# ---- block 1 ----
block_1/cell_classes.png
Fill, decap, tap and diode cells in grey.
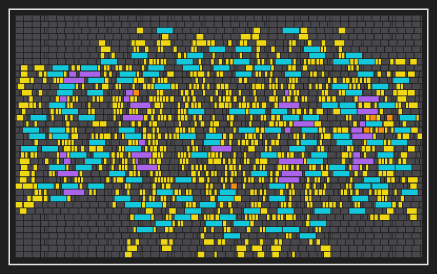

## src/rtl/prefix_addsub_pipe.sv

```systemverilog
// Pipelined Kogge-Stone adder/subtractor: s = a + (op ? ~b : b) + c, with cout, ovf, zero.
// Latency: STAGES cycles from acceptance to out_valid; one result per cycle when unstalled.
// Backpressure: global stall, in_ready = out_ready || !out_valid; all stages hold while stalled.
// Optional macro PREFIX_ADDSUB_FLAGS_EN enables the ovf/zero flags (tied to 0 otherwise).
module prefix_addsub_pipe #(
  parameter int WIDTH  = 32,
  parameter int STAGES = 2
) (
  input  logic             clk,
  input  logic             rst_n,
  input  logic             in_valid,
  output logic             in_ready,
  input  logic [WIDTH-1:0] a,
  input  logic [WIDTH-1:0] b,
  input  logic             c,
  input  logic             op,
  output logic             out_valid,
  input  logic             out_ready,
  output logic [WIDTH-1:0] s,
  output logic             cout,
  output logic             ovf,
  output logic             zero
);

  localparam int LEVELS = $clog2(WIDTH);
  localparam int SDIV   = (STAGES > 1) ? STAGES - 1 : 1;

  // Level 0 (operand pre-processing) is always registered; the remaining
  // STAGES-1 registers sit after prefix levels ceil(k*LEVELS/(STAGES-1)),
  // which always puts the last one after the final prefix level.
  function automatic logic reg_after(input int lv);
    logic r;
    r = (lv == 0);
    for (int k = 1; k < STAGES; k++) begin
      if ((k * LEVELS + SDIV - 1) / SDIV == lv) r = 1'b1;
    end
    return r;
  endfunction

  // The whole pipe advances together: a beat moves only when the output slot frees up.
  assign in_ready = out_ready || !out_valid;

  for (genvar l = 0; l <= LEVELS; l++) begin : lvl
    // *_d: combinational result of this level, *_q: value handed to the next level.
    // g/p are group generate/propagate, po is the original per-bit propagate,
    // cc is the carry-in, v is the beat valid bit.
    logic [WIDTH-1:0] g_d, p_d, po_d;
    logic [WIDTH-1:0] g_q, p_q, po_q;
    logic             c_d, v_d, c_q, v_q;

    if (l == 0) begin : g_pre
      logic [WIDTH-1:0] bx;
      assign bx   = op ? ~b : b;
      assign p_d  = a ^ bx;
      assign po_d = a ^ bx;
      // Fold the carry-in into bit 0 so every prefix group from bit 0 carries it.
      assign g_d  = (a & bx) | {{(WIDTH-1){1'b0}}, (a[0] ^ bx[0]) & c};
      assign c_d  = c;
      assign v_d  = in_valid;
    end else begin : g_comb
      localparam int D = 1 << (l - 1);
      // One Kogge-Stone combine level: merge each group with the one D bits below.
      always_comb begin
        g_d = lvl[l-1].g_q;
        p_d = lvl[l-1].p_q;
        for (int i = D; i < WIDTH; i++) begin
          g_d[i] = lvl[l-1].g_q[i] | (lvl[l-1].p_q[i] & lvl[l-1].g_q[i-D]);
          p_d[i] = lvl[l-1].p_q[i] & lvl[l-1].p_q[i-D];
        end
      end
      assign po_d = lvl[l-1].po_q;
      assign c_d  = lvl[l-1].c_q;
      assign v_d  = lvl[l-1].v_q;
    end

    if (reg_after(l)) begin : g_reg
      // Stage register: moves with the pipe; data loads only for valid beats so bubbles keep the last result.
      always_ff @(posedge clk) begin
        if (!rst_n) begin
          v_q  <= 1'b0;
          g_q  <= '0;
          p_q  <= '0;
          po_q <= '0;
          c_q  <= 1'b0;
        end else if (in_ready) begin
          v_q <= v_d;
          if (v_d) begin
            g_q  <= g_d;
            p_q  <= p_d;
            po_q <= po_d;
            c_q  <= c_d;
          end
        end
      end
    end else begin : g_wire
      assign v_q  = v_d;
      assign g_q  = g_d;
      assign p_q  = p_d;
      assign po_q = po_d;
      assign c_q  = c_d;
    end
  end

  // Carry into bit i is the group generate of bits [i-1:0] (plus carry-in).
  logic [WIDTH-1:0] carry_in;
  logic             unused_p;

  assign carry_in  = {lvl[LEVELS].g_q[WIDTH-2:0], lvl[LEVELS].c_q};
  assign s         = carry_in ^ lvl[LEVELS].po_q;
  assign cout      = lvl[LEVELS].g_q[WIDTH-1];
  assign out_valid = lvl[LEVELS].v_q;
  assign unused_p  = ^lvl[LEVELS].p_q;

`ifdef PREFIX_ADDSUB_FLAGS_EN
  logic res_seen;

  // Remembers that a real result has been presented, so zero stays low out of reset.
  always_ff @(posedge clk) begin
    if (!rst_n) begin
      res_seen <= 1'b0;
    end else if (out_valid) begin
      res_seen <= 1'b1;
    end
  end

  assign ovf  = carry_in[WIDTH-1] ^ cout;
  assign zero = (out_valid | res_seen) & ~|s;
`else
  assign ovf  = 1'b0;
  assign zero = 1'b0;
`endif

endmodule

```

## config.mk

```make
export PLATFORM = sky130hd
export DESIGN_NAME = prefix_addsub_pipe
export DESIGN_NICKNAME = d
export VERILOG_FILES = /design/src/rtl/prefix_addsub_pipe.sv
export SDC_FILE = /design/constraint.sdc
export NUM_CORES = 1
export LEC_CHECK = 0
export ABC_AREA = 1
export CORE_ASPECT_RATIO = 0.6
export CORE_MARGIN = 2
export CORE_UTILIZATION = 37
export DETAILED_ROUTE_END_ITERATION = 6
export DONT_BUFFER_PORTS = 1
export PLACE_DENSITY_LB_ADDON = 0.25
export SLEW_MARGIN = 0
export SYNTH_ARGS = -nofsm -noshare
export SYNTH_HDL_FRONTEND = slang
export SYNTH_SLANG_ARGS = --single-unit
```

## constraint.sdc

```tcl
create_clock -name clk -period 2.95 [get_ports clk]
set_input_delay 0.59 -clock clk [delete_from_list [all_inputs] [get_ports clk]]
set_output_delay 0.59 -clock clk [all_outputs]
set_load 0.005 [all_outputs]
```

# ---- block 2 ----
`src/rtl/debug_bridge.sv`:
```
// Debug read bridge: services halted-core reads of imem, dmem, regfile
// and PC for the debug controller, with a timeout on memory replies.
module debug_bridge #(
  parameter int          TIMEOUT  = 255,
  parameter logic [31:0] ERR_WORD = 32'hDEADBEEF
) (
  input  logic        CLK,
  input  logic        RST,
  input  logic        tx_flag,
  input  logic [2:0]  mode,
  input  logic [31:0] address_bridged,
  output logic [31:0] data_internal,
  output logic        doneSending,
  output logic        err,
  output logic        mem_rd,
  output logic        mem_sel,
  output logic [29:0] mem_addr,
  input  logic [31:0] mem_rdata,
  input  logic        mem_valid,
  output logic [4:0]  rf_addr,
  input  logic [31:0] rf_rdata,
  input  logic [31:0] pc_value
);

  localparam int CW = $clog2(TIMEOUT + 1);
  localparam logic [CW-1:0] LAST = CW'(TIMEOUT - 1);

  typedef enum logic [2:0] {
    IDLE, ISSUE, WAIT, RFREAD, ACK, HOLD
  } state_t;

  state_t      state, next_state;
  logic [CW-1:0] cnt, next_cnt;
  logic [31:0] next_data;
  logic        next_err;
  logic        next_sel;
  logic [29:0] next_addr;
  logic [4:0]  next_rf;
  logic        misaligned;

  assign misaligned = |address_bridged[1:0];

  always_comb begin
    next_state = state;
    next_cnt   = cnt;
    next_data  = data_internal;
    next_err   = err;
    next_sel   = mem_sel;
    next_addr  = mem_addr;
    next_rf    = rf_addr;
    unique case (state)
      IDLE: begin
        if (tx_flag) begin
          unique case (mode)
            3'b001, 3'b010: begin
              if (misaligned) begin
                next_state = ACK;
                next_data  = ERR_WORD;
                next_err   = 1'b1;
              end else begin
                next_state = ISSUE;
                next_sel   = (mode == 3'b010);
                next_addr  = address_bridged[31:2];
              end
            end
            3'b101: begin
              next_state = RFREAD;
              next_rf    = address_bridged[4:0];
            end
            3'b110: begin
              next_state = ACK;
              next_data  = pc_value;
              next_err   = 1'b0;
            end
            default: begin
              next_state = ACK;
              next_data  = ERR_WORD;
              next_err   = 1'b1;
            end
          endcase
        end
      end
      ISSUE: begin
        next_cnt   = '0;
        next_state = WAIT;
      end
      WAIT: begin
        // a reply in the final wait cycle still counts as success
        if (mem_valid) begin
          next_state = ACK;
          next_data  = mem_rdata;
          next_err   = 1'b0;
        end else if (cnt == LAST) begin
          next_state = ACK;
          next_data  = ERR_WORD;
          next_err   = 1'b1;
        end else begin
          next_cnt = cnt + 1'b1;
        end
      end
      RFREAD: begin
        next_state = ACK;
        next_data  = rf_rdata;
        next_err   = 1'b0;
      end
      ACK: next_state = HOLD;
      HOLD: begin
        if (!tx_flag) next_state = IDLE;
      end
      default: next_state = IDLE;
    endcase
  end

  always_ff @(posedge CLK or negedge RST) begin
    if (!RST) begin
      state         <= IDLE;
      cnt           <= '0;
      data_internal <= '0;
      err           <= 1'b0;
      mem_sel       <= 1'b0;
      mem_addr      <= '0;
      rf_addr       <= '0;
      mem_rd        <= 1'b0;
      doneSending   <= 1'b0;
    end else begin
      state         <= next_state;
      cnt           <= next_cnt;
      data_internal <= next_data;
      err           <= next_err;
      mem_sel       <= next_sel;
      mem_addr      <= next_addr;
      rf_addr       <= next_rf;
      mem_rd        <= (next_state == ISSUE);
      doneSending   <= (next_state == ACK);
    end
  end

endmodule

```
`config.mk`:
```
export PLATFORM = sky130hd
export DESIGN_NAME = debug_bridge
export DESIGN_NICKNAME = d
export VERILOG_FILES = /design/src/rtl/debug_bridge.sv
export SDC_FILE = /design/constraint.sdc
export NUM_CORES = 1
export LEC_CHECK = 0
export ABC_CLOCK_PERIOD_IN_PS = 3350
export CAP_MARGIN = 20
export CORE_MARGIN = 1
export CORE_UTILIZATION = 43
export DETAILED_ROUTE_END_ITERATION = 10
export PLACE_DENSITY_LB_ADDON = 0.2
export SYNTH_ARGS = -nofsm -noshare
export SYNTH_HDL_FRONTEND = slang
export SYNTH_SLANG_ARGS = --single-unit
```
`constraint.sdc`:
```
create_clock -name CLK -period 3.35 [get_ports CLK]
set_input_delay 0.8375 -clock CLK [delete_from_list [all_inputs] [get_ports CLK]]
set_output_delay 0.8375 -clock CLK [all_outputs]
set_load 0.05 [all_outputs]
```
# ---- block 3 ----
$ cat src/rtl/dmem_pkg.sv
// Shared constants and types for the data-memory arbiter and the pipeline around it.
package dmem_pkg;

  localparam int unsigned DMEM_ADDR_W = 8;
  localparam int unsigned DMEM_DATA_W = 8;

  // Wide enough for LOCK_MAX up to 15.
  localparam int unsigned LOCK_CNT_W = 4;

  typedef enum logic {
    OWN_CORE = 1'b0,
    OWN_HOST = 1'b1
  } owner_e;

  typedef enum logic [2:0] {
    OP_NOP   = 3'd0,
    OP_ADD   = 3'd1,
    OP_SUB   = 3'd2,
    OP_LOAD  = 3'd3,
    OP_STORE = 3'd4
  } opcode_e;

endpackage

$ cat src/rtl/dmem_arbiter_if.sv
// Core, host and memory-side signals of the data-memory arbiter.
interface dmem_arbiter_if
  import dmem_pkg::*;
#(
  parameter int unsigned ADDR_W = DMEM_ADDR_W,
  parameter int unsigned DATA_W = DMEM_DATA_W
);

  logic              core_req;
  logic              core_we;
  logic [ADDR_W-1:0] core_addr;
  logic [DATA_W-1:0] core_wdata;
  logic              core_gnt;
  logic              core_stall;
  logic              core_rvalid;
  logic [DATA_W-1:0] core_rdata;

  logic              host_req;
  logic              host_we;
  logic [ADDR_W-1:0] host_addr;
  logic [DATA_W-1:0] host_wdata;
  logic              host_lock;
  logic              host_gnt;
  logic              host_rvalid;
  logic [DATA_W-1:0] host_rdata;

  logic              mem_en;
  logic              mem_we;
  logic [ADDR_W-1:0] mem_addr;
  logic [DATA_W-1:0] mem_wdata;
  logic [DATA_W-1:0] mem_rdata;

  // Arbiter side.
  modport slave (
    input  core_req, core_we, core_addr, core_wdata,
    input  host_req, host_we, host_addr, host_wdata, host_lock,
    input  mem_rdata,
    output core_gnt, core_stall, core_rvalid, core_rdata,
    output host_gnt, host_rvalid, host_rdata,
    output mem_en, mem_we, mem_addr, mem_wdata
  );

  // Requester / memory side.
  modport master (
    output core_req, core_we, core_addr, core_wdata,
    output host_req, host_we, host_addr, host_wdata, host_lock,
    output mem_rdata,
    input  core_gnt, core_stall, core_rvalid, core_rdata,
    input  host_gnt, host_rvalid, host_rdata,
    input  mem_en, mem_we, mem_addr, mem_wdata
  );

endinterface

$ cat src/rtl/rr_lock_pointer.sv
// Two-way priority pointer with host burst retention; produces the one-hot grant.
module rr_lock_pointer
  import dmem_pkg::*;
#(
  parameter int unsigned LOCK_MAX = 4
) (
  input  logic       clk,
  input  logic       reset,
  input  logic       i_core_req,
  input  logic       i_host_req,
  input  logic       i_host_lock,
  output logic [1:0] o_gnt_c
);

  localparam logic [LOCK_CNT_W:0] LOCK_LIMIT = (LOCK_CNT_W + 1)'(LOCK_MAX);

  owner_e                r_ptr;
  owner_e                w_ptr_nxt;
  logic [LOCK_CNT_W-1:0] r_cnt;
  logic [LOCK_CNT_W-1:0] w_cnt_nxt;
  logic [LOCK_CNT_W:0]   w_cnt_inc;

  // Pointer and lock counter registers.
  always_ff @(posedge clk or posedge reset) begin
    if (reset) begin
      r_ptr <= OWN_CORE;
      r_cnt <= '0;
    end else begin
      r_ptr <= w_ptr_nxt;
      r_cnt <= w_cnt_nxt;
    end
  end

  // Grant selection and pointer/lock next state.
  always_comb begin
    o_gnt_c   = 2'b00;
    w_ptr_nxt = r_ptr;
    w_cnt_nxt = r_cnt;
    w_cnt_inc = {1'b0, r_cnt} + (LOCK_CNT_W + 1)'(1);

    if (i_core_req && (!i_host_req || (r_ptr == OWN_CORE))) begin
      o_gnt_c[0] = 1'b1;
    end else if (i_host_req) begin
      o_gnt_c[1] = 1'b1;
    end

    if (!i_host_lock) begin
      w_cnt_nxt = '0;
    end

    if (o_gnt_c[0]) begin
      w_ptr_nxt = OWN_HOST;
      w_cnt_nxt = '0;
    end else if (o_gnt_c[1]) begin
      if (!i_host_lock) begin
        w_ptr_nxt = OWN_CORE;
      end else if (i_core_req) begin
        // Host keeps priority until it has held the core off LOCK_MAX times.
        if (w_cnt_inc >= LOCK_LIMIT) begin
          w_ptr_nxt = OWN_CORE;
          w_cnt_nxt = '0;
        end else begin
          w_ptr_nxt = OWN_HOST;
          w_cnt_nxt = w_cnt_inc[LOCK_CNT_W-1:0];
        end
      end else begin
        w_ptr_nxt = OWN_HOST;
      end
    end
  end

endmodule

$ cat src/rtl/dmem_arbiter.sv
// Single-port data-memory arbiter between the core MEM stage and the host port.
module dmem_arbiter
  import dmem_pkg::*;
#(
  parameter int unsigned ADDR_W   = DMEM_ADDR_W,
  parameter int unsigned DATA_W   = DMEM_DATA_W,
  parameter int unsigned LOCK_MAX = 4
) (
  input  logic          clk,
  input  logic          reset,
  dmem_arbiter_if.slave bus
);

  logic [1:0]        w_gnt;
  logic              w_core_gnt;
  logic              w_host_gnt;
  logic              w_any_gnt;
  owner_e            w_win_owner;
  logic              w_win_we;
  logic [ADDR_W-1:0] w_win_addr;
  logic [DATA_W-1:0] w_win_wdata;

  logic              r_mem_en;
  logic              r_mem_we;
  logic [ADDR_W-1:0] r_mem_addr;
  logic [DATA_W-1:0] r_mem_wdata;
  logic              r_rd_pending;
  owner_e            r_rd_owner;
  logic              r_core_rvalid;
  logic [DATA_W-1:0] r_core_rdata;
  logic              r_host_rvalid;
  logic [DATA_W-1:0] r_host_rdata;

  rr_lock_pointer #(
    .LOCK_MAX (LOCK_MAX)
  ) u_ptr (
    .clk         (clk),
    .reset       (reset),
    .i_core_req  (bus.core_req),
    .i_host_req  (bus.host_req),
    .i_host_lock (bus.host_lock),
    .o_gnt_c     (w_gnt)
  );

  assign w_core_gnt = w_gnt[0];
  assign w_host_gnt = w_gnt[1];
  assign w_any_gnt  = w_core_gnt | w_host_gnt;

  // Select the fields of the granted requester.
  always_comb begin
    w_win_owner = OWN_CORE;
    w_win_we    = bus.core_we;
    w_win_addr  = bus.core_addr;
    w_win_wdata = bus.core_wdata;
    if (w_host_gnt) begin
      w_win_owner = OWN_HOST;
      w_win_we    = bus.host_we;
      w_win_addr  = bus.host_addr;
      w_win_wdata = bus.host_wdata;
    end
  end

  // Issue register onto the memory port; tracks which requester owns the read in flight.
  always_ff @(posedge clk or posedge reset) begin
    if (reset) begin
      r_mem_en     <= 1'b0;
      r_mem_we     <= 1'b0;
      r_mem_addr   <= '0;
      r_mem_wdata  <= '0;
      r_rd_pending <= 1'b0;
      r_rd_owner   <= OWN_CORE;
    end else begin
      r_mem_en     <= w_any_gnt;
      r_mem_we     <= w_any_gnt & w_win_we;
      r_rd_pending <= w_any_gnt & ~w_win_we;
      if (w_any_gnt) begin
        r_mem_addr  <= w_win_addr;
        r_mem_wdata <= w_win_wdata;
      end
      if (w_any_gnt && !w_win_we) begin
        r_rd_owner <= w_win_owner;
      end
    end
  end

  // Read return: capture memory data for the owner and pulse its rvalid.
  always_ff @(posedge clk or posedge reset) begin
    if (reset) begin
      r_core_rvalid <= 1'b0;
      r_core_rdata  <= '0;
      r_host_rvalid <= 1'b0;
      r_host_rdata  <= '0;
    end else begin
      r_core_rvalid <= r_rd_pending && (r_rd_owner == OWN_CORE);
      r_host_rvalid <= r_rd_pending && (r_rd_owner == OWN_HOST);
      if (r_rd_pending && (r_rd_owner == OWN_CORE)) begin
        r_core_rdata <= bus.mem_rdata;
      end
      if (r_rd_pending && (r_rd_owner == OWN_HOST)) begin
        r_host_rdata <= bus.mem_rdata;
      end
    end
  end

  assign bus.core_gnt    = w_core_gnt;
  assign bus.host_gnt    = w_host_gnt;
  assign bus.core_stall  = bus.core_req & ~w_core_gnt;
  assign bus.core_rvalid = r_core_rvalid;
  assign bus.core_rdata  = r_core_rdata;
  assign bus.host_rvalid = r_host_rvalid;
  assign bus.host_rdata  = r_host_rdata;
  assign bus.mem_en      = r_mem_en;
  assign bus.mem_we      = r_mem_we;
  assign bus.mem_addr    = r_mem_addr;
  assign bus.mem_wdata   = r_mem_wdata;

endmodule
$ cat src/flat_wrapper.sv
// flat-port wrapper written by rule: the top's interface ports become plain ports
module dmem_arbiter_flat import dmem_pkg::*;
#(
  parameter int unsigned ADDR_W   = DMEM_ADDR_W,
  parameter int unsigned DATA_W   = DMEM_DATA_W,
  parameter int unsigned LOCK_MAX = 4
)
  (clk, reset, bus_core_req, bus_core_we, bus_core_addr, bus_core_wdata, bus_host_req, bus_host_we, bus_host_addr, bus_host_wdata, bus_host_lock, bus_mem_rdata, bus_core_gnt, bus_core_stall, bus_core_rvalid, bus_core_rdata, bus_host_gnt, bus_host_rvalid, bus_host_rdata, bus_mem_en, bus_mem_we, bus_mem_addr, bus_mem_wdata);
  dmem_arbiter_if #(.ADDR_W(ADDR_W), .DATA_W(DATA_W)) bus_i ();
  input  logic clk;
  input  logic reset;
  input wire logic [$bits(bus_i.core_req)-1:0] bus_core_req;
  input wire logic [$bits(bus_i.core_we)-1:0] bus_core_we;
  input wire logic [$bits(bus_i.core_addr)-1:0] bus_core_addr;
  input wire logic [$bits(bus_i.core_wdata)-1:0] bus_core_wdata;
  input wire logic [$bits(bus_i.host_req)-1:0] bus_host_req;
  input wire logic [$bits(bus_i.host_we)-1:0] bus_host_we;
  input wire logic [$bits(bus_i.host_addr)-1:0] bus_host_addr;
  input wire logic [$bits(bus_i.host_wdata)-1:0] bus_host_wdata;
  input wire logic [$bits(bus_i.host_lock)-1:0] bus_host_lock;
  input wire logic [$bits(bus_i.mem_rdata)-1:0] bus_mem_rdata;
  output wire logic [$bits(bus_i.core_gnt)-1:0] bus_core_gnt;
  output wire logic [$bits(bus_i.core_stall)-1:0] bus_core_stall;
  output wire logic [$bits(bus_i.core_rvalid)-1:0] bus_core_rvalid;
  output wire logic [$bits(bus_i.core_rdata)-1:0] bus_core_rdata;
  output wire logic [$bits(bus_i.host_gnt)-1:0] bus_host_gnt;
  output wire logic [$bits(bus_i.host_rvalid)-1:0] bus_host_rvalid;
  output wire logic [$bits(bus_i.host_rdata)-1:0] bus_host_rdata;
  output wire logic [$bits(bus_i.mem_en)-1:0] bus_mem_en;
  output wire logic [$bits(bus_i.mem_we)-1:0] bus_mem_we;
  output wire logic [$bits(bus_i.mem_addr)-1:0] bus_mem_addr;
  output wire logic [$bits(bus_i.mem_wdata)-1:0] bus_mem_wdata;
  assign bus_i.core_req = bus_core_req;
  assign bus_i.core_we = bus_core_we;
  assign bus_i.core_addr = bus_core_addr;
  assign bus_i.core_wdata = bus_core_wdata;
  assign bus_i.host_req = bus_host_req;
  assign bus_i.host_we = bus_host_we;
  assign bus_i.host_addr = bus_host_addr;
  assign bus_i.host_wdata = bus_host_wdata;
  assign bus_i.host_lock = bus_host_lock;
  assign bus_i.mem_rdata = bus_mem_rdata;
  assign bus_core_gnt = bus_i.core_gnt;
  assign bus_core_stall = bus_i.core_stall;
  assign bus_core_rvalid = bus_i.core_rvalid;
  assign bus_core_rdata = bus_i.core_rdata;
  assign bus_host_gnt = bus_i.host_gnt;
  assign bus_host_rvalid = bus_i.host_rvalid;
  assign bus_host_rdata = bus_i.host_rdata;
  assign bus_mem_en = bus_i.mem_en;
  assign bus_mem_we = bus_i.mem_we;
  assign bus_mem_addr = bus_i.mem_addr;
  assign bus_mem_wdata = bus_i.mem_wdata;
  dmem_arbiter #(.ADDR_W(ADDR_W), .DATA_W(DATA_W), .LOCK_MAX(LOCK_MAX)) u_core (.clk(clk), .reset(reset), .bus(bus_i));
endmodule
$ cat config.mk
export PLATFORM = sky130hd
export DESIGN_NAME = dmem_arbiter_flat
export DESIGN_NICKNAME = d
export VERILOG_FILES = /design/src/rtl/dmem_pkg.sv /design/src/rtl/dmem_arbiter_if.sv /design/src/rtl/rr_lock_pointer.sv /design/src/rtl/dmem_arbiter.sv /design/src/flat_wrapper.sv
export SDC_FILE = /design/constraint.sdc
export NUM_CORES = 1
export LEC_CHECK = 0
export ABC_AREA = 1
export CAP_MARGIN = 10
export CORE_ASPECT_RATIO = 2
export CORE_MARGIN = 2
export CORE_UTILIZATION = 38
export CTS_BUF_LIST = sky130_fd_sc_hd__clkbuf_8
export CTS_CLUSTER_SIZE = 24
export DETAILED_ROUTE_END_ITERATION = 8
export PLACE_DENSITY = 0.86
export SETUP_SLACK_MARGIN = 0.05
export SLEW_MARGIN = 15
export SYNTH_ARGS = -nofsm -noshare
export SYNTH_HDL_FRONTEND = slang
export SYNTH_SLANG_ARGS = --single-unit
$ cat constraint.sdc
create_clock -name clk -period 1.3 [get_ports clk]
set_input_delay 0.13 -clock clk [delete_from_list [all_inputs] [get_ports clk]]
set_output_delay 0.13 -clock clk [all_outputs]
set_load 0.005 [all_outputs]
# ---- block 4 ----
File: src/rtl/uart_tx_arb_port.sv
// Shared UART transmit port: forwards two clients' requests to a grant arbiter and serializes the granted byte (8N1).
// Optional even-parity bit after the data bits when UART_TX_PARITY_EN is defined.
module uart_tx_arb_port #(
  parameter int CLKS_PER_BIT = 868,
  parameter int STOP_BITS    = 1
) (
  input  logic       clock,
  input  logic       reset,
  input  logic       valid_0,
  input  logic [7:0] data_0,
  input  logic       valid_1,
  input  logic [7:0] data_1,
  input  logic       gnt_0,
  input  logic       gnt_1,
  output logic       req_0,
  output logic       req_1,
  output logic       ack_0,
  output logic       ack_1,
  output logic       tx,
  output logic       busy,
  output logic       src
);

`ifdef UART_TX_PARITY_EN
  typedef enum logic [2:0] {S_IDLE, S_START, S_DATA, S_PARITY, S_STOP} state_t;
`else
  typedef enum logic [2:0] {S_IDLE, S_START, S_DATA, S_STOP} state_t;
`endif

  state_t      state_q, state_d;
  logic [15:0] baud_q, baud_d;
  logic [2:0]  bit_idx_q, bit_idx_d;
  logic [7:0]  shift_q, shift_d;
  logic        tx_q, tx_d;
  logic        busy_q, busy_d;
  logic        ack_0_q, ack_0_d;
  logic        ack_1_q, ack_1_d;
  logic        src_q, src_d;
`ifdef UART_TX_PARITY_EN
  logic        parity_q, parity_d;
`endif

  logic bit_end;
  assign bit_end = (baud_q == 16'(CLKS_PER_BIT - 1));

  always_comb begin
    state_d   = state_q;
    baud_d    = baud_q;
    bit_idx_d = bit_idx_q;
    shift_d   = shift_q;
    tx_d      = tx_q;
    busy_d    = busy_q;
    src_d     = src_q;
    ack_0_d   = 1'b0;
    ack_1_d   = 1'b0;
`ifdef UART_TX_PARITY_EN
    parity_d  = parity_q;
`endif
    if (state_q == S_IDLE) begin
      tx_d      = 1'b1;
      baud_d    = 16'd0;
      bit_idx_d = 3'd0;
      // Client 0 wins whenever both grants are seen together
      if (gnt_0 && valid_0) begin
        shift_d = data_0;
        src_d   = 1'b0;
        ack_0_d = 1'b1;
        tx_d    = 1'b0;
        busy_d  = 1'b1;
        state_d = S_START;
`ifdef UART_TX_PARITY_EN
        parity_d = ^data_0;
`endif
      end else if (gnt_1 && valid_1) begin
        shift_d = data_1;
        src_d   = 1'b1;
        ack_1_d = 1'b1;
        tx_d    = 1'b0;
        busy_d  = 1'b1;
        state_d = S_START;
`ifdef UART_TX_PARITY_EN
        parity_d = ^data_1;
`endif
      end
    end else if (!bit_end) begin
      baud_d = baud_q + 16'd1;
    end else begin
      baud_d = 16'd0;
      case (state_q)
        S_START: begin
          state_d   = S_DATA;
          bit_idx_d = 3'd0;
          tx_d      = shift_q[0];
        end
        S_DATA: begin
          if (bit_idx_q == 3'd7) begin
            bit_idx_d = 3'd0;
`ifdef UART_TX_PARITY_EN
            state_d = S_PARITY;
            tx_d    = parity_q;
`else
            state_d = S_STOP;
            tx_d    = 1'b1;
`endif
          end else begin
            bit_idx_d = bit_idx_q + 3'd1;
            shift_d   = {1'b0, shift_q[7:1]};
            tx_d      = shift_q[1];
          end
        end
`ifdef UART_TX_PARITY_EN
        S_PARITY: begin
          state_d   = S_STOP;
          bit_idx_d = 3'd0;
          tx_d      = 1'b1;
        end
`endif
        S_STOP: begin
          tx_d = 1'b1;
          if (bit_idx_q == 3'(STOP_BITS - 1)) begin
            state_d   = S_IDLE;
            busy_d    = 1'b0;
            bit_idx_d = 3'd0;
          end else begin
            bit_idx_d = bit_idx_q + 3'd1;
          end
        end
        default: begin
          state_d = S_IDLE;
          tx_d    = 1'b1;
          busy_d  = 1'b0;
        end
      endcase
    end
  end

  always_ff @(posedge clock or posedge reset) begin
    if (reset) begin
      state_q   <= S_IDLE;
      baud_q    <= 16'd0;
      bit_idx_q <= 3'd0;
      shift_q   <= 8'd0;
      tx_q      <= 1'b1;
      busy_q    <= 1'b0;
      ack_0_q   <= 1'b0;
      ack_1_q   <= 1'b0;
      src_q     <= 1'b0;
`ifdef UART_TX_PARITY_EN
      parity_q  <= 1'b0;
`endif
    end else begin
      state_q   <= state_d;
      baud_q    <= baud_d;
      bit_idx_q <= bit_idx_d;
      shift_q   <= shift_d;
      tx_q      <= tx_d;
      busy_q    <= busy_d;
      ack_0_q   <= ack_0_d;
      ack_1_q   <= ack_1_d;
      src_q     <= src_d;
`ifdef UART_TX_PARITY_EN
      parity_q  <= parity_d;
`endif
    end
  end

  // Requests drop during a frame and during the ack cycle
  assign req_0 = valid_0 & ~busy_q & ~ack_0_q;
  assign req_1 = valid_1 & ~busy_q & ~ack_1_q;
  assign ack_0 = ack_0_q;
  assign ack_1 = ack_1_q;
  assign tx    = tx_q;
  assign busy  = busy_q;
  assign src   = src_q;

endmodule

File: config.mk
export PLATFORM = sky130hd
export DESIGN_NAME = uart_tx_arb_port
export DESIGN_NICKNAME = d
export VERILOG_FILES = /design/src/rtl/uart_tx_arb_port.sv
export SDC_FILE = /design/constraint.sdc
export NUM_CORES = 1
export LEC_CHECK = 0
export ABC_AREA = 1
export CAP_MARGIN = 10
export CORE_UTILIZATION = 54
export CTS_CLUSTER_DIAMETER = 120
export CTS_CLUSTER_SIZE = 24
export DETAILED_ROUTE_END_ITERATION = 7
export PLACE_DENSITY_LB_ADDON = 0.25
export SLEW_MARGIN = 25
export SYNTH_ARGS = -nofsm -noshare
export SYNTH_HDL_FRONTEND = slang
export SYNTH_SLANG_ARGS = --single-unit
export TNS_END_PERCENT = 20
File: constraint.sdc
create_clock -name clock -period 1.9 [get_ports clock]
set_input_delay 0.38 -clock clock [delete_from_list [all_inputs] [get_ports clock]]
set_output_delay 0.38 -clock clock [all_outputs]
set_load 0.01 [all_outputs]
block_1/metal_stack.png
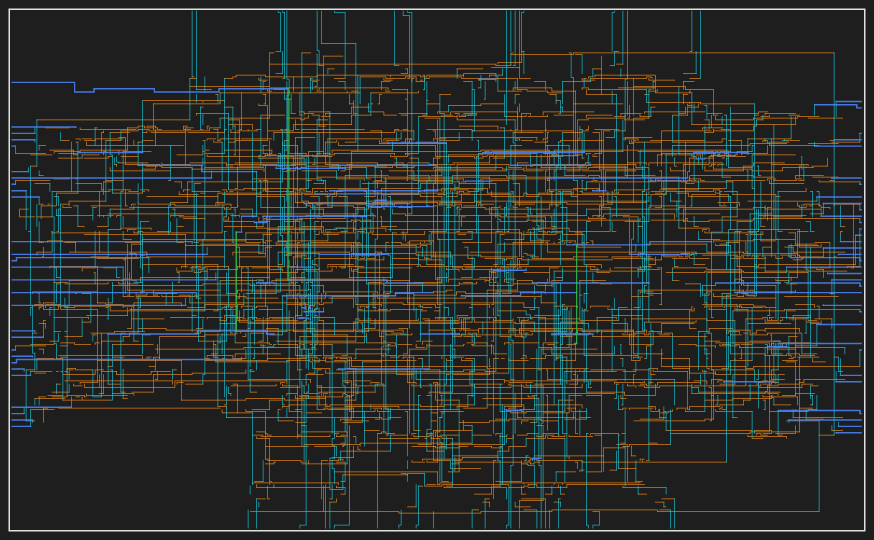
[green] met4 | wire length: 83.0 um
[orange] met1 | wire length: 10500 um
[cyan] met2 | wire length: 7040 um
[blue] met3 | wire length: 1400 um
final wirelength: 19.01 mm
total track usage: 19.60%
routed vias: 6115
WL/cell: 15.05 um

## Picture notes: block_1/cell_classes.png
[purple] clock drivers and dummy loads | cells: 32 | share of their area: 7.7%
[orange] other buffers and delay cells | cells: 6 | share of their area: 0.61%
[yellow] all other logic | cells: 847 | share of their area: 56%
[cyan] flip-flops | cells: 132 | share of their area: 36%
final core occ: 40.94%
Seq/total area: 34.18%
final instance area: 7731 um^2

==> flow_metrics.tcl, block 1 <==
# implementation run metrics
set metrics [dict create \
    outcome "completed" \
    cpMostUsedCell "nand2_1" \
    timing.fmax_ghz 0.5474 \
    ys_top_cells_by_count "nand2_1, nor2_1, dfxtp_1" \
    post-cts-setup-buffers 0 \
    dr.pass1.iters 7 \
    internal-power_w 0.003329 \
    grt_overflow 0 \
    largest_registers "lvl.g_q (64), lvl.po_q (64), lvl.c_q (2)" \
    hold_class "primary input to flop" \
    vdd_drop_max_uv 391.8 \
    top_area_cell "dfxtp_1" \
    dieArea_um2 20240 \
    top_cell "nand2_1" \
    path_delay_family "buffers and inverters" \
    cp_cell_sequence "inv_2 > nor2_4 > nor2_4 > buf_4 > nand2_1 > nor2_1 > nand2_1 > nand2_1 > nand2_1 > inv_1 > a21oi_1" \
    setup_violations 0 \
    dieWidth_um 182.3 \
    ys_sh_xor_pct 7.939 \
    lay_top_count "nand2_1" \
    cp_max_fo 79 \
    hp-start "rst_n" \
    port_buffers 0 \
    vias_per_cell 4.842 \
    cts_resized 0 \
    synthCells 1026 \
    area_growth_pct 9.498 \
    use_met2_pct 25.55 \
    tightest_slew_ns 0.7846 \
    startpoint_type "flop" \
    cp_data_arrival_time_ns 2.11 \
    grt_pass1_wl_mm 31.27 \
    synth.cellmix.simpleShare_pct 24.81 \
    path_buffers 3 \
    hold_violations 0 \
    edf_count 0 \
    final_cells 1263 \
    synth.cellmix.compoundShare_pct 14.58 \
]
[block 1: how the worst max path moves through the flow]
| stage | slack [ns] | to | depth (start not counted) |
|---|---|---|---|
| after global placement | 0.99 | lvl[5].g_q[30]$_SDFFE_PN0P_ | 10 |
| after detailed placement | 0.93 | lvl[5].g_q[30]$_SDFFE_PN0P_ | 10 |
| after floorplan | 1.21 | lvl[0].po_q[29]$_SDFFE_PN0P_ | 6 |
| final | 1.12 | lvl[5].g_q[30]$_SDFFE_PN0P_ | 11 |
| after CTS | 1.12 | lvl[5].g_q[30]$_SDFFE_PN0P_ | 11 |
| after global routing | 0.92 | lvl[5].g_q[30]$_SDFFE_PN0P_ | 11 |
[block 1: metrics by stage]
step	util (%)	setup WS, ns
2_1_floorplan	-	1.214
3_3_place_gp	37.92	0.9944
3_5_place_dp	37.92	0.9320
4_1_cts	40.94	1.118
5_1_grt	40.94	0.9191
6_report	40.94	1.123
[block 1: layout make-up]
type	instances	share of cell area (%)
repair buffers	6	0.5826
multi-input cells	737	48.54
flip-flops and latches	132	34.18
clock inverters	13	1.651
well taps	246	3.981
clock buffers	19	5.729
inverters	110	5.341
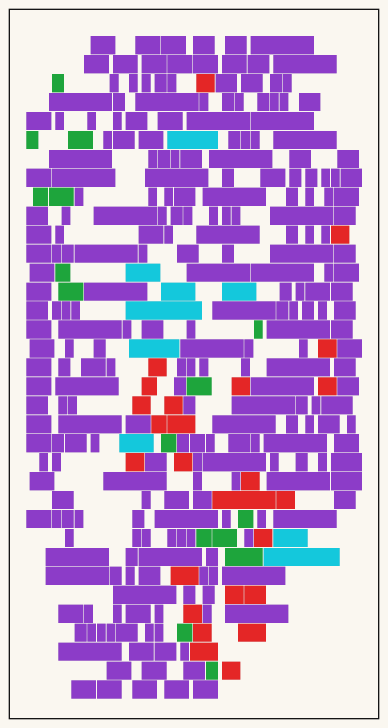
block_3/drive_strength.png
[cyan] drive 6 and up | cells: 9
[red] drive 3 to 4 | cells: 25
[green] drive 2 | cells: 16
[purple] drive 1 or less | cells: 256
area delta synth->final: 64.96%
final instance area: 2987 um^2

==> flow_metrics.tcl, block 3 <==
# implementation run metrics
set metrics [dict create \
    outcome "completed" \
    fp_util_pct 39.37 \
    ys_sh_xor_pct 0.4838 \
    dominant_cells "flip-flops and latches" \
    antenna_found_initial 0 \
    sh_seq_area_pct 36.03 \
    cts_resized 44 \
    grt_pass1_vias 1684 \
    dieWidth_um 52.81 \
    flops 43 \
    cts_tree "yes" \
    synth_nets 250 \
    dp.cells 346 \
    power_frac_clock_pct 31.9 \
    drcViolationCount 0 \
    synth.cellmix.compoundShare_pct 5.943 \
    place_ws_ns -0.2794 \
    cp_data_arrival_time_ns 1.43 \
    nMultiInputCombCells 133 \
    grt_overflow 0 \
    totalPowerFinal_w 0.003834 \
    die-height_um 101.6 \
    antenna_left 0 \
    power_density_nw_per_um2 1284 \
    sh_comb_area_pct 22.37 \
    internal-power_w 0.002861 \
    final_nets 354 \
    nNonClkBuffers 103 \
    setup_violations 0 \
]
-- block 3: final timing paths --
kind | slack (ns) | cells past startpoint | endpoint | start
worst max-delay path | 0.08 | 5 | u_core.u_ptr.r_cnt[1]$_DFF_PP0_ | u_core.u_ptr.r_cnt[0]$_DFF_PP0_
worst min-delay path | 0.19 | 3 | u_core.bus.host_rdata[7]$_DFFE_PP0P_ | reset
worst max register to register | 0.08 | 5 | u_core.u_ptr.r_cnt[1]$_DFF_PP0_ | u_core.u_ptr.r_cnt[0]$_DFF_PP0_
worst min register to register | 0.48 | 2 | u_core.bus.core_rdata[6]$_DFFE_PP0P_ | u_core.bus.core_rdata[6]$_DFFE_PP0P_
max in group asynchronous | 0.90 | 3 | u_core.bus.mem_wdata[2]$_DFFE_PP0P_ | reset
min in group clk | 0.39 | 3 | u_core.bus.mem_wdata[2]$_DFFE_PP0P_ | bus_host_wdata[2]
-- block 3: routing by layer --
metal | GRT usage [%] | up-vias | share of wire [%]
met5 | 0 | - | 0
met4 | 8.876 | 0 | 2.6
met3 | 3.687 | 9 | 4.6
met2 | 35.38 | 58 | 58
met1 | 21.16 | 804 | 35
li1 | - | 837 | -
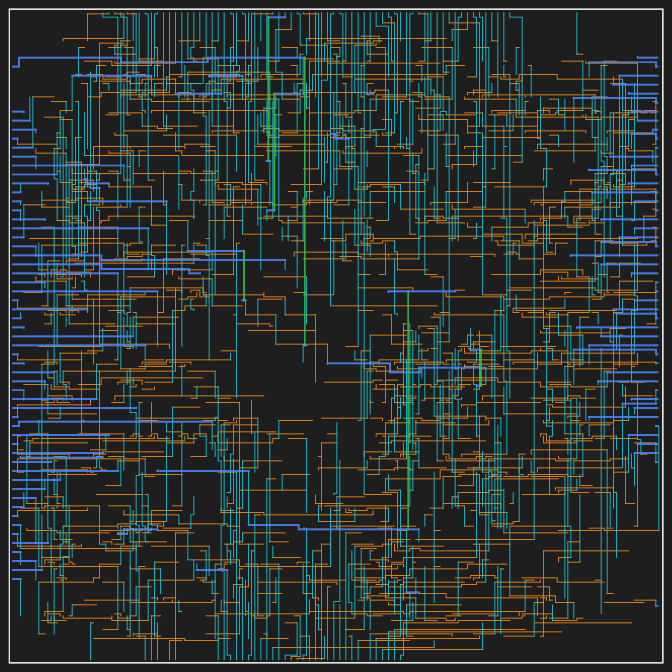
block_2/metal_stack.png
[orange] met1 | wire length: 4770 um
[blue] met3 | wire length: 883 um
[green] met4 | wire length: 132 um
[cyan] met2 | wire length: 5690 um
final wirelength: 11.47 mm
total track usage: 24.31%

==> flow_metrics.tcl, block 2 <==
# implementation run metrics
set metrics [dict create \
    finalSetupTns_ns 0 \
    cts_root_buffer "clkbuf_8" \
    path_delay_family "buffers and inverters" \
    cap_violations 0 \
    cts_max_path_buffers 2 \
    yosys_warnings 0 \
    cpPeakStageDelay_ns 0.50 \
    post-cts-setup-buffers 0 \
    drcViolationCount 0 \
    synth_area_um2 4019 \
    outcome "completed" \
    drive_gt1_share_pct 10.67 \
    dr_wl_met2_mm 5.689 \
    port_buffers 205 \
    timing.fmax_ghz 0.3493 \
    gp_congestion 0.8249 \
    final_cells 708 \
    dieArea_um2 9737 \
    met1_usage_pct 29.28 \
    hold_class "primary input to async pin" \
    final_area_um2 6359 \
    grt_use_met3_pct 8.014 \
    antenna_found_initial 0 \
    openroad.warnings 27 \
    period_needed_ns 2.863 \
]
-- block 2: worst register-to-register path, stage by stage (launching register included) --
cell     delay, ns
dfrtp_1       0.94
inv_2         0.39
nand2_1       0.64
o22ai_1       0.20
a21oi_1       0.20
mux2_4        0.16
-- block 2: state kept, by name (all words and copies together), names as in the netlist --
name	flops
state	3
mem_addr	30
mem_sel	1
doneSending	1
mem_rd	1
rf_addr	5
cnt	8
data_internal	32
err	1
-- block 2: cells by family after synthesis --
family,count (synthesis),share of synthesized area [%]
and+or+nand+nor,163,17.96
adders and majority gates,2,0.6226
DFF,82,51.06
muxes,43,14.60
AOI/OAI and AO/OA,76,11.58
buffers and inverters,27,3.300
xor gates and xnor gates,4,0.8719
-- block 2: layout make-up --
type / instances / area [um^2]
fillers: 670 / 2532
repair buffers: 211 / 2115
flip-flops and latches: 82 / 2052
multi-input cells: 288 / 1834
well taps: 108 / 135.1
clock buffers: 11 / 131.4
clock inverters: 4 / 76.32
inverters: 4 / 15.01
-- block 2: power by group --
| part | internal [W] | total (W) | switching, W |
|---|---|---|---|
| Sequential | 0.00131 | 0.00154 | 0.000239 |
| Combinational | 0.00112 | 0.00289 | 0.00177 |
| Clock | 0.000419 | 0.000769 | 0.000350 |
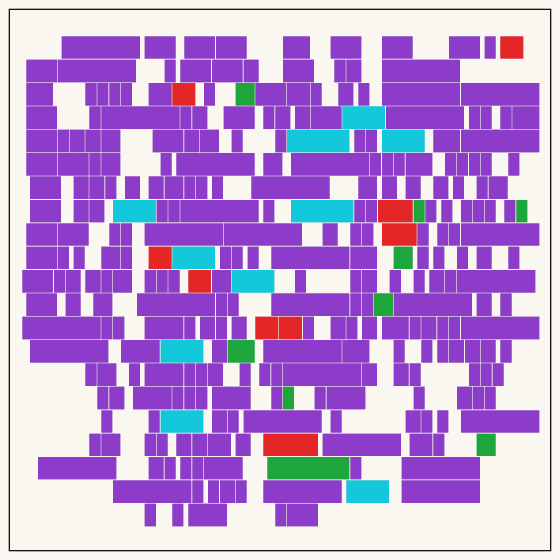
block_4/drive_strength.png
[purple] drive 1 or less | cells: 272
[cyan] drive 6 and up | cells: 10
[red] drive 3 to 4 | cells: 9
[green] drive 2 | cells: 9
final setup slack of the worst path: 0.1473 ns
Plain + repair buffers: 35

==> flow_metrics.tcl, block 4 <==
# implementation run metrics
set metrics [dict create \
    outcome "completed" \
    cpMostUsedCell "nand2_1" \
    cp-endpoint "shift_q[3]$_DFFE_PP0P_" \
    min_path_cells 1 \
    post-cts-setup-buffers 0 \
    topCellsByArea "dfrtp_1, nand2_1, nor2_1" \
    power_density_nw_per_um2 1262 \
    setup_violations 0 \
    die-height_um 62.85 \
    yosys_warnings 0 \
    ys.flops 34 \
    period_needed_ns 1.753 \
    top_area_cell "dfrtp_1" \
    comb_area_um2 1021 \
    skew_ns 0.007740 \
    r2r-end "shift_q[3]$_DFFE_PP0P_" \
    fp.coreArea_um2 3442 \
    cp-end-kind "flop" \
    totalPowerFinal_w 0.003113 \
    fillers 274 \
    taps 46 \
    placedInstanceArea_um2 2359 \
    reg2reg_depth 8 \
]
==> block 4: power by group <==
group	total, W	internal [W]	switching [W]	leakage (nW)
logic	0.00145	0.000563	0.000892	0.663
registers	0.00103	0.000907	0.000125	0.453
clock network	0.000626	0.000366	0.000261	0.0575
==> block 4: per-layer routing <==
layer  GRT usage [%]  vias to the layer above  part of all wire (%)
met5               0                        -                     0
met1           30.28                      866                    43
met2           43.07                       44                    50
met4           13.08                        0                   2.8
li1                -                      935                     -
met3           4.562                       13                   3.7
==> block 4: cells by family after synthesis <==
group                      share of synthesized area [%]
xor gates and xnor gates                           2.628
buffers and inverters                              6.320
and+or+nand+nor                                    39.61
adders and majority gates                          5.006
AOI/OAI and AO/OA                                  3.817
DFF                                                42.62
==> block 4: flip-flops by register name (all words and copies together) (netlist names) <==
register and count:
ack_0 1, ack_1 1, baud_q 16, bit_idx_q 3, busy 1, shift_q 8
src 1, state_q 2, tx 1
==> block 4: what timing repair did <==
item                       4_1_cts  5_1_grt
hold endpoints to repair         0        0
resized                          2        0
setup endpoints to repair        2        0
hold buffers                     0        0

==> gallery <==
Placed standard cells.
Plate I
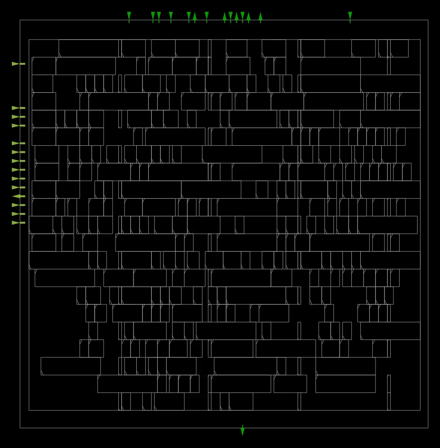
Plate II
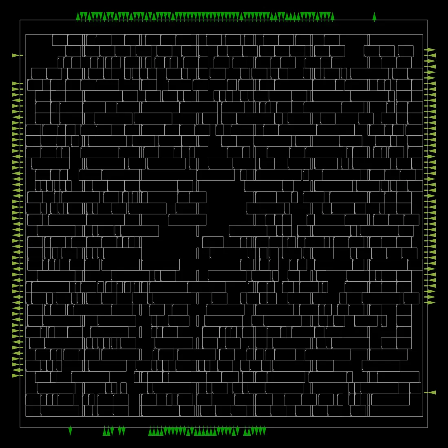
Plate III
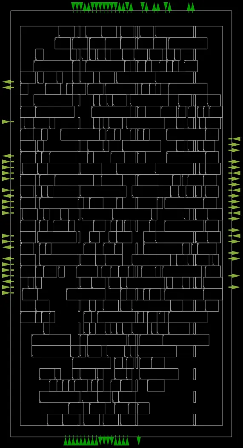
Plate IV
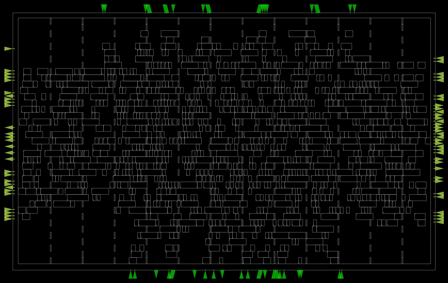
- block 4 = Plate I
- block 1 = Plate IV
- block 3 = Plate III
- block 2 = Plate II


# ---- block 5 ----
block_5/final_placement.png
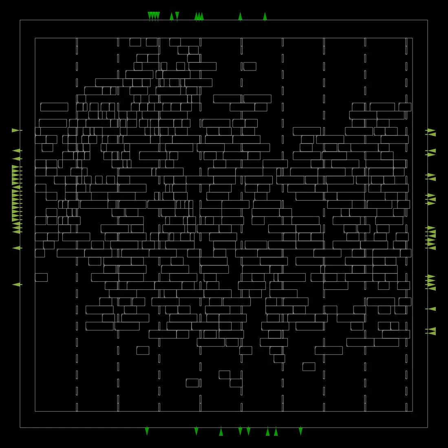

### src/rtl/instruction_fetch_queue_if.sv
`default_nettype none
// ============================================================================
// Module      : instruction_fetch_queue_if
// Description : Bundle of start/boot, instruction-memory, redirect and
//               instruction-delivery signals of the fetch queue.
// Revision    : 1.0 - initial release
// ============================================================================
interface instruction_fetch_queue_if #(
  parameter int WORD_RANGE = 8,
  parameter int INST_RANGE = 12
);
  logic [WORD_RANGE-1:0] init_PC;
  logic                  start;
  logic                  imem_req;
  logic [WORD_RANGE-1:0] imem_addr;
  logic [INST_RANGE-1:0] imem_rdata;
  logic                  redirect;
  logic [WORD_RANGE-1:0] redirect_pc;
  logic [INST_RANGE-1:0] inst_out;
  logic [WORD_RANGE-1:0] inst_pc;
  logic                  inst_valid;
  logic                  inst_ready;

  // Fetch-queue side
  modport master (
    input  init_PC, start, imem_rdata, redirect, redirect_pc, inst_ready,
    output imem_req, imem_addr, inst_out, inst_pc, inst_valid
  );

  // Environment side (memory, control unit, consumer)
  modport slave (
    output init_PC, start, imem_rdata, redirect, redirect_pc, inst_ready,
    input  imem_req, imem_addr, inst_out, inst_pc, inst_valid
  );
endinterface
`default_nettype wire

### src/rtl/instruction_fetch_queue.sv
`default_nettype none
// ============================================================================
// Module      : instruction_fetch_queue
// Description : Sequential instruction fetcher with a small prefetch queue,
//               valid/ready delivery and branch/jump redirect with flush.
// Revision    : 1.0 - initial release
// ============================================================================
module instruction_fetch_queue #(
  parameter int WORD_RANGE  = 8,
  parameter int INST_RANGE  = 12,
  parameter int QUEUE_DEPTH = 4
) (
  input wire logic                   clk,
  input wire logic                   rst_n,
  instruction_fetch_queue_if.master  bus
);

  localparam int c_PTR_W = $clog2(QUEUE_DEPTH);
  localparam int c_CNT_W = c_PTR_W + 1;
  localparam logic [c_CNT_W-1:0] c_DEPTH = c_CNT_W'(QUEUE_DEPTH);

  typedef enum logic [0:0] {
    ST_IDLE = 1'b0,
    ST_RUN  = 1'b1
  } state_t;

  state_t                r_state;
  state_t                w_state_next;
  logic [WORD_RANGE-1:0] r_pc;
  logic [WORD_RANGE-1:0] w_pc_next;
  logic [WORD_RANGE-1:0] r_req_pc;
  logic                  r_inflight;
  logic [c_CNT_W-1:0]    r_count;
  logic [c_CNT_W-1:0]    w_occupancy;
  logic [c_PTR_W-1:0]    r_head;
  logic [c_PTR_W-1:0]    r_tail;
  logic [INST_RANGE-1:0] r_q_inst [QUEUE_DEPTH];
  logic [WORD_RANGE-1:0] r_q_pc   [QUEUE_DEPTH];
  logic                  w_req;
  logic                  w_flush;
  logic                  w_push;
  logic                  w_pop;

  // Slots already committed: queued entries plus the response still on its way
  assign w_occupancy = r_count + {{(c_CNT_W-1){1'b0}}, r_inflight};

  // A response is dropped when a redirect lands in the cycle it arrives
  assign w_push = r_inflight && !w_flush;
  assign w_pop  = (r_count != '0) && bus.inst_ready;

  // Next-state, fetch issue and next-PC decisions
  always_comb begin
    w_state_next = r_state;
    w_req        = 1'b0;
    w_flush      = 1'b0;
    w_pc_next    = r_pc;
    case (r_state)
      ST_IDLE: begin
        if (bus.start) begin
          w_state_next = ST_RUN;
          w_pc_next    = bus.init_PC;
        end
      end
      ST_RUN: begin
        if (bus.redirect) begin
          w_flush   = 1'b1;
          w_pc_next = bus.redirect_pc;
        end else if (w_occupancy < c_DEPTH) begin
          w_req     = 1'b1;
          w_pc_next = r_pc + 1'b1;
        end
      end
      default: w_state_next = ST_IDLE;
    endcase
  end

  // State register; only reset brings the machine back to IDLE
  always_ff @(posedge clk or negedge rst_n) begin
    if (!rst_n) r_state <= ST_IDLE;
    else        r_state <= w_state_next;
  end

  // Program counter and outstanding-request tracking
  always_ff @(posedge clk or negedge rst_n) begin
    if (!rst_n) begin
      r_pc       <= '0;
      r_req_pc   <= '0;
      r_inflight <= 1'b0;
    end else begin
      r_pc       <= w_pc_next;
      r_inflight <= w_req;
      if (w_req) r_req_pc <= r_pc;
    end
  end

  // Queue pointers and occupancy; a flush wins over a coincident push/pop
  always_ff @(posedge clk or negedge rst_n) begin
    if (!rst_n) begin
      r_head  <= '0;
      r_tail  <= '0;
      r_count <= '0;
    end else if (w_flush) begin
      r_head  <= '0;
      r_tail  <= '0;
      r_count <= '0;
    end else begin
      if (w_push) r_tail <= r_tail + 1'b1;
      if (w_pop)  r_head <= r_head + 1'b1;
      case ({w_push, w_pop})
        2'b10:   r_count <= r_count + 1'b1;
        2'b01:   r_count <= r_count - 1'b1;
        default: r_count <= r_count;
      endcase
    end
  end

  // Queue storage: captured instruction paired with the address it came from
  always_ff @(posedge clk or negedge rst_n) begin
    if (!rst_n) begin
      for (int i = 0; i < QUEUE_DEPTH; i++) begin
        r_q_inst[i] <= '0;
        r_q_pc[i]   <= '0;
      end
    end else if (w_push) begin
      r_q_inst[r_tail] <= bus.imem_rdata;
      r_q_pc[r_tail]   <= r_req_pc;
    end
  end

  assign bus.imem_req   = w_req;
  assign bus.imem_addr  = r_pc;
  assign bus.inst_out   = r_q_inst[r_head];
  assign bus.inst_pc    = r_q_pc[r_head];
  assign bus.inst_valid = (r_count != '0);

endmodule
`default_nettype wire

### src/flat_wrapper.sv
// flat-port wrapper written by rule: the top's interface ports become plain ports
module instruction_fetch_queue_flat 
#(
  parameter int WORD_RANGE  = 8,
  parameter int INST_RANGE  = 12,
  parameter int QUEUE_DEPTH = 4
)
  (clk, rst_n, bus_init_PC, bus_start, bus_imem_rdata, bus_redirect, bus_redirect_pc, bus_inst_ready, bus_imem_req, bus_imem_addr, bus_inst_out, bus_inst_pc, bus_inst_valid);
  instruction_fetch_queue_if #(.WORD_RANGE(WORD_RANGE), .INST_RANGE(INST_RANGE)) bus_i ();
  input wire logic clk;
  input wire logic rst_n;
  input wire logic [$bits(bus_i.init_PC)-1:0] bus_init_PC;
  input wire logic [$bits(bus_i.start)-1:0] bus_start;
  input wire logic [$bits(bus_i.imem_rdata)-1:0] bus_imem_rdata;
  input wire logic [$bits(bus_i.redirect)-1:0] bus_redirect;
  input wire logic [$bits(bus_i.redirect_pc)-1:0] bus_redirect_pc;
  input wire logic [$bits(bus_i.inst_ready)-1:0] bus_inst_ready;
  output wire logic [$bits(bus_i.imem_req)-1:0] bus_imem_req;
  output wire logic [$bits(bus_i.imem_addr)-1:0] bus_imem_addr;
  output wire logic [$bits(bus_i.inst_out)-1:0] bus_inst_out;
  output wire logic [$bits(bus_i.inst_pc)-1:0] bus_inst_pc;
  output wire logic [$bits(bus_i.inst_valid)-1:0] bus_inst_valid;
  assign bus_i.init_PC = bus_init_PC;
  assign bus_i.start = bus_start;
  assign bus_i.imem_rdata = bus_imem_rdata;
  assign bus_i.redirect = bus_redirect;
  assign bus_i.redirect_pc = bus_redirect_pc;
  assign bus_i.inst_ready = bus_inst_ready;
  assign bus_imem_req = bus_i.imem_req;
  assign bus_imem_addr = bus_i.imem_addr;
  assign bus_inst_out = bus_i.inst_out;
  assign bus_inst_pc = bus_i.inst_pc;
  assign bus_inst_valid = bus_i.inst_valid;
  instruction_fetch_queue #(.WORD_RANGE(WORD_RANGE), .INST_RANGE(INST_RANGE), .QUEUE_DEPTH(QUEUE_DEPTH)) u_core (.clk(clk), .rst_n(rst_n), .bus(bus_i));
endmodule
### config.mk
export PLATFORM = sky130hd
export DESIGN_NAME = instruction_fetch_queue_flat
export DESIGN_NICKNAME = d
export VERILOG_FILES = /design/src/rtl/instruction_fetch_queue_if.sv /design/src/rtl/instruction_fetch_queue.sv /design/src/flat_wrapper.sv
export SDC_FILE = /design/constraint.sdc
export NUM_CORES = 1
export LEC_CHECK = 0
export CORE_MARGIN = 5
export CORE_UTILIZATION = 30
export DETAILED_ROUTE_END_ITERATION = 8
export SYNTH_ARGS = -nofsm -noshare
export SYNTH_HDL_FRONTEND = slang
export SYNTH_SLANG_ARGS = --single-unit
### constraint.sdc
create_clock -name clk -period 2.03 [get_ports clk]
set_input_delay 0.609 -clock clk [delete_from_list [all_inputs] [get_ports clk]]
set_output_delay 0.609 -clock clk [all_outputs]
set_load 0.02 [all_outputs]
# ---- block 6 ----
## config.mk

```make
export PLATFORM = sky130hd
export DESIGN_NAME = id_redirect
export DESIGN_NICKNAME = d
export VERILOG_FILES = /design/src/rtl/id_redirect_pkg.sv /design/src/rtl/id_branch_cmp.sv /design/src/rtl/id_redirect.sv
export SDC_FILE = /design/constraint.sdc
export NUM_CORES = 1
export LEC_CHECK = 0
export ABC_AREA = 1
export CAP_MARGIN = 10
export CORE_AREA = 2 2 167 169
export CTS_CLUSTER_SIZE = 25
export DETAILED_ROUTE_END_ITERATION = 10
export DIE_AREA = 0 0 169 171
export GPL_TIMING_DRIVEN = 0
export PLACE_DENSITY = 0.61
export SYNTH_ARGS = -nofsm -noshare
export SYNTH_HDL_FRONTEND = slang
export SYNTH_SLANG_ARGS = --single-unit
```

## constraint.sdc

```tcl
create_clock -name clk -period 3.4 [get_ports clk]
set_input_delay 0.68 -clock clk [delete_from_list [all_inputs] [get_ports clk]]
set_output_delay 0.68 -clock clk [all_outputs]
set_load 0.02 [all_outputs]
```

## src/rtl/id_redirect_pkg.sv

```systemverilog
`default_nettype none
// +----------------------------------------------------------------------+
// | id_redirect_pkg : shared encodings for the ID-stage redirect logic   |
// | Rev 1.0                                                              |
// +----------------------------------------------------------------------+
package id_redirect_pkg;

  localparam logic [2:0] c_sel_jaddr  = 3'd0;
  localparam logic [2:0] c_sel_raddr  = 3'd1;
  localparam logic [2:0] c_sel_npc    = 3'd2;
  localparam logic [2:0] c_sel_vector = 3'd3;
  localparam logic [2:0] c_sel_baddr  = 3'd4;
  localparam logic [2:0] c_sel_eaddr  = 3'd5;

  localparam logic [5:0] c_op_special = 6'h00;
  localparam logic [5:0] c_op_regimm  = 6'h01;
  localparam logic [5:0] c_op_j       = 6'h02;
  localparam logic [5:0] c_op_jal     = 6'h03;
  localparam logic [5:0] c_op_beq     = 6'h04;
  localparam logic [5:0] c_op_bne     = 6'h05;
  localparam logic [5:0] c_op_cop0    = 6'h10;

  localparam logic [5:0] c_fn_jr      = 6'h08;
  localparam logic [5:0] c_fn_jalr    = 6'h09;
  localparam logic [5:0] c_fn_syscall = 6'h0C;
  localparam logic [5:0] c_fn_break   = 6'h0D;
  localparam logic [5:0] c_fn_teq     = 6'h34;
  localparam logic [5:0] c_fn_eret    = 6'h18;
  localparam logic [4:0] c_rt_bgez    = 5'h01;

  localparam logic [4:0] c_cause_sys  = 5'd8;
  localparam logic [4:0] c_cause_bp   = 5'd9;
  localparam logic [4:0] c_cause_tr   = 5'd13;

  localparam logic [31:0] c_vector    = 32'h0040_0004;

  typedef enum logic [1:0] {
    ST_RUN    = 2'd0,
    ST_SQUASH = 2'd1,
    ST_TRAP   = 2'd2
  } state_t;

endpackage
`default_nettype wire

```

## src/rtl/id_branch_cmp.sv

```systemverilog
`default_nettype none
// +----------------------------------------------------------------------+
// | id_branch_cmp : operand compare and jump/branch target adders        |
// | Rev 1.0                                                              |
// +----------------------------------------------------------------------+
module id_branch_cmp (
  input  logic [31:0] rs_data,
  input  logic [31:0] rt_data,
  input  logic [3:0]  pc_hi,
  input  logic [31:0] id_npc,
  input  logic [25:0] instr_index,
  output logic        rs_eq_rt,
  output logic [31:0] jaddr,
  output logic [31:0] baddr
);

  logic [31:0] w_boff;

  assign w_boff   = {{14{instr_index[15]}}, instr_index[15:0], 2'b00};
  assign baddr    = id_npc + w_boff;
  assign jaddr    = {pc_hi, instr_index, 2'b00};
  assign rs_eq_rt = (rs_data == rt_data);

endmodule
`default_nettype wire

```

## src/rtl/id_redirect.sv

```systemverilog
`default_nettype none
// +----------------------------------------------------------------------+
// | id_redirect : IF/ID register, next-PC select and trap sequencing     |
// | Option macro: TEQ_TRAP_EN (teq raises cause 13 when rs == rt)        |
// | Rev 1.0                                                              |
// +----------------------------------------------------------------------+
module id_redirect
  import id_redirect_pkg::*;
#(
  parameter int DRAIN_CYCLES = 2
) (
  input  logic        clk,
  input  logic        rst,
  input  logic [31:0] if_pc,
  input  logic [31:0] if_npc,
  input  logic [31:0] if_instr,
  input  logic        ex_stall,
  input  logic [31:0] rs_data,
  input  logic [31:0] rt_data,
  input  logic [31:0] epc,
  output logic [2:0]  pc_sel,
  output logic [31:0] pc_jaddr,
  output logic [31:0] pc_raddr,
  output logic [31:0] pc_baddr,
  output logic [31:0] pc_eaddr,
  output logic        if_stall,
  output logic [31:0] id_pc,
  output logic [31:0] id_npc,
  output logic [31:0] id_instr,
  output logic        id_valid,
  output logic        exc_req,
  output logic [4:0]  exc_cause,
  output logic        eret_req
);

  localparam logic [3:0] c_drain = 4'(DRAIN_CYCLES);

  state_t      r_state;
  logic [3:0]  r_cnt;
  logic [4:0]  r_cause;

  logic        w_eq;
  logic [2:0]  w_sel;
  logic        w_taken;
  logic        w_trap;
  logic [4:0]  w_trap_cause;
  logic        w_eret;
  logic        w_fire;
  logic [5:0]  w_op;
  logic [5:0]  w_fn;

  assign w_op = id_instr[31:26];
  assign w_fn = id_instr[5:0];

  id_branch_cmp u_cmp (
    .rs_data     (rs_data),
    .rt_data     (rt_data),
    .pc_hi       (id_pc[31:28]),
    .id_npc      (id_npc),
    .instr_index (id_instr[25:0]),
    .rs_eq_rt    (w_eq),
    .jaddr       (pc_jaddr),
    .baddr       (pc_baddr)
  );

  assign pc_raddr = rs_data;
  assign pc_eaddr = epc;

  // Only a valid, unstalled slot in RUN may redirect or trap.
  always_comb begin
    w_sel        = c_sel_npc;
    w_taken      = 1'b0;
    w_trap       = 1'b0;
    w_trap_cause = 5'd0;
    w_eret       = 1'b0;
    if (r_state == ST_RUN && id_valid && !ex_stall) begin
      case (w_op)
        c_op_special: begin
          case (w_fn)
            c_fn_jr, c_fn_jalr: begin
              w_sel   = c_sel_raddr;
              w_taken = 1'b1;
            end
            c_fn_syscall: begin
              w_trap       = 1'b1;
              w_trap_cause = c_cause_sys;
            end
            c_fn_break: begin
              w_trap       = 1'b1;
              w_trap_cause = c_cause_bp;
            end
            c_fn_teq: begin
`ifdef TEQ_TRAP_EN
              if (w_eq) begin
                w_trap       = 1'b1;
                w_trap_cause = c_cause_tr;
              end
`endif
            end
            default: ;
          endcase
        end
        c_op_j, c_op_jal: begin
          w_sel   = c_sel_jaddr;
          w_taken = 1'b1;
        end
        c_op_beq: if (w_eq) begin
          w_sel   = c_sel_baddr;
          w_taken = 1'b1;
        end
        c_op_bne: if (!w_eq) begin
          w_sel   = c_sel_baddr;
          w_taken = 1'b1;
        end
        c_op_regimm: if (id_instr[20:16] == c_rt_bgez && !rs_data[31]) begin
          w_sel   = c_sel_baddr;
          w_taken = 1'b1;
        end
        c_op_cop0: if (id_instr[25] && w_fn == c_fn_eret) begin
          w_sel   = c_sel_eaddr;
          w_taken = 1'b1;
          w_eret  = 1'b1;
        end
        default: ;
      endcase
    end
  end

  assign w_fire    = (r_state == ST_TRAP) && (r_cnt == 4'd0) && !ex_stall;
  assign pc_sel    = w_fire ? c_sel_vector : w_sel;
  assign if_stall  = (r_state == ST_TRAP) && (r_cnt != 4'd0);
  assign exc_req   = w_fire;
  assign exc_cause = w_fire ? r_cause : 5'd0;
  assign eret_req  = w_eret;

  always_ff @(posedge clk or negedge rst) begin
    if (!rst) begin
      r_state  <= ST_RUN;
      r_cnt    <= 4'd0;
      r_cause  <= 5'd0;
      id_pc    <= 32'd0;
      id_npc   <= 32'd0;
      id_instr <= 32'd0;
      id_valid <= 1'b0;
    end else if (!ex_stall) begin
      // The slot fetched alongside a redirect is dropped: no delay slot.
      if (!if_stall) begin
        id_pc    <= if_pc;
        id_npc   <= if_npc;
        id_instr <= if_instr;
        id_valid <= !(w_taken || w_fire);
      end
      case (r_state)
        ST_RUN: begin
          if (w_taken) begin
            r_state <= ST_SQUASH;
          end else if (w_trap) begin
            r_state <= ST_TRAP;
            r_cnt   <= c_drain;
            r_cause <= w_trap_cause;
          end
        end
        ST_SQUASH: r_state <= ST_RUN;
        ST_TRAP: begin
          if (r_cnt != 4'd0) r_cnt <= r_cnt - 4'd1;
          else               r_state <= ST_SQUASH;
        end
        default: r_state <= ST_RUN;
      endcase
    end
  end

endmodule
`default_nettype wire

```

# ---- block 7 ----
## config.mk

```make
export PLATFORM = sky130hd
export DESIGN_NAME = demux_rr_scheduler
export DESIGN_NICKNAME = d
export VERILOG_FILES = /design/src/rtl/demux_rr_scheduler.sv
export SDC_FILE = /design/constraint.sdc
export NUM_CORES = 1
export LEC_CHECK = 0
export ABC_AREA = 1
export CORE_MARGIN = 3
export CORE_UTILIZATION = 60
export CTS_BUF_LIST = sky130_fd_sc_hd__clkbuf_8
export DETAILED_ROUTE_END_ITERATION = 10
export GPL_ROUTABILITY_DRIVEN = 0
export PLACE_DENSITY = 0.9
export SYNTH_ARGS = -nofsm -noshare
export SYNTH_HDL_FRONTEND = slang
export SYNTH_SLANG_ARGS = --single-unit
```

## constraint.sdc

```tcl
create_clock -name clk -period 3.65 [get_ports clk]
set_input_delay 0.5475 -clock clk [delete_from_list [all_inputs] [get_ports clk]]
set_output_delay 0.5475 -clock clk [all_outputs]
set_load 0.02 [all_outputs]
```

## src/rtl/demux_rr_scheduler.sv

```systemverilog
// Round-robin owner of the 1-to-4 DEMUX LED path.
// Timed grant slots with a one-cycle gap on each hand-over.
module demux_rr_scheduler #(
  parameter int TICK_DIV   = 50_000_000,
  parameter int SLOT_TICKS = 2
) (
  input  logic       clk,
  input  logic       rst_n,
  input  logic       enable,
  input  logic [3:0] req,
  output logic [1:0] select,
  output logic       demux_in,
  output logic [3:0] grant,
  output logic       busy
);

  localparam int PW = (TICK_DIV > 1) ? $clog2(TICK_DIV) : 1;
  localparam int SW = $clog2(SLOT_TICKS + 1);

  typedef enum logic [1:0] {
    IDLE,
    GRANT,
    GAP
  } state_t;

  state_t        state, state_n;
  logic [PW-1:0] presc, presc_n;
  logic [SW-1:0] slot, slot_n;
  logic [1:0]    ptr, ptr_n;
  logic [1:0]    select_n;
  logic          demux_in_n;
  logic [3:0]    grant_n;
  logic          busy_n;
  logic [1:0]    nxt, idx;
  logic          found;
  logic          tick, start, hand_over;

  always_comb begin
    nxt   = ptr;
    idx   = '0;
    found = 1'b0;
    for (int k = 1; k <= 4; k++) begin
      idx = ptr + 2'(k);
      if (!found && req[idx]) begin
        nxt   = idx;
        found = 1'b1;
      end
    end
  end

  assign tick      = presc == PW'(TICK_DIV - 1);
  assign start     = enable && (req != 4'b0);
  // select still names the owner while in GRANT
  assign hand_over = (tick && slot == SW'(SLOT_TICKS - 1))
                   || !req[select] || !enable;

  always_comb begin
    state_n    = state;
    presc_n    = presc;
    slot_n     = slot;
    ptr_n      = ptr;
    select_n   = select;
    demux_in_n = demux_in;
    grant_n    = grant;
    busy_n     = busy;
    unique case (state)
      IDLE, GAP: begin
        if (start) begin
          state_n    = GRANT;
          presc_n    = '0;
          slot_n     = '0;
          ptr_n      = nxt;
          select_n   = nxt;
          demux_in_n = 1'b1;
          grant_n    = 4'b0001 << nxt;
          busy_n     = 1'b1;
        end else begin
          state_n    = IDLE;
          demux_in_n = 1'b0;
          grant_n    = 4'b0;
          busy_n     = 1'b0;
        end
      end
      GRANT: begin
        if (hand_over) begin
          state_n    = GAP;
          demux_in_n = 1'b0;
          grant_n    = 4'b0;
          busy_n     = 1'b1;
        end else if (tick) begin
          presc_n = '0;
          slot_n  = slot + 1'b1;
        end else begin
          presc_n = presc + 1'b1;
        end
      end
      default: begin
        state_n    = IDLE;
        demux_in_n = 1'b0;
        grant_n    = 4'b0;
        busy_n     = 1'b0;
      end
    endcase
  end

  always_ff @(posedge clk) begin
    if (!rst_n) begin
      state    <= IDLE;
      presc    <= '0;
      slot     <= '0;
      ptr      <= 2'd3;
      select   <= 2'd0;
      demux_in <= 1'b0;
      grant    <= 4'b0;
      busy     <= 1'b0;
    end else begin
      state    <= state_n;
      presc    <= presc_n;
      slot     <= slot_n;
      ptr      <= ptr_n;
      select   <= select_n;
      demux_in <= demux_in_n;
      grant    <= grant_n;
      busy     <= busy_n;
    end
  end

endmodule

```

# ---- block 8 ----
--- config.mk ---
export PLATFORM = sky130hd
export DESIGN_NAME = midi_message_parser
export DESIGN_NICKNAME = d
export VERILOG_FILES = /design/src/rtl/midi_message_parser.sv
export SDC_FILE = /design/constraint.sdc
export NUM_CORES = 1
export LEC_CHECK = 0
export CAP_MARGIN = 20
export CORE_MARGIN = 2
export CORE_UTILIZATION = 51
export DETAILED_ROUTE_END_ITERATION = 10
export PLACE_DENSITY = 0.79
export SLEW_MARGIN = 15
export SYNTH_ARGS = -nofsm -noshare
export SYNTH_HDL_FRONTEND = slang
export SYNTH_SLANG_ARGS = --single-unit
--- constraint.sdc ---
create_clock -name clk -period 2.21 [get_ports clk]
set_clock_uncertainty 0.1 [all_clocks]
set_input_delay 0.442 -clock clk [delete_from_list [all_inputs] [get_ports clk]]
set_output_delay 0.442 -clock clk [all_outputs]
set_load 0.1 [all_outputs]
--- src/rtl/midi_message_parser.sv ---
// MIDI byte-stream parser: tracks running status, assembles channel-voice events,
// passes real-time bytes straight through and counts orphaned data bytes.
module midi_message_parser #(
  parameter int         OMNI    = 1,
  parameter logic [3:0] CHANNEL = 4'd0
) (
  input  logic       clk,
  input  logic       rst,
  input  logic       byte_valid,
  input  logic [7:0] byte_data,
  output logic       event_valid,
  output logic [2:0] event_type,
  output logic [3:0] event_channel,
  output logic [6:0] event_data1,
  output logic [6:0] event_data2,
  output logic       rt_valid,
  output logic [7:0] rt_code,
  output logic [7:0] stray_count
);

  typedef enum logic [2:0] {
    IDLE    = 3'd0,
    WAIT_D1 = 3'd1,
    WAIT_D2 = 3'd2,
    SYSEX   = 3'd3,
    SKIP1   = 3'd4,
    SKIP2   = 3'd5
  } state_t;

  state_t     state;
  logic [2:0] rs_type;
  logic [3:0] rs_chan;
  logic [6:0] data1_q;

  logic       is_rt;
  logic       is_chan;
  logic       is_sys;
  logic       is_data;
  logic       fire;
  logic       pass;
  logic [2:0] ev_type;
  logic [6:0] ev_d1;
  logic [6:0] ev_d2;

  function automatic logic [7:0] sat_inc(input logic [7:0] v);
    return (v == 8'hFF) ? v : v + 8'd1;
  endfunction

  // Program change and channel pressure carry a single data byte.
  function automatic logic two_data(input logic [2:0] t);
    return !(t == 3'd4 || t == 3'd5);
  endfunction

  always_comb begin
    is_rt   = (byte_data[7:3] == 5'b11111);
    is_chan = byte_data[7] && (byte_data[7:4] != 4'hF);
    is_sys  = (byte_data[7:4] == 4'hF) && !is_rt;
    is_data = !byte_data[7];
    fire    = is_data && ((state == WAIT_D1 && !two_data(rs_type)) || state == WAIT_D2);
    pass    = (OMNI != 0) || (rs_chan == CHANNEL);
    ev_d1   = (state == WAIT_D2) ? data1_q : byte_data[6:0];
    ev_d2   = (state == WAIT_D2) ? byte_data[6:0] : 7'd0;
    // Note-on with zero velocity is the conventional note-off.
    ev_type = (rs_type == 3'd1 && ev_d2 == 7'd0) ? 3'd0 : rs_type;
  end

  always_ff @(posedge clk or posedge rst) begin
    if (rst) begin
      state         <= IDLE;
      rs_type       <= 3'd0;
      rs_chan       <= 4'd0;
      data1_q       <= 7'd0;
      event_valid   <= 1'b0;
      event_type    <= 3'd0;
      event_channel <= 4'd0;
      event_data1   <= 7'd0;
      event_data2   <= 7'd0;
      rt_valid      <= 1'b0;
      rt_code       <= 8'd0;
      stray_count   <= 8'd0;
    end else begin
      event_valid <= 1'b0;
      rt_valid    <= 1'b0;
      if (byte_valid) begin
        if (is_rt) begin
          rt_valid <= 1'b1;
          rt_code  <= byte_data;
        end else if (is_chan) begin
          rs_type <= byte_data[6:4];
          rs_chan <= byte_data[3:0];
          state   <= WAIT_D1;
        end else if (is_sys) begin
          rs_type <= 3'd0;
          rs_chan <= 4'd0;
          case (byte_data[3:0])
            4'h0:       state <= SYSEX;
            4'h1, 4'h3: state <= SKIP1;
            4'h2:       state <= SKIP2;
            default:    state <= IDLE;
          endcase
        end else begin
          case (state)
            IDLE:    stray_count <= sat_inc(stray_count);
            WAIT_D1: begin
              if (two_data(rs_type)) begin
                data1_q <= byte_data[6:0];
                state   <= WAIT_D2;
              end
            end
            WAIT_D2: state <= WAIT_D1;
            SKIP2:   state <= SKIP1;
            SKIP1:   state <= IDLE;
            default: ;
          endcase
          if (fire && pass) begin
            event_valid   <= 1'b1;
            event_type    <= ev_type;
            event_channel <= rs_chan;
            event_data1   <= ev_d1;
            event_data2   <= ev_d2;
          end
        end
      end
    end
  end

endmodule
block_5/metal_stack.png
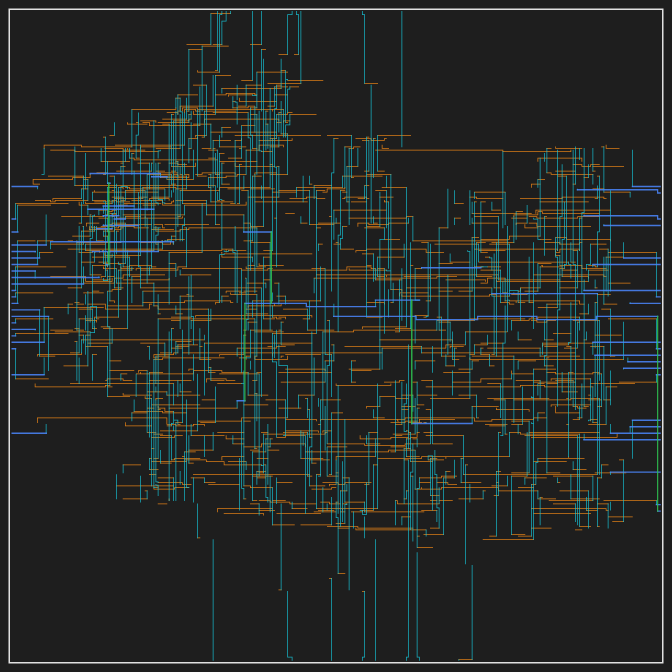
[orange] met1 | wire length: 4830 um
[cyan] met2 | wire length: 5420 um
[blue] met3 | wire length: 558 um
[green] met4 | wire length: 119 um
routed vias: 3058
WL/cell: 17.02 um
final wirelength: 10.93 mm

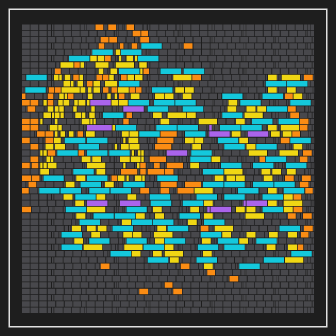
block_5/cell_classes.png
Fill, decap, tap and diode cells in grey.
[purple] clock drivers and dummy loads | cells: 13 | share of their area: 4.4%
[yellow] all other logic | cells: 203 | share of their area: 35%
[orange] other buffers and delay cells | cells: 105 | share of their area: 18%
[cyan] flip-flops | cells: 105 | share of their area: 43%
final instance area: 6381 um^2
final core occ: 40.32%
num rows: 46

About block_5/final_placement.png:
Filler Cell Count: 1485
Well Taps: 216
flop count: 105
core area: 15830 um^2

==> flow_metrics.tcl, block 5 <==
# implementation run metrics
set metrics [dict create \
    dieWidth_um 136.6 \
    violations "negative setup slack" \
    drt_iter0_markers 121 \
    post-cts-setup-buffers 2 \
    h-tree-depth 3 \
    dr_wl_met2_mm 5.418 \
    drive_gt1_share_pct 46.95 \
    fin_ws_ns -0.2096 \
    place_ws_ns -0.6257 \
    outcome "finished with violations" \
    path_delay_family "multiplexers" \
    vias_per_cell 4.763 \
    ys.flops 105 \
    adder_share_pct 1.977 \
    setup_violations 21 \
    edf_count 0 \
    cts_resized 138 \
    ys_cells 324 \
    flop_area_um2 2629 \
    critPathKind "flop to output pin" \
    final_cells 642 \
    placedInstanceArea_um2 6041 \
    use_met2_pct 20.48 \
    tightest_slew_ns 0.4817 \
    top_logic_kind "multiplexers" \
    nClkBuffers 12 \
    synth.cellmix.compoundShare_pct 4.396 \
    grt_use_met3_pct 3.162 \
    grt_pass1_wl_mm 17.88 \
    sh_comb_area_pct 32.96 \
    mux_area_share_pct 31.53 \
    nMultiInputCombCells 197 \
    ys_area_um2 4810 \
    cts_tree "yes" \
]
[block 5: worst reg2reg max path: stages (launching register included)]
cell and delay (ns):
dfrtp_1 0.41, buf_6 0.14, o31a_1 0.30, ha_2 0.19
fa_2 0.33, xnor2_1 0.14, or3_1 0.33, a21oi_2 0.13
[block 5: path summary, 6_finish.rpt]
| path | endpoint | slack [ns] | startpoint | cells past startpoint |
|---|---|---|---|---|
| setup / recovery | bus_inst_out[3] | -0.21 | u_core.r_head[0]$_DFFE_PN0P_ | 3 |
| hold / removal | u_core.r_q_inst[40]$_DFFE_PN0P_ | 0.23 | rst_n | 1 |
| setup reg to reg | u_core.r_count[2]$_DFFE_PN0P_ | -0.02 | u_core.r_count[0]$_DFFE_PN0P_ | 7 |
| hold reg to reg | u_core.r_q_inst[0]$_DFFE_PN0P_ | 0.50 | u_core.r_q_inst[0]$_DFFE_PN0P_ | 1 |
| max in group asynchronous | u_core.r_q_inst[15]$_DFFE_PN0P_ | 1.18 | rst_n | 2 |
| min in group clk | u_core.r_q_inst[0]$_DFFE_PN0P_ | 0.50 | u_core.r_q_inst[0]$_DFFE_PN0P_ | 1 |
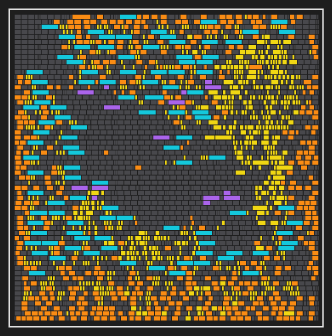
block_6/cell_classes.png
Fill, decap, tap and diode cells in grey.
[purple] clock drivers and dummy loads | cells: 15 | share of their area: 2.4%
[cyan] flip-flops | cells: 105 | share of their area: 22%
[yellow] all other logic | cells: 824 | share of their area: 34%
[orange] other buffers and delay cells | cells: 519 | share of their area: 41%
core area: 27320 um^2
Seq/total area: 21.65%
final core occ: 44.56%
final instance area: 12180 um^2

==> flow_metrics.tcl, block 6 <==
# implementation run metrics
set metrics [dict create \
    outcome "completed" \
    startpoint "id_instr[15]$_DFFE_PN0P_" \
    drcViolationCount 0 \
    hold_class "primary input to async pin" \
    place_ws_ns -0.4109 \
    grt_pass1_vias 7526 \
    period_needed_ns 3.287 \
    postSynthSeqShare_pct 35.63 \
    cp-end-kind "output pin" \
    edf_count 0 \
    dr.pass1.iters 5 \
    cp-endpoint "pc_baddr[31]" \
    avgSynthCellArea_um2 7.050 \
    topCellsByArea "dfrtp_1, nand2_1, buf_4" \
    cts_sinks 105 \
    finalSetupTns_ns 0 \
    port_buffers 393 \
    numCtsBuffers 9 \
    placedInstanceArea_um2 11790 \
    cpPeakStageDelay_ns 0.56 \
    cp_cell_sequence "buf_12 > ha_1 > inv_1 > o21bai_1 > a21boi_0 > o21ai_0 > a21oi_1 > nand2_1 > xor2_1 > dlymetal6s2s_1" \
    r2r-end "id_pc[15]$_DFFE_PN0P_" \
    cp_data_arrival_time_ns 2.61 \
]
block 6: what timing repair did:
| action | CTS | global route |
|---|---|---|
| pin swaps | 2 | 3 |
| buffers inserted | 3 | 1 |
| setup endpoints to repair | 28 | 19 |
| gates resized | 42 | 42 |
| hold buffers | 0 | 0 |
block 6: area by class of cell:
cell class / instances / area (um^2)
antenna: 2 / 5.005
buffer: 121 / 857.1
clock buffer: 9 / 225.2
clock inverter: 6 / 60.06
fill: 2806 / 15150
inverter: 105 / 394.1
multi-input combinational: 719 / 3613
sequential: 105 / 2636
tap: 346 / 432.9
timing repair buffer: 398 / 3951
block 6: state kept, by name (all words and copies together) (netlist names):
register,flops
id_instr,32
id_npc,32
id_pc,32
r_cnt,4
r_cause,2
r_state,2
id_valid,1
block 6: kinds of logic (layout without fill, tap and decap cells):
| kind of cell | Yosys count | after routing | share of synthesized area, % |
|---|---|---|---|
| AND/OR/NAND/NOR | 542 | 542 | 29.22 |
| buffers and inverters | 226 | 639 | 16.97 |
| flip-flops | 105 | 105 | 35.63 |
| XOR/XNOR | 38 | 38 | 4.513 |
| adder cells (fa/ha/maj) | 31 | 31 | 5.361 |
| other | 1 | 7 | 0.05085 |
| AND-OR/OR-AND | 103 | 103 | 8.263 |
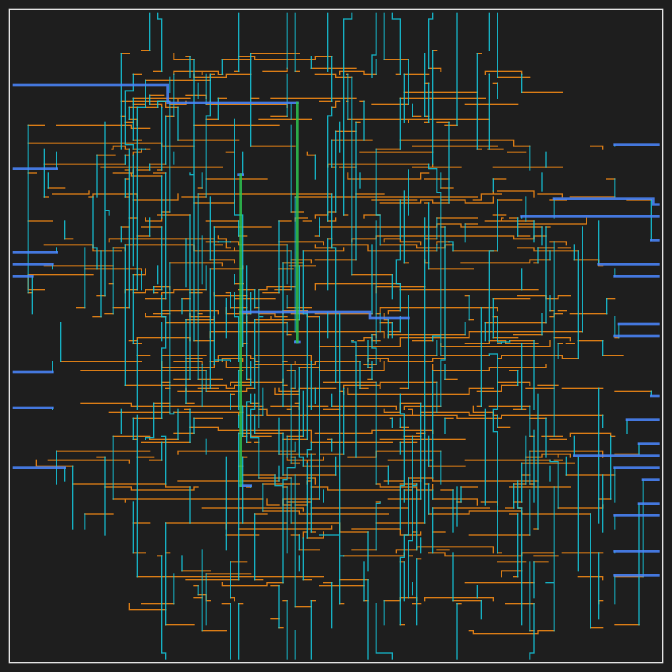
block_8/metal_stack.png
[cyan] met2 | wire length: 2290 um
[green] met4 | wire length: 62.6 um
[blue] met3 | wire length: 181 um
[orange] met1 | wire length: 2250 um
routed vias: 1747
WL/cell: 13.92 um
total track usage: 18.83%
final wirelength: 4.774 mm

==> flow_metrics.tcl, block 8 <==
# implementation run metrics
set metrics [dict create \
    final_nets 287 \
    r2r-end "state[0]$_DFFE_PP0P_" \
    placedInstanceArea_um2 3060 \
    hold-path-endpoint "rt_code[7]$_DFFE_PP0P_" \
    synthCells 215 \
    flops 56 \
    whs_ns 0.3748 \
    tightest_slew_ns 0.3420 \
    async_reset_ff_share_pct 100.0 \
    use_met2_pct 30.06 \
    buf_share_pct 16.82 \
    nClkBuffers 7 \
    port_buffers 49 \
    grt_overflow 0 \
    num_io_pins 50 \
    drcViolationCount 0 \
    drive_gt1_share_pct 35.14 \
    hold_violations 0 \
    hp-start "rt_code[7]$_DFFE_PP0P_" \
    openroad.warnings 26 \
    flop_area_um2 1405 \
    sh_comb_area_pct 32.17 \
    dr.pass1.iters 4 \
    outcome "completed" \
    antenna_left 0 \
]
## block 8: cells by family (layout without fill, tap and decap cells)
group	after synthesis	in the layout	share of synthesized area, %
xor+xnor	7	7	2.444
buf+inv	18	79	3.890
simple gates	68	68	14.66
compound gates	44	44	13.52
fa+ha+maj	1	1	0.4987
mux	21	21	9.127
flops	56	56	55.86
## block 8: worst max-delay path by stage
stage                                     startpoint                          to  slack (ns)  cells after the start
after floorplan           stray_count[4]$_DFFE_PP0P_  stray_count[1]$_DFFE_PP0P_        0.02                      3
after global placement                  byte_data[7]        state[2]$_DFFE_PP0P_        0.09                      5
after detailed placement                byte_data[7]        state[2]$_DFFE_PP0P_        0.08                      5
after CTS                               byte_data[7]        state[2]$_DFFE_PP0P_        0.41                      5
after global routing                    byte_data[7]  stray_count[7]$_DFFE_PP0P_        0.25                      5
final                                   byte_data[7]        state[2]$_DFFE_PP0P_        0.39                      5
## block 8: registers in the layout (all words and copies together), names as in the netlist, 4 cells and up
register,flops
rt_code,8
event_data2,7
stray_count,8
event_channel,4
event_data1,7
data1_q,7
rs_chan,4
## block 8: critical path: stages
cell and delay, ns:
clkdlybuf4s50_1 0.52, nor3_1 0.35, a21oi_1 0.07, or3b_1 0.35
a22o_1 0.18
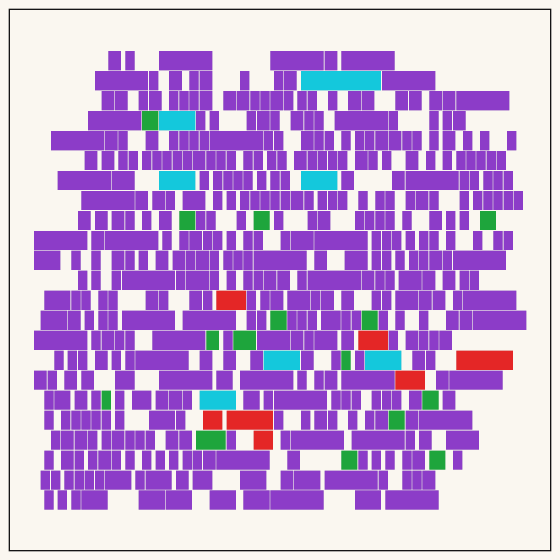
block_7/drive_strength.png
[red] drive 3 to 4 | cells: 7
[green] drive 2 | cells: 15
[purple] drive 1 or less | cells: 447
[cyan] drive 6 and up | cells: 7
Plain + repair buffers: 16
area delta synth->final: 8.684%
final setup slack of the worst path: 1.193 ns
final instance area: 2975 um^2

==> flow_metrics.tcl, block 7 <==
# implementation run metrics
set metrics [dict create \
    edf_count 0 \
    flop_area_um2 780.7 \
    sh_comb_area_pct 57.19 \
    outcome "completed" \
    cp_cell_sequence "ha_1 > nand2_2 > nor2_4 > nand3_1 > nor2_1 > nand2_1 > inv_1 > nor3_1 > nand2_1 > a21oi_1" \
    cts_root_buffer "clkbuf_8" \
    grt_overflow 0 \
    r2r-end "presc[15]$_SDFFE_PN0P_" \
    openroad.warnings 26 \
    synth.cellmix.compoundShare_pct 8.684 \
    grt_pass1_wl_mm 11.89 \
    dr.pass1.iters 7 \
    inv_count 42 \
    holdBufCountCts 0 \
    postSynthSeqShare_pct 28.52 \
]
## block 7: metal layers
| layer | track usage, % | routed length, um |
|---|---|---|
| met4 | 10.46 | 120 |
| met2 | 43.31 | 3153 |
| met3 | 5.335 | 522 |
| met5 | 0 | 0 |
| met1 | 38.46 | 3221 |
## block 7: synth_stat cells, drive strengths merged, types with 2 or more instances
cell type | n | area share [%]
inv | 42 | 5.8
clkbuf | 8 | 1.1
o21ai | 5 | 1.1
nor3 | 8 | 1.5
nor2 | 87 | 13
buf | 8 | 2.5
a21oi | 35 | 6.4
dfxtp | 39 | 29
nand3 | 60 | 11
nand4 | 4 | 1.5
nand2 | 152 | 21
xor2 | 8 | 2.6
ha | 2 | 0.91
or2 | 4 | 0.91
o211ai | 3 | 0.82
## block 7: worst min-delay path, stage by stage (launching register included)
cell and delay [ns]:
dfxtp_1 0.34, nand2_1 0.08, o21ai_2 0.05
## block 7: through the flow
stage | cells | setup slack, ns
6_report | 526 | 1.193
5_1_grt | 526 | 1.012
3_3_place_gp | 518 | 1.088
2_1_floorplan | 468 | 1.865
3_5_place_dp | 518 | 1.015
4_1_cts | 526 | 1.240

==> gallery <==
Port wiring.
image #1
Bar = 50 um.
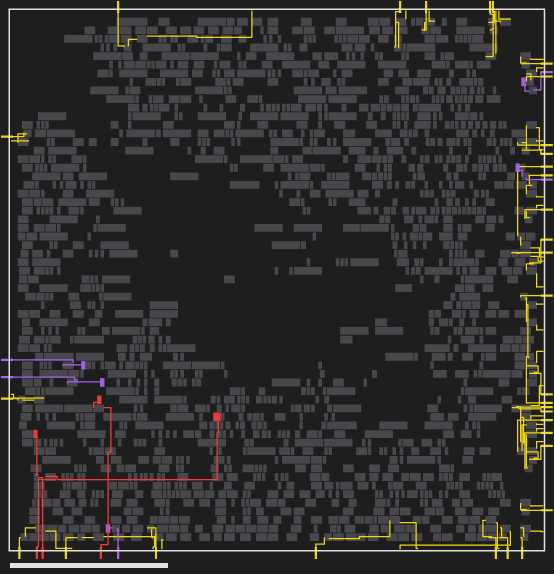
image #2
Bar = 20 um.
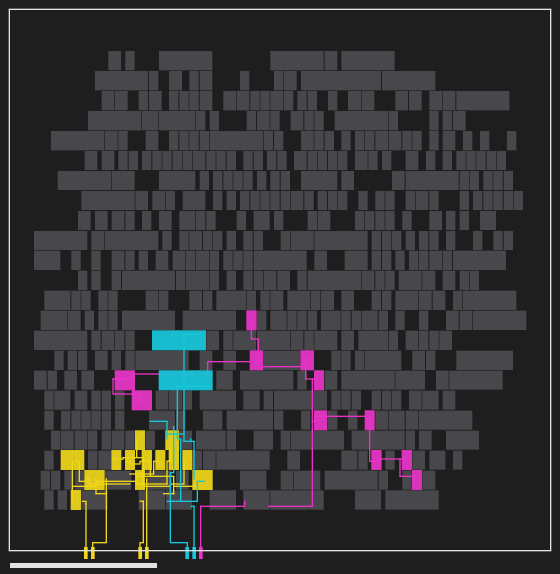
image #3
Bar = 20 um.
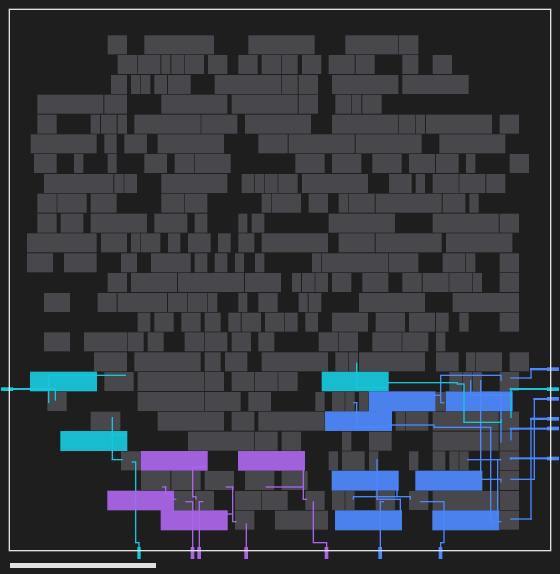
image #4
Bar = 50 um.
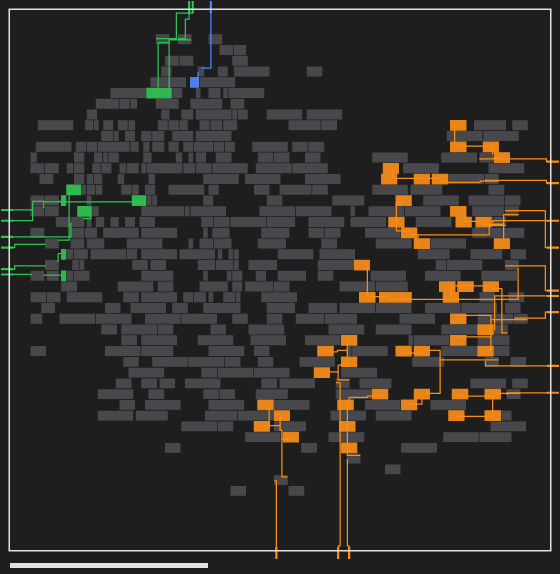
The one with the largest die is image #1.
The one with the most cells is image #1.
- image #4 = block 5
- image #1 = block 6
- image #2 = block 7
- image #3 = block 8

Key to image #1:
[red] pc_sel | bits: 3 | direction: output | end cells: 3 | buffers: 3 | wire: 193 um
[yellow] epc | bits: 32 | direction: input | end cells: 0 | buffers: 64 | wire: 789 um
[purple] exc_cause | bits: 5 | direction: output | end cells: 5 | buffers: 5 | wire: 88.8 um


# ---- block 9 ----
block_9/metal_stack.png
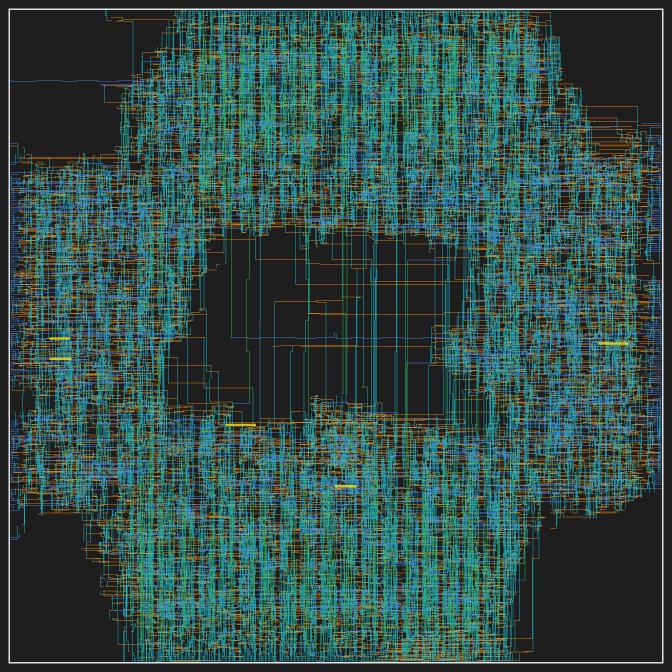

<file path="config.mk">
export PLATFORM = sky130hd
export DESIGN_NAME = theta_chunk_sched_flat
export DESIGN_NICKNAME = d
export VERILOG_FILES = /design/src/rtl/theta_chunk_sched_if.sv /design/src/rtl/theta_chunk_sched.sv /design/src/flat_wrapper.sv
export SDC_FILE = /design/constraint.sdc
export NUM_CORES = 2
export LEC_CHECK = 0
export CAP_MARGIN = 25
export CORE_MARGIN = 2
export CORE_UTILIZATION = 50
export CTS_BUF_LIST = sky130_fd_sc_hd__clkbuf_4
export DETAILED_ROUTE_END_ITERATION = 8
export HOLD_SLACK_MARGIN = 0.15
export PLACE_DENSITY = 0.85
export SYNTH_ARGS = -nofsm -noshare
export SYNTH_HDL_FRONTEND = slang
export SYNTH_SLANG_ARGS = --single-unit
</file>
<file path="constraint.sdc">
create_clock -name clk -period 12.9 [get_ports clk]
set_clock_uncertainty 0.1 [all_clocks]
set_input_delay 1.935 -clock clk [delete_from_list [all_inputs] [get_ports clk]]
set_output_delay 1.935 -clock clk [all_outputs]
set_load 0.01 [all_outputs]
</file>
<file path="src/rtl/theta_chunk_sched_if.sv">
// Signal bundle between theta_chunk_sched (master) and its load / datapath / unload side (slave).
// round_idx and last_round exist only when ROUND_IDX_OUT_EN is defined.
interface theta_chunk_sched_if;
   logic          load_valid;
   logic          load_ready;
   logic [0:199]  load_data;
   logic          chunk_valid;
   logic [2:0]    chunk_idx;
   logic [0:199]  chunk_out;
   logic [0:24]   pre_out;
   logic          ret_valid;
   logic [0:199]  ret_data;
   logic          out_valid;
   logic          out_ready;
   logic [0:199]  out_data;
   logic          busy;
   logic          err_timeout;
`ifdef ROUND_IDX_OUT_EN
   logic [4:0]    round_idx;
   logic          last_round;

   modport master (
      input  load_valid, load_data, ret_valid, ret_data, out_ready,
      output load_ready, chunk_valid, chunk_idx, chunk_out, pre_out,
             out_valid, out_data, busy, err_timeout, round_idx, last_round
   );
   modport slave (
      output load_valid, load_data, ret_valid, ret_data, out_ready,
      input  load_ready, chunk_valid, chunk_idx, chunk_out, pre_out,
             out_valid, out_data, busy, err_timeout, round_idx, last_round
   );
`else
   modport master (
      input  load_valid, load_data, ret_valid, ret_data, out_ready,
      output load_ready, chunk_valid, chunk_idx, chunk_out, pre_out,
             out_valid, out_data, busy, err_timeout
   );
   modport slave (
      output load_valid, load_data, ret_valid, ret_data, out_ready,
      input  load_ready, chunk_valid, chunk_idx, chunk_out, pre_out,
             out_valid, out_data, busy, err_timeout
   );
`endif
endinterface

</file>
<file path="src/rtl/theta_chunk_sched.sv">
// Slice-serial Keccak-f[1600] state scheduler feeding theta: load, per-round chunk issue/return, unload.
// Define ROUND_IDX_OUT_EN to add the round_idx / last_round outputs.
module theta_chunk_sched #(
   parameter int ROUNDS  = 24,
   parameter int LAT_MAX = 15
) (
   input  logic                clk,
   input  logic                rst,
   theta_chunk_sched_if.master bus
);
   localparam int              WD_LIM   = LAT_MAX + 8;
   localparam int              WD_W     = $clog2(WD_LIM + 1);
   localparam logic [4:0]      LAST_RND = 5'(ROUNDS - 1);
   localparam logic [WD_W-1:0] WD_END   = WD_W'(WD_LIM - 1);

   typedef enum logic [2:0] {IDLE, LOAD, ISSUE, WAIT, UNLOAD} state_t;

   state_t          st;
   logic [0:199]    mem [8];
   logic [2:0]      ld_cnt, iss_cnt, ret_cnt, ul_cnt;
   logic [4:0]      rnd;
   logic [WD_W-1:0] wd_cnt;
   logic [0:24]     snap;
   logic            load_hs, ret_hs, out_hs, last_ret;

   function automatic logic [0:24] first_slice(input logic [0:199] c);
      logic [0:24] s;
      s = '0;
      for (int y = 0; y < 5; y++)
         for (int x = 0; x < 5; x++)
            s[5*y + x] = c[40*y + 8*x];
      return s;
   endfunction

   assign load_hs  = bus.load_valid & bus.load_ready;
   assign ret_hs   = bus.ret_valid & ((st == ISSUE) | (st == WAIT));
   assign out_hs   = bus.out_valid & bus.out_ready;
   assign last_ret = ret_hs & (st == WAIT) & (ret_cnt == 3'd7);

   // State RAM is never cleared; loads and returns cannot occur in the same state
   always_ff @(posedge clk) begin
      if (!rst) begin
         if (load_hs)     mem[ld_cnt]  <= bus.load_data;
         else if (ret_hs) mem[ret_cnt] <= bus.ret_data;
      end
   end

   always_ff @(posedge clk) begin
      if (rst) begin
         st              <= IDLE;
         ld_cnt          <= 3'd0;
         iss_cnt         <= 3'd0;
         ret_cnt         <= 3'd0;
         ul_cnt          <= 3'd0;
         rnd             <= 5'd0;
         wd_cnt          <= '0;
         bus.load_ready  <= 1'b0;
         bus.chunk_valid <= 1'b0;
         bus.chunk_idx   <= 3'd0;
         bus.chunk_out   <= '0;
         bus.pre_out     <= '0;
         bus.out_valid   <= 1'b0;
         bus.out_data    <= '0;
         bus.busy        <= 1'b0;
         bus.err_timeout <= 1'b0;
`ifdef ROUND_IDX_OUT_EN
         bus.round_idx   <= 5'd0;
         bus.last_round  <= 1'b0;
`endif
      end else begin
         bus.chunk_valid <= 1'b0;
         if (ret_hs) ret_cnt <= ret_cnt + 3'd1;
         unique case (st)
            IDLE: begin
               bus.load_ready <= 1'b1;
               if (load_hs) begin
                  st       <= LOAD;
                  ld_cnt   <= 3'd1;
                  bus.busy <= 1'b1;
               end
            end
            LOAD: begin
               if (load_hs) begin
                  ld_cnt <= ld_cnt + 3'd1;
                  if (ld_cnt == 3'd7) begin
                     st             <= ISSUE;
                     rnd            <= 5'd0;
                     iss_cnt        <= 3'd0;
                     ret_cnt        <= 3'd0;
                     bus.load_ready <= 1'b0;
                  end
               end
            end
            ISSUE: begin
               // chunk 0 is snapshotted here so its early write-back cannot leak into chunk 7's pre_out
               bus.chunk_valid <= 1'b1;
               bus.chunk_idx   <= iss_cnt;
               bus.chunk_out   <= mem[iss_cnt];
               bus.pre_out     <= (iss_cnt == 3'd7) ? snap : first_slice(mem[iss_cnt + 3'd1]);
               if (iss_cnt == 3'd0) snap <= first_slice(mem[0]);
`ifdef ROUND_IDX_OUT_EN
               bus.round_idx   <= rnd;
               bus.last_round  <= (rnd == LAST_RND);
`endif
               iss_cnt <= iss_cnt + 3'd1;
               wd_cnt  <= '0;
               if (iss_cnt == 3'd7) st <= WAIT;
            end
            WAIT: begin
               if (last_ret) begin
                  wd_cnt <= '0;
                  if (rnd == LAST_RND) begin
                     st            <= UNLOAD;
                     ul_cnt        <= 3'd0;
                     bus.out_valid <= 1'b1;
                     bus.out_data  <= mem[0];
                  end else begin
                     rnd <= rnd + 5'd1;
                     st  <= ISSUE;
                  end
               end else if (ret_hs) begin
                  wd_cnt <= '0;
               end else if (wd_cnt == WD_END) begin
                  bus.err_timeout <= 1'b1;
                  bus.busy        <= 1'b0;
                  bus.load_ready  <= 1'b1;
                  ld_cnt          <= 3'd0;
                  st              <= IDLE;
               end else begin
                  wd_cnt <= wd_cnt + WD_W'(1);
               end
            end
            UNLOAD: begin
               if (out_hs) begin
                  ul_cnt       <= ul_cnt + 3'd1;
                  bus.out_data <= mem[ul_cnt + 3'd1];
                  if (ul_cnt == 3'd7) begin
                     bus.out_valid  <= 1'b0;
                     bus.busy       <= 1'b0;
                     bus.load_ready <= 1'b1;
                     ld_cnt         <= 3'd0;
                     st             <= IDLE;
                  end
               end
            end
            default: st <= IDLE;
         endcase
      end
   end
endmodule
</file>
<file path="src/flat_wrapper.sv">
// flat-port wrapper written by rule: the top's interface ports become plain ports
module theta_chunk_sched_flat 
#(
   parameter int ROUNDS  = 24,
   parameter int LAT_MAX = 15
)
  (clk, rst, bus_load_valid, bus_load_data, bus_ret_valid, bus_ret_data, bus_out_ready, bus_load_ready, bus_chunk_valid, bus_chunk_idx, bus_chunk_out, bus_pre_out, bus_out_valid, bus_out_data, bus_busy, bus_err_timeout);
  theta_chunk_sched_if bus_i ();
  input  logic clk;
  input  logic rst;
  input wire logic [$bits(bus_i.load_valid)-1:0] bus_load_valid;
  input wire logic [$bits(bus_i.load_data)-1:0] bus_load_data;
  input wire logic [$bits(bus_i.ret_valid)-1:0] bus_ret_valid;
  input wire logic [$bits(bus_i.ret_data)-1:0] bus_ret_data;
  input wire logic [$bits(bus_i.out_ready)-1:0] bus_out_ready;
  output wire logic [$bits(bus_i.load_ready)-1:0] bus_load_ready;
  output wire logic [$bits(bus_i.chunk_valid)-1:0] bus_chunk_valid;
  output wire logic [$bits(bus_i.chunk_idx)-1:0] bus_chunk_idx;
  output wire logic [$bits(bus_i.chunk_out)-1:0] bus_chunk_out;
  output wire logic [$bits(bus_i.pre_out)-1:0] bus_pre_out;
  output wire logic [$bits(bus_i.out_valid)-1:0] bus_out_valid;
  output wire logic [$bits(bus_i.out_data)-1:0] bus_out_data;
  output wire logic [$bits(bus_i.busy)-1:0] bus_busy;
  output wire logic [$bits(bus_i.err_timeout)-1:0] bus_err_timeout;
  assign bus_i.load_valid = bus_load_valid;
  assign bus_i.load_data = bus_load_data;
  assign bus_i.ret_valid = bus_ret_valid;
  assign bus_i.ret_data = bus_ret_data;
  assign bus_i.out_ready = bus_out_ready;
  assign bus_load_ready = bus_i.load_ready;
  assign bus_chunk_valid = bus_i.chunk_valid;
  assign bus_chunk_idx = bus_i.chunk_idx;
  assign bus_chunk_out = bus_i.chunk_out;
  assign bus_pre_out = bus_i.pre_out;
  assign bus_out_valid = bus_i.out_valid;
  assign bus_out_data = bus_i.out_data;
  assign bus_busy = bus_i.busy;
  assign bus_err_timeout = bus_i.err_timeout;
  theta_chunk_sched #(.ROUNDS(ROUNDS), .LAT_MAX(LAT_MAX)) u_core (.clk(clk), .rst(rst), .bus(bus_i));
endmodule
</file>
# ---- block 10 ----
**config.mk**
```make
export PLATFORM = sky130hd
export DESIGN_NAME = id_stage_pipe
export DESIGN_NICKNAME = d
export VERILOG_FILES = /design/src/rtl/id_stage_pipe.sv
export SDC_FILE = /design/constraint.sdc
export NUM_CORES = 1
export LEC_CHECK = 0
export CAP_MARGIN = 10
export CORE_AREA = 2 2 237 239
export DETAILED_ROUTE_END_ITERATION = 16
export DIE_AREA = 0 0 239 241
export PLACE_DENSITY = 0.84
export SETUP_SLACK_MARGIN = 0.05
export SLEW_MARGIN = 20
export SYNTH_ARGS = -nofsm -noshare
export SYNTH_HDL_FRONTEND = slang
export SYNTH_SLANG_ARGS = --single-unit
```
**constraint.sdc**
```tcl
create_clock -name clk -period 3.5 [get_ports clk]
set_input_delay 0.525 -clock clk [delete_from_list [all_inputs] [get_ports clk]]
set_output_delay 0.525 -clock clk [all_outputs]
set_load 0.02 [all_outputs]
```
**src/rtl/id_stage_pipe.sv**
```systemverilog
// ---------------------------------------------------------------------------
// id_stage_pipe
// Decode stage of the ARM pipeline with the ID/EX pipeline register folded in.
// It decodes one instruction per cycle, reads both operands from a register
// file (with write-back bypass), evaluates the condition code, detects RAW
// hazards against the instructions in EX/MEM, and registers the execute-stage
// controls and operands. It never holds: on a stall it loads a bubble and
// IF/ID re-presents the instruction.
//
// Build option:
//   ID_FWD_EN  defined   -> execute stage forwards; only load-use stalls
//              undefined -> any RAW dependency on EX/MEM stalls until write-back
//
// Ports:
//   clk, rst (async, active-low)
//   instr_valid, instr, pc_in, status_in {N,Z,C,V}, flush
//   wb_en / wb_dest / wb_value        register-file write port (bypassed)
//   exe_wb_en / exe_mem_r_en / exe_dest, mem_wb_en / mem_dest   hazard inputs
//   hazard_out                         combinational stall request
//   valid_out, pc_out, val_rn, val_rm, exe_cmd, s_out, b_out, mem_r_en,
//   mem_w_en, wb_en_out, imm_out, dest_out, src1_out, src2_out,
//   shift_operand, imm24               registered ID/EX contents
// ---------------------------------------------------------------------------
module id_stage_pipe #(
  parameter int N       = 32,
  parameter int REG_NUM = 16
) (
  input  logic          clk,
  input  logic          rst,
  input  logic          instr_valid,
  input  logic [31:0]   instr,
  input  logic [N-1:0]  pc_in,
  input  logic [3:0]    status_in,
  input  logic          flush,
  input  logic          wb_en,
  input  logic [3:0]    wb_dest,
  input  logic [N-1:0]  wb_value,
  input  logic          exe_wb_en,
  input  logic          exe_mem_r_en,
  input  logic [3:0]    exe_dest,
  input  logic          mem_wb_en,
  input  logic [3:0]    mem_dest,
  output logic          hazard_out,
  output logic          valid_out,
  output logic [N-1:0]  pc_out,
  output logic [N-1:0]  val_rn,
  output logic [N-1:0]  val_rm,
  output logic [3:0]    exe_cmd,
  output logic          s_out,
  output logic          b_out,
  output logic          mem_r_en,
  output logic          mem_w_en,
  output logic          wb_en_out,
  output logic          imm_out,
  output logic [3:0]    dest_out,
  output logic [3:0]    src1_out,
  output logic [3:0]    src2_out,
  output logic [11:0]   shift_operand,
  output logic [23:0]   imm24
);

  localparam logic [4:0] LP_REG_NUM = 5'(REG_NUM);

  // Instruction fields
  logic [3:0] w_cond, w_op, w_rn, w_rd, w_rm, w_src2;
  logic [1:0] w_mode;
  logic       w_i, w_s;
  assign w_cond = instr[31:28];
  assign w_mode = instr[27:26];
  assign w_i    = instr[25];
  assign w_op   = instr[24:21];
  assign w_s    = instr[20];
  assign w_rn   = instr[19:16];
  assign w_rd   = instr[15:12];
  assign w_rm   = instr[3:0];

  // ---------------- decode ----------------
  logic [3:0] w_exe;
  logic       w_known, w_s_dec, w_b_dec, w_mr_dec, w_mw_dec, w_wb_dec, w_imm_dec;
  always_comb begin
    w_exe     = 4'b0000;
    w_known   = 1'b0;
    w_s_dec   = 1'b0;
    w_b_dec   = 1'b0;
    w_mr_dec  = 1'b0;
    w_mw_dec  = 1'b0;
    w_wb_dec  = 1'b0;
    w_imm_dec = 1'b0;
    case (w_mode)
      2'b00: begin
        w_known  = 1'b1;
        w_wb_dec = 1'b1;
        case (w_op)
          4'b1101: w_exe = 4'b0001;                          // MOV
          4'b1111: w_exe = 4'b1001;                          // MVN
          4'b0100: w_exe = 4'b0010;                          // ADD
          4'b0101: w_exe = 4'b0011;                          // ADC
          4'b0010: w_exe = 4'b0100;                          // SUB
          4'b0110: w_exe = 4'b0101;                          // SBC
          4'b0000: w_exe = 4'b0110;                          // AND
          4'b1100: w_exe = 4'b0111;                          // ORR
          4'b0001: w_exe = 4'b1000;                          // EOR
          4'b1010: begin w_exe = 4'b0100; w_wb_dec = 1'b0; end  // CMP
          4'b1000: begin w_exe = 4'b0110; w_wb_dec = 1'b0; end  // TST
          default: begin w_known = 1'b0; w_wb_dec = 1'b0; end
        endcase
        // Unlisted data-processing opcodes keep every control at zero
        w_s_dec   = w_known & w_s;
        w_imm_dec = w_known & w_i;
      end
      2'b01: begin
        w_exe     = 4'b0010;
        w_imm_dec = w_i;
        w_mr_dec  = w_s;       // LDR
        w_wb_dec  = w_s;
        w_mw_dec  = ~w_s;      // STR
      end
      2'b10: w_b_dec = 1'b1;
      default: ;
    endcase
  end

  logic w_is_str, w_uses_src1, w_uses_src2;
  assign w_is_str    = (w_mode == 2'b01) && !w_s;
  assign w_src2      = w_is_str ? w_rd : w_rm;
  assign w_uses_src1 = (w_mode != 2'b10) &&
                       !((w_mode == 2'b00) && ((w_op == 4'b1101) || (w_op == 4'b1111)));
  assign w_uses_src2 = ((w_mode == 2'b00) && !w_i) || w_is_str;

  // ---------------- condition ----------------
  logic w_fn, w_fz, w_fc, w_fv, w_cond_ok;
  assign {w_fn, w_fz, w_fc, w_fv} = status_in;
  always_comb begin
    w_cond_ok = 1'b0;
    case (w_cond)
      4'b0000: w_cond_ok = w_fz;
      4'b0001: w_cond_ok = !w_fz;
      4'b0010: w_cond_ok = w_fc;
      4'b0011: w_cond_ok = !w_fc;
      4'b0100: w_cond_ok = w_fn;
      4'b0101: w_cond_ok = !w_fn;
      4'b0110: w_cond_ok = w_fv;
      4'b0111: w_cond_ok = !w_fv;
      4'b1000: w_cond_ok = w_fc && !w_fz;
      4'b1001: w_cond_ok = !w_fc || w_fz;
      4'b1010: w_cond_ok = (w_fn == w_fv);
      4'b1011: w_cond_ok = (w_fn != w_fv);
      4'b1100: w_cond_ok = !w_fz && (w_fn == w_fv);
      4'b1101: w_cond_ok = w_fz || (w_fn != w_fv);
      4'b1110: w_cond_ok = 1'b1;
      default: w_cond_ok = 1'b0;
    endcase
  end

  // ---------------- hazard ----------------
`ifdef ID_FWD_EN
  // Only a load in EX cannot be forwarded in time
  function automatic logic f_match(input logic [3:0] r);
    return exe_wb_en && exe_mem_r_en && (exe_dest == r);
  endfunction
  logic w_unused;
  assign w_unused = ^{mem_wb_en, mem_dest};
`else
  function automatic logic f_match(input logic [3:0] r);
    return (exe_wb_en && (exe_dest == r)) || (mem_wb_en && (mem_dest == r));
  endfunction
  logic w_unused;
  assign w_unused = exe_mem_r_en;
`endif

  assign hazard_out = instr_valid &&
                      ((w_uses_src1 && f_match(w_rn)) || (w_uses_src2 && f_match(w_src2)));

  // ---------------- register file ----------------
  logic [N-1:0] r_rf [REG_NUM];

  always_ff @(posedge clk or negedge rst) begin
    if (!rst) begin
      for (int i = 0; i < REG_NUM; i++) r_rf[i] <= '0;
    end else if (wb_en && ({1'b0, wb_dest} < LP_REG_NUM)) begin
      r_rf[wb_dest] <= wb_value;
    end
  end

  // Same-cycle write-back is visible to the read (bypass)
  function automatic logic [N-1:0] f_read(input logic [3:0] a);
    if ({1'b0, a} >= LP_REG_NUM)   return '0;
    else if (wb_en && wb_dest == a) return wb_value;
    else                            return r_rf[a];
  endfunction

  logic [N-1:0] w_val_rn, w_val_rm;
  assign w_val_rn = f_read(w_rn);
  assign w_val_rm = f_read(w_src2);

  // Flush, stall, invalid slot and failed condition all collapse to a bubble
  logic w_issue;
  assign w_issue = !flush && !hazard_out && instr_valid && w_cond_ok;

  // ---------------- ID/EX register ----------------
  always_ff @(posedge clk or negedge rst) begin
    if (!rst) begin
      valid_out     <= 1'b0;
      pc_out        <= '0;
      val_rn        <= '0;
      val_rm        <= '0;
      exe_cmd       <= 4'b0000;
      s_out         <= 1'b0;
      b_out         <= 1'b0;
      mem_r_en      <= 1'b0;
      mem_w_en      <= 1'b0;
      wb_en_out     <= 1'b0;
      imm_out       <= 1'b0;
      dest_out      <= 4'b0000;
      src1_out      <= 4'b0000;
      src2_out      <= 4'b0000;
      shift_operand <= 12'h000;
      imm24         <= 24'h000000;
    end else begin
      pc_out        <= pc_in;
      val_rn        <= w_val_rn;
      val_rm        <= w_val_rm;
      dest_out      <= w_rd;
      src1_out      <= w_rn;
      src2_out      <= w_src2;
      shift_operand <= instr[11:0];
      imm24         <= instr[23:0];
      valid_out     <= w_issue;
      exe_cmd       <= w_issue ? w_exe : 4'b0000;
      s_out         <= w_issue && w_s_dec;
      b_out         <= w_issue && w_b_dec;
      mem_r_en      <= w_issue && w_mr_dec;
      mem_w_en      <= w_issue && w_mw_dec;
      wb_en_out     <= w_issue && w_wb_dec;
      imm_out       <= w_issue && w_imm_dec;
    end
  end

endmodule

```
# ---- block 11 ----
**src/rtl/seq_divider_if.sv**
```systemverilog
// Start/done handshake bundle between the arithmetic controller and the divider.
// The master modport is the controller side; the divider takes the slave side.
interface seq_divider_if #(
    parameter int unsigned WIDTH = 4
);
    logic             start;
    logic [WIDTH-1:0] dividend;
    logic [WIDTH-1:0] divisor;
    logic             busy;
    logic             done;
    logic [WIDTH-1:0] quotient;
    logic [WIDTH-1:0] remainder;
    logic             div_by_zero;

    modport master (
        output start,
        output dividend,
        output divisor,
        input  busy,
        input  done,
        input  quotient,
        input  remainder,
        input  div_by_zero
    );

    modport slave (
        input  start,
        input  dividend,
        input  divisor,
        output busy,
        output done,
        output quotient,
        output remainder,
        output div_by_zero
    );
endinterface

```
**src/rtl/seq_divider.sv**
```systemverilog
// Sequential restoring divider: one quotient bit per clock from a shift-and-subtract datapath.
// Results are published only on entry to DONE and held until the next result or reset.
module seq_divider #(
    parameter int unsigned WIDTH = 4
) (
    input  logic        clk,
    input  logic        rst_n,
    seq_divider_if.slave bus
);
    localparam int unsigned CW = $clog2(WIDTH + 1);

    typedef enum logic [1:0] {
        IDLE,
        CALC,
        DONE
    } state_t;

    state_t           state;
    logic [WIDTH:0]   prem;
    logic [WIDTH-1:0] qsr;
    logic [WIDTH-1:0] dvs;
    logic [CW-1:0]    cnt;

    logic             busy_r;
    logic             done_r;
    logic             dz_r;
    logic [WIDTH-1:0] quo_r;
    logic [WIDTH-1:0] rem_r;

    logic [WIDTH:0]   prem_sh;
    logic [WIDTH+1:0] trial;
    logic [WIDTH:0]   prem_nx;
    logic [WIDTH-1:0] qsr_nx;

    // One iteration: shift {prem, qsr} left, trial-subtract with an extra borrow bit.
    always_comb begin
        prem_sh = {prem[WIDTH-1:0], qsr[WIDTH-1]};
        trial   = {1'b0, prem_sh} - {2'b00, dvs};
        prem_nx = prem_sh;
        qsr_nx  = {qsr[WIDTH-2:0], 1'b0};
        if (!trial[WIDTH+1]) begin
            prem_nx = trial[WIDTH:0];
            qsr_nx  = {qsr[WIDTH-2:0], 1'b1};
        end
    end

    always_ff @(posedge clk or negedge rst_n) begin
        if (!rst_n) begin
            state  <= IDLE;
            prem   <= '0;
            qsr    <= '0;
            dvs    <= '0;
            cnt    <= '0;
            busy_r <= 1'b0;
            done_r <= 1'b0;
            dz_r   <= 1'b0;
            quo_r  <= '0;
            rem_r  <= '0;
        end else begin
            case (state)
                IDLE: begin
                    done_r <= 1'b0;
                    if (bus.start) begin
                        if (bus.divisor != '0) begin
                            dvs    <= bus.divisor;
                            qsr    <= bus.dividend;
                            prem   <= '0;
                            cnt    <= CW'(WIDTH);
                            busy_r <= 1'b1;
                            dz_r   <= 1'b0;
                            state  <= CALC;
                        end else begin
                            quo_r  <= '1;
                            rem_r  <= bus.dividend;
                            dz_r   <= 1'b1;
                            done_r <= 1'b1;
                            state  <= DONE;
                        end
                    end
                end
                CALC: begin
                    prem <= prem_nx;
                    qsr  <= qsr_nx;
                    cnt  <= cnt - CW'(1);
                    // Last iteration: publish the freshly computed bits directly.
                    if (cnt == CW'(1)) begin
                        busy_r <= 1'b0;
                        done_r <= 1'b1;
                        quo_r  <= qsr_nx;
                        rem_r  <= prem_nx[WIDTH-1:0];
                        state  <= DONE;
                    end
                end
                DONE: begin
                    done_r <= 1'b0;
                    state  <= IDLE;
                end
                default: begin
                    busy_r <= 1'b0;
                    done_r <= 1'b0;
                    state  <= IDLE;
                end
            endcase
        end
    end

    assign bus.busy        = busy_r;
    assign bus.done        = done_r;
    assign bus.div_by_zero = dz_r;
    assign bus.quotient    = quo_r;
    assign bus.remainder   = rem_r;
endmodule
```
**src/flat_wrapper.sv**
```systemverilog
// flat-port wrapper written by rule: the top's interface ports become plain ports
module seq_divider_flat 
#(
    parameter int unsigned WIDTH = 4
)
  (clk, rst_n, bus_start, bus_dividend, bus_divisor, bus_busy, bus_done, bus_quotient, bus_remainder, bus_div_by_zero);
  seq_divider_if #(.WIDTH(WIDTH)) bus_i ();
  input  logic clk;
  input  logic rst_n;
  input wire logic [$bits(bus_i.start)-1:0] bus_start;
  input wire logic [$bits(bus_i.dividend)-1:0] bus_dividend;
  input wire logic [$bits(bus_i.divisor)-1:0] bus_divisor;
  output wire logic [$bits(bus_i.busy)-1:0] bus_busy;
  output wire logic [$bits(bus_i.done)-1:0] bus_done;
  output wire logic [$bits(bus_i.quotient)-1:0] bus_quotient;
  output wire logic [$bits(bus_i.remainder)-1:0] bus_remainder;
  output wire logic [$bits(bus_i.div_by_zero)-1:0] bus_div_by_zero;
  assign bus_i.start = bus_start;
  assign bus_i.dividend = bus_dividend;
  assign bus_i.divisor = bus_divisor;
  assign bus_busy = bus_i.busy;
  assign bus_done = bus_i.done;
  assign bus_quotient = bus_i.quotient;
  assign bus_remainder = bus_i.remainder;
  assign bus_div_by_zero = bus_i.div_by_zero;
  seq_divider #(.WIDTH(WIDTH)) u_core (.clk(clk), .rst_n(rst_n), .bus(bus_i));
endmodule
```
**config.mk**
```make
export PLATFORM = sky130hd
export DESIGN_NAME = seq_divider_flat
export DESIGN_NICKNAME = d
export VERILOG_FILES = /design/src/rtl/seq_divider_if.sv /design/src/rtl/seq_divider.sv /design/src/flat_wrapper.sv
export SDC_FILE = /design/constraint.sdc
export NUM_CORES = 1
export LEC_CHECK = 0
export ABC_AREA = 1
export ABC_CLOCK_PERIOD_IN_PS = 2100
export CAP_MARGIN = 20
export CORE_MARGIN = 10
export CORE_UTILIZATION = 40
export CTS_CLUSTER_SIZE = 12
export DETAILED_ROUTE_END_ITERATION = 12
export DONT_BUFFER_PORTS = 1
export GPL_TIMING_DRIVEN = 0
export PLACE_DENSITY = 0.59
export SLEW_MARGIN = 5
export SYNTH_ARGS = -nofsm -noshare
export SYNTH_HDL_FRONTEND = slang
export SYNTH_SLANG_ARGS = --single-unit
```
**constraint.sdc**
```tcl
create_clock -name clk -period 2.1 [get_ports clk]
set_input_delay 0.42 -clock clk [delete_from_list [all_inputs] [get_ports clk]]
set_output_delay 0.42 -clock clk [all_outputs]
set_load 0.005 [all_outputs]
```
# ---- block 12 ----
**config.mk**
```make
export PLATFORM = sky130hd
export DESIGN_NAME = addsub_dispatch
export DESIGN_NICKNAME = d
export VERILOG_FILES = /design/src/rtl/addsub_dispatch.sv
export SDC_FILE = /design/constraint.sdc
export NUM_CORES = 1
export LEC_CHECK = 0
export CORE_MARGIN = 8
export CORE_UTILIZATION = 36
export CTS_BUF_LIST = sky130_fd_sc_hd__clkbuf_2
export DETAILED_ROUTE_END_ITERATION = 8
export PLACE_DENSITY = 0.72
export SYNTH_ARGS = -nofsm -noshare
export SYNTH_HDL_FRONTEND = slang
export SYNTH_SLANG_ARGS = --single-unit
export TNS_END_PERCENT = 1
```
**constraint.sdc**
```tcl
create_clock -name clock -period 3.1 [get_ports clock]
set_clock_uncertainty 0.05 [all_clocks]
set_input_delay 0.31 -clock clock [delete_from_list [all_inputs] [get_ports clock]]
set_output_delay 0.31 -clock clock [all_outputs]
set_load 0.01 [all_outputs]
```
**src/rtl/addsub_dispatch.sv**
```systemverilog
// addsub_dispatch: two's-complement front end sequencing a sign-magnitude add/sub unit
module addsub_dispatch #(
    parameter int TIMEOUT_CYCLES = 64
) (
    input  logic        clock,
    input  logic        reset,
    input  logic        in_valid,
    output logic        in_ready,
    input  logic        op_sub,
    input  logic [31:0] opa,
    input  logic [31:0] opb,
    output logic        out_valid,
    input  logic        out_ready,
    output logic [31:0] result,
    output logic        overflow,
    output logic        timeout,
    output logic [31:0] as_a,
    output logic [31:0] as_b,
    output logic [3:0]  as_control,
    output logic        as_start,
    input  logic        as_finish,
    input  logic [31:0] as_c,
    input  logic        as_sign
);
    typedef enum logic [1:0] {IDLE, ISSUE, WAIT, HOLD} state_t;
    localparam int CW = $clog2(TIMEOUT_CYCLES);
    localparam logic [CW-1:0] LAST = CW'(TIMEOUT_CYCLES - 1);
    state_t state;
    logic [CW-1:0] cnt;
    logic sb;
    logic [31:0] cap;
    logic cap_ovf;
    // Effective B sign, and the unit's magnitude/sign converted back to two's complement.
    // as_control[1:0] hold the latched A sign and effective B sign during WAIT.
    always_comb begin
        sb = opb[31] ^ op_sub;
        cap = (as_sign && as_c != 32'd0) ? ~as_c + 32'd1 : as_c;
        cap_ovf = (as_control[1] == as_control[0]) && (cap[31] != as_control[1]) && (cap != 32'd0);
    end
    // Sequencer: accept, pulse start, wait for finish or timeout, hold result until consumed
    always_ff @(posedge clock or posedge reset) begin
        if (reset) begin
            state <= IDLE;
            in_ready <= 1'b1;
            as_start <= 1'b0;
            out_valid <= 1'b0;
            overflow <= 1'b0;
            timeout <= 1'b0;
            result <= 32'd0;
            as_a <= 32'd0;
            as_b <= 32'd0;
            as_control <= 4'b1000;
            cnt <= '0;
        end else begin
            case (state)
                IDLE: if (in_valid) begin
                    as_a <= opa[31] ? ~opa + 32'd1 : opa;
                    as_b <= opb[31] ? ~opb + 32'd1 : opb;
                    as_control <= {2'b10, opa[31], sb};
                    in_ready <= 1'b0;
                    as_start <= 1'b1;
                    cnt <= '0;
                    state <= ISSUE;
                end
                ISSUE: begin
                    as_start <= 1'b0;
                    state <= WAIT;
                end
                WAIT: if (as_finish) begin
                    result <= cap;
                    overflow <= cap_ovf;
                    timeout <= 1'b0;
                    out_valid <= 1'b1;
                    state <= HOLD;
                end else if (cnt == LAST) begin
                    result <= 32'd0;
                    overflow <= 1'b0;
                    timeout <= 1'b1;
                    out_valid <= 1'b1;
                    state <= HOLD;
                end else begin
                    cnt <= cnt + 1'b1;
                end
                HOLD: if (out_ready) begin
                    out_valid <= 1'b0;
                    in_ready <= 1'b1;
                    cnt <= '0;
                    state <= IDLE;
                end
                default: state <= IDLE;
            endcase
        end
    end
endmodule

```

==> screenshots <==
Placed standard cells.
panel A
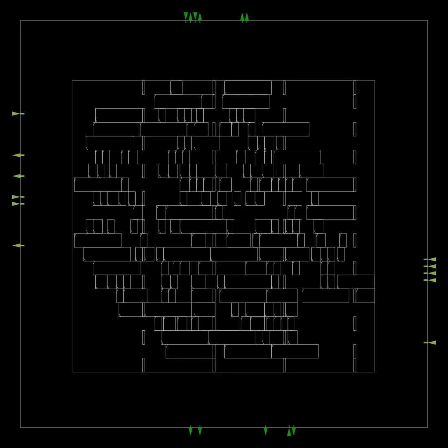
panel B
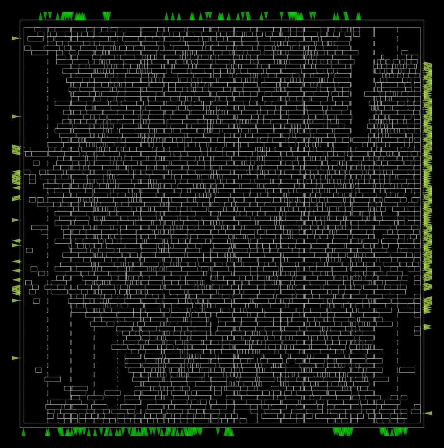
panel C
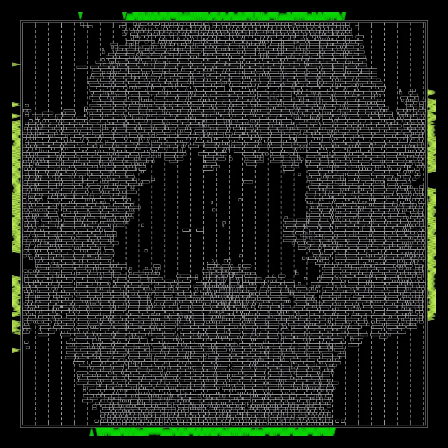
panel D
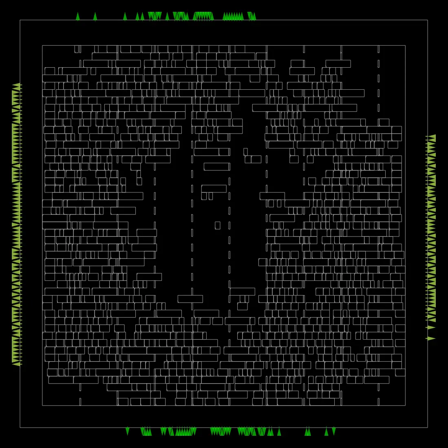
panel C -> block 9
panel D -> block 12
panel A -> block 11
panel B -> block 10
Of these, most cells: panel C

block_11/cell_classes.png
Fill, decap, tap and diode cells in grey.
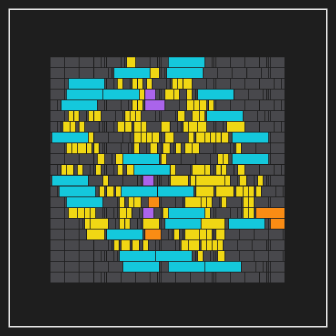
[orange] other buffers and delay cells | cells: 4 | share of their area: 3.3%
[purple] clock drivers and dummy loads | cells: 4 | share of their area: 2.4%
[cyan] flip-flops | cells: 28 | share of their area: 47%
[yellow] all other logic | cells: 141 | share of their area: 48%
final core occ: 45.88%
Seq/total area: 45.05%

==> flow_metrics.tcl, block 11 <==
# implementation run metrics
set metrics [dict create \
    outcome "completed" \
    dp_hpwl_mm 2.268 \
    gp_congestion 0.8211 \
    antenna_cells 0 \
    synth_nets 189 \
    mux_area_share_pct 0 \
    edf_count 0 \
    min_path_cells 2 \
    drcViolationCount 0 \
    cp.depth 7 \
    h-tree-depth 1 \
    die-height_um 79.82 \
    period_used_pct 77.24 \
    place_ws_ns 0.3777 \
    grt_use_met3_pct 2.590 \
    numCtsBuffers 3 \
    final_nets 196 \
    wirelength_mm 2.906 \
    yosysUniqueCellTypes 24 \
    antenna_left 0 \
    cts_max_path_buffers 2 \
    cts.clk_slew.worst_paths_ns 0.14 \
    cap_violations 0 \
    whs_ns 0.2150 \
    grt_max_degree 29 \
    yosys_warnings 0 \
    dieWidth_um 79.82 \
    ys_cells 171 \
    cts_root_buffer "clkbuf_4" \
    lay_top_cells "nand2_1, dfrtp_1, inv_1" \
    worstPathRequired_ns 2.29 \
    final_max_slew_viol_count 0 \
    ys.flops 28 \
    skew_ns 0.002433 \
    cpMaxStageDelayCell "dfrtp_1" \
    top_cell "nand2_1" \
    use_met2_pct 15.05 \
    grt_pass1_wl_mm 4.961 \
    hold_class "primary input to flop" \
    fp_util_pct 42.23 \
    pg_clk_w 0.000256 \
    dr.pass1.iters 4 \
    fp.coreArea_um2 3390 \
    pg_seq_w 0.000979 \
    lay_top_count "nand2_1" \
]
-- block 11: worst paths after layout --
check / startpoint / to
worst max-delay path: u_core.prem[0]$_DFFE_PN0P_ / u_core.qsr[0]$_DFFE_PN0P_
worst min-delay path: bus_divisor[0] / u_core.dvs[0]$_DFFE_PN0P_
max in group asynchronous: rst_n / u_core.bus.remainder[3]$_DFFE_PN0P_
worst max register to register: u_core.prem[0]$_DFFE_PN0P_ / u_core.qsr[0]$_DFFE_PN0P_
min in group asynchronous: rst_n / u_core.dvs[2]$_DFFE_PN0P_
worst min register to register: u_core.dvs[0]$_DFFE_PN0P_ / u_core.dvs[0]$_DFFE_PN0P_
-- block 11: cell type report --
class                      instances  area [um^2]
inverter                          29        108.9
sequential                        28        700.7
clock buffer                       4        36.28
timing repair buffer               2        30.03
buffer                             2        18.77
multi-input combinational        112        603.1
fill                             339         1834
tap                               46        57.56
-- block 11: metrics by stage --
step                      power [W]  instances  instance area [um^2]
final                      0.002443        223                  1555
after global routing       0.002734        223                  1555
after CTS                  0.002494        223                  1555
after detailed placement   0.002210        217                  1489
after global placement     0.002170        217                  1489
after floorplan            0.001910        171                  1431
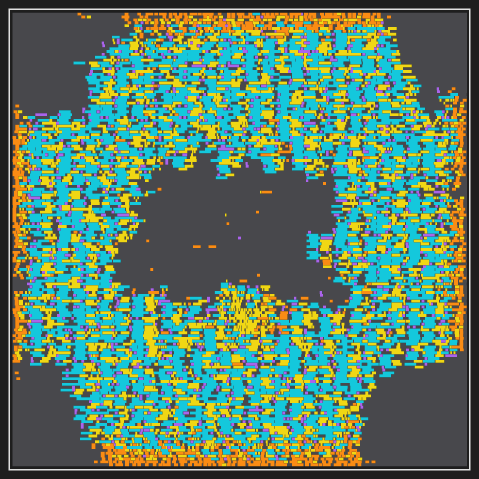
block_9/cell_classes.png
Fill, decap, tap and diode cells in grey.
[yellow] all other logic | cells: 2792 | share of their area: 31%
[purple] clock drivers and dummy loads | cells: 960 | share of their area: 6.6%
[orange] other buffers and delay cells | cells: 933 | share of their area: 8.8%
[cyan] flip-flops | cells: 2083 | share of their area: 54%
num rows: 158
Seq/total area: 52.45%

## Picture notes: block_9/metal_stack.png
[orange] met1 | wire length: 89.1 mm
[yellow] met5 | wire length: 74.5 um
[blue] met3 | wire length: 27.2 mm
[cyan] met2 | wire length: 134 mm
[green] met4 | wire length: 17400 um
total track usage: 27.80%
routed vias: 60000

==> flow_metrics.tcl, block 9 <==
# implementation run metrics
set metrics [dict create \
    numCtsBuffers 537 \
    hold-path-endpoint "u_core.bus.chunk_idx[0]$_SDFFE_PP0P_" \
    fp_util_pct 50.21 \
    tightest_slew_ns 1.398 \
    reg2reg_slack_ns 6.65 \
    synth_top_flop_cell "edfxtp_1" \
    final_area_um2 110500 \
    fp.coreArea_um2 185000 \
    critPathKind "primary input to flop" \
    outcome "completed" \
    place_ws_ns 4.964 \
    p_leak_nw 34.61 \
    antenna_found_initial 10 \
    drcViolationCount 0 \
    grt_overflow 0 \
    timing.fmax_ghz 0.1504 \
    comb_area_um2 32830 \
    yosys_warnings 0 \
    cts_sinks 2083 \
    final_max_slew_viol_count 0 \
    adder_share_pct 0.1616 \
    cp_max_fo 69 \
    dieWidth_um 435.1 \
    finalSetupTns_ns 0 \
    wl_per_cell_um 28.91 \
    antenna_left 0 \
    largest_register_ffs 1600 \
    dr_wl_met2_mm 133.8 \
    ys_top_cells_by_count "edfxtp_1, mux4_2, dfxtp_1" \
    hold_violations 0 \
    startpoint "bus_load_valid" \
    fillers 13080 \
    period_used_pct 51.54 \
    lay_top_count "edfxtp_1" \
    top_area_cell "edfxtp_1" \
    synth_nets 5760 \
    max_slew_margin_pct 6.791 \
    final_cells 9256 \
    synthCells 5343 \
    postSynthSeqShare_pct 62.39 \
    period_needed_ns 6.649 \
    dr.pass1.iters 6 \
    r2r-end "u_core.mem[7][185]$_DFFE_PP_" \
]
==> block 9: routing by layer <==
metal / GRT usage (%) / up-vias
met4: 19.01 / 10
met2: 45.93 / 4440
li1: - / 24520
met3: 6.229 / 735
met5: 0 / -
met1: 32.55 / 30290
==> block 9: critical path, cell delays in order <==
cell and delay (ns):
clkdlybuf4s50_1 0.62, and2_1 0.25, or3_4 0.52, buf_4 0.62, buf_4 0.83, nand3_1 0.20
o21ai_0 0.21, nor2b_4 0.48, buf_4 0.81, buf_4 0.76
==> block 9: area by class of cell <==
cell class | instances | share of cell area (%)
Clock inverter | 161 | 1.001
Clock buffer | 799 | 5.426
Sequential cell | 2083 | 52.45
Inverter | 9 | 0.03735
Tap cell | 2480 | 2.807
Timing Repair Buffer | 933 | 8.563
Antenna cell | 8 | 0.01811
Multi-Input combinational cell | 2783 | 29.70
==> block 9: power by group <==
part / internal, W / switching (W)
Sequential: 0.00776 / 0.000422
Clock: 0.00321 / 0.00271
Combinational: 0.00152 / 0.00173
Total: 0.0125 / 0.00486
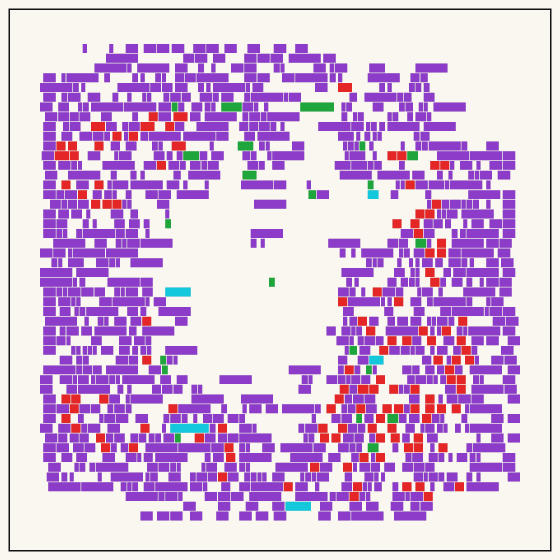
block_12/drive_strength.png
[red] drive 3 to 4 | cells: 118
[cyan] drive 6 and up | cells: 5
[green] drive 2 | cells: 21
[purple] drive 1 or less | cells: 897
Plain + repair buffers: 317
area delta synth->final: 48.11%

==> flow_metrics.tcl, block 12 <==
# implementation run metrics
set metrics [dict create \
    cp.depth 12 \
    cpMaxStageDelayCell "or3b_2" \
    edf_count 0 \
    vias_per_cell 5.150 \
    hold_class "primary input to async pin" \
    final_cells 1270 \
    setup_violations 0 \
    critPathKind "primary input to flop" \
    ys_sh_xor_pct 11.77 \
    outcome "completed" \
    fillers 1666 \
    antenna_left 0 \
    cp_cell_sequence "clkdlybuf4s50_1 > inv_1 > ha_1 > or3b_2 > o31ai_1 > xor2_1 > nor4bb_1 > buf_4 > o2111ai_1 > nor4b_1 > buf_4 > a31oi_1" \
    dp_hpwl_mm 15.99 \
    comb_area_um2 3536 \
    num_io_pins 208 \
    ys.flops 111 \
    path_buffers 4 \
    path_delay_family "simple AND/OR/NAND/NOR gates" \
    synthCells 753 \
]
==> block 12: layer usage <==
metal / vias up / track usage (%) / part of all wire (%)
li1: 3245 / - / -
met5: - / 0 / 0
met4: 0 / 5.740 / 1.6
met1: 3072 / 21.58 / 41
met2: 198 / 29.49 / 47
met3: 25 / 6.782 / 10
==> block 12: report_power, final <==
part / total (W) / switching (W) / internal [W] / leakage, nW
clock: 0.000715 / 0.000523 / 0.000191 / 0.0733
combinational: 0.00306 / 0.00145 / 0.00162 / 2.66
sequential: 0.00242 / 0.000359 / 0.00206 / 1.40
total: 0.00620 / 0.00233 / 0.00387 / 4.13
==> block 12: through the flow <==
step | total power [W] | utilization [%] | hold slack, ns
after floorplan | 0.003693 | - | 0.3499
after global placement | 0.005515 | 53.51 | 0.4112
after detailed placement | 0.005572 | 53.51 | 0.4208
after CTS | 0.006302 | 54.16 | 0.06870
after global routing | 0.006705 | 54.16 | 0.09738
final | 0.006202 | 54.16 | 0.07230
==> block 12: cell type report <==
cell class	instances	share of cell area (%)
Sequential cell	111	28.66
Tap cell	229	2.955
Clock inverter	7	0.7356
Timing Repair Buffer	317	30.09
Multi-Input combinational cell	582	36.47
Inverter	15	0.6194
Clock buffer	9	0.4646
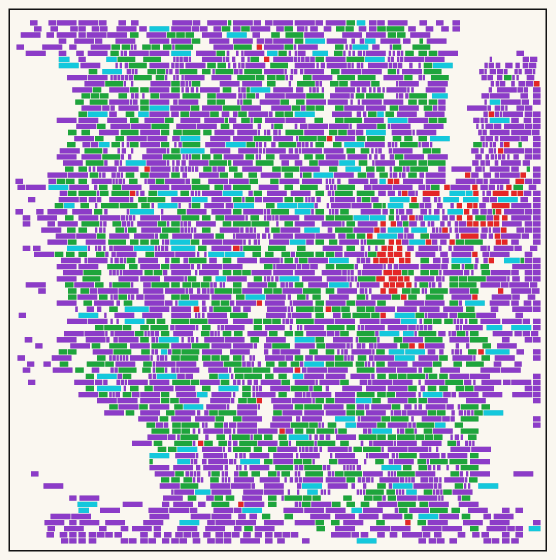
block_10/drive_strength.png
[red] drive 3 to 4 | cells: 97
[green] drive 2 | cells: 725
[purple] drive 1 or less | cells: 1900
[cyan] drive 6 and up | cells: 132
area delta synth->final: 19.24%
final instance area: 38430 um^2
Plain + repair buffers: 379
final setup slack of the worst path: 0.1119 ns

==> flow_metrics.tcl, block 10 <==
# implementation run metrics
set metrics [dict create \
    outcome "completed" \
    num_io_pins 276 \
    die-height_um 241 \
    largest_register_ffs 512 \
    power_density_nw_per_um2 607.8 \
    setup_violations 0 \
    dr.pass1.iters 6 \
    rsz0062_at_grt "false" \
    max_slew_margin_pct 31.95 \
    comb_area_um2 15030 \
    port_buffers 274 \
    synth_top_flop_cell "dfrtp_1" \
    yosys_warnings 0 \
    route.layer.met1.wl_mm 35.16 \
    postSynthSeqShare_pct 50.23 \
    top_cell "dfrtp_1" \
    path_buffers 3 \
    skew_ns 0.02371 \
    startpoint "instr[26]" \
    p_leak_nw 16.20 \
    largest-register "r_rf" \
    dp_hpwl_mm 53.84 \
    fp_util_pct 58.74 \
    path_delay_family "buffers and inverters" \
    yosys.area.top_type_share_pct 50.23 \
    cts_resized 2 \
    synth.cellmix.simpleShare_pct 7.857 \
]
-- block 10: layout make-up --
| class | instances | area share, % |
|---|---|---|
| Clock buffer | 100 | 5.430 |
| Multi-Input combinational cell | 1694 | 39.11 |
| Tap cell | 704 | 2.292 |
| Antenna cell | 5 | 0.03255 |
| Clock inverter | 23 | 0.7911 |
| Timing Repair Buffer | 379 | 10.09 |
| Inverter | 11 | 0.1270 |
| Sequential cell | 647 | 42.13 |
-- block 10: report_power, final --
| part | internal, W | total, W | switching, W |
|---|---|---|---|
| clock network | 0.00460 | 0.00767 | 0.00307 |
| registers | 0.00911 | 0.0103 | 0.00123 |
| logic | 0.00297 | 0.00535 | 0.00238 |
| total | 0.0167 | 0.0234 | 0.00668 |
-- block 10: per-stage QoR --
step	total power, W	util [%]	std cells	setup slack (ns)
floorplan	0.01359	-	2601	0.3955
global placement	0.01526	65.63	3433	-0.2368
global route	0.02425	70.03	3561	0.05760
detailed placement	0.01564	65.63	3433	-0.3701
finish	0.02336	70.04	3563	0.1119
CTS	0.02334	70.00	3557	0.07574

# ---- block 13 ----
block_13/cell_classes.png
Fill, decap, tap and diode cells in grey.
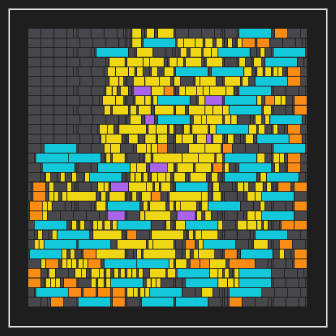

File: src/rtl/seg7_pkg.sv
// Shared definitions for the 7-segment / BCD conversion path.
package seg7_pkg;
  localparam int N_DIGITS = 4;
  localparam int IDX_W    = 2;
  localparam logic [3:0] BCD_MAX = 4'd9;

  typedef enum logic [1:0] {
    ST_IDLE   = 2'd0,
    ST_CALC   = 2'd1,
    ST_FINISH = 2'd2
  } state_t;

  function automatic logic any_invalid(input logic [N_DIGITS-1:0][3:0] d);
    logic bad;
    bad = 1'b0;
    for (int i = 0; i < N_DIGITS; i++)
      if (d[i] > BCD_MAX) bad = 1'b1;
    return bad;
  endfunction
endpackage

File: src/rtl/digit_mac.sv
// Combinational Horner step: res = acc*10 + digit, truncated to NUM_W.
module digit_mac #(
  parameter int NUM_W = 16
) (
  input  logic [NUM_W-1:0] acc,
  input  logic [3:0]       digit,
  output logic [NUM_W-1:0] res
);
  assign res = (acc << 3) + (acc << 1) + NUM_W'(digit);
endmodule

File: src/rtl/digits_to_dec.sv
// Iterative four-digit BCD to binary converter, one digit per clock,
// with start/busy/done handshake and invalid-digit flagging.
module digits_to_dec
  import seg7_pkg::*;
#(
  parameter int               NUM_W     = 16,
  parameter logic [NUM_W-1:0] ERR_VALUE = '0
) (
  input  logic             clk,
  input  logic             rst,
  input  logic             start,
  input  logic [3:0]       i_Digit1,
  input  logic [3:0]       i_Digit2,
  input  logic [3:0]       i_Digit3,
  input  logic [3:0]       i_Digit4,
  output logic [NUM_W-1:0] o_num,
  output logic             o_busy,
  output logic             o_done,
  output logic             o_err
);
  state_t                    state;
  logic [N_DIGITS-1:0][3:0]  dig;
  logic [N_DIGITS-1:0][3:0]  dig_in;
  logic [NUM_W-1:0]          acc;
  logic [NUM_W-1:0]          mac;
  logic [IDX_W-1:0]          idx;
  logic                      err;

  // Element 0 is the thousands digit so idx walks most significant first.
  assign dig_in = {i_Digit1, i_Digit2, i_Digit3, i_Digit4};

  digit_mac #(.NUM_W(NUM_W)) u_mac (
    .acc  (acc),
    .digit(dig[idx]),
    .res  (mac)
  );

  always_ff @(posedge clk or posedge rst) begin
    if (rst) begin
      state  <= ST_IDLE;
      dig    <= '0;
      acc    <= '0;
      idx    <= '0;
      err    <= 1'b0;
      o_num  <= '0;
      o_busy <= 1'b0;
      o_done <= 1'b0;
      o_err  <= 1'b0;
    end else begin
      o_done <= 1'b0;
      case (state)
        ST_IDLE: begin
          if (start) begin
            dig    <= dig_in;
            acc    <= '0;
            idx    <= '0;
            o_busy <= 1'b1;
            err    <= any_invalid(dig_in);
            state  <= any_invalid(dig_in) ? ST_FINISH : ST_CALC;
          end
        end
        ST_CALC: begin
          acc <= mac;
          idx <= idx + 1'b1;
          if (idx == IDX_W'(N_DIGITS - 1)) state <= ST_FINISH;
        end
        ST_FINISH: begin
          o_num  <= err ? ERR_VALUE : acc;
          o_err  <= err;
          o_done <= 1'b1;
          o_busy <= 1'b0;
          state  <= ST_IDLE;
        end
        default: state <= ST_IDLE;
      endcase
    end
  end
endmodule

File: config.mk
export PLATFORM = sky130hd
export DESIGN_NAME = digits_to_dec
export DESIGN_NICKNAME = d
export VERILOG_FILES = /design/src/rtl/seg7_pkg.sv /design/src/rtl/digit_mac.sv /design/src/rtl/digits_to_dec.sv
export SDC_FILE = /design/constraint.sdc
export NUM_CORES = 1
export LEC_CHECK = 0
export ABC_CLOCK_PERIOD_IN_PS = 2800
export CORE_MARGIN = 5
export CORE_UTILIZATION = 51
export DETAILED_ROUTE_END_ITERATION = 7
export HOLD_SLACK_MARGIN = 0.08
export PLACE_DENSITY = 0.77
export SLEW_MARGIN = 20
export SYNTH_ARGS = -nofsm -noshare
export SYNTH_HDL_FRONTEND = slang
export SYNTH_SLANG_ARGS = --single-unit
File: constraint.sdc
create_clock -name clk -period 2.8 [get_ports clk]
set_input_delay 0.7 -clock clk [delete_from_list [all_inputs] [get_ports clk]]
set_output_delay 0.7 -clock clk [all_outputs]
set_load 0.01 [all_outputs]
# ---- block 14 ----
File: src/rtl/ram_port_arbiter_pkg.sv
// Shared definitions for the RAM port arbiter: grant encoding and default widths.
package ram_port_arbiter_pkg;

    typedef enum logic [1:0] {
        GNT_NONE = 2'd0,
        GNT_ARM  = 2'd1,
        GNT_KEY  = 2'd2
    } gnt_t;

    localparam int DEF_DATA_W     = 32;
    localparam int DEF_ADDR_W     = 32;
    localparam int DEF_KQ_DEPTH   = 4;
    localparam int DEF_STARVE_MAX = 8;

endpackage

File: src/rtl/ram_port_arbiter_key_write_queue.sv
// Keyboard write FIFO: address/data pairs, registered count drives full/empty.
module key_write_queue #(
    parameter int DATA_W = 32,
    parameter int ADDR_W = 32,
    parameter int DEPTH  = 4
) (
    input  logic                       clk,
    input  logic                       rst_n,
    input  logic                       push,
    input  logic [ADDR_W-1:0]          pushAddr,
    input  logic [DATA_W-1:0]          pushData,
    input  logic                       pop,
    output logic [ADDR_W-1:0]          headAddr,
    output logic [DATA_W-1:0]          headData,
    output logic [$clog2(DEPTH):0]     count,
    output logic                       full,
    output logic                       empty
);

    localparam int PTR_W = $clog2(DEPTH);
    localparam int CNT_W = PTR_W + 1;

    logic [ADDR_W-1:0] addrMem [DEPTH];
    logic [DATA_W-1:0] dataMem [DEPTH];
    logic [PTR_W-1:0]  wrPtr;
    logic [PTR_W-1:0]  rdPtr;

    assign full     = (count == CNT_W'(DEPTH));
    assign empty    = (count == '0);
    assign headAddr = addrMem[rdPtr];
    assign headData = dataMem[rdPtr];

    always_ff @(posedge clk) begin
        if (!rst_n) begin
            wrPtr <= '0;
            rdPtr <= '0;
            count <= '0;
        end else begin
            if (push) wrPtr <= wrPtr + PTR_W'(1);
            if (pop)  rdPtr <= rdPtr + PTR_W'(1);
            case ({push, pop})
                2'b10:   count <= count + CNT_W'(1);
                2'b01:   count <= count - CNT_W'(1);
                default: count <= count;
            endcase
        end
    end

    // Storage is data only; entries become visible solely through the pointers.
    always_ff @(posedge clk) begin
        if (push) begin
            addrMem[wrPtr] <= pushAddr;
            dataMem[wrPtr] <= pushData;
        end
    end

endmodule

File: src/rtl/ram_port_arbiter.sv
// Single-port RAM arbiter between CPU (zero-latency) and queued keyboard writes.
// Optional macro KEY_STARVE_GUARD_EN forces a key write after STARVE_MAX waited cycles.
module ram_port_arbiter
    import ram_port_arbiter_pkg::*;
#(
    parameter int DATA_W     = DEF_DATA_W,
    parameter int ADDR_W     = DEF_ADDR_W,
    parameter int KQ_DEPTH   = DEF_KQ_DEPTH,
    parameter int STARVE_MAX = DEF_STARVE_MAX
) (
    input  logic                       clk,
    input  logic                       rst_n,
    input  logic                       arm_req,
    input  logic                       arm_we,
    input  logic [ADDR_W-1:0]          arm_addr,
    input  logic [DATA_W-1:0]          arm_wdata,
    output logic                       arm_ready,
    output logic [DATA_W-1:0]          arm_rdata,
    input  logic                       key_valid,
    input  logic [ADDR_W-1:0]          key_addr,
    input  logic [DATA_W-1:0]          key_data,
    output logic                       key_ready,
    output logic                       mem_we,
    output logic [ADDR_W-1:0]          mem_addr,
    output logic [DATA_W-1:0]          mem_wdata,
    input  logic [DATA_W-1:0]          mem_rdata,
    output logic [$clog2(KQ_DEPTH):0]  kq_count,
    output logic                       key_ovf
);

    logic              push;
    logic              pop;
    logic              full;
    logic              empty;
    logic [ADDR_W-1:0] headAddr;
    logic [DATA_W-1:0] headData;
    logic              starveForce;
    gnt_t              gnt;

    key_write_queue #(
        .DATA_W (DATA_W),
        .ADDR_W (ADDR_W),
        .DEPTH  (KQ_DEPTH)
    ) u_queue (
        .clk      (clk),
        .rst_n    (rst_n),
        .push     (push),
        .pushAddr (key_addr),
        .pushData (key_data),
        .pop      (pop),
        .headAddr (headAddr),
        .headData (headData),
        .count    (kq_count),
        .full     (full),
        .empty    (empty)
    );

    assign key_ready = rst_n && !full;
    assign push      = key_valid && key_ready;
    assign pop       = (gnt == GNT_KEY);

`ifdef KEY_STARVE_GUARD_EN
    localparam int SW = $clog2(STARVE_MAX + 1);
    logic [SW-1:0] starveCnt;

    always_ff @(posedge clk) begin
        if (!rst_n) begin
            starveCnt <= '0;
        end else if (gnt == GNT_KEY || empty) begin
            starveCnt <= '0;
        end else if (starveCnt != SW'(STARVE_MAX)) begin
            starveCnt <= starveCnt + SW'(1);
        end
    end

    assign starveForce = !empty && (starveCnt == SW'(STARVE_MAX));
`else
    // Strict CPU priority; STARVE_MAX has no effect in this build.
    assign starveForce = (STARVE_MAX < 0);
`endif

    always_comb begin
        gnt = GNT_NONE;
        if (!rst_n)          gnt = GNT_NONE;
        else if (starveForce) gnt = GNT_KEY;
        else if (arm_req)    gnt = GNT_ARM;
        else if (!empty)     gnt = GNT_KEY;
    end

    always_comb begin
        arm_ready = 1'b0;
        arm_rdata = '0;
        mem_we    = 1'b0;
        mem_addr  = '0;
        mem_wdata = '0;
        case (gnt)
            GNT_ARM: begin
                arm_ready = 1'b1;
                arm_rdata = mem_rdata;
                mem_we    = arm_we;
                mem_addr  = arm_addr;
                mem_wdata = arm_wdata;
            end
            GNT_KEY: begin
                mem_we    = 1'b1;
                mem_addr  = headAddr;
                mem_wdata = headData;
            end
            default: ;
        endcase
    end

    always_ff @(posedge clk) begin
        if (!rst_n) begin
            key_ovf <= 1'b0;
        end else if (key_valid && !key_ready) begin
            key_ovf <= 1'b1;
        end
    end

endmodule

File: config.mk
export PLATFORM = sky130hd
export DESIGN_NAME = ram_port_arbiter
export DESIGN_NICKNAME = d
export VERILOG_FILES = /design/src/rtl/ram_port_arbiter_pkg.sv /design/src/rtl/ram_port_arbiter_key_write_queue.sv /design/src/rtl/ram_port_arbiter.sv
export SDC_FILE = /design/constraint.sdc
export NUM_CORES = 1
export LEC_CHECK = 0
export CAP_MARGIN = 20
export CORE_MARGIN = 2
export CORE_UTILIZATION = 53
export DETAILED_ROUTE_END_ITERATION = 10
export GPL_ROUTABILITY_DRIVEN = 1
export GPL_TIMING_DRIVEN = 0
export PLACE_DENSITY = 0.85
export SLEW_MARGIN = 20
export SYNTH_ARGS = -nofsm -noshare
export SYNTH_HDL_FRONTEND = slang
export SYNTH_SLANG_ARGS = --single-unit
File: constraint.sdc
create_clock -name clk -period 6.9 [get_ports clk]
set_clock_uncertainty 0.05 [all_clocks]
set_input_delay 1.035 -clock clk [delete_from_list [all_inputs] [get_ports clk]]
set_output_delay 1.035 -clock clk [all_outputs]
set_load 0.1 [all_outputs]
# ---- block 15 ----
**src/rtl/alu_ctrl_pkg.sv**
```systemverilog
// ============================================================================
// Module : alu_ctrl_pkg
// Brief  : Shared opcode constants, dispatch-state encoding, writeback grant
//          indices and result-word width helper for the ALU op scheduler.
// Rev    : 1.0  initial release
// ============================================================================
`default_nettype none

package alu_ctrl_pkg;

  // Opcodes as presented at the input FIFO head.
  localparam logic [1:0] OP_ADD  = 2'b00;
  localparam logic [1:0] OP_SUB  = 2'b01;
  localparam logic [1:0] OP_MUL  = 2'b10;
  localparam logic [1:0] OP_RSVD = 2'b11;

  // Dispatch FSM states.
  typedef enum logic [1:0] {
    D_IDLE = 2'd0,
    D_MUL  = 2'd1,
    D_ALU  = 2'd2,
    D_DROP = 2'd3
  } disp_state_e;

  // Bit positions of the two requesters in the writeback grant vector.
  localparam int unsigned GNT_MUL = 0;
  localparam int unsigned GNT_ALU = 1;

  // Result word is {id, flag, data}.
  function automatic int unsigned res_width(input int unsigned data_size,
                                            input int unsigned id_size);
    return data_size + 1 + id_size;
  endfunction

endpackage

`default_nettype wire

```
**src/rtl/wb_rr_arbiter.sv**
```systemverilog
// ============================================================================
// Module : wb_rr_arbiter
// Brief  : Two-requester round-robin arbiter for the output-FIFO write port.
//          Grant is combinational; the last-granted pointer is registered.
// Ports  : clk   in   clock
//          rst   in   synchronous active-high reset (pointer -> ALU)
//          full  in   output FIFO full; suppresses every grant
//          req   in   [1:0] request vector {alu, mul}
//          gnt   out  [1:0] one-hot (or zero) grant vector {alu, mul}
// Rev    : 1.0  initial release
// ============================================================================
`default_nettype none

module wb_rr_arbiter
  import alu_ctrl_pkg::*;
(
  input  logic       clk,
  input  logic       rst,
  input  logic       full,
  input  logic [1:0] req,
  output logic [1:0] gnt
);

  // 1 = ALU was granted last, 0 = MUL was granted last.
  logic last_alu_q;
  logic last_alu_d;

  always_comb begin
    gnt        = 2'b00;
    last_alu_d = last_alu_q;
    if (!full) begin
      unique case (req)
        2'b01:   gnt[GNT_MUL] = 1'b1;
        2'b10:   gnt[GNT_ALU] = 1'b1;
        // Tie: whoever did not win last time goes now.
        2'b11: begin
          if (last_alu_q) gnt[GNT_MUL] = 1'b1;
          else            gnt[GNT_ALU] = 1'b1;
        end
        default: gnt = 2'b00;
      endcase
    end
    if (gnt != 2'b00) last_alu_d = gnt[GNT_ALU];
  end

  always_ff @(posedge clk) begin
    if (rst) last_alu_q <= 1'b1;
    else     last_alu_q <= last_alu_d;
  end

endmodule

`default_nettype wire

```
**src/rtl/alu_op_scheduler.sv**
```systemverilog
// ============================================================================
// Module : alu_op_scheduler
// Brief  : In-order dispatcher from the ALU input FIFO to the multiplier and
//          add/sub unit, plus round-robin writeback of their results into the
//          output FIFO.
// Ports  : clk, rst                       clock, sync active-high reset
//          in_empty, in_op, in_rd_en      input FIFO head / pop
//          mul_go, mul_ready, mul_accept  multiplier dispatch handshake
//          alu_go, alu_accept             add/sub dispatch handshake
//          mul_valid_res, mul_result,
//          mul_written                    multiplier result writeback
//          alu_valid_res, alu_result,
//          alu_written                    add/sub result writeback
//          out_full, out_wr_en, out_data  output FIFO write port
//          op_err                         reserved opcode dropped
//          mul_cnt, alu_cnt, drop_cnt     saturating statistics counters,
//                                         present only with ALU_SCHED_STATS_EN
// Rev    : 1.0  initial release
// ============================================================================
`default_nettype none

module alu_op_scheduler
  import alu_ctrl_pkg::*;
#(
  parameter  int unsigned DATA_SIZE = 16,
  parameter  int unsigned ID_SIZE   = 8,
  localparam int unsigned RES_W     = res_width(DATA_SIZE, ID_SIZE)
) (
  input  logic             clk,
  input  logic             rst,
  input  logic             in_empty,
  input  logic [1:0]       in_op,
  output logic             in_rd_en,
  output logic             mul_go,
  input  logic             mul_ready,
  input  logic             mul_accept,
  output logic             alu_go,
  input  logic             alu_accept,
  input  logic             mul_valid_res,
  input  logic [RES_W-1:0] mul_result,
  output logic             mul_written,
  input  logic             alu_valid_res,
  input  logic [RES_W-1:0] alu_result,
  output logic             alu_written,
  input  logic             out_full,
  output logic             out_wr_en,
  output logic [RES_W-1:0] out_data,
`ifdef ALU_SCHED_STATS_EN
  output logic [15:0]      mul_cnt,
  output logic [15:0]      alu_cnt,
  output logic [15:0]      drop_cnt,
`endif
  output logic             op_err
);

  // --------------------------------------------------------------------------
  // Dispatch FSM
  // --------------------------------------------------------------------------
  disp_state_e state_q;
  disp_state_e state_d;

  logic pop;
  logic mul_req;
  logic alu_req;
  logic drop;

  always_comb begin
    state_d = state_q;
    pop     = 1'b0;
    mul_req = 1'b0;
    alu_req = 1'b0;
    drop    = 1'b0;
    unique case (state_q)
      D_IDLE: begin
        if (!in_empty) begin
          unique case (in_op)
            OP_MUL:  state_d = D_MUL;
            OP_RSVD: state_d = D_DROP;
            default: state_d = D_ALU;
          endcase
        end
      end
      D_MUL: begin
        // Drop the request in the accept cycle so the unit never sees a
        // second start for the same operation.
        mul_req = mul_ready & ~mul_accept;
        if (mul_accept) begin
          pop     = 1'b1;
          state_d = D_IDLE;
        end
      end
      D_ALU: begin
        alu_req = ~alu_accept;
        if (alu_accept) begin
          pop     = 1'b1;
          state_d = D_IDLE;
        end
      end
      D_DROP: begin
        pop     = 1'b1;
        drop    = 1'b1;
        state_d = D_IDLE;
      end
      default: state_d = D_IDLE;
    endcase
  end

  // Aborting to D_IDLE without a pop leaves the head entry in the FIFO, so it
  // is simply dispatched again once reset is released.
  always_ff @(posedge clk) begin
    if (rst) state_q <= D_IDLE;
    else     state_q <= state_d;
  end

  // --------------------------------------------------------------------------
  // Writeback arbitration
  // --------------------------------------------------------------------------
  logic [1:0] req;
  logic [1:0] gnt;
  logic       gnt_mul;
  logic       gnt_alu;

  assign req[GNT_MUL] = mul_valid_res;
  assign req[GNT_ALU] = alu_valid_res;

  wb_rr_arbiter u_wb_arb (
    .clk  (clk),
    .rst  (rst),
    .full (out_full),
    .req  (req),
    .gnt  (gnt)
  );

  // Outputs are forced low for the whole reset cycle, not only after the edge.
  assign gnt_mul = gnt[GNT_MUL] & ~rst;
  assign gnt_alu = gnt[GNT_ALU] & ~rst;

  assign mul_written = gnt_mul;
  assign alu_written = gnt_alu;
  assign out_wr_en   = gnt_mul | gnt_alu;
  assign out_data    = gnt_mul ? mul_result :
                       gnt_alu ? alu_result : '0;

  assign in_rd_en = pop     & ~rst;
  assign mul_go   = mul_req & ~rst;
  assign alu_go   = alu_req & ~rst;
  assign op_err   = drop    & ~rst;

  // --------------------------------------------------------------------------
  // Optional statistics
  // --------------------------------------------------------------------------
`ifdef ALU_SCHED_STATS_EN
  logic [15:0] mul_cnt_q;
  logic [15:0] alu_cnt_q;
  logic [15:0] drop_cnt_q;

  always_ff @(posedge clk) begin
    if (rst) begin
      mul_cnt_q  <= 16'd0;
      alu_cnt_q  <= 16'd0;
      drop_cnt_q <= 16'd0;
    end else begin
      if (mul_written && (mul_cnt_q != 16'hFFFF))  mul_cnt_q  <= mul_cnt_q + 16'd1;
      if (alu_written && (alu_cnt_q != 16'hFFFF))  alu_cnt_q  <= alu_cnt_q + 16'd1;
      if (op_err      && (drop_cnt_q != 16'hFFFF)) drop_cnt_q <= drop_cnt_q + 16'd1;
    end
  end

  assign mul_cnt  = mul_cnt_q;
  assign alu_cnt  = alu_cnt_q;
  assign drop_cnt = drop_cnt_q;
`endif

endmodule

`default_nettype wire

```
**config.mk**
```make
export PLATFORM = sky130hd
export DESIGN_NAME = alu_op_scheduler
export DESIGN_NICKNAME = d
export VERILOG_FILES = /design/src/rtl/alu_ctrl_pkg.sv /design/src/rtl/wb_rr_arbiter.sv /design/src/rtl/alu_op_scheduler.sv
export SDC_FILE = /design/constraint.sdc
export NUM_CORES = 1
export LEC_CHECK = 0
export ABC_CLOCK_PERIOD_IN_PS = 5700
export CAP_MARGIN = 25
export CELL_PAD_IN_SITES_DETAIL_PLACEMENT = 1
export CELL_PAD_IN_SITES_GLOBAL_PLACEMENT = 2
export CORE_UTILIZATION = 10
export DETAILED_ROUTE_END_ITERATION = 6
export HOLD_SLACK_MARGIN = 0.1
export PLACE_DENSITY = 0.95
export SYNTH_ARGS = -nofsm -noshare
export SYNTH_HDL_FRONTEND = slang
export SYNTH_SLANG_ARGS = --single-unit
```
**constraint.sdc**
```tcl
create_clock -name clk -period 5.7 [get_ports clk]
set_input_delay 1.71 -clock clk [delete_from_list [all_inputs] [get_ports clk]]
set_output_delay 1.71 -clock clk [all_outputs]
set_load 0.01 [all_outputs]
```
# ---- block 16 ----
$ cat src/rtl/riscv_pkg.sv
// Shared RV32I R-type definitions: r_func codes, request struct, encoder and legality check.
// r_func packs {instr[30], instr[25], funct3}; bit 3 (instr[25]) marks the unsupported M extension.
package riscv_pkg;

    typedef enum logic [4:0] {
        R_ADD  = 5'b00000,
        R_SLL  = 5'b00001,
        R_SLT  = 5'b00010,
        R_SLTU = 5'b00011,
        R_XOR  = 5'b00100,
        R_SRL  = 5'b00101,
        R_OR   = 5'b00110,
        R_AND  = 5'b00111,
        R_SUB  = 5'b10000,
        R_SRA  = 5'b10101
    } r_func;

    localparam logic [6:0]  OPC_R     = 7'b0110011;
    localparam logic [31:0] INSTR_NOP = 32'h0000_0013;

    typedef struct packed {
        r_func      func;
        logic [4:0] rd;
        logic [4:0] rs1;
        logic [4:0] rs2;
    } r_req_t;

    typedef enum logic {
        ST_ISSUE  = 1'b0,
        ST_BUBBLE = 1'b1
    } issue_state_t;

    function automatic logic [31:0] encode_r(input r_req_t r);
        logic [4:0] f;
        f = r.func;
        return {1'b0, f[4], 4'b0000, f[3], r.rs2, r.rs1, f[2:0], r.rd, OPC_R};
    endfunction

    function automatic logic r_legal(input logic [4:0] f);
        return !f[3] && (!f[4] || (f[2:0] == 3'b000) || (f[2:0] == 3'b101));
    endfunction

endpackage

$ cat src/rtl/r_issue_fifo.sv
// Synchronous FIFO with occupancy count and synchronous flush; flush dominates push/pop.
// Latency: a pushed entry is visible at dout the cycle after the push. Backpressure: push ignored while full.
module r_issue_fifo #(
    parameter int DEPTH = 4,
    parameter int WIDTH = 32
) (
    input  logic                       clk,
    input  logic                       rst_n,
    input  logic                       flush,
    input  logic                       push,
    input  logic                       pop,
    input  logic [WIDTH-1:0]           din,
    output logic [WIDTH-1:0]           dout,
    output logic                       full,
    output logic                       empty,
    output logic [$clog2(DEPTH):0]     count
);

    localparam int AW = $clog2(DEPTH);

    logic [WIDTH-1:0] mem_q [DEPTH];
    logic [AW-1:0]    wr_ptr_q, wr_ptr_d;
    logic [AW-1:0]    rd_ptr_q, rd_ptr_d;
    logic [AW:0]      count_q, count_d;
    logic             push_ok, pop_ok;

    assign full    = (count_q == (AW+1)'(DEPTH));
    assign empty   = (count_q == '0);
    assign count   = count_q;
    assign dout    = mem_q[rd_ptr_q];
    assign push_ok = push && !full && !flush;
    assign pop_ok  = pop && !empty && !flush;

    always_comb begin
        wr_ptr_d = wr_ptr_q;
        rd_ptr_d = rd_ptr_q;
        count_d  = count_q;
        if (flush) begin
            wr_ptr_d = '0;
            rd_ptr_d = '0;
            count_d  = '0;
        end else begin
            if (push_ok) wr_ptr_d = wr_ptr_q + 1'b1;
            if (pop_ok)  rd_ptr_d = rd_ptr_q + 1'b1;
            count_d = count_q + {{AW{1'b0}}, push_ok} - {{AW{1'b0}}, pop_ok};
        end
    end

    always_ff @(posedge clk or negedge rst_n) begin
        if (!rst_n) begin
            wr_ptr_q <= '0;
            rd_ptr_q <= '0;
            count_q  <= '0;
        end else begin
            wr_ptr_q <= wr_ptr_d;
            rd_ptr_q <= rd_ptr_d;
            count_q  <= count_d;
        end
    end

    // Storage needs no reset: entries are only read while count says they are valid.
    always_ff @(posedge clk) begin
        if (push_ok) mem_q[wr_ptr_q] <= din;
    end

endmodule

$ cat src/rtl/r_instr_issuer.sv
// Encodes R-type requests into RV32I words, queues them and issues them in order with a running iaddr.
// Optional R_ISSUE_HAZARD_NOP_EN inserts an ADDI x0,x0,0 when the head reads the previous word's rd.
module r_instr_issuer
    import riscv_pkg::*;
#(
    parameter int          DEPTH    = 4,
    parameter logic [31:0] PC_RESET = 32'h0000_0000,
    parameter logic [31:0] PC_STEP  = 32'd4
) (
    input  logic                   clk,
    input  logic                   reset,
    input  logic                   req_valid,
    output logic                   req_ready,
    input  logic [4:0]             req_func,
    input  logic [4:0]             req_rd,
    input  logic [4:0]             req_rs1,
    input  logic [4:0]             req_rs2,
    output logic                   req_err,
    input  logic                   flush,
    output logic                   out_valid,
    input  logic                   out_ready,
    output logic [31:0]            idata,
    output logic [31:0]            iaddr,
    output logic [$clog2(DEPTH):0] fifo_count
);

    issue_state_t state_q, state_d;
    logic [31:0]  pc_q, pc_d;
    logic         req_err_q, req_err_d;
    logic [31:0]  head, enc_word;
    logic         full, empty, accept, legal, push, pop, xfer, show_nop, hazard;
    r_req_t       req;

    always_comb begin
        req.func = r_func'(req_func);
        req.rd   = req_rd;
        req.rs1  = req_rs1;
        req.rs2  = req_rs2;
    end

    assign enc_word  = encode_r(req);
    assign legal     = r_legal(req_func);
    assign req_ready = !full;
    assign out_valid = !empty;
    assign accept    = req_valid && req_ready;
    assign push      = accept && legal && !flush;
    assign xfer      = out_valid && out_ready && !flush;
    assign pop       = xfer && !show_nop;
    assign req_err_d = accept && !legal && !flush;
    assign pc_d      = xfer ? pc_q + PC_STEP : pc_q;

    assign idata   = !out_valid ? 32'h0 : (show_nop ? INSTR_NOP : head);
    assign iaddr   = pc_q;
    assign req_err = req_err_q;

    r_issue_fifo #(
        .DEPTH (DEPTH),
        .WIDTH (32)
    ) u_fifo (
        .clk   (clk),
        .rst_n (reset),
        .flush (flush),
        .push  (push),
        .pop   (pop),
        .din   (enc_word),
        .dout  (head),
        .full  (full),
        .empty (empty),
        .count (fifo_count)
    );

`ifdef R_ISSUE_HAZARD_NOP_EN
    logic [4:0] last_rd_q, last_rd_d;
    logic       last_vld_q, last_vld_d;

    assign hazard = last_vld_q && (last_rd_q != 5'd0) &&
                    ((head[19:15] == last_rd_q) || (head[24:20] == last_rd_q));

    always_comb begin
        last_rd_d  = last_rd_q;
        last_vld_d = last_vld_q;
        if (flush) begin
            last_vld_d = 1'b0;
        end else if (xfer) begin
            if (show_nop) begin
                last_vld_d = 1'b0;
            end else begin
                last_rd_d  = head[11:7];
                last_vld_d = 1'b1;
            end
        end
    end

    always_ff @(posedge clk or negedge reset) begin
        if (!reset) begin
            last_rd_q  <= '0;
            last_vld_q <= 1'b0;
        end else begin
            last_rd_q  <= last_rd_d;
            last_vld_q <= last_vld_d;
        end
    end
`else
    assign hazard = 1'b0;
`endif

    // BUBBLE holds the NOP stable while downstream stalls; the head stays queued underneath it.
    always_comb begin
        state_d  = state_q;
        show_nop = 1'b0;
        case (state_q)
            ST_ISSUE: begin
                if (out_valid && hazard) begin
                    show_nop = 1'b1;
                    if (!out_ready) state_d = ST_BUBBLE;
                end
            end
            ST_BUBBLE: begin
                show_nop = 1'b1;
                if (out_ready) state_d = ST_ISSUE;
            end
            default: state_d = ST_ISSUE;
        endcase
        if (flush) state_d = ST_ISSUE;
    end

    always_ff @(posedge clk or negedge reset) begin
        if (!reset) begin
            state_q   <= ST_ISSUE;
            pc_q      <= PC_RESET;
            req_err_q <= 1'b0;
        end else begin
            state_q   <= state_d;
            pc_q      <= pc_d;
            req_err_q <= req_err_d;
        end
    end

endmodule

$ cat config.mk
export PLATFORM = sky130hd
export DESIGN_NAME = r_instr_issuer
export DESIGN_NICKNAME = d
export VERILOG_FILES = /design/src/rtl/riscv_pkg.sv /design/src/rtl/r_issue_fifo.sv /design/src/rtl/r_instr_issuer.sv
export SDC_FILE = /design/constraint.sdc
export NUM_CORES = 1
export LEC_CHECK = 0
export CORE_MARGIN = 2
export CORE_UTILIZATION = 58
export CTS_BUF_LIST = sky130_fd_sc_hd__clkbuf_16
export DETAILED_ROUTE_END_ITERATION = 10
export DONT_BUFFER_PORTS = 1
export HOLD_SLACK_MARGIN = 0.06
export PLACE_DENSITY = 0.76
export SYNTH_ARGS = -nofsm -noshare
export SYNTH_HDL_FRONTEND = slang
export SYNTH_HIERARCHICAL = 1
export SYNTH_SLANG_ARGS = --single-unit
$ cat constraint.sdc
create_clock -name clk -period 2.4 [get_ports clk]
set_input_delay 0.24 -clock clk [delete_from_list [all_inputs] [get_ports clk]]
set_output_delay 0.24 -clock clk [all_outputs]
set_load 0.05 [all_outputs]
block_14/final_placement.png
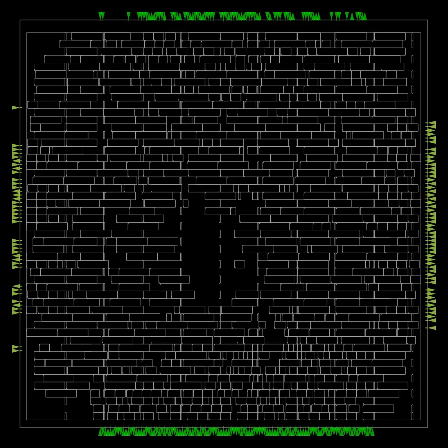
core area: 19590 um^2
Filler Cell Count: 1149
final core occ: 74.76%
Well Taps: 265

==> flow_metrics.tcl, block 14 <==
# implementation run metrics
set metrics [dict create \
    outcome "completed" \
    grt_use_met3_pct 4.451 \
    synth.cellmix.simpleShare_pct 2.905 \
    adder_share_pct 0.7730 \
    num_io_pins 268 \
    sh_seq_area_pct 53.86 \
    placedInstanceArea_um2 13810 \
    worstPathRequired_ns 5.81 \
    cp-end-kind "output pin" \
    final_nets 980 \
    startpoint "arm_req" \
    dr.max_layer_used "met4" \
    area_growth_pct 37.09 \
    gp_congestion 0.8408 \
    lay_top_cells "clkdlybuf4s50_1, edfxtp_1, mux4_2, a22o_1, and3_1" \
    antenna_found_initial 1 \
    power_density_nw_per_um2 268.9 \
    cts_tree "yes" \
    nMultiInputCombCells 199 \
    openroad.warnings 29 \
    track_usage_pct 23.56 \
    dp_hpwl_mm 16.90 \
    met1_usage_pct 30.84 \
    cts_root_buffer "clkbuf_16" \
    vdd_drop_max_uv 224.8 \
    synth_nets 680 \
    drive_gt1_share_pct 16.08 \
    edf_count 256 \
    grt_max_degree 42 \
    flops 266 \
    cpMaxStageDelayCell "clkdlybuf4s50_1" \
    reg2reg_depth 9 \
    sh_comb_area_pct 17.13 \
    cp_max_fo 10 \
    final_max_slew_viol_count 0 \
    timing.fmax_ghz 0.1881 \
    clock_latency_ns 0.51 \
    cp_data_arrival_time_ns 4.23 \
    synth_area_um2 10680 \
    drcViolationCount 0 \
]
block 14: worst paths after layout:
path,end,slack [ns]
worst max-delay path,mem_addr[13],1.58
worst min-delay path,flop,0.46
worst min register to register,flop,0.46
worst max register to register,u_queue.count[2]$_SDFFE_PN0P_,4.22
block 14: registers in the layout, indices dropped and copies added, names as in the netlist, named ones only:
name,flops
u_queue.dataMem,128
u_queue.addrMem,128
u_queue.count,3
u_queue.wrPtr,2
key_ovf,1
u_queue.rdPtr,2
block 14: power breakdown:
part,leakage [nW],internal [W],switching [W],total [W]
Sequential,2.41,0.00183,0.0000157,0.00185
Combinational,2.06,0.000255,0.000461,0.000716
Clock,0.412,0.000822,0.000555,0.00138
Total,4.88,0.00291,0.00103,0.00394
block 14: metrics by stage:
| step | util, % | hold slack [ns] | cells | total power [W] |
|---|---|---|---|---|
| global route | 74.76 | 0.4649 | 1093 | 0.004054 |
| global placement | 69.87 | 0.4067 | 1041 | 0.002573 |
| floorplan | - | 0.3904 | 509 | 0.002350 |
| detailed placement | 70.48 | 0.4401 | 1045 | 0.002594 |
| finish | 74.76 | 0.4578 | 1093 | 0.003938 |
| CTS | 74.75 | 0.4502 | 1092 | 0.003965 |
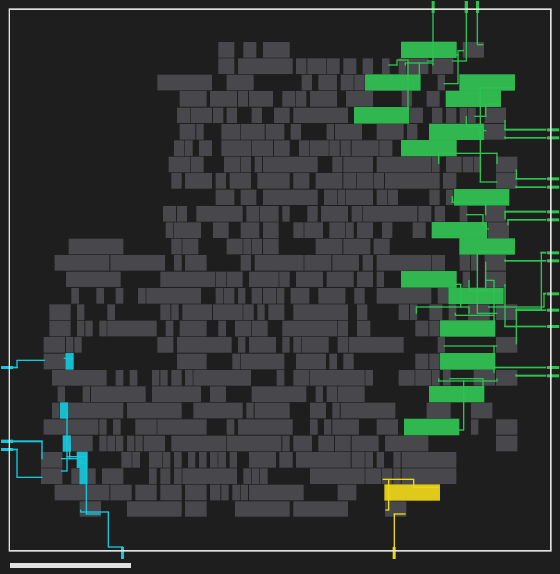
block_13/port_nets.png
Bar = 20 um.
[yellow] o_busy | bits: 1 | direction: output | end cells: 1 | buffers: 1 | wire: 23.6 um
[green] o_num | bits: 16 | direction: output | end cells: 16 | buffers: 16 | wire: 334 um
[cyan] i_Digit2 | bits: 4 | direction: input | end cells: 5 | buffers: 4 | wire: 70.4 um
Port Buf Inserts: 37
IO Count: 38

About block_13/cell_classes.png:
[purple] clock drivers and dummy loads | cells: 8 | share of their area: 2.5%
[yellow] all other logic | cells: 269 | share of their area: 48%
[orange] other buffers and delay cells | cells: 48 | share of their area: 12%
[cyan] flip-flops | cells: 56 | share of their area: 37%
final instance area: 3874 um^2
num rows: 29

==> flow_metrics.tcl, block 13 <==
# implementation run metrics
set metrics [dict create \
    outcome "finished with violations" \
    violations "negative setup slack" \
    wl_per_cell_um 15.89 \
    postLayoutCoreUtil_pct 62.07 \
    reg2reg_depth 9 \
    startpoint "idx[0]$_DFFE_PP0P_" \
    synth_top_flop_cell "dfrtp_1" \
    cts_tree "yes" \
    fillers 521 \
    post-cts-setup-buffers 0 \
    dp_hpwl_mm 5.418 \
    hp-start "dig[15]$_DFFE_PP0P_" \
    grt_use_met3_pct 3.594 \
    dr_wl_met2_mm 3.491 \
    hold_class "flop to flop" \
    p_comb_share_pct 47.8 \
    track_usage_pct 20.04 \
    postSynthSeqShare_pct 43.43 \
    r2r-start "idx[0]$_DFFE_PP0P_" \
    async_reset_ff_share_pct 100.0 \
    pg_seq_w 0.00124 \
    cp_data_arrival_time_ns 3.11 \
    placedInstanceArea_um2 3737 \
    setup_violations 4 \
    cp_max_fo 5 \
    place_ws_ns -0.1976 \
    flop_area_um2 1403 \
    ys_top_cells_by_count "nand2_1, dfrtp_1, o21ai_0" \
    h-tree-depth 2 \
    die-height_um 89.55 \
    cpPeakStageDelay_ns 0.53 \
    final_max_slew_viol_count 0 \
    nMultiInputCombCells 257 \
    fin_ws_ns -0.08459 \
]
[block 13: layout by cell type (no fill, tap or decap), drive strengths merged, types with 3 or more instances in the layout]
cell type      count
nand2b            17
clkbuf             7
o21ai             32
a21oi              8
or3                3
a21o               4
inv               12
o21a               3
a211o              3
nand4              3
dfrtp             56
xnor2              4
nor2              11
nand3             17
a211oi             4
mux4               4
o31ai              8
buf               11
nor3               5
clkdlybuf4s50     37
nand2             78
ha                27
[block 13: logic make-up (layout without fill, tap and decap cells)]
kind of cell             count (synthesis)  after routing  synth area share [%]
AND/OR/NAND/NOR                        145            145                 21.36
AND-OR/OR-AND                           73             73                 14.77
flip-flops                              56             56                 43.43
adder cells (fa/ha/maj)                 29             29                 11.71
buffers and inverters                   28             68                 4.149
multiplexers                             6              6                 3.490
XOR/XNOR                                 4              4                 1.086
[block 13: state kept, by name, summed over array words and instances (netlist names)]
register	flops
o_num	16
acc	16
err	1
o_err	1
o_done	1
dig	16
idx	2
o_busy	1
state	2
[block 13: worst min-delay path, cell delays in order, from the launching register on]
cell and delay (ns):
dfrtp_1 0.35, nand2_1 0.05, nand2_1 0.06
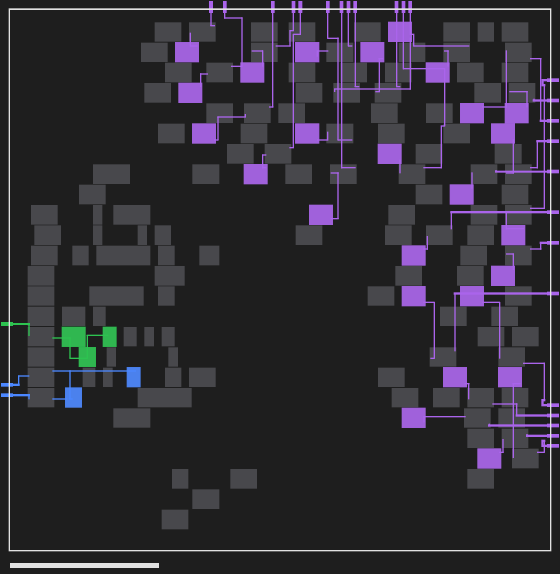
block_15/port_nets.png
Bar = 20 um.
[green] alu_accept | bits: 1 | direction: input | end cells: 3 | buffers: 1 | wire: 16.7 um
[blue] in_op | bits: 2 | direction: input | end cells: 2 | buffers: 2 | wire: 22.5 um
[purple] out_data | bits: 25 | direction: output | end cells: 25 | buffers: 25 | wire: 410 um
IO Count: 93
Port Buf Inserts: 92

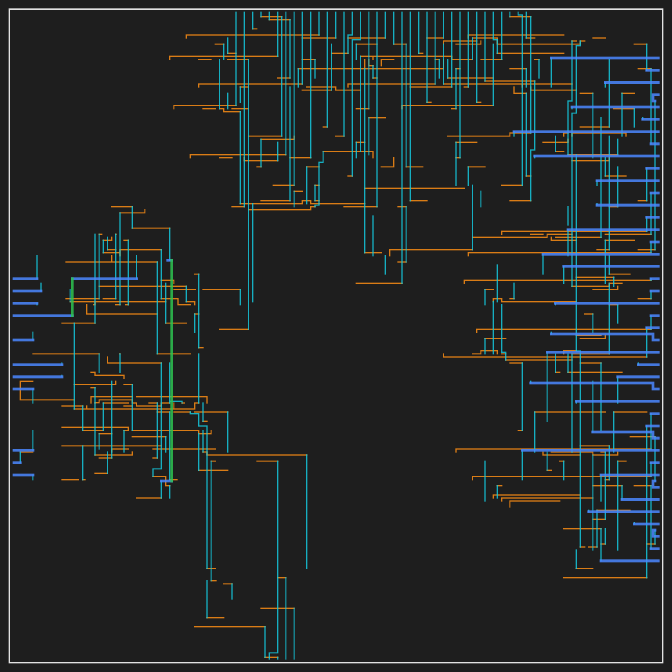
block_15/metal_stack.png
[green] met4 | wire length: 28.6 um
[blue] met3 | wire length: 284 um
[cyan] met2 | wire length: 1310 um
[orange] met1 | wire length: 1010 um
routed vias: 885
WL/cell: 12.14 um
final wirelength: 2.634 mm
total track usage: 9.202%

==> flow_metrics.tcl, block 15 <==
# implementation run metrics
set metrics [dict create \
    sh_comb_area_pct 24.70 \
    yosys.area.top_type_share_pct 44.30 \
    grt_pass1_wl_mm 3.739 \
    taps 67 \
    path_buffers 3 \
    max_slew_margin_pct 79.16 \
    cts_root_buffer "clkbuf_8" \
    outcome "completed" \
    cpMostUsedCell "clkdlybuf4s50_1" \
    cts_tree "yes" \
    busiest_layer "met2" \
    top_cell "a22o_1" \
    skew_ns 0.0001587 \
    antenna_left 0 \
    comb_area_um2 366.6 \
    cts_resized 0 \
    grt_max_degree 28 \
    finalSetupTns_ns 0 \
    rsz0062_at_grt "false" \
    synth_top_flop_cell "dfxtp_1" \
    critPathKind "primary input to output pin" \
    final_max_slew_viol_count 0 \
    cp-end-kind "output pin" \
    grt_use_met3_pct 2.778 \
    openroad.warnings 26 \
    dr_wl_met2_mm 1.313 \
    ys_sh_xor_pct 0 \
]
==> block 15: placed cells by master (no fill, tap or decap), types with 2 or more instances in the layout <==
cell and count:
clkdlybuf4s50_1 92, a22o_1 25, nor2_1 4, nand2b_1 3
a21oi_1 3, clkbuf_8 3, dfxtp_1 3, nand2_1 2
and3_1 2, nor2b_1 2, nor3_1 2
==> block 15: metrics by stage <==
stage / setup slack [ns] / hold slack [ns] / area, um^2 / utilization (%)
6_report: 0.4136 / 0.5326 / 1484 / 31.21
5_1_grt: 0.2531 / 0.5674 / 1484 / 31.21
4_1_cts: 0.3749 / 0.5355 / 1484 / 31.21
3_5_place_dp: 0.3876 / 0.5226 / 1439 / 30.26
3_3_place_gp: 0.4312 / 0.5138 / 1439 / 30.26
2_1_floorplan: 1.451 / 0.4801 / 494.2 / -
==> block 15: flip-flops by register name, indices dropped and copies added (netlist names) <==
name / flops
u_wb_arb.last_alu_q: 1
state_q: 2
==> block 15: where the power goes <==
part	internal [W]	leakage (nW)	switching [W]
clock network	0.0000479	0.0228	0.0000158
logic	0.0000611	0.499	0.0000245
registers	0.0000226	0.0248	0.00000182
total	0.000132	0.547	0.0000422
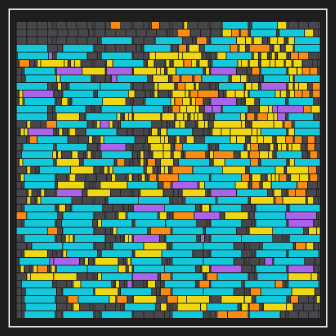
block_16/cell_classes.png
Fill, decap, tap and diode cells in grey.
[purple] clock drivers and dummy loads | cells: 32 | share of their area: 7.3%
[orange] other buffers and delay cells | cells: 80 | share of their area: 9.3%
[cyan] flip-flops | cells: 167 | share of their area: 58%
[yellow] all other logic | cells: 255 | share of their area: 26%
num rows: 39
core area: 11520 um^2
final instance area: 8563 um^2
Seq/total area: 56.39%

==> flow_metrics.tcl, block 16 <==
# implementation run metrics
set metrics [dict create \
    outcome "finished with violations" \
    violations "design-rule violations" \
    cts_max_path_buffers 2 \
    grt_max_degree 40 \
    dieWidth_um 112.9 \
    postSynthSeqShare_pct 70.01 \
    p_leak_nw 3.262 \
    grt_overflow 0 \
    topCellsByArea "edfxtp_1, dfrtp_1, mux4_2" \
    worstPathRequired_ns 2.69 \
    reg2reg_depth 13 \
    switching_share_pct 20.61 \
    hold_violations 0 \
    cp_cell_sequence "nor3b_4 > nor2_1 > nand2_1 > nor2_1 > inv_2 > nor3_2 > inv_1 > ha_1 > inv_1 > ha_2 > inv_2 > fa_2 > nor2_1" \
    power_leader "registers" \
    drcViolationCount 11 \
    place_ws_ns 0.03210 \
    cpMostUsedCell "nor2_1" \
    port_buffers 0 \
    yosysUniqueCellTypes 42 \
    p_switching_w 0.001288 \
    vdd_drop_max_uv 558.8 \
    openroad.warnings 30 \
    nNonClkBuffers 80 \
]
## block 16: cell families (layout without fill, tap and decap cells)
family / Yosys count / in the layout / share of synthesized area (%)
buffers and inverters: 25 / 122 / 2.454
xor gates and xnor gates: 34 / 34 / 4.326
adders and majority gates: 8 / 8 / 1.563
AOI/OAI and AO/OA: 6 / 6 / 0.5272
muxes: 34 / 34 / 11.00
DFF: 167 / 167 / 70.01
and+or+nand+nor: 113 / 113 / 10.02
other: 2 / 50 / 0.1091
## block 16: cells in the mapped netlist (all sizes together) (4+ instances only)
cell / n
and2: 36
and3: 4
buf: 10
clkbuf: 5
dfrtp: 39
edfxtp: 128
ha: 7
inv: 10
mux4: 32
nand2: 13
nand3: 8
nand4: 11
nor2: 21
nor3: 5
xnor2: 24
xor2: 10
## block 16: routing by layer
metal	vias up	track usage (%)	share of wire [%]
met1	1908	26.48	40
met4	0	8.943	2.0
met3	16	7.445	6.4
met2	94	36.14	51
met5	-	0	0
li1	1684	-	-
## block 16: per-stage QoR
stage	power, W	cell area (um^2)
detailed placement	0.003456	7565
CTS	0.006284	8453
finish	0.006248	8563
global route	0.006426	8563
global placement	0.003445	7565
floorplan	0.003396	7087

# ---- block 17 ----
block_17/port_nets.png
Bar = 100 um.
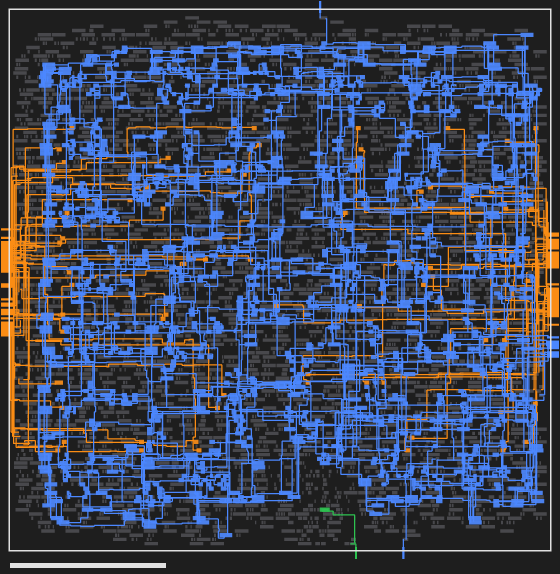

[config.mk]
export PLATFORM = sky130hd
export DESIGN_NAME = register_file_mp
export DESIGN_NICKNAME = d
export VERILOG_FILES = /design/src/rtl/regfile_pkg.sv /design/src/rtl/register_file_mp.sv
export SDC_FILE = /design/constraint.sdc
export NUM_CORES = 2
export LEC_CHECK = 0
export ABC_CLOCK_PERIOD_IN_PS = 109900
export CELL_PAD_IN_SITES_DETAIL_PLACEMENT = 0
export CELL_PAD_IN_SITES_GLOBAL_PLACEMENT = 2
export CORE_UTILIZATION = 47
export CTS_BUF_LIST = sky130_fd_sc_hd__clkbuf_8
export CTS_CLUSTER_DIAMETER = 60
export CTS_CLUSTER_SIZE = 20
export DETAILED_ROUTE_END_ITERATION = 7
export PLACE_DENSITY_LB_ADDON = 0.1
export RECOVER_POWER = 100
export SETUP_SLACK_MARGIN = 0.2
export SLEW_MARGIN = 20
export SYNTH_ARGS = -nofsm -noshare
export SYNTH_HDL_FRONTEND = slang
export SYNTH_SLANG_ARGS = --single-unit
[constraint.sdc]
create_clock -name clk -period 109.9 [get_ports clk]
set_input_delay 21.98 -clock clk [delete_from_list [all_inputs] [get_ports clk]]
set_output_delay 21.98 -clock clk [all_outputs]
set_load 0.01 [all_outputs]
[src/rtl/regfile_pkg.sv]
// Shared definitions for the multi-port register file: parameter defaults
// and the clear-sequencer state encoding.
package regfile_pkg;

  localparam int unsigned DATA_W_DEF   = 32;
  localparam int unsigned ADDR_W_DEF   = 5;
  localparam int unsigned NUM_RD_DEF   = 2;
  localparam int unsigned ZERO_REG_DEF = 1;
  localparam int unsigned BYPASS_DEF   = 1;

  typedef enum logic {
    IDLE  = 1'b0,
    CLEAR = 1'b1
  } state_e;

endpackage

[src/rtl/register_file_mp.sv]
// Multi-read-port register file with optional hardwired zero entry, optional
// write-to-read forwarding, and a one-entry-per-cycle clear sequencer.
module register_file_mp
  import regfile_pkg::*;
#(
  parameter int unsigned DATA_W   = DATA_W_DEF,
  parameter int unsigned ADDR_W   = ADDR_W_DEF,
  parameter int unsigned NUM_RD   = NUM_RD_DEF,
  parameter int unsigned ZERO_REG = ZERO_REG_DEF,
  parameter int unsigned BYPASS   = BYPASS_DEF
) (
  input  logic                     clk,
  input  logic                     rst,
  input  logic                     RegWriteSig,
  input  logic [ADDR_W-1:0]        writeReg,
  input  logic [DATA_W-1:0]        writeData,
  input  logic [NUM_RD*ADDR_W-1:0] readRegs,
  output logic [NUM_RD*DATA_W-1:0] RegDatas,
  input  logic                     clearReq,
  output logic                     busy
);

  localparam int unsigned DEPTH = 2 ** ADDR_W;

  logic [DATA_W-1:0] mem_q [DEPTH];

  state_e            state_q, state_d;
  logic [ADDR_W-1:0] cnt_q, cnt_d;

  logic              user_wr;
  logic              wr_en;
  logic [ADDR_W-1:0] wr_addr;
  logic [DATA_W-1:0] wr_data;

  assign busy    = (state_q == CLEAR);
  assign user_wr = (state_q == IDLE) && RegWriteSig &&
                   !((ZERO_REG != 0) && (writeReg == '0));

  // NOTE: every signal gets a default before the case so no path leaves one unassigned (no latch).
  always_comb begin
    state_d = state_q;
    cnt_d   = cnt_q;
    wr_en   = 1'b0;
    wr_addr = writeReg;
    wr_data = writeData;
    case (state_q)
      IDLE: begin
        wr_en = user_wr;
        if (clearReq) begin
          state_d = CLEAR;
          cnt_d   = '0;
        end
      end
      CLEAR: begin
        wr_en   = 1'b1;
        wr_addr = cnt_q;
        wr_data = '0;
        cnt_d   = cnt_q + 1'b1;
        if (cnt_q == ADDR_W'(DEPTH - 1)) begin
          state_d = IDLE;
          cnt_d   = '0;
        end
      end
      default: state_d = IDLE;
    endcase
  end

  // NOTE: the array itself is reset because reset must leave every entry reading zero.
  always_ff @(posedge clk or posedge rst) begin
    if (rst) begin
      state_q <= IDLE;
      cnt_q   <= '0;
      for (int i = 0; i < DEPTH; i++) mem_q[i] <= '0;
    end else begin
      // NOTE: non-blocking so every flop samples pre-edge values regardless of statement order.
      state_q <= state_d;
      cnt_q   <= cnt_d;
      if (wr_en) mem_q[wr_addr] <= wr_data;
    end
  end

  for (genvar g = 0; g < NUM_RD; g++) begin : g_rd
    logic [ADDR_W-1:0] rd_addr;
    logic [DATA_W-1:0] rd_data;

    assign rd_addr = readRegs[g*ADDR_W +: ADDR_W];

    // Later overrides take priority: forwarding beats the array, zeroing beats both.
    always_comb begin
      rd_data = mem_q[rd_addr];
      if ((BYPASS != 0) && user_wr && (rd_addr == writeReg)) rd_data = writeData;
      if (((ZERO_REG != 0) && (rd_addr == '0)) || busy || rst) rd_data = '0;
    end

    assign RegDatas[g*DATA_W +: DATA_W] = rd_data;
  end

endmodule

# ---- block 18 ----
**src/rtl/lsu_pkg.sv**
```systemverilog
// lsu_pkg: RV32I load/store width codes, FSM state encodings and a request
// legality helper shared by load_store_unit and lsu_align.
package lsu_pkg;

    localparam logic [2:0] F3_B  = 3'b000;
    localparam logic [2:0] F3_H  = 3'b001;
    localparam logic [2:0] F3_W  = 3'b010;
    localparam logic [2:0] F3_BU = 3'b100;
    localparam logic [2:0] F3_HU = 3'b101;

    localparam logic [2:0] S_IDLE = 3'd0;
    localparam logic [2:0] S_RD   = 3'd1;
    localparam logic [2:0] S_MRG  = 3'd2;
    localparam logic [2:0] S_WR   = 3'd3;
    localparam logic [2:0] S_RESP = 3'd4;

    // Stores only have signed-looking width codes; BU/HU exist for loads only.
    function automatic logic f3_legal(input logic we, input logic [2:0] f3);
        if (we) begin
            return (f3 == F3_B) || (f3 == F3_H) || (f3 == F3_W);
        end
        return (f3 == F3_B) || (f3 == F3_H) || (f3 == F3_W) ||
               (f3 == F3_BU) || (f3 == F3_HU);
    endfunction

endpackage

```
**src/rtl/lsu_align.sv**
```systemverilog
// lsu_align: little-endian lane extraction with sign/zero extension for loads,
// and byte/halfword merge of store data into a read word for sub-word stores.
module lsu_align
    import lsu_pkg::*;
(
    input  logic [2:0]  funct3,
    input  logic [1:0]  offset,
    input  logic [31:0] word,
    input  logic [31:0] wdata,
    output logic [31:0] load_data,
    output logic [31:0] store_word
);

    logic [7:0]  lane_b;
    logic [15:0] lane_h;

    // NOTE: every output of an always_comb gets a default first, so no path can infer a latch.
    always_comb begin
        lane_b     = word[{offset, 3'b000} +: 8];
        lane_h     = offset[1] ? word[31:16] : word[15:0];
        load_data  = word;
        store_word = wdata;
        case (funct3)
            F3_B: begin
                load_data  = {{24{lane_b[7]}}, lane_b};
                store_word = word;
                store_word[{offset, 3'b000} +: 8] = wdata[7:0];
            end
            F3_BU: load_data = {24'h0, lane_b};
            F3_H: begin
                load_data  = {{16{lane_h[15]}}, lane_h};
                store_word = offset[1] ? {wdata[15:0], word[15:0]}
                                       : {word[31:16], wdata[15:0]};
            end
            F3_HU: load_data = {16'h0, lane_h};
            default: begin
                load_data  = word;
                store_word = wdata;
            end
        endcase
    end

endmodule

```
**src/rtl/load_store_unit.sv**
```systemverilog
// load_store_unit: RV32I loads/stores onto a word-wide memory without byte enables;
// sub-word stores run as read-modify-write. Optional macro: LSU_MISALIGN_TRAP_EN.
module load_store_unit
    import lsu_pkg::*;
#(
    parameter int DATA_WIDTH = 32,
    parameter int DATA_DEPTH = 16,
    parameter int AW         = $clog2(DATA_DEPTH)
) (
    input  logic                  clk,
    input  logic                  rst_n,
    input  logic                  req_valid,
    output logic                  req_ready,
    input  logic                  req_we,
    input  logic [2:0]            req_funct3,
    input  logic [31:0]           req_addr,
    input  logic [DATA_WIDTH-1:0] req_wdata,
    output logic                  resp_valid,
    output logic [DATA_WIDTH-1:0] resp_rdata,
    output logic                  resp_err,
    output logic [AW-1:0]         mem_addr,
    output logic                  mem_rd_en,
    output logic                  mem_wr_en,
    output logic [DATA_WIDTH-1:0] mem_wdata,
    input  logic [DATA_WIDTH-1:0] mem_rdata
);

    logic [2:0]            state_q;
    logic                  we_q;
    logic [2:0]            f3_q;
    logic [1:0]            off_q;
    logic [AW-1:0]         waddr_q;
    logic [DATA_WIDTH-1:0] wbuf_q;
    logic [DATA_WIDTH-1:0] rdata_q;

    logic [2:0]            eff_f3;
    logic [1:0]            eff_off;
    logic                  is_half;
    logic                  is_word;
    logic                  req_err;
    logic [DATA_WIDTH-1:0] load_data;
    logic [DATA_WIDTH-1:0] store_word;
    logic                  unused_addr_hi;

    // Addresses wrap modulo the memory size.
    assign unused_addr_hi = ^req_addr[31:AW+2];

    // Request decode: illegal codes fall back to word access, offsets are forced aligned.
    always_comb begin
        eff_f3  = f3_legal(req_we, req_funct3) ? req_funct3 : F3_W;
        is_half = (eff_f3 == F3_H) || (eff_f3 == F3_HU);
        is_word = (eff_f3 == F3_W);
        eff_off = req_addr[1:0];
        if (is_word) begin
            eff_off = 2'b00;
        end else if (is_half) begin
            eff_off[0] = 1'b0;
        end
`ifdef LSU_MISALIGN_TRAP_EN
        req_err = !f3_legal(req_we, req_funct3) ||
                  (is_half && req_addr[0]) ||
                  (is_word && (req_addr[1:0] != 2'b00));
`else
        req_err = 1'b0;
`endif
    end

    lsu_align u_align (
        .funct3     (f3_q),
        .offset     (off_q),
        .word       (mem_rdata),
        .wdata      (wbuf_q),
        .load_data  (load_data),
        .store_word (store_word)
    );

`ifdef LSU_MISALIGN_TRAP_EN
    logic err_q;
`endif

    // NOTE: sequential state uses non-blocking assignments so every register samples pre-edge values.
    always_ff @(posedge clk) begin
        if (!rst_n) begin
            // NOTE: datapath registers are reset as well, since they drive outputs that must read 0 after reset.
            state_q <= S_IDLE;
            we_q    <= 1'b0;
            f3_q    <= F3_W;
            off_q   <= 2'b00;
            waddr_q <= '0;
            wbuf_q  <= '0;
            rdata_q <= '0;
`ifdef LSU_MISALIGN_TRAP_EN
            err_q   <= 1'b0;
`endif
        end else begin
            case (state_q)
                S_IDLE: begin
                    if (req_valid) begin
                        we_q    <= req_we;
                        f3_q    <= eff_f3;
                        off_q   <= eff_off;
                        waddr_q <= req_addr[AW+1:2];
                        wbuf_q  <= req_wdata;
                        rdata_q <= '0;
`ifdef LSU_MISALIGN_TRAP_EN
                        err_q   <= req_err;
`endif
                        if (req_err) begin
                            state_q <= S_RESP;
                        end else if (req_we && is_word) begin
                            state_q <= S_WR;
                        end else begin
                            state_q <= S_RD;
                        end
                    end
                end
                S_RD:  state_q <= S_MRG;
                S_MRG: begin
                    // mem_rdata holds the word read in S_RD during this cycle only.
                    if (we_q) begin
                        wbuf_q  <= store_word;
                        state_q <= S_WR;
                    end else begin
                        rdata_q <= load_data;
                        state_q <= S_RESP;
                    end
                end
                S_WR:   state_q <= S_RESP;
                S_RESP: state_q <= S_IDLE;
                default: state_q <= S_IDLE;
            endcase
        end
    end

    assign req_ready  = (state_q == S_IDLE);
    assign resp_valid = (state_q == S_RESP);
    assign resp_rdata = rdata_q;
    assign mem_rd_en  = (state_q == S_RD);
    assign mem_wr_en  = (state_q == S_WR);
    assign mem_addr   = waddr_q;
    assign mem_wdata  = wbuf_q;

`ifdef LSU_MISALIGN_TRAP_EN
    assign resp_err = err_q;
`else
    assign resp_err = 1'b0;
`endif

endmodule

```
**config.mk**
```make
export PLATFORM = sky130hd
export DESIGN_NAME = load_store_unit
export DESIGN_NICKNAME = d
export VERILOG_FILES = /design/src/rtl/lsu_pkg.sv /design/src/rtl/lsu_align.sv /design/src/rtl/load_store_unit.sv
export SDC_FILE = /design/constraint.sdc
export NUM_CORES = 1
export LEC_CHECK = 0
export CORE_AREA = 2 2 113 115
export DETAILED_ROUTE_END_ITERATION = 16
export DIE_AREA = 0 0 115 117
export PLACE_DENSITY = 0.79
export SYNTH_ARGS = -nofsm -noshare
export SYNTH_HDL_FRONTEND = slang
export SYNTH_HIERARCHICAL = 1
export SYNTH_SLANG_ARGS = --single-unit
export TNS_END_PERCENT = 50
```
**constraint.sdc**
```tcl
create_clock -name clk -period 2.21 [get_ports clk]
set_input_delay 0.3315 -clock clk [delete_from_list [all_inputs] [get_ports clk]]
set_output_delay 0.3315 -clock clk [all_outputs]
set_load 0.02 [all_outputs]
```
block_17/metal_stack.png
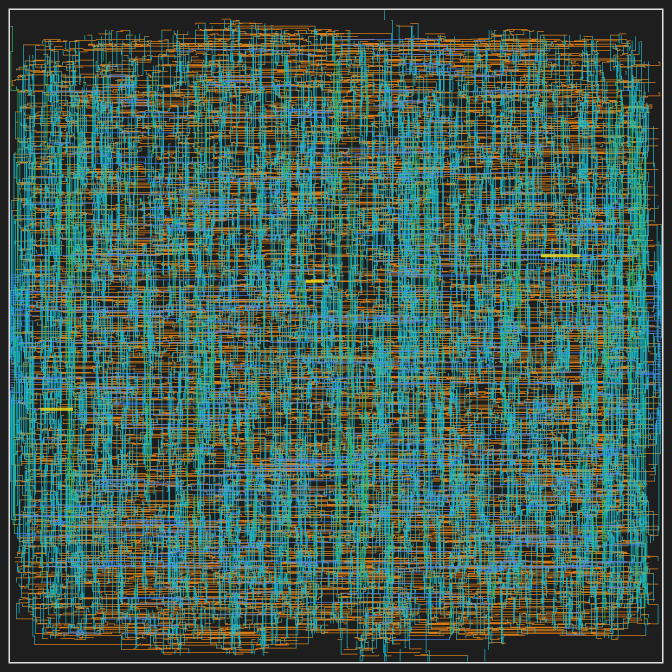
[yellow] met5 | wire length: 43.2 um
[blue] met3 | wire length: 14900 um
[green] met4 | wire length: 7770 um
[cyan] met2 | wire length: 96.5 mm
[orange] met1 | wire length: 90.6 mm
final wirelength: 209.7 mm
routed vias: 42950
total track usage: 35.05%

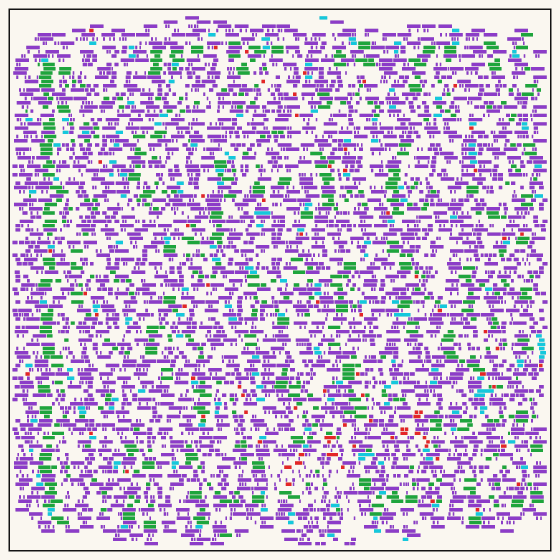
block_17/drive_strength.png
[purple] drive 1 or less | cells: 4297
[green] drive 2 | cells: 552
[cyan] drive 6 and up | cells: 176
[red] drive 3 to 4 | cells: 76
area delta synth->final: 6.652%
final setup slack of the worst path: 55.78 ns
Plain + repair buffers: 201
final instance area: 59460 um^2

Notes on block_17/port_nets.png above:
[green] RegWriteSig | bits: 1 | direction: input | end cells: 2 | buffers: 1 | wire: 53.1 um
[orange] RegDatas | bits: 64 | direction: output | end cells: 64 | buffers: 64 | wire: 8770 um
[blue] readRegs | bits: 10 | direction: input | end cells: 1303 | buffers: 37 | wire: 29.8 mm
Port Buf Inserts: 115
IO Count: 116

==> flow_metrics.tcl, block 17 <==
# implementation run metrics
set metrics [dict create \
    outcome "finished with violations" \
    violations "max-capacitance violations, max-slew violations" \
    p_leak_nw 25.67 \
    holdBufCountCts 0 \
    cap_violations 51 \
    hold_violations 0 \
    ys_sh_xor_pct 0.1885 \
    ys_cells 5219 \
    mux_area_share_pct 22.95 \
    cp_cell_sequence "dlygate4sd3_1 > or2_2 > o41a_1 > o31ai_4 > clkbuf_1 > or2_2 > clkbuf_1 > o221ai_1 > dlygate4sd3_1" \
    synth.cellmix.simpleShare_pct 9.381 \
    openroad.warnings 42 \
    drive_gt1_share_pct 15.76 \
    flops 1030 \
    top_area_cell "dfrtp_1" \
    sh_seq_area_pct 43.35 \
    cpMaxStageDelayCell "clkbuf_1" \
    antenna_left 0 \
    cts_resized 0 \
    min_path_cells 2 \
    period_used_pct 49.25 \
    path_delay_family "buffers and inverters" \
    dp_hpwl_mm 113.4 \
    final_cells 6629 \
    cts_sinks 1030 \
    final_max_slew_viol_count 2828 \
    clock_latency_ns 0.85 \
    rsz0062_at_grt "false" \
    ys_area_um2 55750 \
    period_needed_ns 54.12 \
    cp-end-kind "output pin" \
    nClkBuffers 111 \
    cts.clk_slew.worst_paths_ns 0.08 \
    cp_data_arrival_time_ns 32.14 \
    nMultiInputCombCells 3603 \
    cpPeakStageDelay_ns 2.98 \
]
## block 17: routing by layer
metal  GRT usage, %  vias to the layer above  routed length, um
met5              0                        -                 43
met4          11.17                        6               7765
met3          4.920                      381              14850
met2          55.80                     1671              96470
met1          49.49                    22100              90600
li1               -                    18800                  -
## block 17: power breakdown
part           leakage (nW)  switching [W]  internal [W]  total, W
logic                  10.6       0.000261      0.000185  0.000446
clock network          1.24       0.000173      0.000116  0.000288
registers              13.9       0.000104      0.000516  0.000620
## block 17: worst paths after layout
kind	from	endpoint	slack (ns)
setup / recovery	readRegs[7]	RegDatas[43]	55.78
hold / removal	mem_q[551]$_DFFE_PP0P_	mem_q[551]$_DFFE_PP0P_	0.50
setup reg to reg	busy$_DFF_PP0_	mem_q[891]$_DFFE_PP0P_	102.15
hold reg to reg	mem_q[551]$_DFFE_PP0P_	mem_q[551]$_DFFE_PP0P_	0.50
max in group asynchronous	rst	mem_q[300]$_DFFE_PP0P_	67.98
min in group asynchronous	rst	mem_q[122]$_DFFE_PP0P_	23.27
## block 17: registers in the layout, indices dropped and copies added, names as in the netlist
register,cells
cnt_q,5
busy,1
mem_q,1024
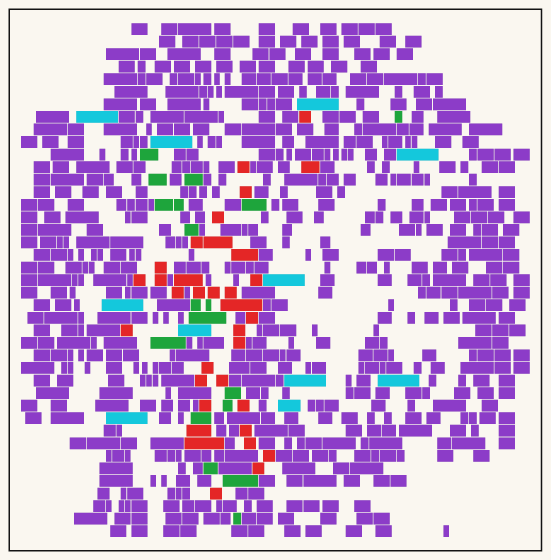
block_18/drive_strength.png
[purple] drive 1 or less | cells: 644
[cyan] drive 6 and up | cells: 11
[red] drive 3 to 4 | cells: 34
[green] drive 2 | cells: 18
area delta synth->final: 37.20%
final setup slack of the worst path: 0.1316 ns

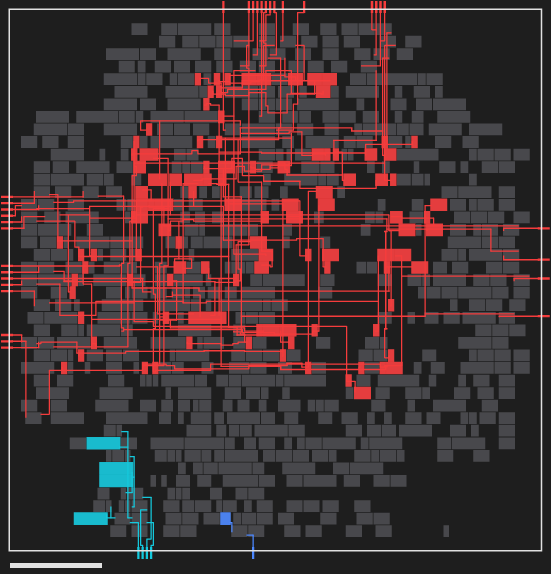
block_18/port_nets.png
Bar = 20 um.
[cyan] mem_addr | bits: 4 | direction: output | end cells: 4 | buffers: 4 | wire: 85.1 um
[blue] resp_valid | bits: 1 | direction: output | end cells: 1 | buffers: 1 | wire: 6.80 um
[red] mem_rdata | bits: 32 | direction: input | end cells: 105 | buffers: 38 | wire: 3280 um
IO Count: 176
Port Buf Inserts: 148

==> flow_metrics.tcl, block 18 <==
# implementation run metrics
set metrics [dict create \
    tightest_slew_ns 0.6029 \
    synth.cellmix.simpleShare_pct 16.78 \
    lay_top_count "clkdlybuf4s50_1" \
    critPathKind "flop to flop" \
    p_switching_w 0.001616 \
    comb_area_um2 3099 \
    dieArea_um2 13460 \
    post-cts-setup-buffers 0 \
    met1_usage_pct 33.97 \
    p_comb_share_pct 36.2 \
    cp-end-kind "flop" \
    avgSynthCellArea_um2 8.672 \
    dp_hpwl_mm 13.18 \
    outcome "completed" \
    synth_top_flop_cell "dfxtp_1" \
    pg_seq_w 0.00171 \
    vias 5326 \
    final_cells 857 \
    internal-power_w 0.003117 \
    switching_share_pct 34.14 \
    vias_per_cell 6.215 \
    top_logic_kind "AND-OR/OR-AND gates" \
    ys_cells 576 \
    mux_area_share_pct 11.87 \
    setup_violations 0 \
    use_met2_pct 44.39 \
    rows 41 \
    cp_data_arrival_time_ns 2.36 \
    holdBufCountCts 0 \
    hold_violations 0 \
    yosys_warnings 6 \
    synthCells 576 \
    yosys.area.top_type_share_pct 30.86 \
    dieWidth_um 115 \
    edf_count 0 \
    die-height_um 117 \
]
[block 18: state kept, by name, indices dropped and copies added, names as in the netlist]
signal      cells
mem_wdata      32
off_q           2
we_q            1
state_q         3
mem_addr        4
f3_q            3
resp_rdata     32
[block 18: worst max-delay path: stages (launching register included)]
cell and delay, ns:
dfxtp_1 0.31, inv_1 0.26, ha_4 0.28, nand3b_1 0.35
o221ai_1 0.33, a22o_1 0.17, mux2i_1 0.07, nand3_1 0.11
o211a_1 0.15
[block 18: path summary, 6_finish.rpt]
path | slack, ns | cells past startpoint | end | from
max reg2reg | 0.13 | 8 | mem_wdata[25]$_SDFFE_PN0P_ | off_q[0]$_SDFFE_PN0P_
min reg2reg | 0.46 | 2 | mem_addr[1]$_SDFFE_PN0P_ | mem_addr[1]$_SDFFE_PN0P_
min | 0.42 | 3 | state_q[2]$_SDFFE_PN0P_ | rst_n
max | 0.13 | 8 | mem_wdata[25]$_SDFFE_PN0P_ | off_q[0]$_SDFFE_PN0P_
[block 18: area by class of cell]
class	count	share of cell area [%]
inverters	20	1.095
clock buffers	11	3.542
clock inverters	2	0.1826
repair buffers	175	24.69
flip-flops and latches	77	22.53
well taps	150	2.739
multi-input cells	422	45.23

==> gallery <==
Placement by cell class.
Fill, decap, tap and diode cells in grey.
(a)
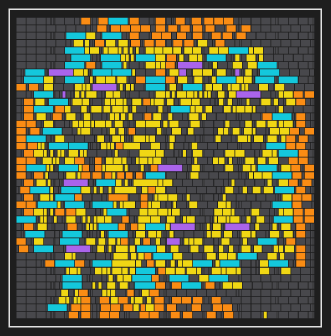
(b)
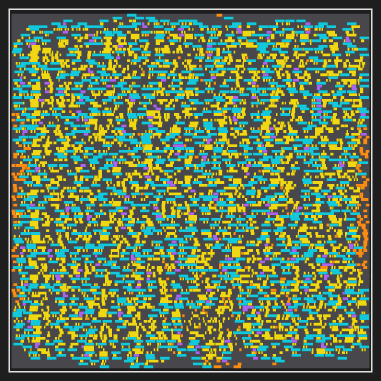
block 18: (a)
block 17: (b)
Of these, most cells: (b)
Of these, most sequential cells: (b)

Key to (b):
[cyan] flip-flops | cells: 1030 | share of their area: 45%
[orange] other buffers and delay cells | cells: 201 | share of their area: 2.9%
[purple] clock drivers and dummy loads | cells: 197 | share of their area: 4.3%
[yellow] all other logic | cells: 3673 | share of their area: 48%


# ---- block 19 ----
block_19/cell_classes.png
Fill, decap, tap and diode cells in grey.
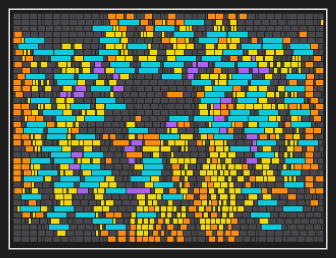

File: config.mk
export PLATFORM = sky130hd
export DESIGN_NAME = wb_arbiter
export DESIGN_NICKNAME = d
export VERILOG_FILES = /design/src/rtl/wb_pkg.sv /design/src/rtl/wb_fifo.sv /design/src/rtl/wb_arbiter.sv
export SDC_FILE = /design/constraint.sdc
export NUM_CORES = 1
export LEC_CHECK = 0
export ABC_CLOCK_PERIOD_IN_PS = 2800
export CORE_ASPECT_RATIO = 0.75
export CORE_MARGIN = 1
export CORE_UTILIZATION = 40
export CTS_BUF_LIST = sky130_fd_sc_hd__clkbuf_8
export CTS_CLUSTER_SIZE = 12
export DETAILED_ROUTE_END_ITERATION = 8
export GPL_ROUTABILITY_DRIVEN = 0
export HOLD_SLACK_MARGIN = 0.02
export PLACE_DENSITY_LB_ADDON = 0.25
export SLEW_MARGIN = 20
export SYNTH_ARGS = -nofsm -noshare
export SYNTH_HDL_FRONTEND = slang
export SYNTH_SLANG_ARGS = --single-unit
File: constraint.sdc
create_clock -name clock -period 2.8 [get_ports clock]
set_input_delay 0.56 -clock clock [delete_from_list [all_inputs] [get_ports clock]]
set_output_delay 0.56 -clock clock [all_outputs]
set_load 0.05 [all_outputs]
File: src/rtl/wb_pkg.sv
// Shared write-back definitions: register constants, exception codes and
// the multdiv FIFO entry layout used by wb_fifo and wb_arbiter.
package wb_pkg;

  localparam logic [4:0]  REG_ZERO        = 5'd0;
  localparam logic [4:0]  RSTATUS_DEFAULT = 5'd30;
  localparam logic [31:0] EXC_MULT        = 32'd4;
  localparam logic [31:0] EXC_DIV         = 32'd5;

  // live is cleared when an entry is popped or overwritten by a younger
  // pipeline write to the same register (WAW kill).
  typedef struct packed {
    logic        live;
    logic [4:0]  regNum;
    logic [31:0] data;
  } wb_entry_t;

  // One-hot register mask, used to build the pending-register vector.
  function automatic logic [31:0] regMask(input logic [4:0] r);
    logic [31:0] m;
    m    = '0;
    m[r] = 1'b1;
    return m;
  endfunction

endpackage

File: src/rtl/wb_fifo.sv
// In-order circular buffer of multdiv results. Each slot carries a live bit
// that a pipeline write to the same destination can clear (kill port); the
// kill also applies to the entry being pushed in the same cycle.
module wb_fifo
  import wb_pkg::*;
#(
  parameter int DEPTH = 2,
  localparam int PW   = $clog2(DEPTH),
  localparam int CW   = PW + 1
) (
  input  logic            clock,
  input  logic            rstN,
  input  logic            push,
  input  logic [4:0]      pushReg,
  input  logic [31:0]     pushData,
  input  logic            pop,
  input  logic            killEn,
  input  logic [4:0]      killReg,
  output wb_entry_t       headEntry,
  output logic [CW-1:0]   count,
  output logic [31:0]     pending
);

  wb_entry_t       mem [DEPTH];
  logic [PW-1:0]   wrPtr;
  logic [PW-1:0]   rdPtr;
  logic            pushLive;

  // A same-cycle pipeline write to the pushed register makes the new entry dead.
  assign pushLive  = !(killEn && (killReg == pushReg));
  assign headEntry = mem[rdPtr];

  // Storage, pointers and count; kill, pop and push ordered so push wins its slot.
  always_ff @(posedge clock or negedge rstN) begin
    if (!rstN) begin
      for (int i = 0; i < DEPTH; i++) mem[i] <= '0;
      wrPtr <= '0;
      rdPtr <= '0;
      count <= '0;
    end else begin
      if (killEn) begin
        for (int i = 0; i < DEPTH; i++)
          if (mem[i].regNum == killReg) mem[i].live <= 1'b0;
      end
      if (pop) begin
        mem[rdPtr].live <= 1'b0;
        rdPtr           <= rdPtr + PW'(1);
      end
      if (push) begin
        mem[wrPtr] <= '{live: pushLive, regNum: pushReg, data: pushData};
        wrPtr      <= wrPtr + PW'(1);
      end
      count <= count + CW'(push) - CW'(pop);
    end
  end

  // Popped and never-written slots are not live, so every live slot is queued.
  always_comb begin
    pending = '0;
    for (int i = 0; i < DEPTH; i++)
      if (mem[i].live) pending = pending | regMask(mem[i].regNum);
    pending[0] = 1'b0;
  end

endmodule

File: src/rtl/wb_arbiter.sv
// Write-back arbiter for the single register-file write port. Pipeline
// writes take priority; multdiv results bypass when the queue is empty and
// the port is free, otherwise they wait in wb_fifo in order.
// Optional feature macro: WB_EXC_RSTATUS_EN (multdiv exceptions write a
// code to RSTATUS instead of the result).
module wb_arbiter
  import wb_pkg::*;
#(
  parameter int         DEPTH   = 2,
  parameter logic [4:0] RSTATUS = RSTATUS_DEFAULT,
  localparam int        CW      = $clog2(DEPTH) + 1
) (
  input  logic        clock,
  input  logic        ctrl_reset_n,
  input  logic        wb_valid,
  input  logic [4:0]  wb_reg,
  input  logic [31:0] wb_data,
  input  logic        md_valid,
  output logic        md_ready,
  input  logic [4:0]  md_reg,
  input  logic [31:0] md_data,
  input  logic        md_exception,
  input  logic        md_is_div,
  output logic        ctrl_writeEnable,
  output logic [4:0]  ctrl_writeReg,
  output logic [31:0] data_writeReg,
  output logic [31:0] md_pending
);

  logic [4:0]    mdReg;
  logic [31:0]   mdData;
  logic          mdXfer;
  logic          mdLive;
  logic          wbIssue;
  logic          fifoEmpty;
  logic [CW-1:0] count;
  wb_entry_t     head;
  logic          push;
  logic          pop;
  logic          issue;
  logic [4:0]    issueReg;
  logic [31:0]   issueData;

`ifdef WB_EXC_RSTATUS_EN
  // Exceptions turn the result into a status code aimed at RSTATUS.
  always_comb begin
    mdReg  = md_reg;
    mdData = md_data;
    if (md_exception) begin
      mdReg  = RSTATUS;
      mdData = md_is_div ? EXC_DIV : EXC_MULT;
    end
  end
`else
  logic unusedExc;
  assign unusedExc = md_exception ^ md_is_div;
  assign mdReg     = md_reg;
  assign mdData    = md_data;
`endif

  // Ready comes from the registered count only: a full queue refuses even
  // when it is popping in the same cycle.
  assign md_ready  = (count < CW'(DEPTH));
  assign mdXfer    = md_valid && md_ready;
  assign mdLive    = (mdReg != REG_ZERO);
  assign wbIssue   = wb_valid && (wb_reg != REG_ZERO);
  assign fifoEmpty = (count == '0);

  // Port arbitration: pipeline, live head, silent drop of killed head, bypass.
  always_comb begin
    issue     = 1'b0;
    issueReg  = REG_ZERO;
    issueData = '0;
    pop       = 1'b0;
    if (wbIssue) begin
      issue     = 1'b1;
      issueReg  = wb_reg;
      issueData = wb_data;
    end else if (!fifoEmpty) begin
      pop = 1'b1;
      if (head.live) begin
        issue     = 1'b1;
        issueReg  = head.regNum;
        issueData = head.data;
      end
    end else if (mdXfer && mdLive) begin
      issue     = 1'b1;
      issueReg  = mdReg;
      issueData = mdData;
    end
    // r0 results are consumed and dropped; a bypassed result is not queued.
    push = mdXfer && mdLive && !(fifoEmpty && !wbIssue);
  end

  wb_fifo #(.DEPTH(DEPTH)) uFifo (
    .clock     (clock),
    .rstN      (ctrl_reset_n),
    .push      (push),
    .pushReg   (mdReg),
    .pushData  (mdData),
    .pop       (pop),
    .killEn    (wbIssue),
    .killReg   (wb_reg),
    .headEntry (head),
    .count     (count),
    .pending   (md_pending)
  );

  // Register-file write port; address/data hold when no write is issued.
  always_ff @(posedge clock or negedge ctrl_reset_n) begin
    if (!ctrl_reset_n) begin
      ctrl_writeEnable <= 1'b0;
      ctrl_writeReg    <= '0;
      data_writeReg    <= '0;
    end else begin
      ctrl_writeEnable <= issue;
      if (issue) begin
        ctrl_writeReg <= issueReg;
        data_writeReg <= issueData;
      end
    end
  end

endmodule

# ---- block 20 ----
$ cat src/rtl/rr_mux4_arbiter_pkg.sv
// Shared constants and helpers for the 4-way round-robin mux arbiter.
package rr_mux4_arbiter_pkg;
  localparam int N_REQ = 4;
  localparam int SEL_W = 2;
  localparam logic [0:0] ST_IDLE  = 1'b0;
  localparam logic [0:0] ST_GRANT = 1'b1;

  function automatic logic [N_REQ-1:0] onehot4(input logic [SEL_W-1:0] idx);
    onehot4 = 4'b0001 << idx;
  endfunction
endpackage

$ cat src/rtl/mux4to1.sv
// Single-bit 4:1 multiplexer.
module mux4to1 (
  input  logic [3:0] i,
  input  logic [1:0] s,
  output logic       y
);
  assign y = i[s];
endmodule

$ cat src/rtl/rr_pick4.sv
// Round-robin winner search: first set req bit scanning from ptr upward, wrapping.
module rr_pick4
  import rr_mux4_arbiter_pkg::*;
(
  input  logic [N_REQ-1:0] req,
  input  logic [SEL_W-1:0] ptr,
  output logic             found,
  output logic [SEL_W-1:0] idx
);
  logic [2*N_REQ-1:0] dbl_s;
  logic [2*N_REQ-1:0] shifted_s;
  logic [N_REQ-1:0]   rot_s;
  logic [SEL_W-1:0]   off_s;

  // Rotate so the highest-priority requester sits at bit 0.
  assign dbl_s     = {req, req};
  assign shifted_s = dbl_s >> ptr;
  assign rot_s     = shifted_s[N_REQ-1:0];

  // Priority-encode the rotated vector into an offset from ptr.
  always_comb begin
    off_s = 2'd0;
    casez (rot_s)
      4'b???1: off_s = 2'd0;
      4'b??10: off_s = 2'd1;
      4'b?100: off_s = 2'd2;
      4'b1000: off_s = 2'd3;
      default: off_s = 2'd0;
    endcase
  end

  assign found = |req;
  assign idx   = ptr + off_s;
endmodule

$ cat src/rtl/rr_mux4_arbiter.sv
// Round-robin arbiter driving a shared 4:1 data channel with bounded grant length.
module rr_mux4_arbiter
  import rr_mux4_arbiter_pkg::*;
#(
  parameter int DATA_W   = 1,
  parameter int MAX_HOLD = 4
) (
  input  logic                  clk,
  input  logic                  rst_n,
  input  logic [N_REQ-1:0]      req,
  input  logic [4*DATA_W-1:0]   din,
  output logic [N_REQ-1:0]      gnt,
  output logic [SEL_W-1:0]      sel,
  output logic [DATA_W-1:0]     dout,
  output logic                  dout_valid,
  output logic                  busy
);
  logic [0:0]        state_r;
  logic [SEL_W-1:0]  ptr_r;
  logic [7:0]        hold_cnt_r;
  logic [N_REQ-1:0]  gnt_r;
  logic [SEL_W-1:0]  sel_r;
  logic [DATA_W-1:0] dout_r;
  logic              dout_valid_r;

  logic              found_s;
  logic [SEL_W-1:0]  idx_s;
  logic [SEL_W-1:0]  pick_ptr_s;
  logic              release_s;
  logic [DATA_W-1:0] mux_y_s;

  // While granted, the search must already use the post-release pointer (sel+1).
  assign pick_ptr_s = (state_r == ST_GRANT) ? (sel_r + 2'd1) : ptr_r;
  assign release_s  = ~req[sel_r] | (hold_cnt_r == 8'(MAX_HOLD));

  rr_pick4 u_pick (
    .req   (req),
    .ptr   (pick_ptr_s),
    .found (found_s),
    .idx   (idx_s)
  );

  genvar j;
  generate
    for (j = 0; j < DATA_W; j++) begin : g_bit
      mux4to1 u_mux (
        .i ({din[3*DATA_W+j], din[2*DATA_W+j], din[DATA_W+j], din[j]}),
        .s (sel_r),
        .y (mux_y_s[j])
      );
    end
  endgenerate

  // Arbitration state, grant/select and registered output channel.
  always_ff @(posedge clk or negedge rst_n) begin
    if (!rst_n) begin
      state_r      <= ST_IDLE;
      ptr_r        <= 2'd0;
      hold_cnt_r   <= 8'd0;
      gnt_r        <= 4'b0000;
      sel_r        <= 2'd0;
      dout_r       <= '0;
      dout_valid_r <= 1'b0;
    end else begin
      case (state_r)
        ST_IDLE: begin
          dout_valid_r <= 1'b0;
          if (found_s) begin
            gnt_r      <= onehot4(idx_s);
            sel_r      <= idx_s;
            hold_cnt_r <= 8'd1;
            state_r    <= ST_GRANT;
          end
        end
        ST_GRANT: begin
          dout_r       <= mux_y_s;
          dout_valid_r <= req[sel_r];
          if (release_s) begin
            ptr_r <= sel_r + 2'd1;
            if (found_s) begin
              gnt_r      <= onehot4(idx_s);
              sel_r      <= idx_s;
              hold_cnt_r <= 8'd1;
            end else begin
              gnt_r      <= 4'b0000;
              hold_cnt_r <= 8'd0;
              state_r    <= ST_IDLE;
            end
          end else begin
            hold_cnt_r <= hold_cnt_r + 8'd1;
          end
        end
        default: begin
          state_r <= ST_IDLE;
          gnt_r   <= 4'b0000;
        end
      endcase
    end
  end

  assign gnt        = gnt_r;
  assign sel        = sel_r;
  assign dout       = dout_r;
  assign dout_valid = dout_valid_r;
  assign busy       = (state_r == ST_GRANT);
endmodule

$ cat config.mk
export PLATFORM = sky130hd
export DESIGN_NAME = rr_mux4_arbiter
export DESIGN_NICKNAME = d
export VERILOG_FILES = /design/src/rtl/rr_mux4_arbiter_pkg.sv /design/src/rtl/mux4to1.sv /design/src/rtl/rr_pick4.sv /design/src/rtl/rr_mux4_arbiter.sv
export SDC_FILE = /design/constraint.sdc
export NUM_CORES = 1
export LEC_CHECK = 0
export CORE_UTILIZATION = 35
export CTS_BUF_LIST = sky130_fd_sc_hd__clkbuf_16
export CTS_CLUSTER_DIAMETER = 150
export DETAILED_ROUTE_END_ITERATION = 10
export GPL_TIMING_DRIVEN = 0
export SKIP_LAST_GASP = 1
export SYNTH_ARGS = -nofsm -noshare
export SYNTH_HDL_FRONTEND = slang
export SYNTH_HIERARCHICAL = 1
export SYNTH_SLANG_ARGS = --single-unit
$ cat constraint.sdc
create_clock -name clk -period 3.33 [get_ports clk]
set_clock_uncertainty 0.1 [all_clocks]
set_input_delay 0.999 -clock clk [delete_from_list [all_inputs] [get_ports clk]]
set_output_delay 0.999 -clock clk [all_outputs]
set_load 0.1 [all_outputs]
# ---- block 21 ----
**config.mk**
```make
export PLATFORM = sky130hd
export DESIGN_NAME = tpu_seq_ctrl
export DESIGN_NICKNAME = d
export VERILOG_FILES = /design/src/rtl/tpu_pkg.sv /design/src/rtl/tpu_load_tracker.sv /design/src/rtl/tpu_seq_ctrl.sv
export SDC_FILE = /design/constraint.sdc
export NUM_CORES = 1
export LEC_CHECK = 0
export ABC_AREA = 0
export CELL_PAD_IN_SITES_DETAIL_PLACEMENT = 1
export CELL_PAD_IN_SITES_GLOBAL_PLACEMENT = 1
export CORE_MARGIN = 2
export CORE_UTILIZATION = 40
export CTS_CLUSTER_DIAMETER = 60
export CTS_CLUSTER_SIZE = 10
export DETAILED_ROUTE_END_ITERATION = 16
export PLACE_DENSITY = 0.79
export SLEW_MARGIN = 20
export SYNTH_ARGS = -nofsm -noshare
export SYNTH_HDL_FRONTEND = slang
export SYNTH_SLANG_ARGS = --single-unit
```
**constraint.sdc**
```tcl
create_clock -name clk -period 4 [get_ports clk]
set_clock_uncertainty 0.05 [all_clocks]
set_input_delay 0.8 -clock clk [delete_from_list [all_inputs] [get_ports clk]]
set_output_delay 0.8 -clock clk [all_outputs]
set_load 0.02 [all_outputs]
```
**src/rtl/tpu_pkg.sv**
```systemverilog
// Shared opcodes, sequencer state encoding and size derivations for the TPU sequencer.
package tpu_pkg;

   localparam logic [2:0] OP_NOP     = 3'b000;
   localparam logic [2:0] OP_LOAD_A  = 3'b001;
   localparam logic [2:0] OP_LOAD_B  = 3'b010;
   localparam logic [2:0] OP_RUN     = 3'b011;
   localparam logic [2:0] OP_RUN_ACC = 3'b100;
   localparam logic [2:0] OP_READ    = 3'b101;

   typedef enum logic [1:0] {
      ST_IDLE    = 2'd0,
      ST_LOAD    = 2'd1,
      ST_COMPUTE = 2'd2,
      ST_DONE    = 2'd3
   } state_e;

   // A 1x1 array still needs a one-bit index field.
   function automatic int calc_idxw(input int n);
      return (n * n > 1) ? $clog2(n * n) : 1;
   endfunction

   function automatic int calc_cc(input int n);
      return 3 * n - 1;
   endfunction

   function automatic int calc_cw(input int n);
      return $clog2(calc_cc(n) + 1);
   endfunction

endpackage

```
**src/rtl/tpu_load_tracker.sv**
```systemverilog
// Tracks which A and B operand elements hold fresh data since the last pass start.
module tpu_load_tracker
   import tpu_pkg::*;
#(
   parameter  int N    = 2,
   localparam int IDXW = calc_idxw(N),
   localparam int NE   = N * N
) (
   input  logic            clk,
   input  logic            rst,
   input  logic            load_en,
   input  logic            load_b,
   input  logic [IDXW-1:0] idx,
   input  logic            clear,
   output logic            all_loaded
);

   logic [NE-1:0] mask_a_q, mask_a_d;
   logic [NE-1:0] mask_b_q, mask_b_d;
   logic [NE-1:0] bit_sel;

   // Pass start wins over a same-cycle load so every pass demands a full reload.
   always_comb begin
      bit_sel  = NE'(1) << idx;
      mask_a_d = mask_a_q;
      mask_b_d = mask_b_q;
      if (clear) begin
         mask_a_d = '0;
         mask_b_d = '0;
      end else if (load_en) begin
         if (load_b) mask_b_d = mask_b_q | bit_sel;
         else        mask_a_d = mask_a_q | bit_sel;
      end
   end

   always_ff @(posedge clk or posedge rst) begin
      if (rst) begin
         mask_a_q <= '0;
         mask_b_q <= '0;
      end else begin
         mask_a_q <= mask_a_d;
         mask_b_q <= mask_b_d;
      end
   end

   assign all_loaded = (&mask_a_q) & (&mask_b_q);

endmodule

```
**src/rtl/tpu_seq_ctrl.sv**
```systemverilog
// Instruction sequencer for an N x N systolic MMU: operand loads, compute passes,
// result readout and abort.
module tpu_seq_ctrl
   import tpu_pkg::*;
#(
   parameter  int N        = 2,
   parameter  int AUTO_RUN = 1,
   localparam int IDXW     = calc_idxw(N),
   localparam int IW       = 3 + IDXW,
   localparam int CC       = calc_cc(N),
   localparam int CW       = calc_cw(N)
) (
   input  logic            clk,
   input  logic            rst,
   input  logic            instr_valid,
   input  logic [IW-1:0]   instr,
   output logic            instr_ready,
   input  logic            abort,
   output logic            mem_we,
   output logic            mem_sel_b,
   output logic [IDXW-1:0] mem_addr,
   output logic            mmu_en,
   output logic            mmu_clear,
   output logic [CW-1:0]   mmu_cycle,
   output logic            busy,
   output logic            done,
   output logic [IDXW-1:0] out_sel,
   output logic            out_valid,
   output logic            err
);

   state_e            state_q, state_d;
   logic [CW-1:0]     cnt_q, cnt_d;
   logic              clr_q, clr_d;
   logic              we_q, we_d;
   logic              sel_q, sel_d;
   logic [IDXW-1:0]   addr_q, addr_d;
   logic [IDXW-1:0]   osel_q, osel_d;
   logic              ov_q, ov_d;
   logic              err_q, err_d;
   logic              accept, load_en, start, start_clear, all_loaded;
   logic [2:0]        op;
   logic [IDXW-1:0]   idx;

   assign op     = instr[2:0];
   assign idx    = instr[IW-1:3];
   assign accept = instr_valid && (state_q != ST_COMPUTE);

   tpu_load_tracker #(.N(N)) u_tracker (
      .clk        (clk),
      .rst        (rst),
      .load_en    (load_en),
      .load_b     (op[1]),
      .idx        (idx),
      .clear      (start),
      .all_loaded (all_loaded)
   );

   always_ff @(posedge clk or posedge rst) begin
      if (rst) begin
         state_q <= ST_IDLE;
         cnt_q   <= '0;
         clr_q   <= 1'b0;
         we_q    <= 1'b0;
         sel_q   <= 1'b0;
         addr_q  <= '0;
         osel_q  <= '0;
         ov_q    <= 1'b0;
         err_q   <= 1'b0;
      end else begin
         state_q <= state_d;
         cnt_q   <= cnt_d;
         clr_q   <= clr_d;
         we_q    <= we_d;
         sel_q   <= sel_d;
         addr_q  <= addr_d;
         osel_q  <= osel_d;
         ov_q    <= ov_d;
         err_q   <= err_d;
      end
   end

   always_comb begin
      state_d     = state_q;
      cnt_d       = '0;
      clr_d       = 1'b0;
      we_d        = 1'b0;
      sel_d       = sel_q;
      addr_d      = addr_q;
      osel_d      = osel_q;
      ov_d        = 1'b0;
      err_d       = 1'b0;
      load_en     = 1'b0;
      start       = 1'b0;
      start_clear = 1'b0;
      if (state_q == ST_COMPUTE) begin
         // Abort outranks completion on the last step.
         if (abort)                         state_d = ST_IDLE;
         else if (cnt_q == CW'(CC - 1))     state_d = ST_DONE;
         else                               cnt_d   = cnt_q + CW'(1);
      end else begin
         if (accept) begin
            case (op)
               OP_NOP: ;
               OP_LOAD_A, OP_LOAD_B: begin
                  we_d    = 1'b1;
                  sel_d   = op[1];
                  addr_d  = idx;
                  load_en = 1'b1;
                  state_d = ST_LOAD;
               end
               OP_RUN, OP_RUN_ACC: begin
                  if (all_loaded) begin
                     start       = 1'b1;
                     start_clear = (op == OP_RUN);
                  end else begin
                     err_d = 1'b1;
                  end
               end
               OP_READ: begin
                  if (state_q == ST_DONE) begin
                     osel_d = idx;
                     ov_d   = 1'b1;
                  end else begin
                     err_d = 1'b1;
                  end
               end
               default: err_d = 1'b1;
            endcase
         end
         // Auto-start merges with any coincident RUN into a single clearing pass.
         if ((AUTO_RUN != 0) && all_loaded) begin
            start       = 1'b1;
            start_clear = 1'b1;
         end
         if (start) begin
            state_d = ST_COMPUTE;
            clr_d   = start_clear;
         end
      end
   end

   always_comb begin
      instr_ready = (state_q != ST_COMPUTE);
      mmu_en      = (state_q == ST_COMPUTE);
      busy        = (state_q == ST_COMPUTE);
      done        = (state_q == ST_DONE);
      mmu_cycle   = cnt_q;
      mmu_clear   = clr_q;
      mem_we      = we_q;
      mem_sel_b   = sel_q;
      mem_addr    = addr_q;
      out_sel     = osel_q;
      out_valid   = ov_q;
      err         = err_q;
   end

endmodule
```
block_20/drive_strength.png
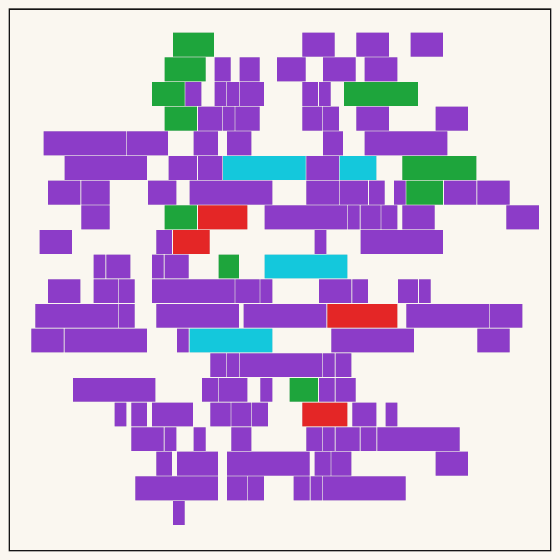
[red] drive 3 to 4 | cells: 4
[green] drive 2 | cells: 10
[purple] drive 1 or less | cells: 118
[cyan] drive 6 and up | cells: 4
area delta synth->final: 27.05%
Plain + repair buffers: 20
final instance area: 1475 um^2
final setup slack of the worst path: 0.2611 ns

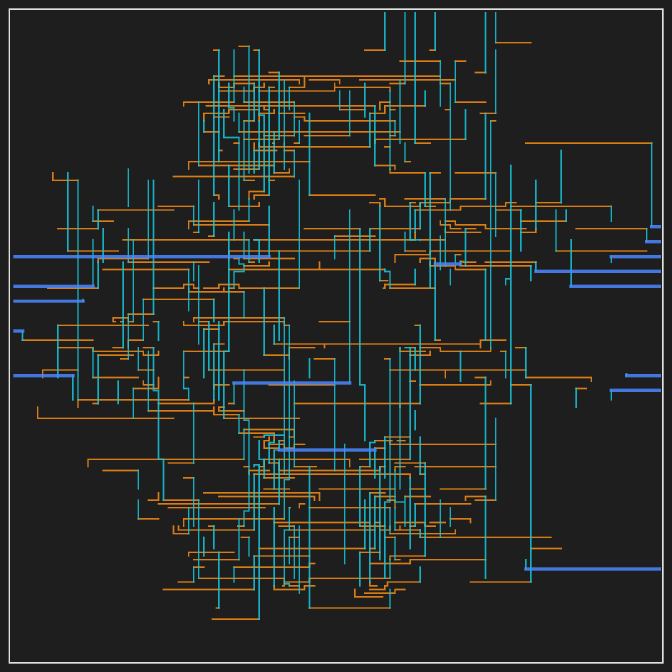
block_20/metal_stack.png
[cyan] met2 | wire length: 1080 um
[blue] met3 | wire length: 109 um
[orange] met1 | wire length: 1180 um
WL/cell: 13.18 um
final wirelength: 2.373 mm
total track usage: 15.21%

==> flow_metrics.tcl, block 20 <==
# implementation run metrics
set metrics [dict create \
    dr.pass1.iters 4 \
    grt_max_degree 20 \
    max_slew_margin_pct 35.22 \
    grt_pass1_vias 883 \
    avgSynthCellArea_um2 10.19 \
    dp_hpwl_mm 1.728 \
    r2r-start "busy$_DFF_PN0_" \
    async_reset_ff_share_pct 100.0 \
    h-tree-depth 1 \
    port_buffers 18 \
    outcome "completed" \
    period_used_pct 92.16 \
    synth_nets 127 \
    dp.cells 176 \
    placedInstanceArea_um2 1396 \
    synth_area_um2 1161 \
    final_max_slew_viol_count 0 \
    critPathKind "primary input to flop" \
    openroad.warnings 27 \
    cts.clk_slew.worst_paths_ns 0.06 \
    yosys_warnings 6 \
    cpPeakStageDelay_ns 0.54 \
    cp.depth 10 \
    setup_violations 0 \
    ys_cells 114 \
    cts_max_path_buffers 2 \
    rsz0062_at_grt "false" \
    use_met2_pct 23.76 \
    drt_iter0_markers 28 \
    cp-endpoint "gnt[2]$_DFFE_PN0P_" \
    synthCells 114 \
    startpoint "req[3]" \
    cap_violations 0 \
    cpMostUsedCell "xnor2_1" \
]
==> block 20: synth_stat cells, types with 2 or more instances <==
cell type / instances
o2bb2ai_1: 3
o21ai_0: 7
o211a_1: 2
nand3_1: 5
nor2b_1: 2
o31ai_1: 2
mux2i_1: 2
a21oi_1: 8
and3b_2: 2
a31oi_1: 2
or3_1: 2
dfrtp_1: 19
nand2_1: 9
o211ai_1: 4
and3_1: 2
inv_1: 7
ha_1: 3
xnor2_1: 3
nor3_1: 2
mux4_2: 2
nand2b_1: 2
nor2_1: 4
or4_1: 2
==> block 20: area by class of cell <==
cell class / count / area [um^2]
clock buffer: 3 / 75.07
inverter: 7 / 26.28
buffer: 2 / 15.01
clock inverter: 1 / 3.754
multi-input combinational: 86 / 644.4
sequential: 19 / 475.5
timing repair buffer: 18 / 180.2
tap: 44 / 55.05
fill: 313 / 1628
==> block 20: placed cells by master (no fill, tap or decap), types with 3 or more instances in the layout <==
cell type,n
a21oi_1,8
clkbuf_16,3
clkdlybuf4s50_1,18
dfrtp_1,19
ha_1,3
inv_1,8
nand2_1,9
nand3_1,5
nor2_1,4
o211ai_1,4
o21ai_0,7
o2bb2ai_1,3
xnor2_1,3
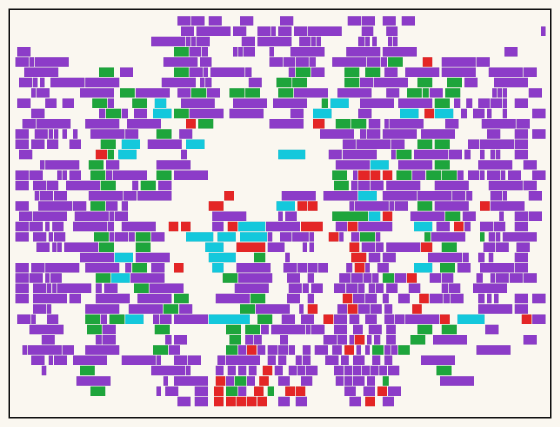
block_19/drive_strength.png
[red] drive 3 to 4 | cells: 53
[green] drive 2 | cells: 91
[purple] drive 1 or less | cells: 529
[cyan] drive 6 and up | cells: 28
area delta synth->final: 36.27%
Plain + repair buffers: 180
final instance area: 8104 um^2

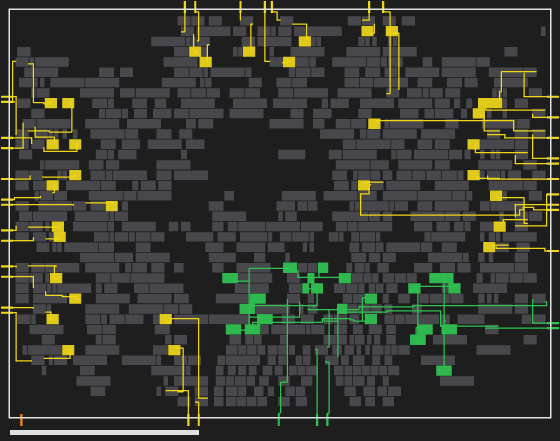
block_19/port_nets.png
Bar = 50 um.
[green] md_reg | bits: 5 | direction: input | end cells: 23 | buffers: 9 | wire: 437 um
[orange] md_is_div | bits: 1 | direction: input | end cells: 0 | buffers: 0
[yellow] wb_data | bits: 32 | direction: input | end cells: 32 | buffers: 32 | wire: 748 um
Port Buf Inserts: 147
IO Count: 151

About block_19/cell_classes.png:
[yellow] all other logic | cells: 371 | share of their area: 36%
[orange] other buffers and delay cells | cells: 180 | share of their area: 22%
[purple] clock drivers and dummy loads | cells: 32 | share of their area: 4.8%
[cyan] flip-flops | cells: 118 | share of their area: 38%
num rows: 38
final core occ: 55.88%
core area: 14500 um^2

==> flow_metrics.tcl, block 19 <==
# implementation run metrics
set metrics [dict create \
    synthCells 535 \
    final_nets 770 \
    ys_top_cells_by_count "dfrtp_1, mux2_2, nand2_1" \
    grt_use_met3_pct 5.516 \
    use_met2_pct 35.01 \
    setup_violations 0 \
    antenna_found_initial 0 \
    cts_resized 15 \
    ys_cells 535 \
    period_used_pct 95.77 \
    path_buffers 1 \
    r2r-start "uFifo.mem[37]$_DFF_PN0_" \
    antenna_left 0 \
    grt_pass1_wl_mm 25.92 \
    top_cell "dfrtp_1" \
    route.layer.met1.wl_mm 7.371 \
    outcome "completed" \
    hp-start "data_writeReg[3]$_DFFE_PN0P_" \
    cts_tree "yes" \
    tightest_slew_ns 0.7273 \
    edf_count 0 \
    synth.cellmix.simpleShare_pct 11.82 \
    grt_max_degree 66 \
    fp_util_pct 41.01 \
    numCtsBuffers 17 \
]
[block 19: path summary, 6_finish.rpt]
kind                       slack (ns)  depth (start not counted)                      endpoint
setup / recovery                 0.12                          3                md_pending[29]
hold / removal                   0.48                          2  data_writeReg[3]$_DFFE_PN0P_
setup reg to reg                 0.86                          6  ctrl_writeReg[2]$_DFFE_PN0P_
hold reg to reg                  0.48                          2  data_writeReg[3]$_DFFE_PN0P_
max in group asynchronous        1.51                          3  ctrl_writeReg[4]$_DFFE_PN0P_
min in group asynchronous        0.55                          2    ctrl_writeEnable$_DFF_PN0_
[block 19: layout by cell type, fill, tap and decap left out, drive strengths merged]
cell,count
mux2,75
bufinv,1
nand3,7
o311ai,1
nor2,11
nand2,69
clkdlybuf4s15,1
o211a,1
or4,2
nand4,2
xor2,9
buf,49
a221oi,35
xnor2,10
a41o,1
clkdlybuf4s50,115
o22ai,31
clkinvlp,2
ha,2
dfrtp,118
dlygate4sd3,1
mux2i,38
a21oi,4
or3b,6
o21ai,5
or3,2
o211ai,4
nand3b,10
conb,1
nor3,37
clkbuf,20
inv,8
clkinv,8
nor4,1
and3,1
o21a,1
dlygate4sd2,12
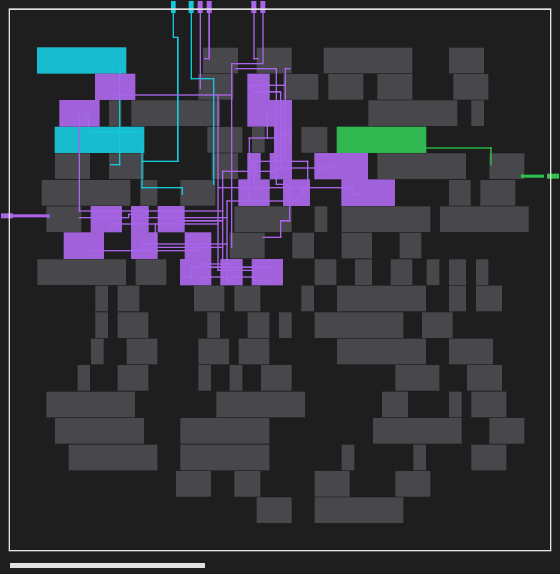
block_21/port_nets.png
Bar = 20 um.
[cyan] mem_addr | bits: 2 | direction: output | end cells: 2 | buffers: 2 | wire: 67.2 um
[purple] instr | bits: 5 | direction: input | end cells: 20 | buffers: 5 | wire: 326 um
[green] err | bits: 1 | direction: output | end cells: 1 | buffers: 1 | wire: 10.8 um
Port Buf Inserts: 24
IO Count: 25

==> flow_metrics.tcl, block 21 <==
# implementation run metrics
set metrics [dict create \
    outcome "completed" \
    cp-end-kind "output pin" \
    finalSetupTns_ns 0 \
    avgSynthCellArea_um2 11.17 \
    fillers 285 \
    mux_area_share_pct 6.014 \
    antenna_found_initial 0 \
    holdBufCountCts 0 \
    ys_sh_xor_pct 0.8255 \
    rows 18 \
    fp_util_pct 42.44 \
    final_cells 144 \
    startpoint_type "flop" \
    async_reset_ff_share_pct 100.0 \
    place_ws_ns 0.9430 \
    wl_per_cell_um 15.73 \
    openroad.warnings 27 \
]
==> block 21: worst max-delay path, delay by kind of cell (launching register included) <==
family / cells / cell delay, ns
buffers and inverters: 2 / 0.88
DFF: 1 / 0.45
and+or+nand+nor: 1 / 0.44
==> block 21: final timing paths <==
kind | depth (start not counted) | slack (ns) | endpoint | start
setup / recovery | 3 | 1.07 | mmu_en | state_q[0]$_DFFE_PP0P_
min in group asynchronous | 2 | 0.88 | out_valid$_DFF_PP0_ | rst
setup reg to reg | 4 | 2.19 | u_tracker.mask_b_q[0]$_DFFE_PP0P_ | state_q[0]$_DFFE_PP0P_
hold reg to reg | 1 | 0.46 | mmu_cycle[0]$_DFF_PP0_ | mmu_cycle[0]$_DFF_PP0_
hold / removal | 1 | 0.46 | mmu_cycle[0]$_DFF_PP0_ | mmu_cycle[0]$_DFF_PP0_
max in group asynchronous | 2 | 2.51 | u_tracker.mask_a_q[1]$_DFFE_PP0P_ | rst
==> block 21: per-layer routing <==
layer	track usage [%]	share of wire (%)	vias to the layer above
met5	0	0	-
met4	7.317	0.84	0
met3	2.342	2.3	2
met2	27.38	53	11
met1	20.57	44	400
li1	-	-	376

# ---- block 22 ----
block_22/metal_stack.png
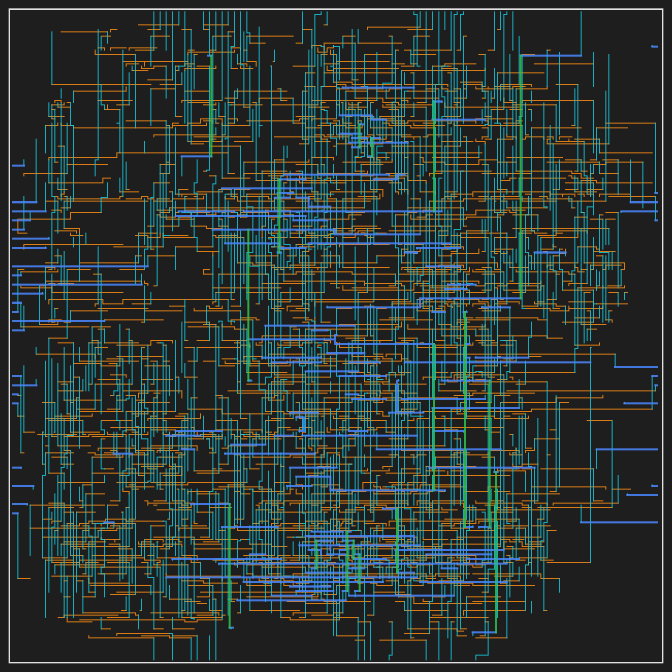

## config.mk

```make
export PLATFORM = sky130hd
export DESIGN_NAME = image_buffer_reader
export DESIGN_NICKNAME = d
export VERILOG_FILES = /design/src/rtl/image_buffer_reader.sv
export SDC_FILE = /design/constraint.sdc
export NUM_CORES = 1
export LEC_CHECK = 0
export CORE_UTILIZATION = 60
export CTS_CLUSTER_DIAMETER = 30
export DETAILED_ROUTE_END_ITERATION = 8
export HOLD_SLACK_MARGIN = 0.05
export PLACE_DENSITY = 0.95
export SLEW_MARGIN = 10
export SYNTH_ARGS = -nofsm -noshare
export SYNTH_HDL_FRONTEND = slang
export SYNTH_SLANG_ARGS = --single-unit
```

## constraint.sdc

```tcl
create_clock -name clk -period 4.5 [get_ports clk]
set_input_delay 0.45 -clock clk [delete_from_list [all_inputs] [get_ports clk]]
set_output_delay 0.45 -clock clk [all_outputs]
set_load 0.01 [all_outputs]
```

## src/rtl/image_buffer_reader.sv

```systemverilog
// +----------------------------------------------------------------------------+
// | Module      : image_buffer_reader                                          |
// | Description : Streams a rectangular window out of a frame buffer in raster |
// |               order over a read-request / pixel valid-ready pair.          |
// |               Optional start-time window bounds check: define the macro    |
// |               READER_BOUNDS_CHECK_EN to enable it.                         |
// | Revision    : 1.0 - initial release                                        |
// +----------------------------------------------------------------------------+
`default_nettype none

module image_buffer_reader #(
   parameter int CAMERA_HSIZE   = 100,
   parameter int CAMERA_VSIZE   = 100,
   parameter int BUF_ADDR_WIDTH = $clog2(CAMERA_HSIZE * CAMERA_VSIZE),
   parameter int COORD_WIDTH    = 8,
   parameter int PIXEL_SIZE     = 12
) (
   input  logic                      clk,
   input  logic                      rst,
   input  logic                      start,
   input  logic [COORD_WIDTH-1:0]    win_x,
   input  logic [COORD_WIDTH-1:0]    win_y,
   input  logic [COORD_WIDTH-1:0]    win_w,
   input  logic [COORD_WIDTH-1:0]    win_h,
   output logic                      busy,
   output logic [BUF_ADDR_WIDTH-1:0] buf_raddr,
   output logic                      buf_rvalid,
   input  logic                      buf_rready,
   input  logic [PIXEL_SIZE-1:0]     buf_rdata,
   output logic [PIXEL_SIZE-1:0]     pix_data,
   output logic                      pix_valid,
   input  logic                      pix_ready,
   output logic                      pix_eol,
   output logic                      pix_eof,
   output logic                      err
);

   typedef enum logic [1:0] {
      ST_IDLE  = 2'd0,
      ST_FETCH = 2'd1,
      ST_DRAIN = 2'd2
   } state_t;

   localparam logic [BUF_ADDR_WIDTH-1:0] c_hsize = BUF_ADDR_WIDTH'(CAMERA_HSIZE);

   state_t                    r_state;
   state_t                    w_state_nxt;
   logic [COORD_WIDTH-1:0]    r_w;
   logic [COORD_WIDTH-1:0]    r_h;
   logic [COORD_WIDTH-1:0]    r_col;
   logic [COORD_WIDTH-1:0]    r_row;
   logic [BUF_ADDR_WIDTH-1:0] r_row_base;
   logic [BUF_ADDR_WIDTH-1:0] r_addr;
   logic [BUF_ADDR_WIDTH-1:0] w_start_base;
   logic                      w_size_ok;
   logic                      w_oob;
   logic                      w_start_ok;
   logic                      w_rd_fire;
   logic                      w_pix_fire;
   logic                      w_last_col;
   logic                      w_last_row;

   assign w_size_ok = (win_w != '0) && (win_h != '0);

`ifdef READER_BOUNDS_CHECK_EN
   logic r_err;

   assign w_oob = ((int'(win_x) + int'(win_w)) > CAMERA_HSIZE) ||
                  ((int'(win_y) + int'(win_h)) > CAMERA_VSIZE);

   always_ff @(posedge clk or posedge rst) begin
      if (rst) r_err <= 1'b0;
      else     r_err <= start && (r_state == ST_IDLE) && w_size_ok && w_oob;
   end

   assign err = r_err;
`else
   assign w_oob = 1'b0;
   assign err   = 1'b0;
`endif

   assign w_start_ok   = start && (r_state == ST_IDLE) && w_size_ok && !w_oob;
   // The only multiply happens once per window; per-pixel addressing is add-only.
   assign w_start_base = BUF_ADDR_WIDTH'(win_y) * c_hsize + BUF_ADDR_WIDTH'(win_x);

   // Request only when the output register is free this cycle. Once raised it
   // stays up: the register is empty (or emptying now) and only a read refills it.
   assign buf_rvalid = (r_state == ST_FETCH) && (!pix_valid || pix_ready);
   assign buf_raddr  = r_addr;
   assign busy       = (r_state != ST_IDLE);
   assign w_rd_fire  = buf_rvalid && buf_rready;
   assign w_pix_fire = pix_valid && pix_ready;
   assign w_last_col = (r_col == r_w - COORD_WIDTH'(1));
   assign w_last_row = (r_row == r_h - COORD_WIDTH'(1));

   always_ff @(posedge clk or posedge rst) begin
      if (rst) r_state <= ST_IDLE;
      else     r_state <= w_state_nxt;
   end

   always_comb begin
      w_state_nxt = r_state;
      case (r_state)
         ST_IDLE:  if (w_start_ok) w_state_nxt = ST_FETCH;
         ST_FETCH: if (w_rd_fire && w_last_col && w_last_row) w_state_nxt = ST_DRAIN;
         ST_DRAIN: if (w_pix_fire && pix_eof) w_state_nxt = ST_IDLE;
         default:  w_state_nxt = ST_IDLE;
      endcase
   end

   always_ff @(posedge clk or posedge rst) begin
      if (rst) begin
         r_w        <= '0;
         r_h        <= '0;
         r_col      <= '0;
         r_row      <= '0;
         r_row_base <= '0;
         r_addr     <= '0;
      end else if (w_start_ok) begin
         r_w        <= win_w;
         r_h        <= win_h;
         r_col      <= '0;
         r_row      <= '0;
         r_row_base <= w_start_base;
         r_addr     <= w_start_base;
      end else if (w_rd_fire) begin
         if (w_last_col) begin
            r_col      <= '0;
            r_row      <= r_row + COORD_WIDTH'(1);
            r_row_base <= r_row_base + c_hsize;
            r_addr     <= r_row_base + c_hsize;
         end else begin
            r_col  <= r_col + COORD_WIDTH'(1);
            r_addr <= r_addr + BUF_ADDR_WIDTH'(1);
         end
      end
   end

   always_ff @(posedge clk or posedge rst) begin
      if (rst) begin
         pix_data  <= '0;
         pix_valid <= 1'b0;
         pix_eol   <= 1'b0;
         pix_eof   <= 1'b0;
      end else if (w_rd_fire) begin
         pix_data  <= buf_rdata;
         pix_valid <= 1'b1;
         pix_eol   <= w_last_col;
         pix_eof   <= w_last_col && w_last_row;
      end else if (w_pix_fire) begin
         pix_valid <= 1'b0;
         pix_eol   <= 1'b0;
         pix_eof   <= 1'b0;
      end
   end

endmodule

`default_nettype wire

```

# ---- block 23 ----
File: src/rtl/axis_position_differentiator.sv
// Decimating differentiator: emits every N-th position sample with its displacement
// since the previous emitted sample, buffered in a 2-entry output FIFO with overflow counting.
module axis_position_differentiator #(
    parameter int S_AXIS_TDATA_WIDTH = 16,
    parameter int M_AXIS_TDATA_WIDTH = 32,
    parameter int FIFO_DEPTH         = 2
) (
    input  logic                          aclk,
    input  logic                          areset,
    input  logic [15:0]                   decimation,
    output logic [15:0]                   overflow_count,
    input  logic                          S_AXIS_tvalid,
    input  logic [S_AXIS_TDATA_WIDTH-1:0] S_AXIS_tdata,
    output logic                          S_AXIS_tready,
    output logic                          M_AXIS_tvalid,
    output logic [M_AXIS_TDATA_WIDTH-1:0] M_AXIS_tdata,
    input  logic                          M_AXIS_tready
);

    localparam int         W     = S_AXIS_TDATA_WIDTH;
    localparam logic [1:0] DEPTH = 2'(FIFO_DEPTH);

    logic [15:0]                   cnt_q, cnt_d;
    logic [W-1:0]                  last_pos_q, last_pos_d;
    logic                          primed_q, primed_d;
    logic [15:0]                   ovf_q, ovf_d;
    logic [M_AXIS_TDATA_WIDTH-1:0] mem_q [2];
    logic                          rd_ptr_q, rd_ptr_d;
    logic                          wr_ptr_q, wr_ptr_d;
    logic [1:0]                    count_q, count_d;

    logic [15:0]                   n_minus1;
    logic                          fire;
    logic                          pop;
    logic                          full;
    logic                          push;
    logic                          drop;
    logic [W-1:0]                  velocity;
    logic [M_AXIS_TDATA_WIDTH-1:0] push_word;

    // Handshakes: the slave side is always ready, so every tvalid is an accept; the
    // master side transfers the FIFO head on any edge where tvalid && tready.
    assign n_minus1  = (decimation == 16'd0) ? 16'd0 : decimation - 16'd1;
    assign fire      = S_AXIS_tvalid && (cnt_q >= n_minus1);
    assign pop       = (count_q != 2'd0) && M_AXIS_tready;
    assign full      = (count_q == DEPTH);
    assign push      = fire && (!full || pop);
    assign drop      = fire && full && !pop;
    // Modulo subtraction gives the shortest signed displacement across the wrap.
    assign velocity  = primed_q ? (S_AXIS_tdata - last_pos_q) : '0;
    assign push_word = {velocity, S_AXIS_tdata};

    always_comb begin
        cnt_d      = cnt_q;
        last_pos_d = last_pos_q;
        primed_d   = primed_q;
        ovf_d      = ovf_q;
        rd_ptr_d   = rd_ptr_q;
        wr_ptr_d   = wr_ptr_q;
        count_d    = count_q;

        if (S_AXIS_tvalid) begin
            cnt_d = fire ? 16'd0 : cnt_q + 16'd1;
        end
        if (fire) begin
            last_pos_d = S_AXIS_tdata;
            primed_d   = 1'b1;
        end
        if (push) begin
            wr_ptr_d = ~wr_ptr_q;
        end
        if (pop) begin
            rd_ptr_d = ~rd_ptr_q;
        end
        count_d = count_q + {1'b0, push} - {1'b0, pop};
        if (drop && (ovf_q != 16'hFFFF)) begin
            ovf_d = ovf_q + 16'd1;
        end
    end

    always_ff @(posedge aclk) begin
        if (areset) begin
            cnt_q      <= '0;
            last_pos_q <= '0;
            primed_q   <= 1'b0;
            ovf_q      <= '0;
            rd_ptr_q   <= 1'b0;
            wr_ptr_q   <= 1'b0;
            count_q    <= '0;
            for (int i = 0; i < 2; i++) begin
                mem_q[i] <= '0;
            end
        end else begin
            cnt_q      <= cnt_d;
            last_pos_q <= last_pos_d;
            primed_q   <= primed_d;
            ovf_q      <= ovf_d;
            rd_ptr_q   <= rd_ptr_d;
            wr_ptr_q   <= wr_ptr_d;
            count_q    <= count_d;
            // When full with a pop, wr_ptr equals rd_ptr: the slot being vacated is reused.
            if (push) begin
                mem_q[wr_ptr_q] <= push_word;
            end
        end
    end

    assign S_AXIS_tready  = 1'b1;
    assign M_AXIS_tvalid  = (count_q != 2'd0);
    assign M_AXIS_tdata   = mem_q[rd_ptr_q];
    assign overflow_count = ovf_q;

endmodule

File: config.mk
export PLATFORM = sky130hd
export DESIGN_NAME = axis_position_differentiator
export DESIGN_NICKNAME = d
export VERILOG_FILES = /design/src/rtl/axis_position_differentiator.sv
export SDC_FILE = /design/constraint.sdc
export NUM_CORES = 1
export LEC_CHECK = 0
export CAP_MARGIN = 40
export CORE_ASPECT_RATIO = 0.6
export CORE_MARGIN = 8
export CORE_UTILIZATION = 56
export DETAILED_ROUTE_END_ITERATION = 10
export PLACE_DENSITY = 0.81
export SKIP_LAST_GASP = 1
export SYNTH_ARGS = -nofsm -noshare
export SYNTH_HDL_FRONTEND = slang
export SYNTH_SLANG_ARGS = --single-unit
File: constraint.sdc
create_clock -name aclk -period 8.68 [get_ports aclk]
set_input_delay 1.302 -clock aclk [delete_from_list [all_inputs] [get_ports aclk]]
set_output_delay 1.302 -clock aclk [all_outputs]
set_load 0.02 [all_outputs]
block_23/metal_stack.png
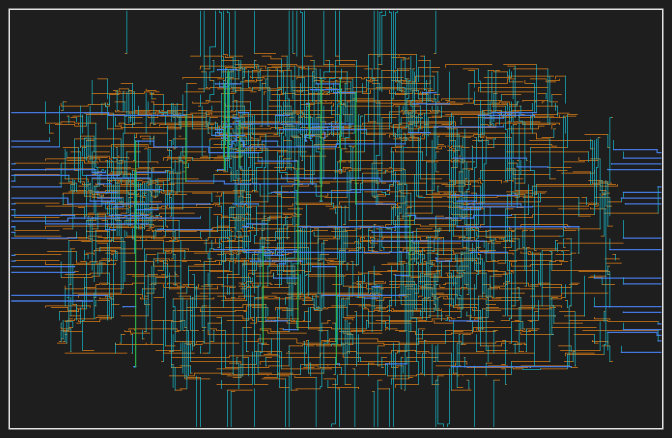
[orange] met1 | wire length: 7130 um
[green] met4 | wire length: 308 um
[cyan] met2 | wire length: 7260 um
[blue] met3 | wire length: 1370 um
final wirelength: 16.06 mm
WL/cell: 17.55 um

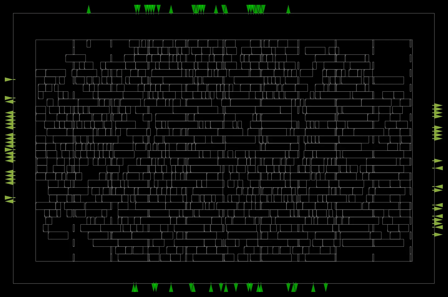
block_23/final_placement.png
final core occ: 71.20%
Well Taps: 160
num rows: 30
flop count: 118

==> flow_metrics.tcl, block 23 <==
# implementation run metrics
set metrics [dict create \
    topCellsByArea "edfxtp_1, dfxtp_1, ha_1" \
    antenna_found_initial 0 \
    hold_violations 0 \
    top_cell "nor2_1" \
    antenna_left 0 \
    postSynthSeqShare_pct 46.08 \
    dr.max_layer_used "met4" \
    port_buffers 84 \
    ys_sh_xor_pct 5.108 \
    largest-register "mem_q" \
    die-height_um 99.56 \
    cap_violations 0 \
    nMultiInputCombCells 490 \
    vias 5261 \
    vias_per_cell 5.750 \
    pwr-share-seq_pct 43.7 \
    placedInstanceArea_um2 7503 \
    dp_hpwl_mm 11.41 \
    fin_ws_ns 2.284 \
    outcome "completed" \
    track_usage_pct 20.72 \
    grt_overflow 0 \
    flop_area_um2 3003 \
    final_max_slew_viol_count 0 \
    met1_usage_pct 26.62 \
    area_growth_pct 23.87 \
    sh_seq_area_pct 37.20 \
    cts_root_buffer "clkbuf_16" \
    numCtsBuffers 17 \
    h-tree-depth 4 \
    use_met2_pct 33.04 \
    place_ws_ns 1.959 \
    cp_data_arrival_time_ns 6.49 \
    fillers 803 \
    gp_congestion 0.8875 \
    ys.flops 118 \
]
[block 23: power groups by stage]
stage	Combinational [W]	Clock (W)	Sequential, W
floorplan	0.0000635	0	0.000613
global placement	0.000107	0	0.000613
detailed placement	0.000111	0	0.000614
CTS	0.000112	0.000668	0.000602
global route	0.000122	0.000692	0.000603
finish	0.000113	0.000664	0.000602
[block 23: final timing paths]
kind                                            startpoint                          to  slack [ns]  cells past startpoint
worst min-delay path            last_pos_q[0]$_SDFFE_PP0N_  last_pos_q[0]$_SDFFE_PP0N_        0.46                      2
worst max register to register      cnt_q[11]$_SDFFE_PP0P_  mem_q[1][10]$_SDFFCE_PN0P_        4.99                      8
worst max-delay path                         decimation[7]  mem_q[1][10]$_SDFFCE_PN0P_        2.28                     14
worst min register to register  last_pos_q[0]$_SDFFE_PP0N_  last_pos_q[0]$_SDFFE_PP0N_        0.46                      2
[block 23: critical path: stages]
cell,delay [ns]
clkdlybuf4s50_1,0.49
or4_4,0.56
or3_4,0.35
or4_1,0.42
or3_4,0.44
nand2_1,0.11
ha_1,0.14
nand2_1,0.08
nor4_1,0.55
and2_1,0.26
a22o_1,0.39
nand3_1,0.28
nand2b_1,0.69
buf_4,0.40
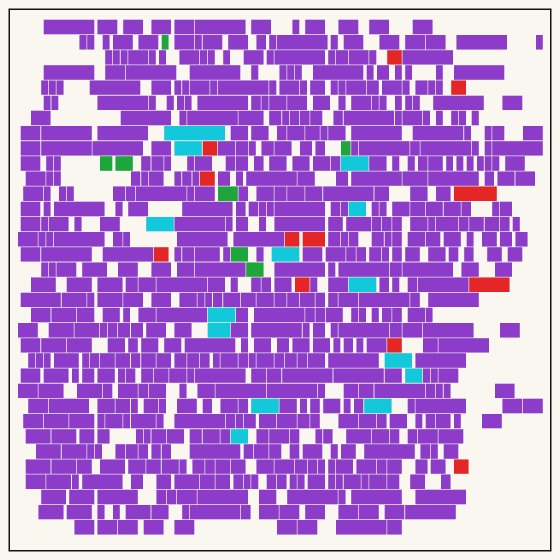
block_22/drive_strength.png
[purple] drive 1 or less | cells: 664
[green] drive 2 | cells: 7
[red] drive 3 to 4 | cells: 12
[cyan] drive 6 and up | cells: 14
final instance area: 6446 um^2
area delta synth->final: 19.29%
Plain + repair buffers: 87
final setup slack of the worst path: 0.6867 ns

Notes on block_22/metal_stack.png above:
[cyan] met2 | wire length: 6720 um
[blue] met3 | wire length: 1070 um
[orange] met1 | wire length: 5460 um
[green] met4 | wire length: 255 um
routed vias: 5024
WL/cell: 16.78 um
final wirelength: 13.50 mm
total track usage: 29.68%

==> flow_metrics.tcl, block 22 <==
# implementation run metrics
set metrics [dict create \
    openroad.warnings 26 \
    comb_cell_power_w 0.000652 \
    outcome "completed" \
    min_path_cells 2 \
    clk_share_pct 3.164 \
    yosys.area.top_type_share_pct 35.66 \
    route.layer.met1.wl_mm 5.464 \
    sh_comb_area_pct 50.25 \
    hold_class "flop to flop" \
    topCellsByArea "dfrtp_1, ha_1, nand2_1" \
    holdBufCountCts 0 \
    busiest_layer "met2" \
    dieArea_um2 9390 \
    yosysUniqueCellTypes 63 \
    dieWidth_um 96.90 \
    top_cell "nand2_1" \
    inv_count 24 \
]
[block 22: registers in the layout (all words and copies together), names as in the netlist]
name,flops
r_state,2
r_row,8
r_h,8
r_col,8
pix_eof,1
pix_data,12
r_row_base,14
pix_valid,1
r_w,8
pix_eol,1
buf_raddr,14
[block 22: critical path, stage by stage]
cell,delay [ns]
clkdlybuf4s50_1,0.47
ha_1,0.33
ha_1,0.31
fa_1,0.47
ha_1,0.37
nor2b_1,0.17
o31a_1,0.28
or4b_1,0.49
nand3_1,0.14
nor3b_1,0.25
xnor2_1,0.19
o22ai_1,0.11
[block 22: worst max-delay path by stage]
| stage | startpoint | endpoint | slack [ns] |
|---|---|---|---|
| CTS | win_y[2] | buf_raddr[13]$_DFFE_PP0P_ | 0.72 |
| floorplan | win_y[2] | buf_raddr[13]$_DFFE_PP0P_ | 1.10 |
| detailed placement | win_y[2] | buf_raddr[13]$_DFFE_PP0P_ | 0.36 |
| global placement | win_y[2] | buf_raddr[13]$_DFFE_PP0P_ | 0.53 |
| global route | win_y[2] | buf_raddr[13]$_DFFE_PP0P_ | 0.51 |
| finish | win_y[2] | buf_raddr[13]$_DFFE_PP0P_ | 0.69 |

==> layout pictures side by side <==
Port wiring.
shot_01.png
Bar = 50 um.
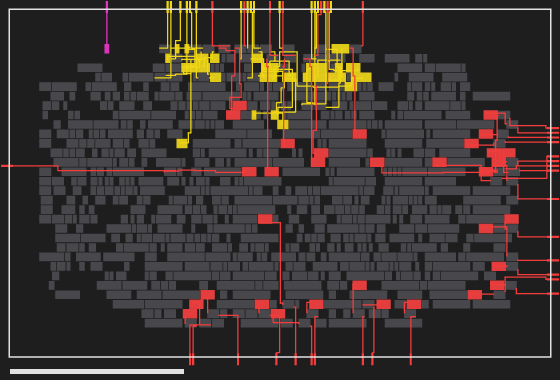
shot_02.png
Bar = 20 um.
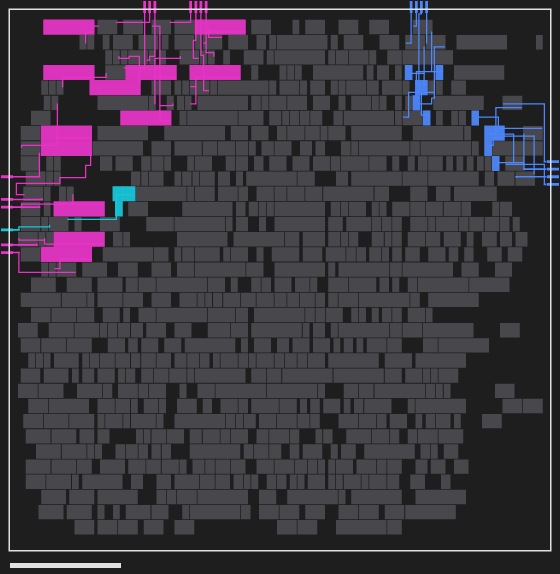
| picture | from |
|---|---|
| shot_01.png | block 23 |
| shot_02.png | block 22 |
The one with the largest die is shot_01.png.



## Gallery

Placement by cell class.
Fill, decap, tap and diode cells in grey.
picture 1
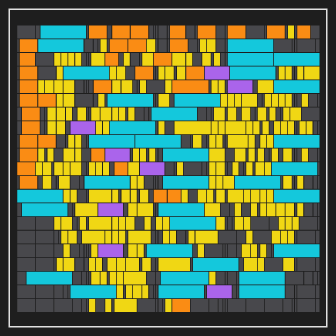
picture 2
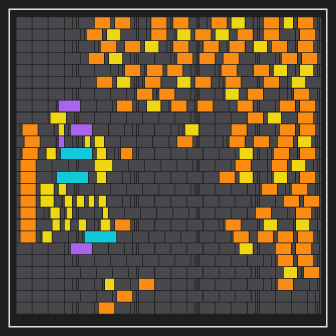
picture 3
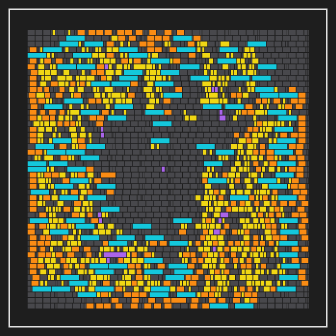
picture 4
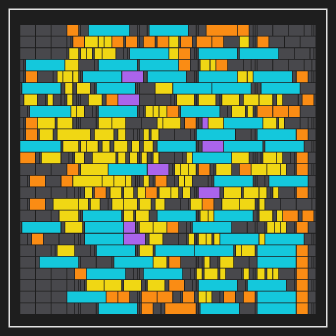
picture 5
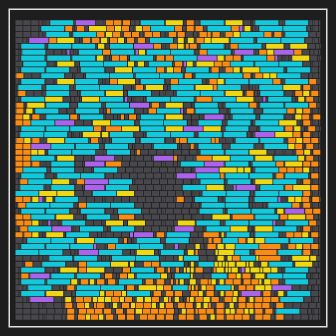
picture 6
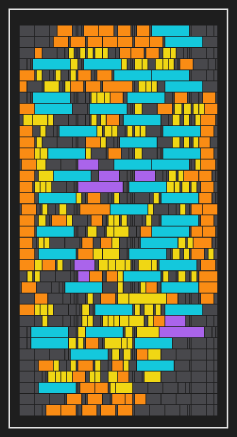
- lowest utilization: picture 2
Picture 4 is block 8.
Picture 6 is block 3.
Picture 1 is block 4.
Picture 3 is block 12.
Picture 5 is block 14.
Picture 2 is block 15.


==> screenshots <==
Cell sizes after repair.
(a)
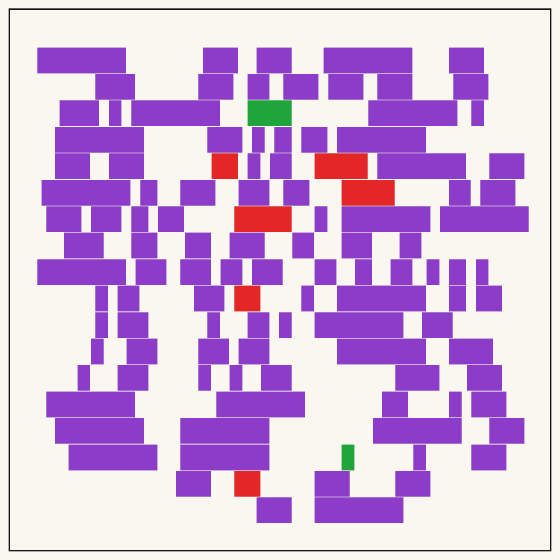
(b)
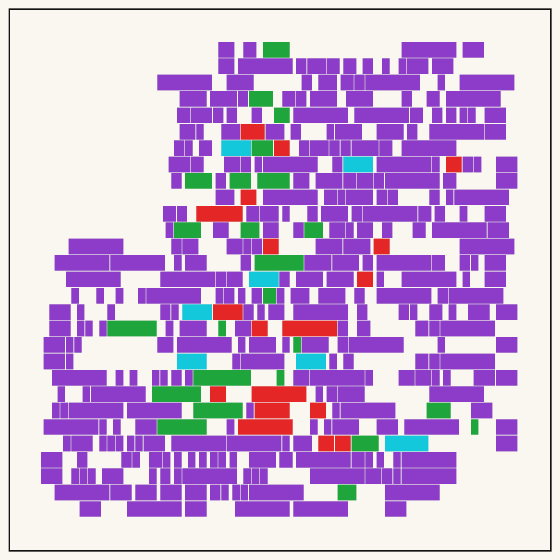
(c)
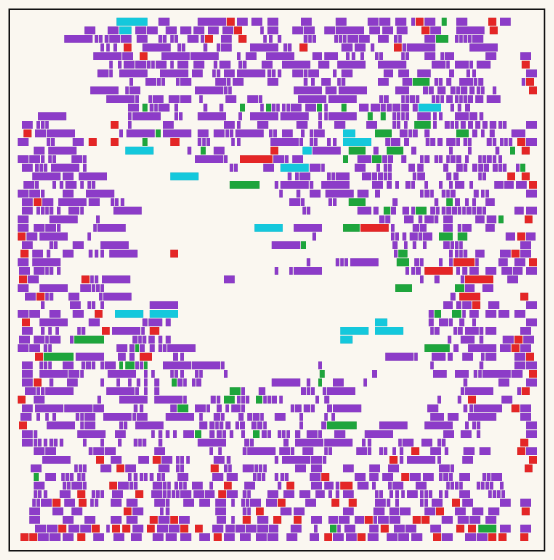
(d)
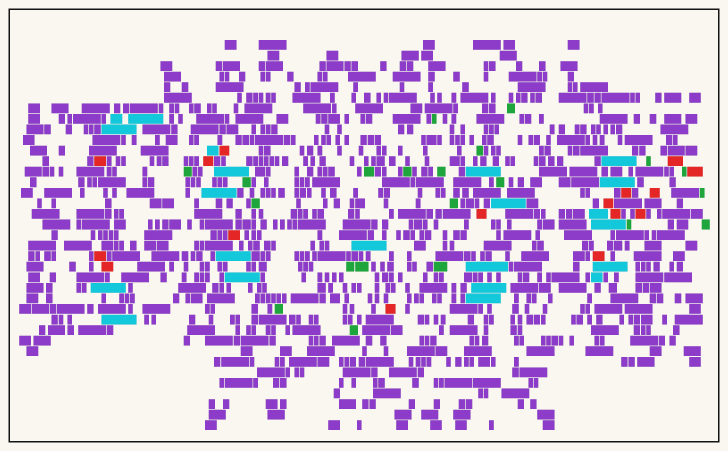
(e)
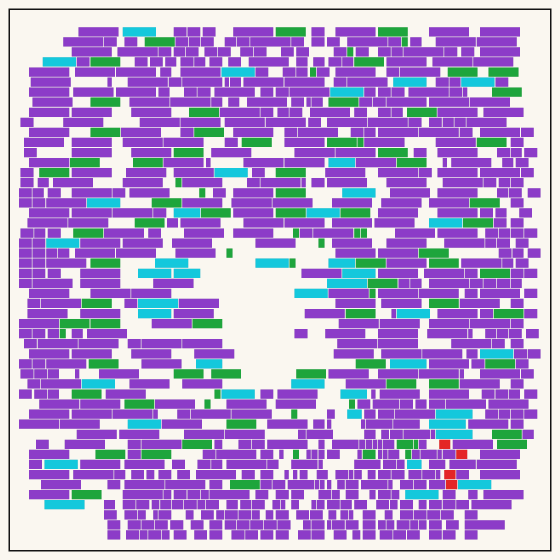
(f)
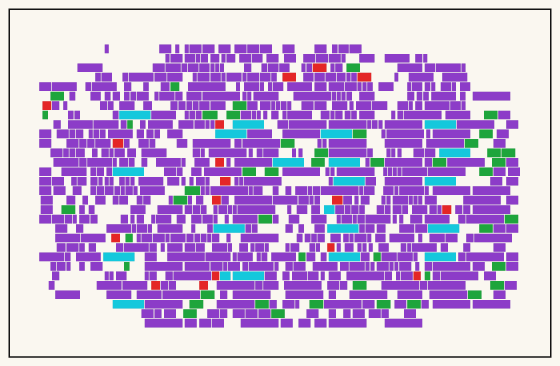
(f): block 23
(d): block 1
(c): block 6
(e): block 14
(a): block 21
(b): block 13
The one with the fewest cells is (a).
The one with the most cells is (c).

Key to (f):
[cyan] drive 6 and up | cells: 21
[red] drive 3 to 4 | cells: 17
[purple] drive 1 or less | cells: 671
[green] drive 2 | cells: 46

Power and IR drop assume default switching activity.
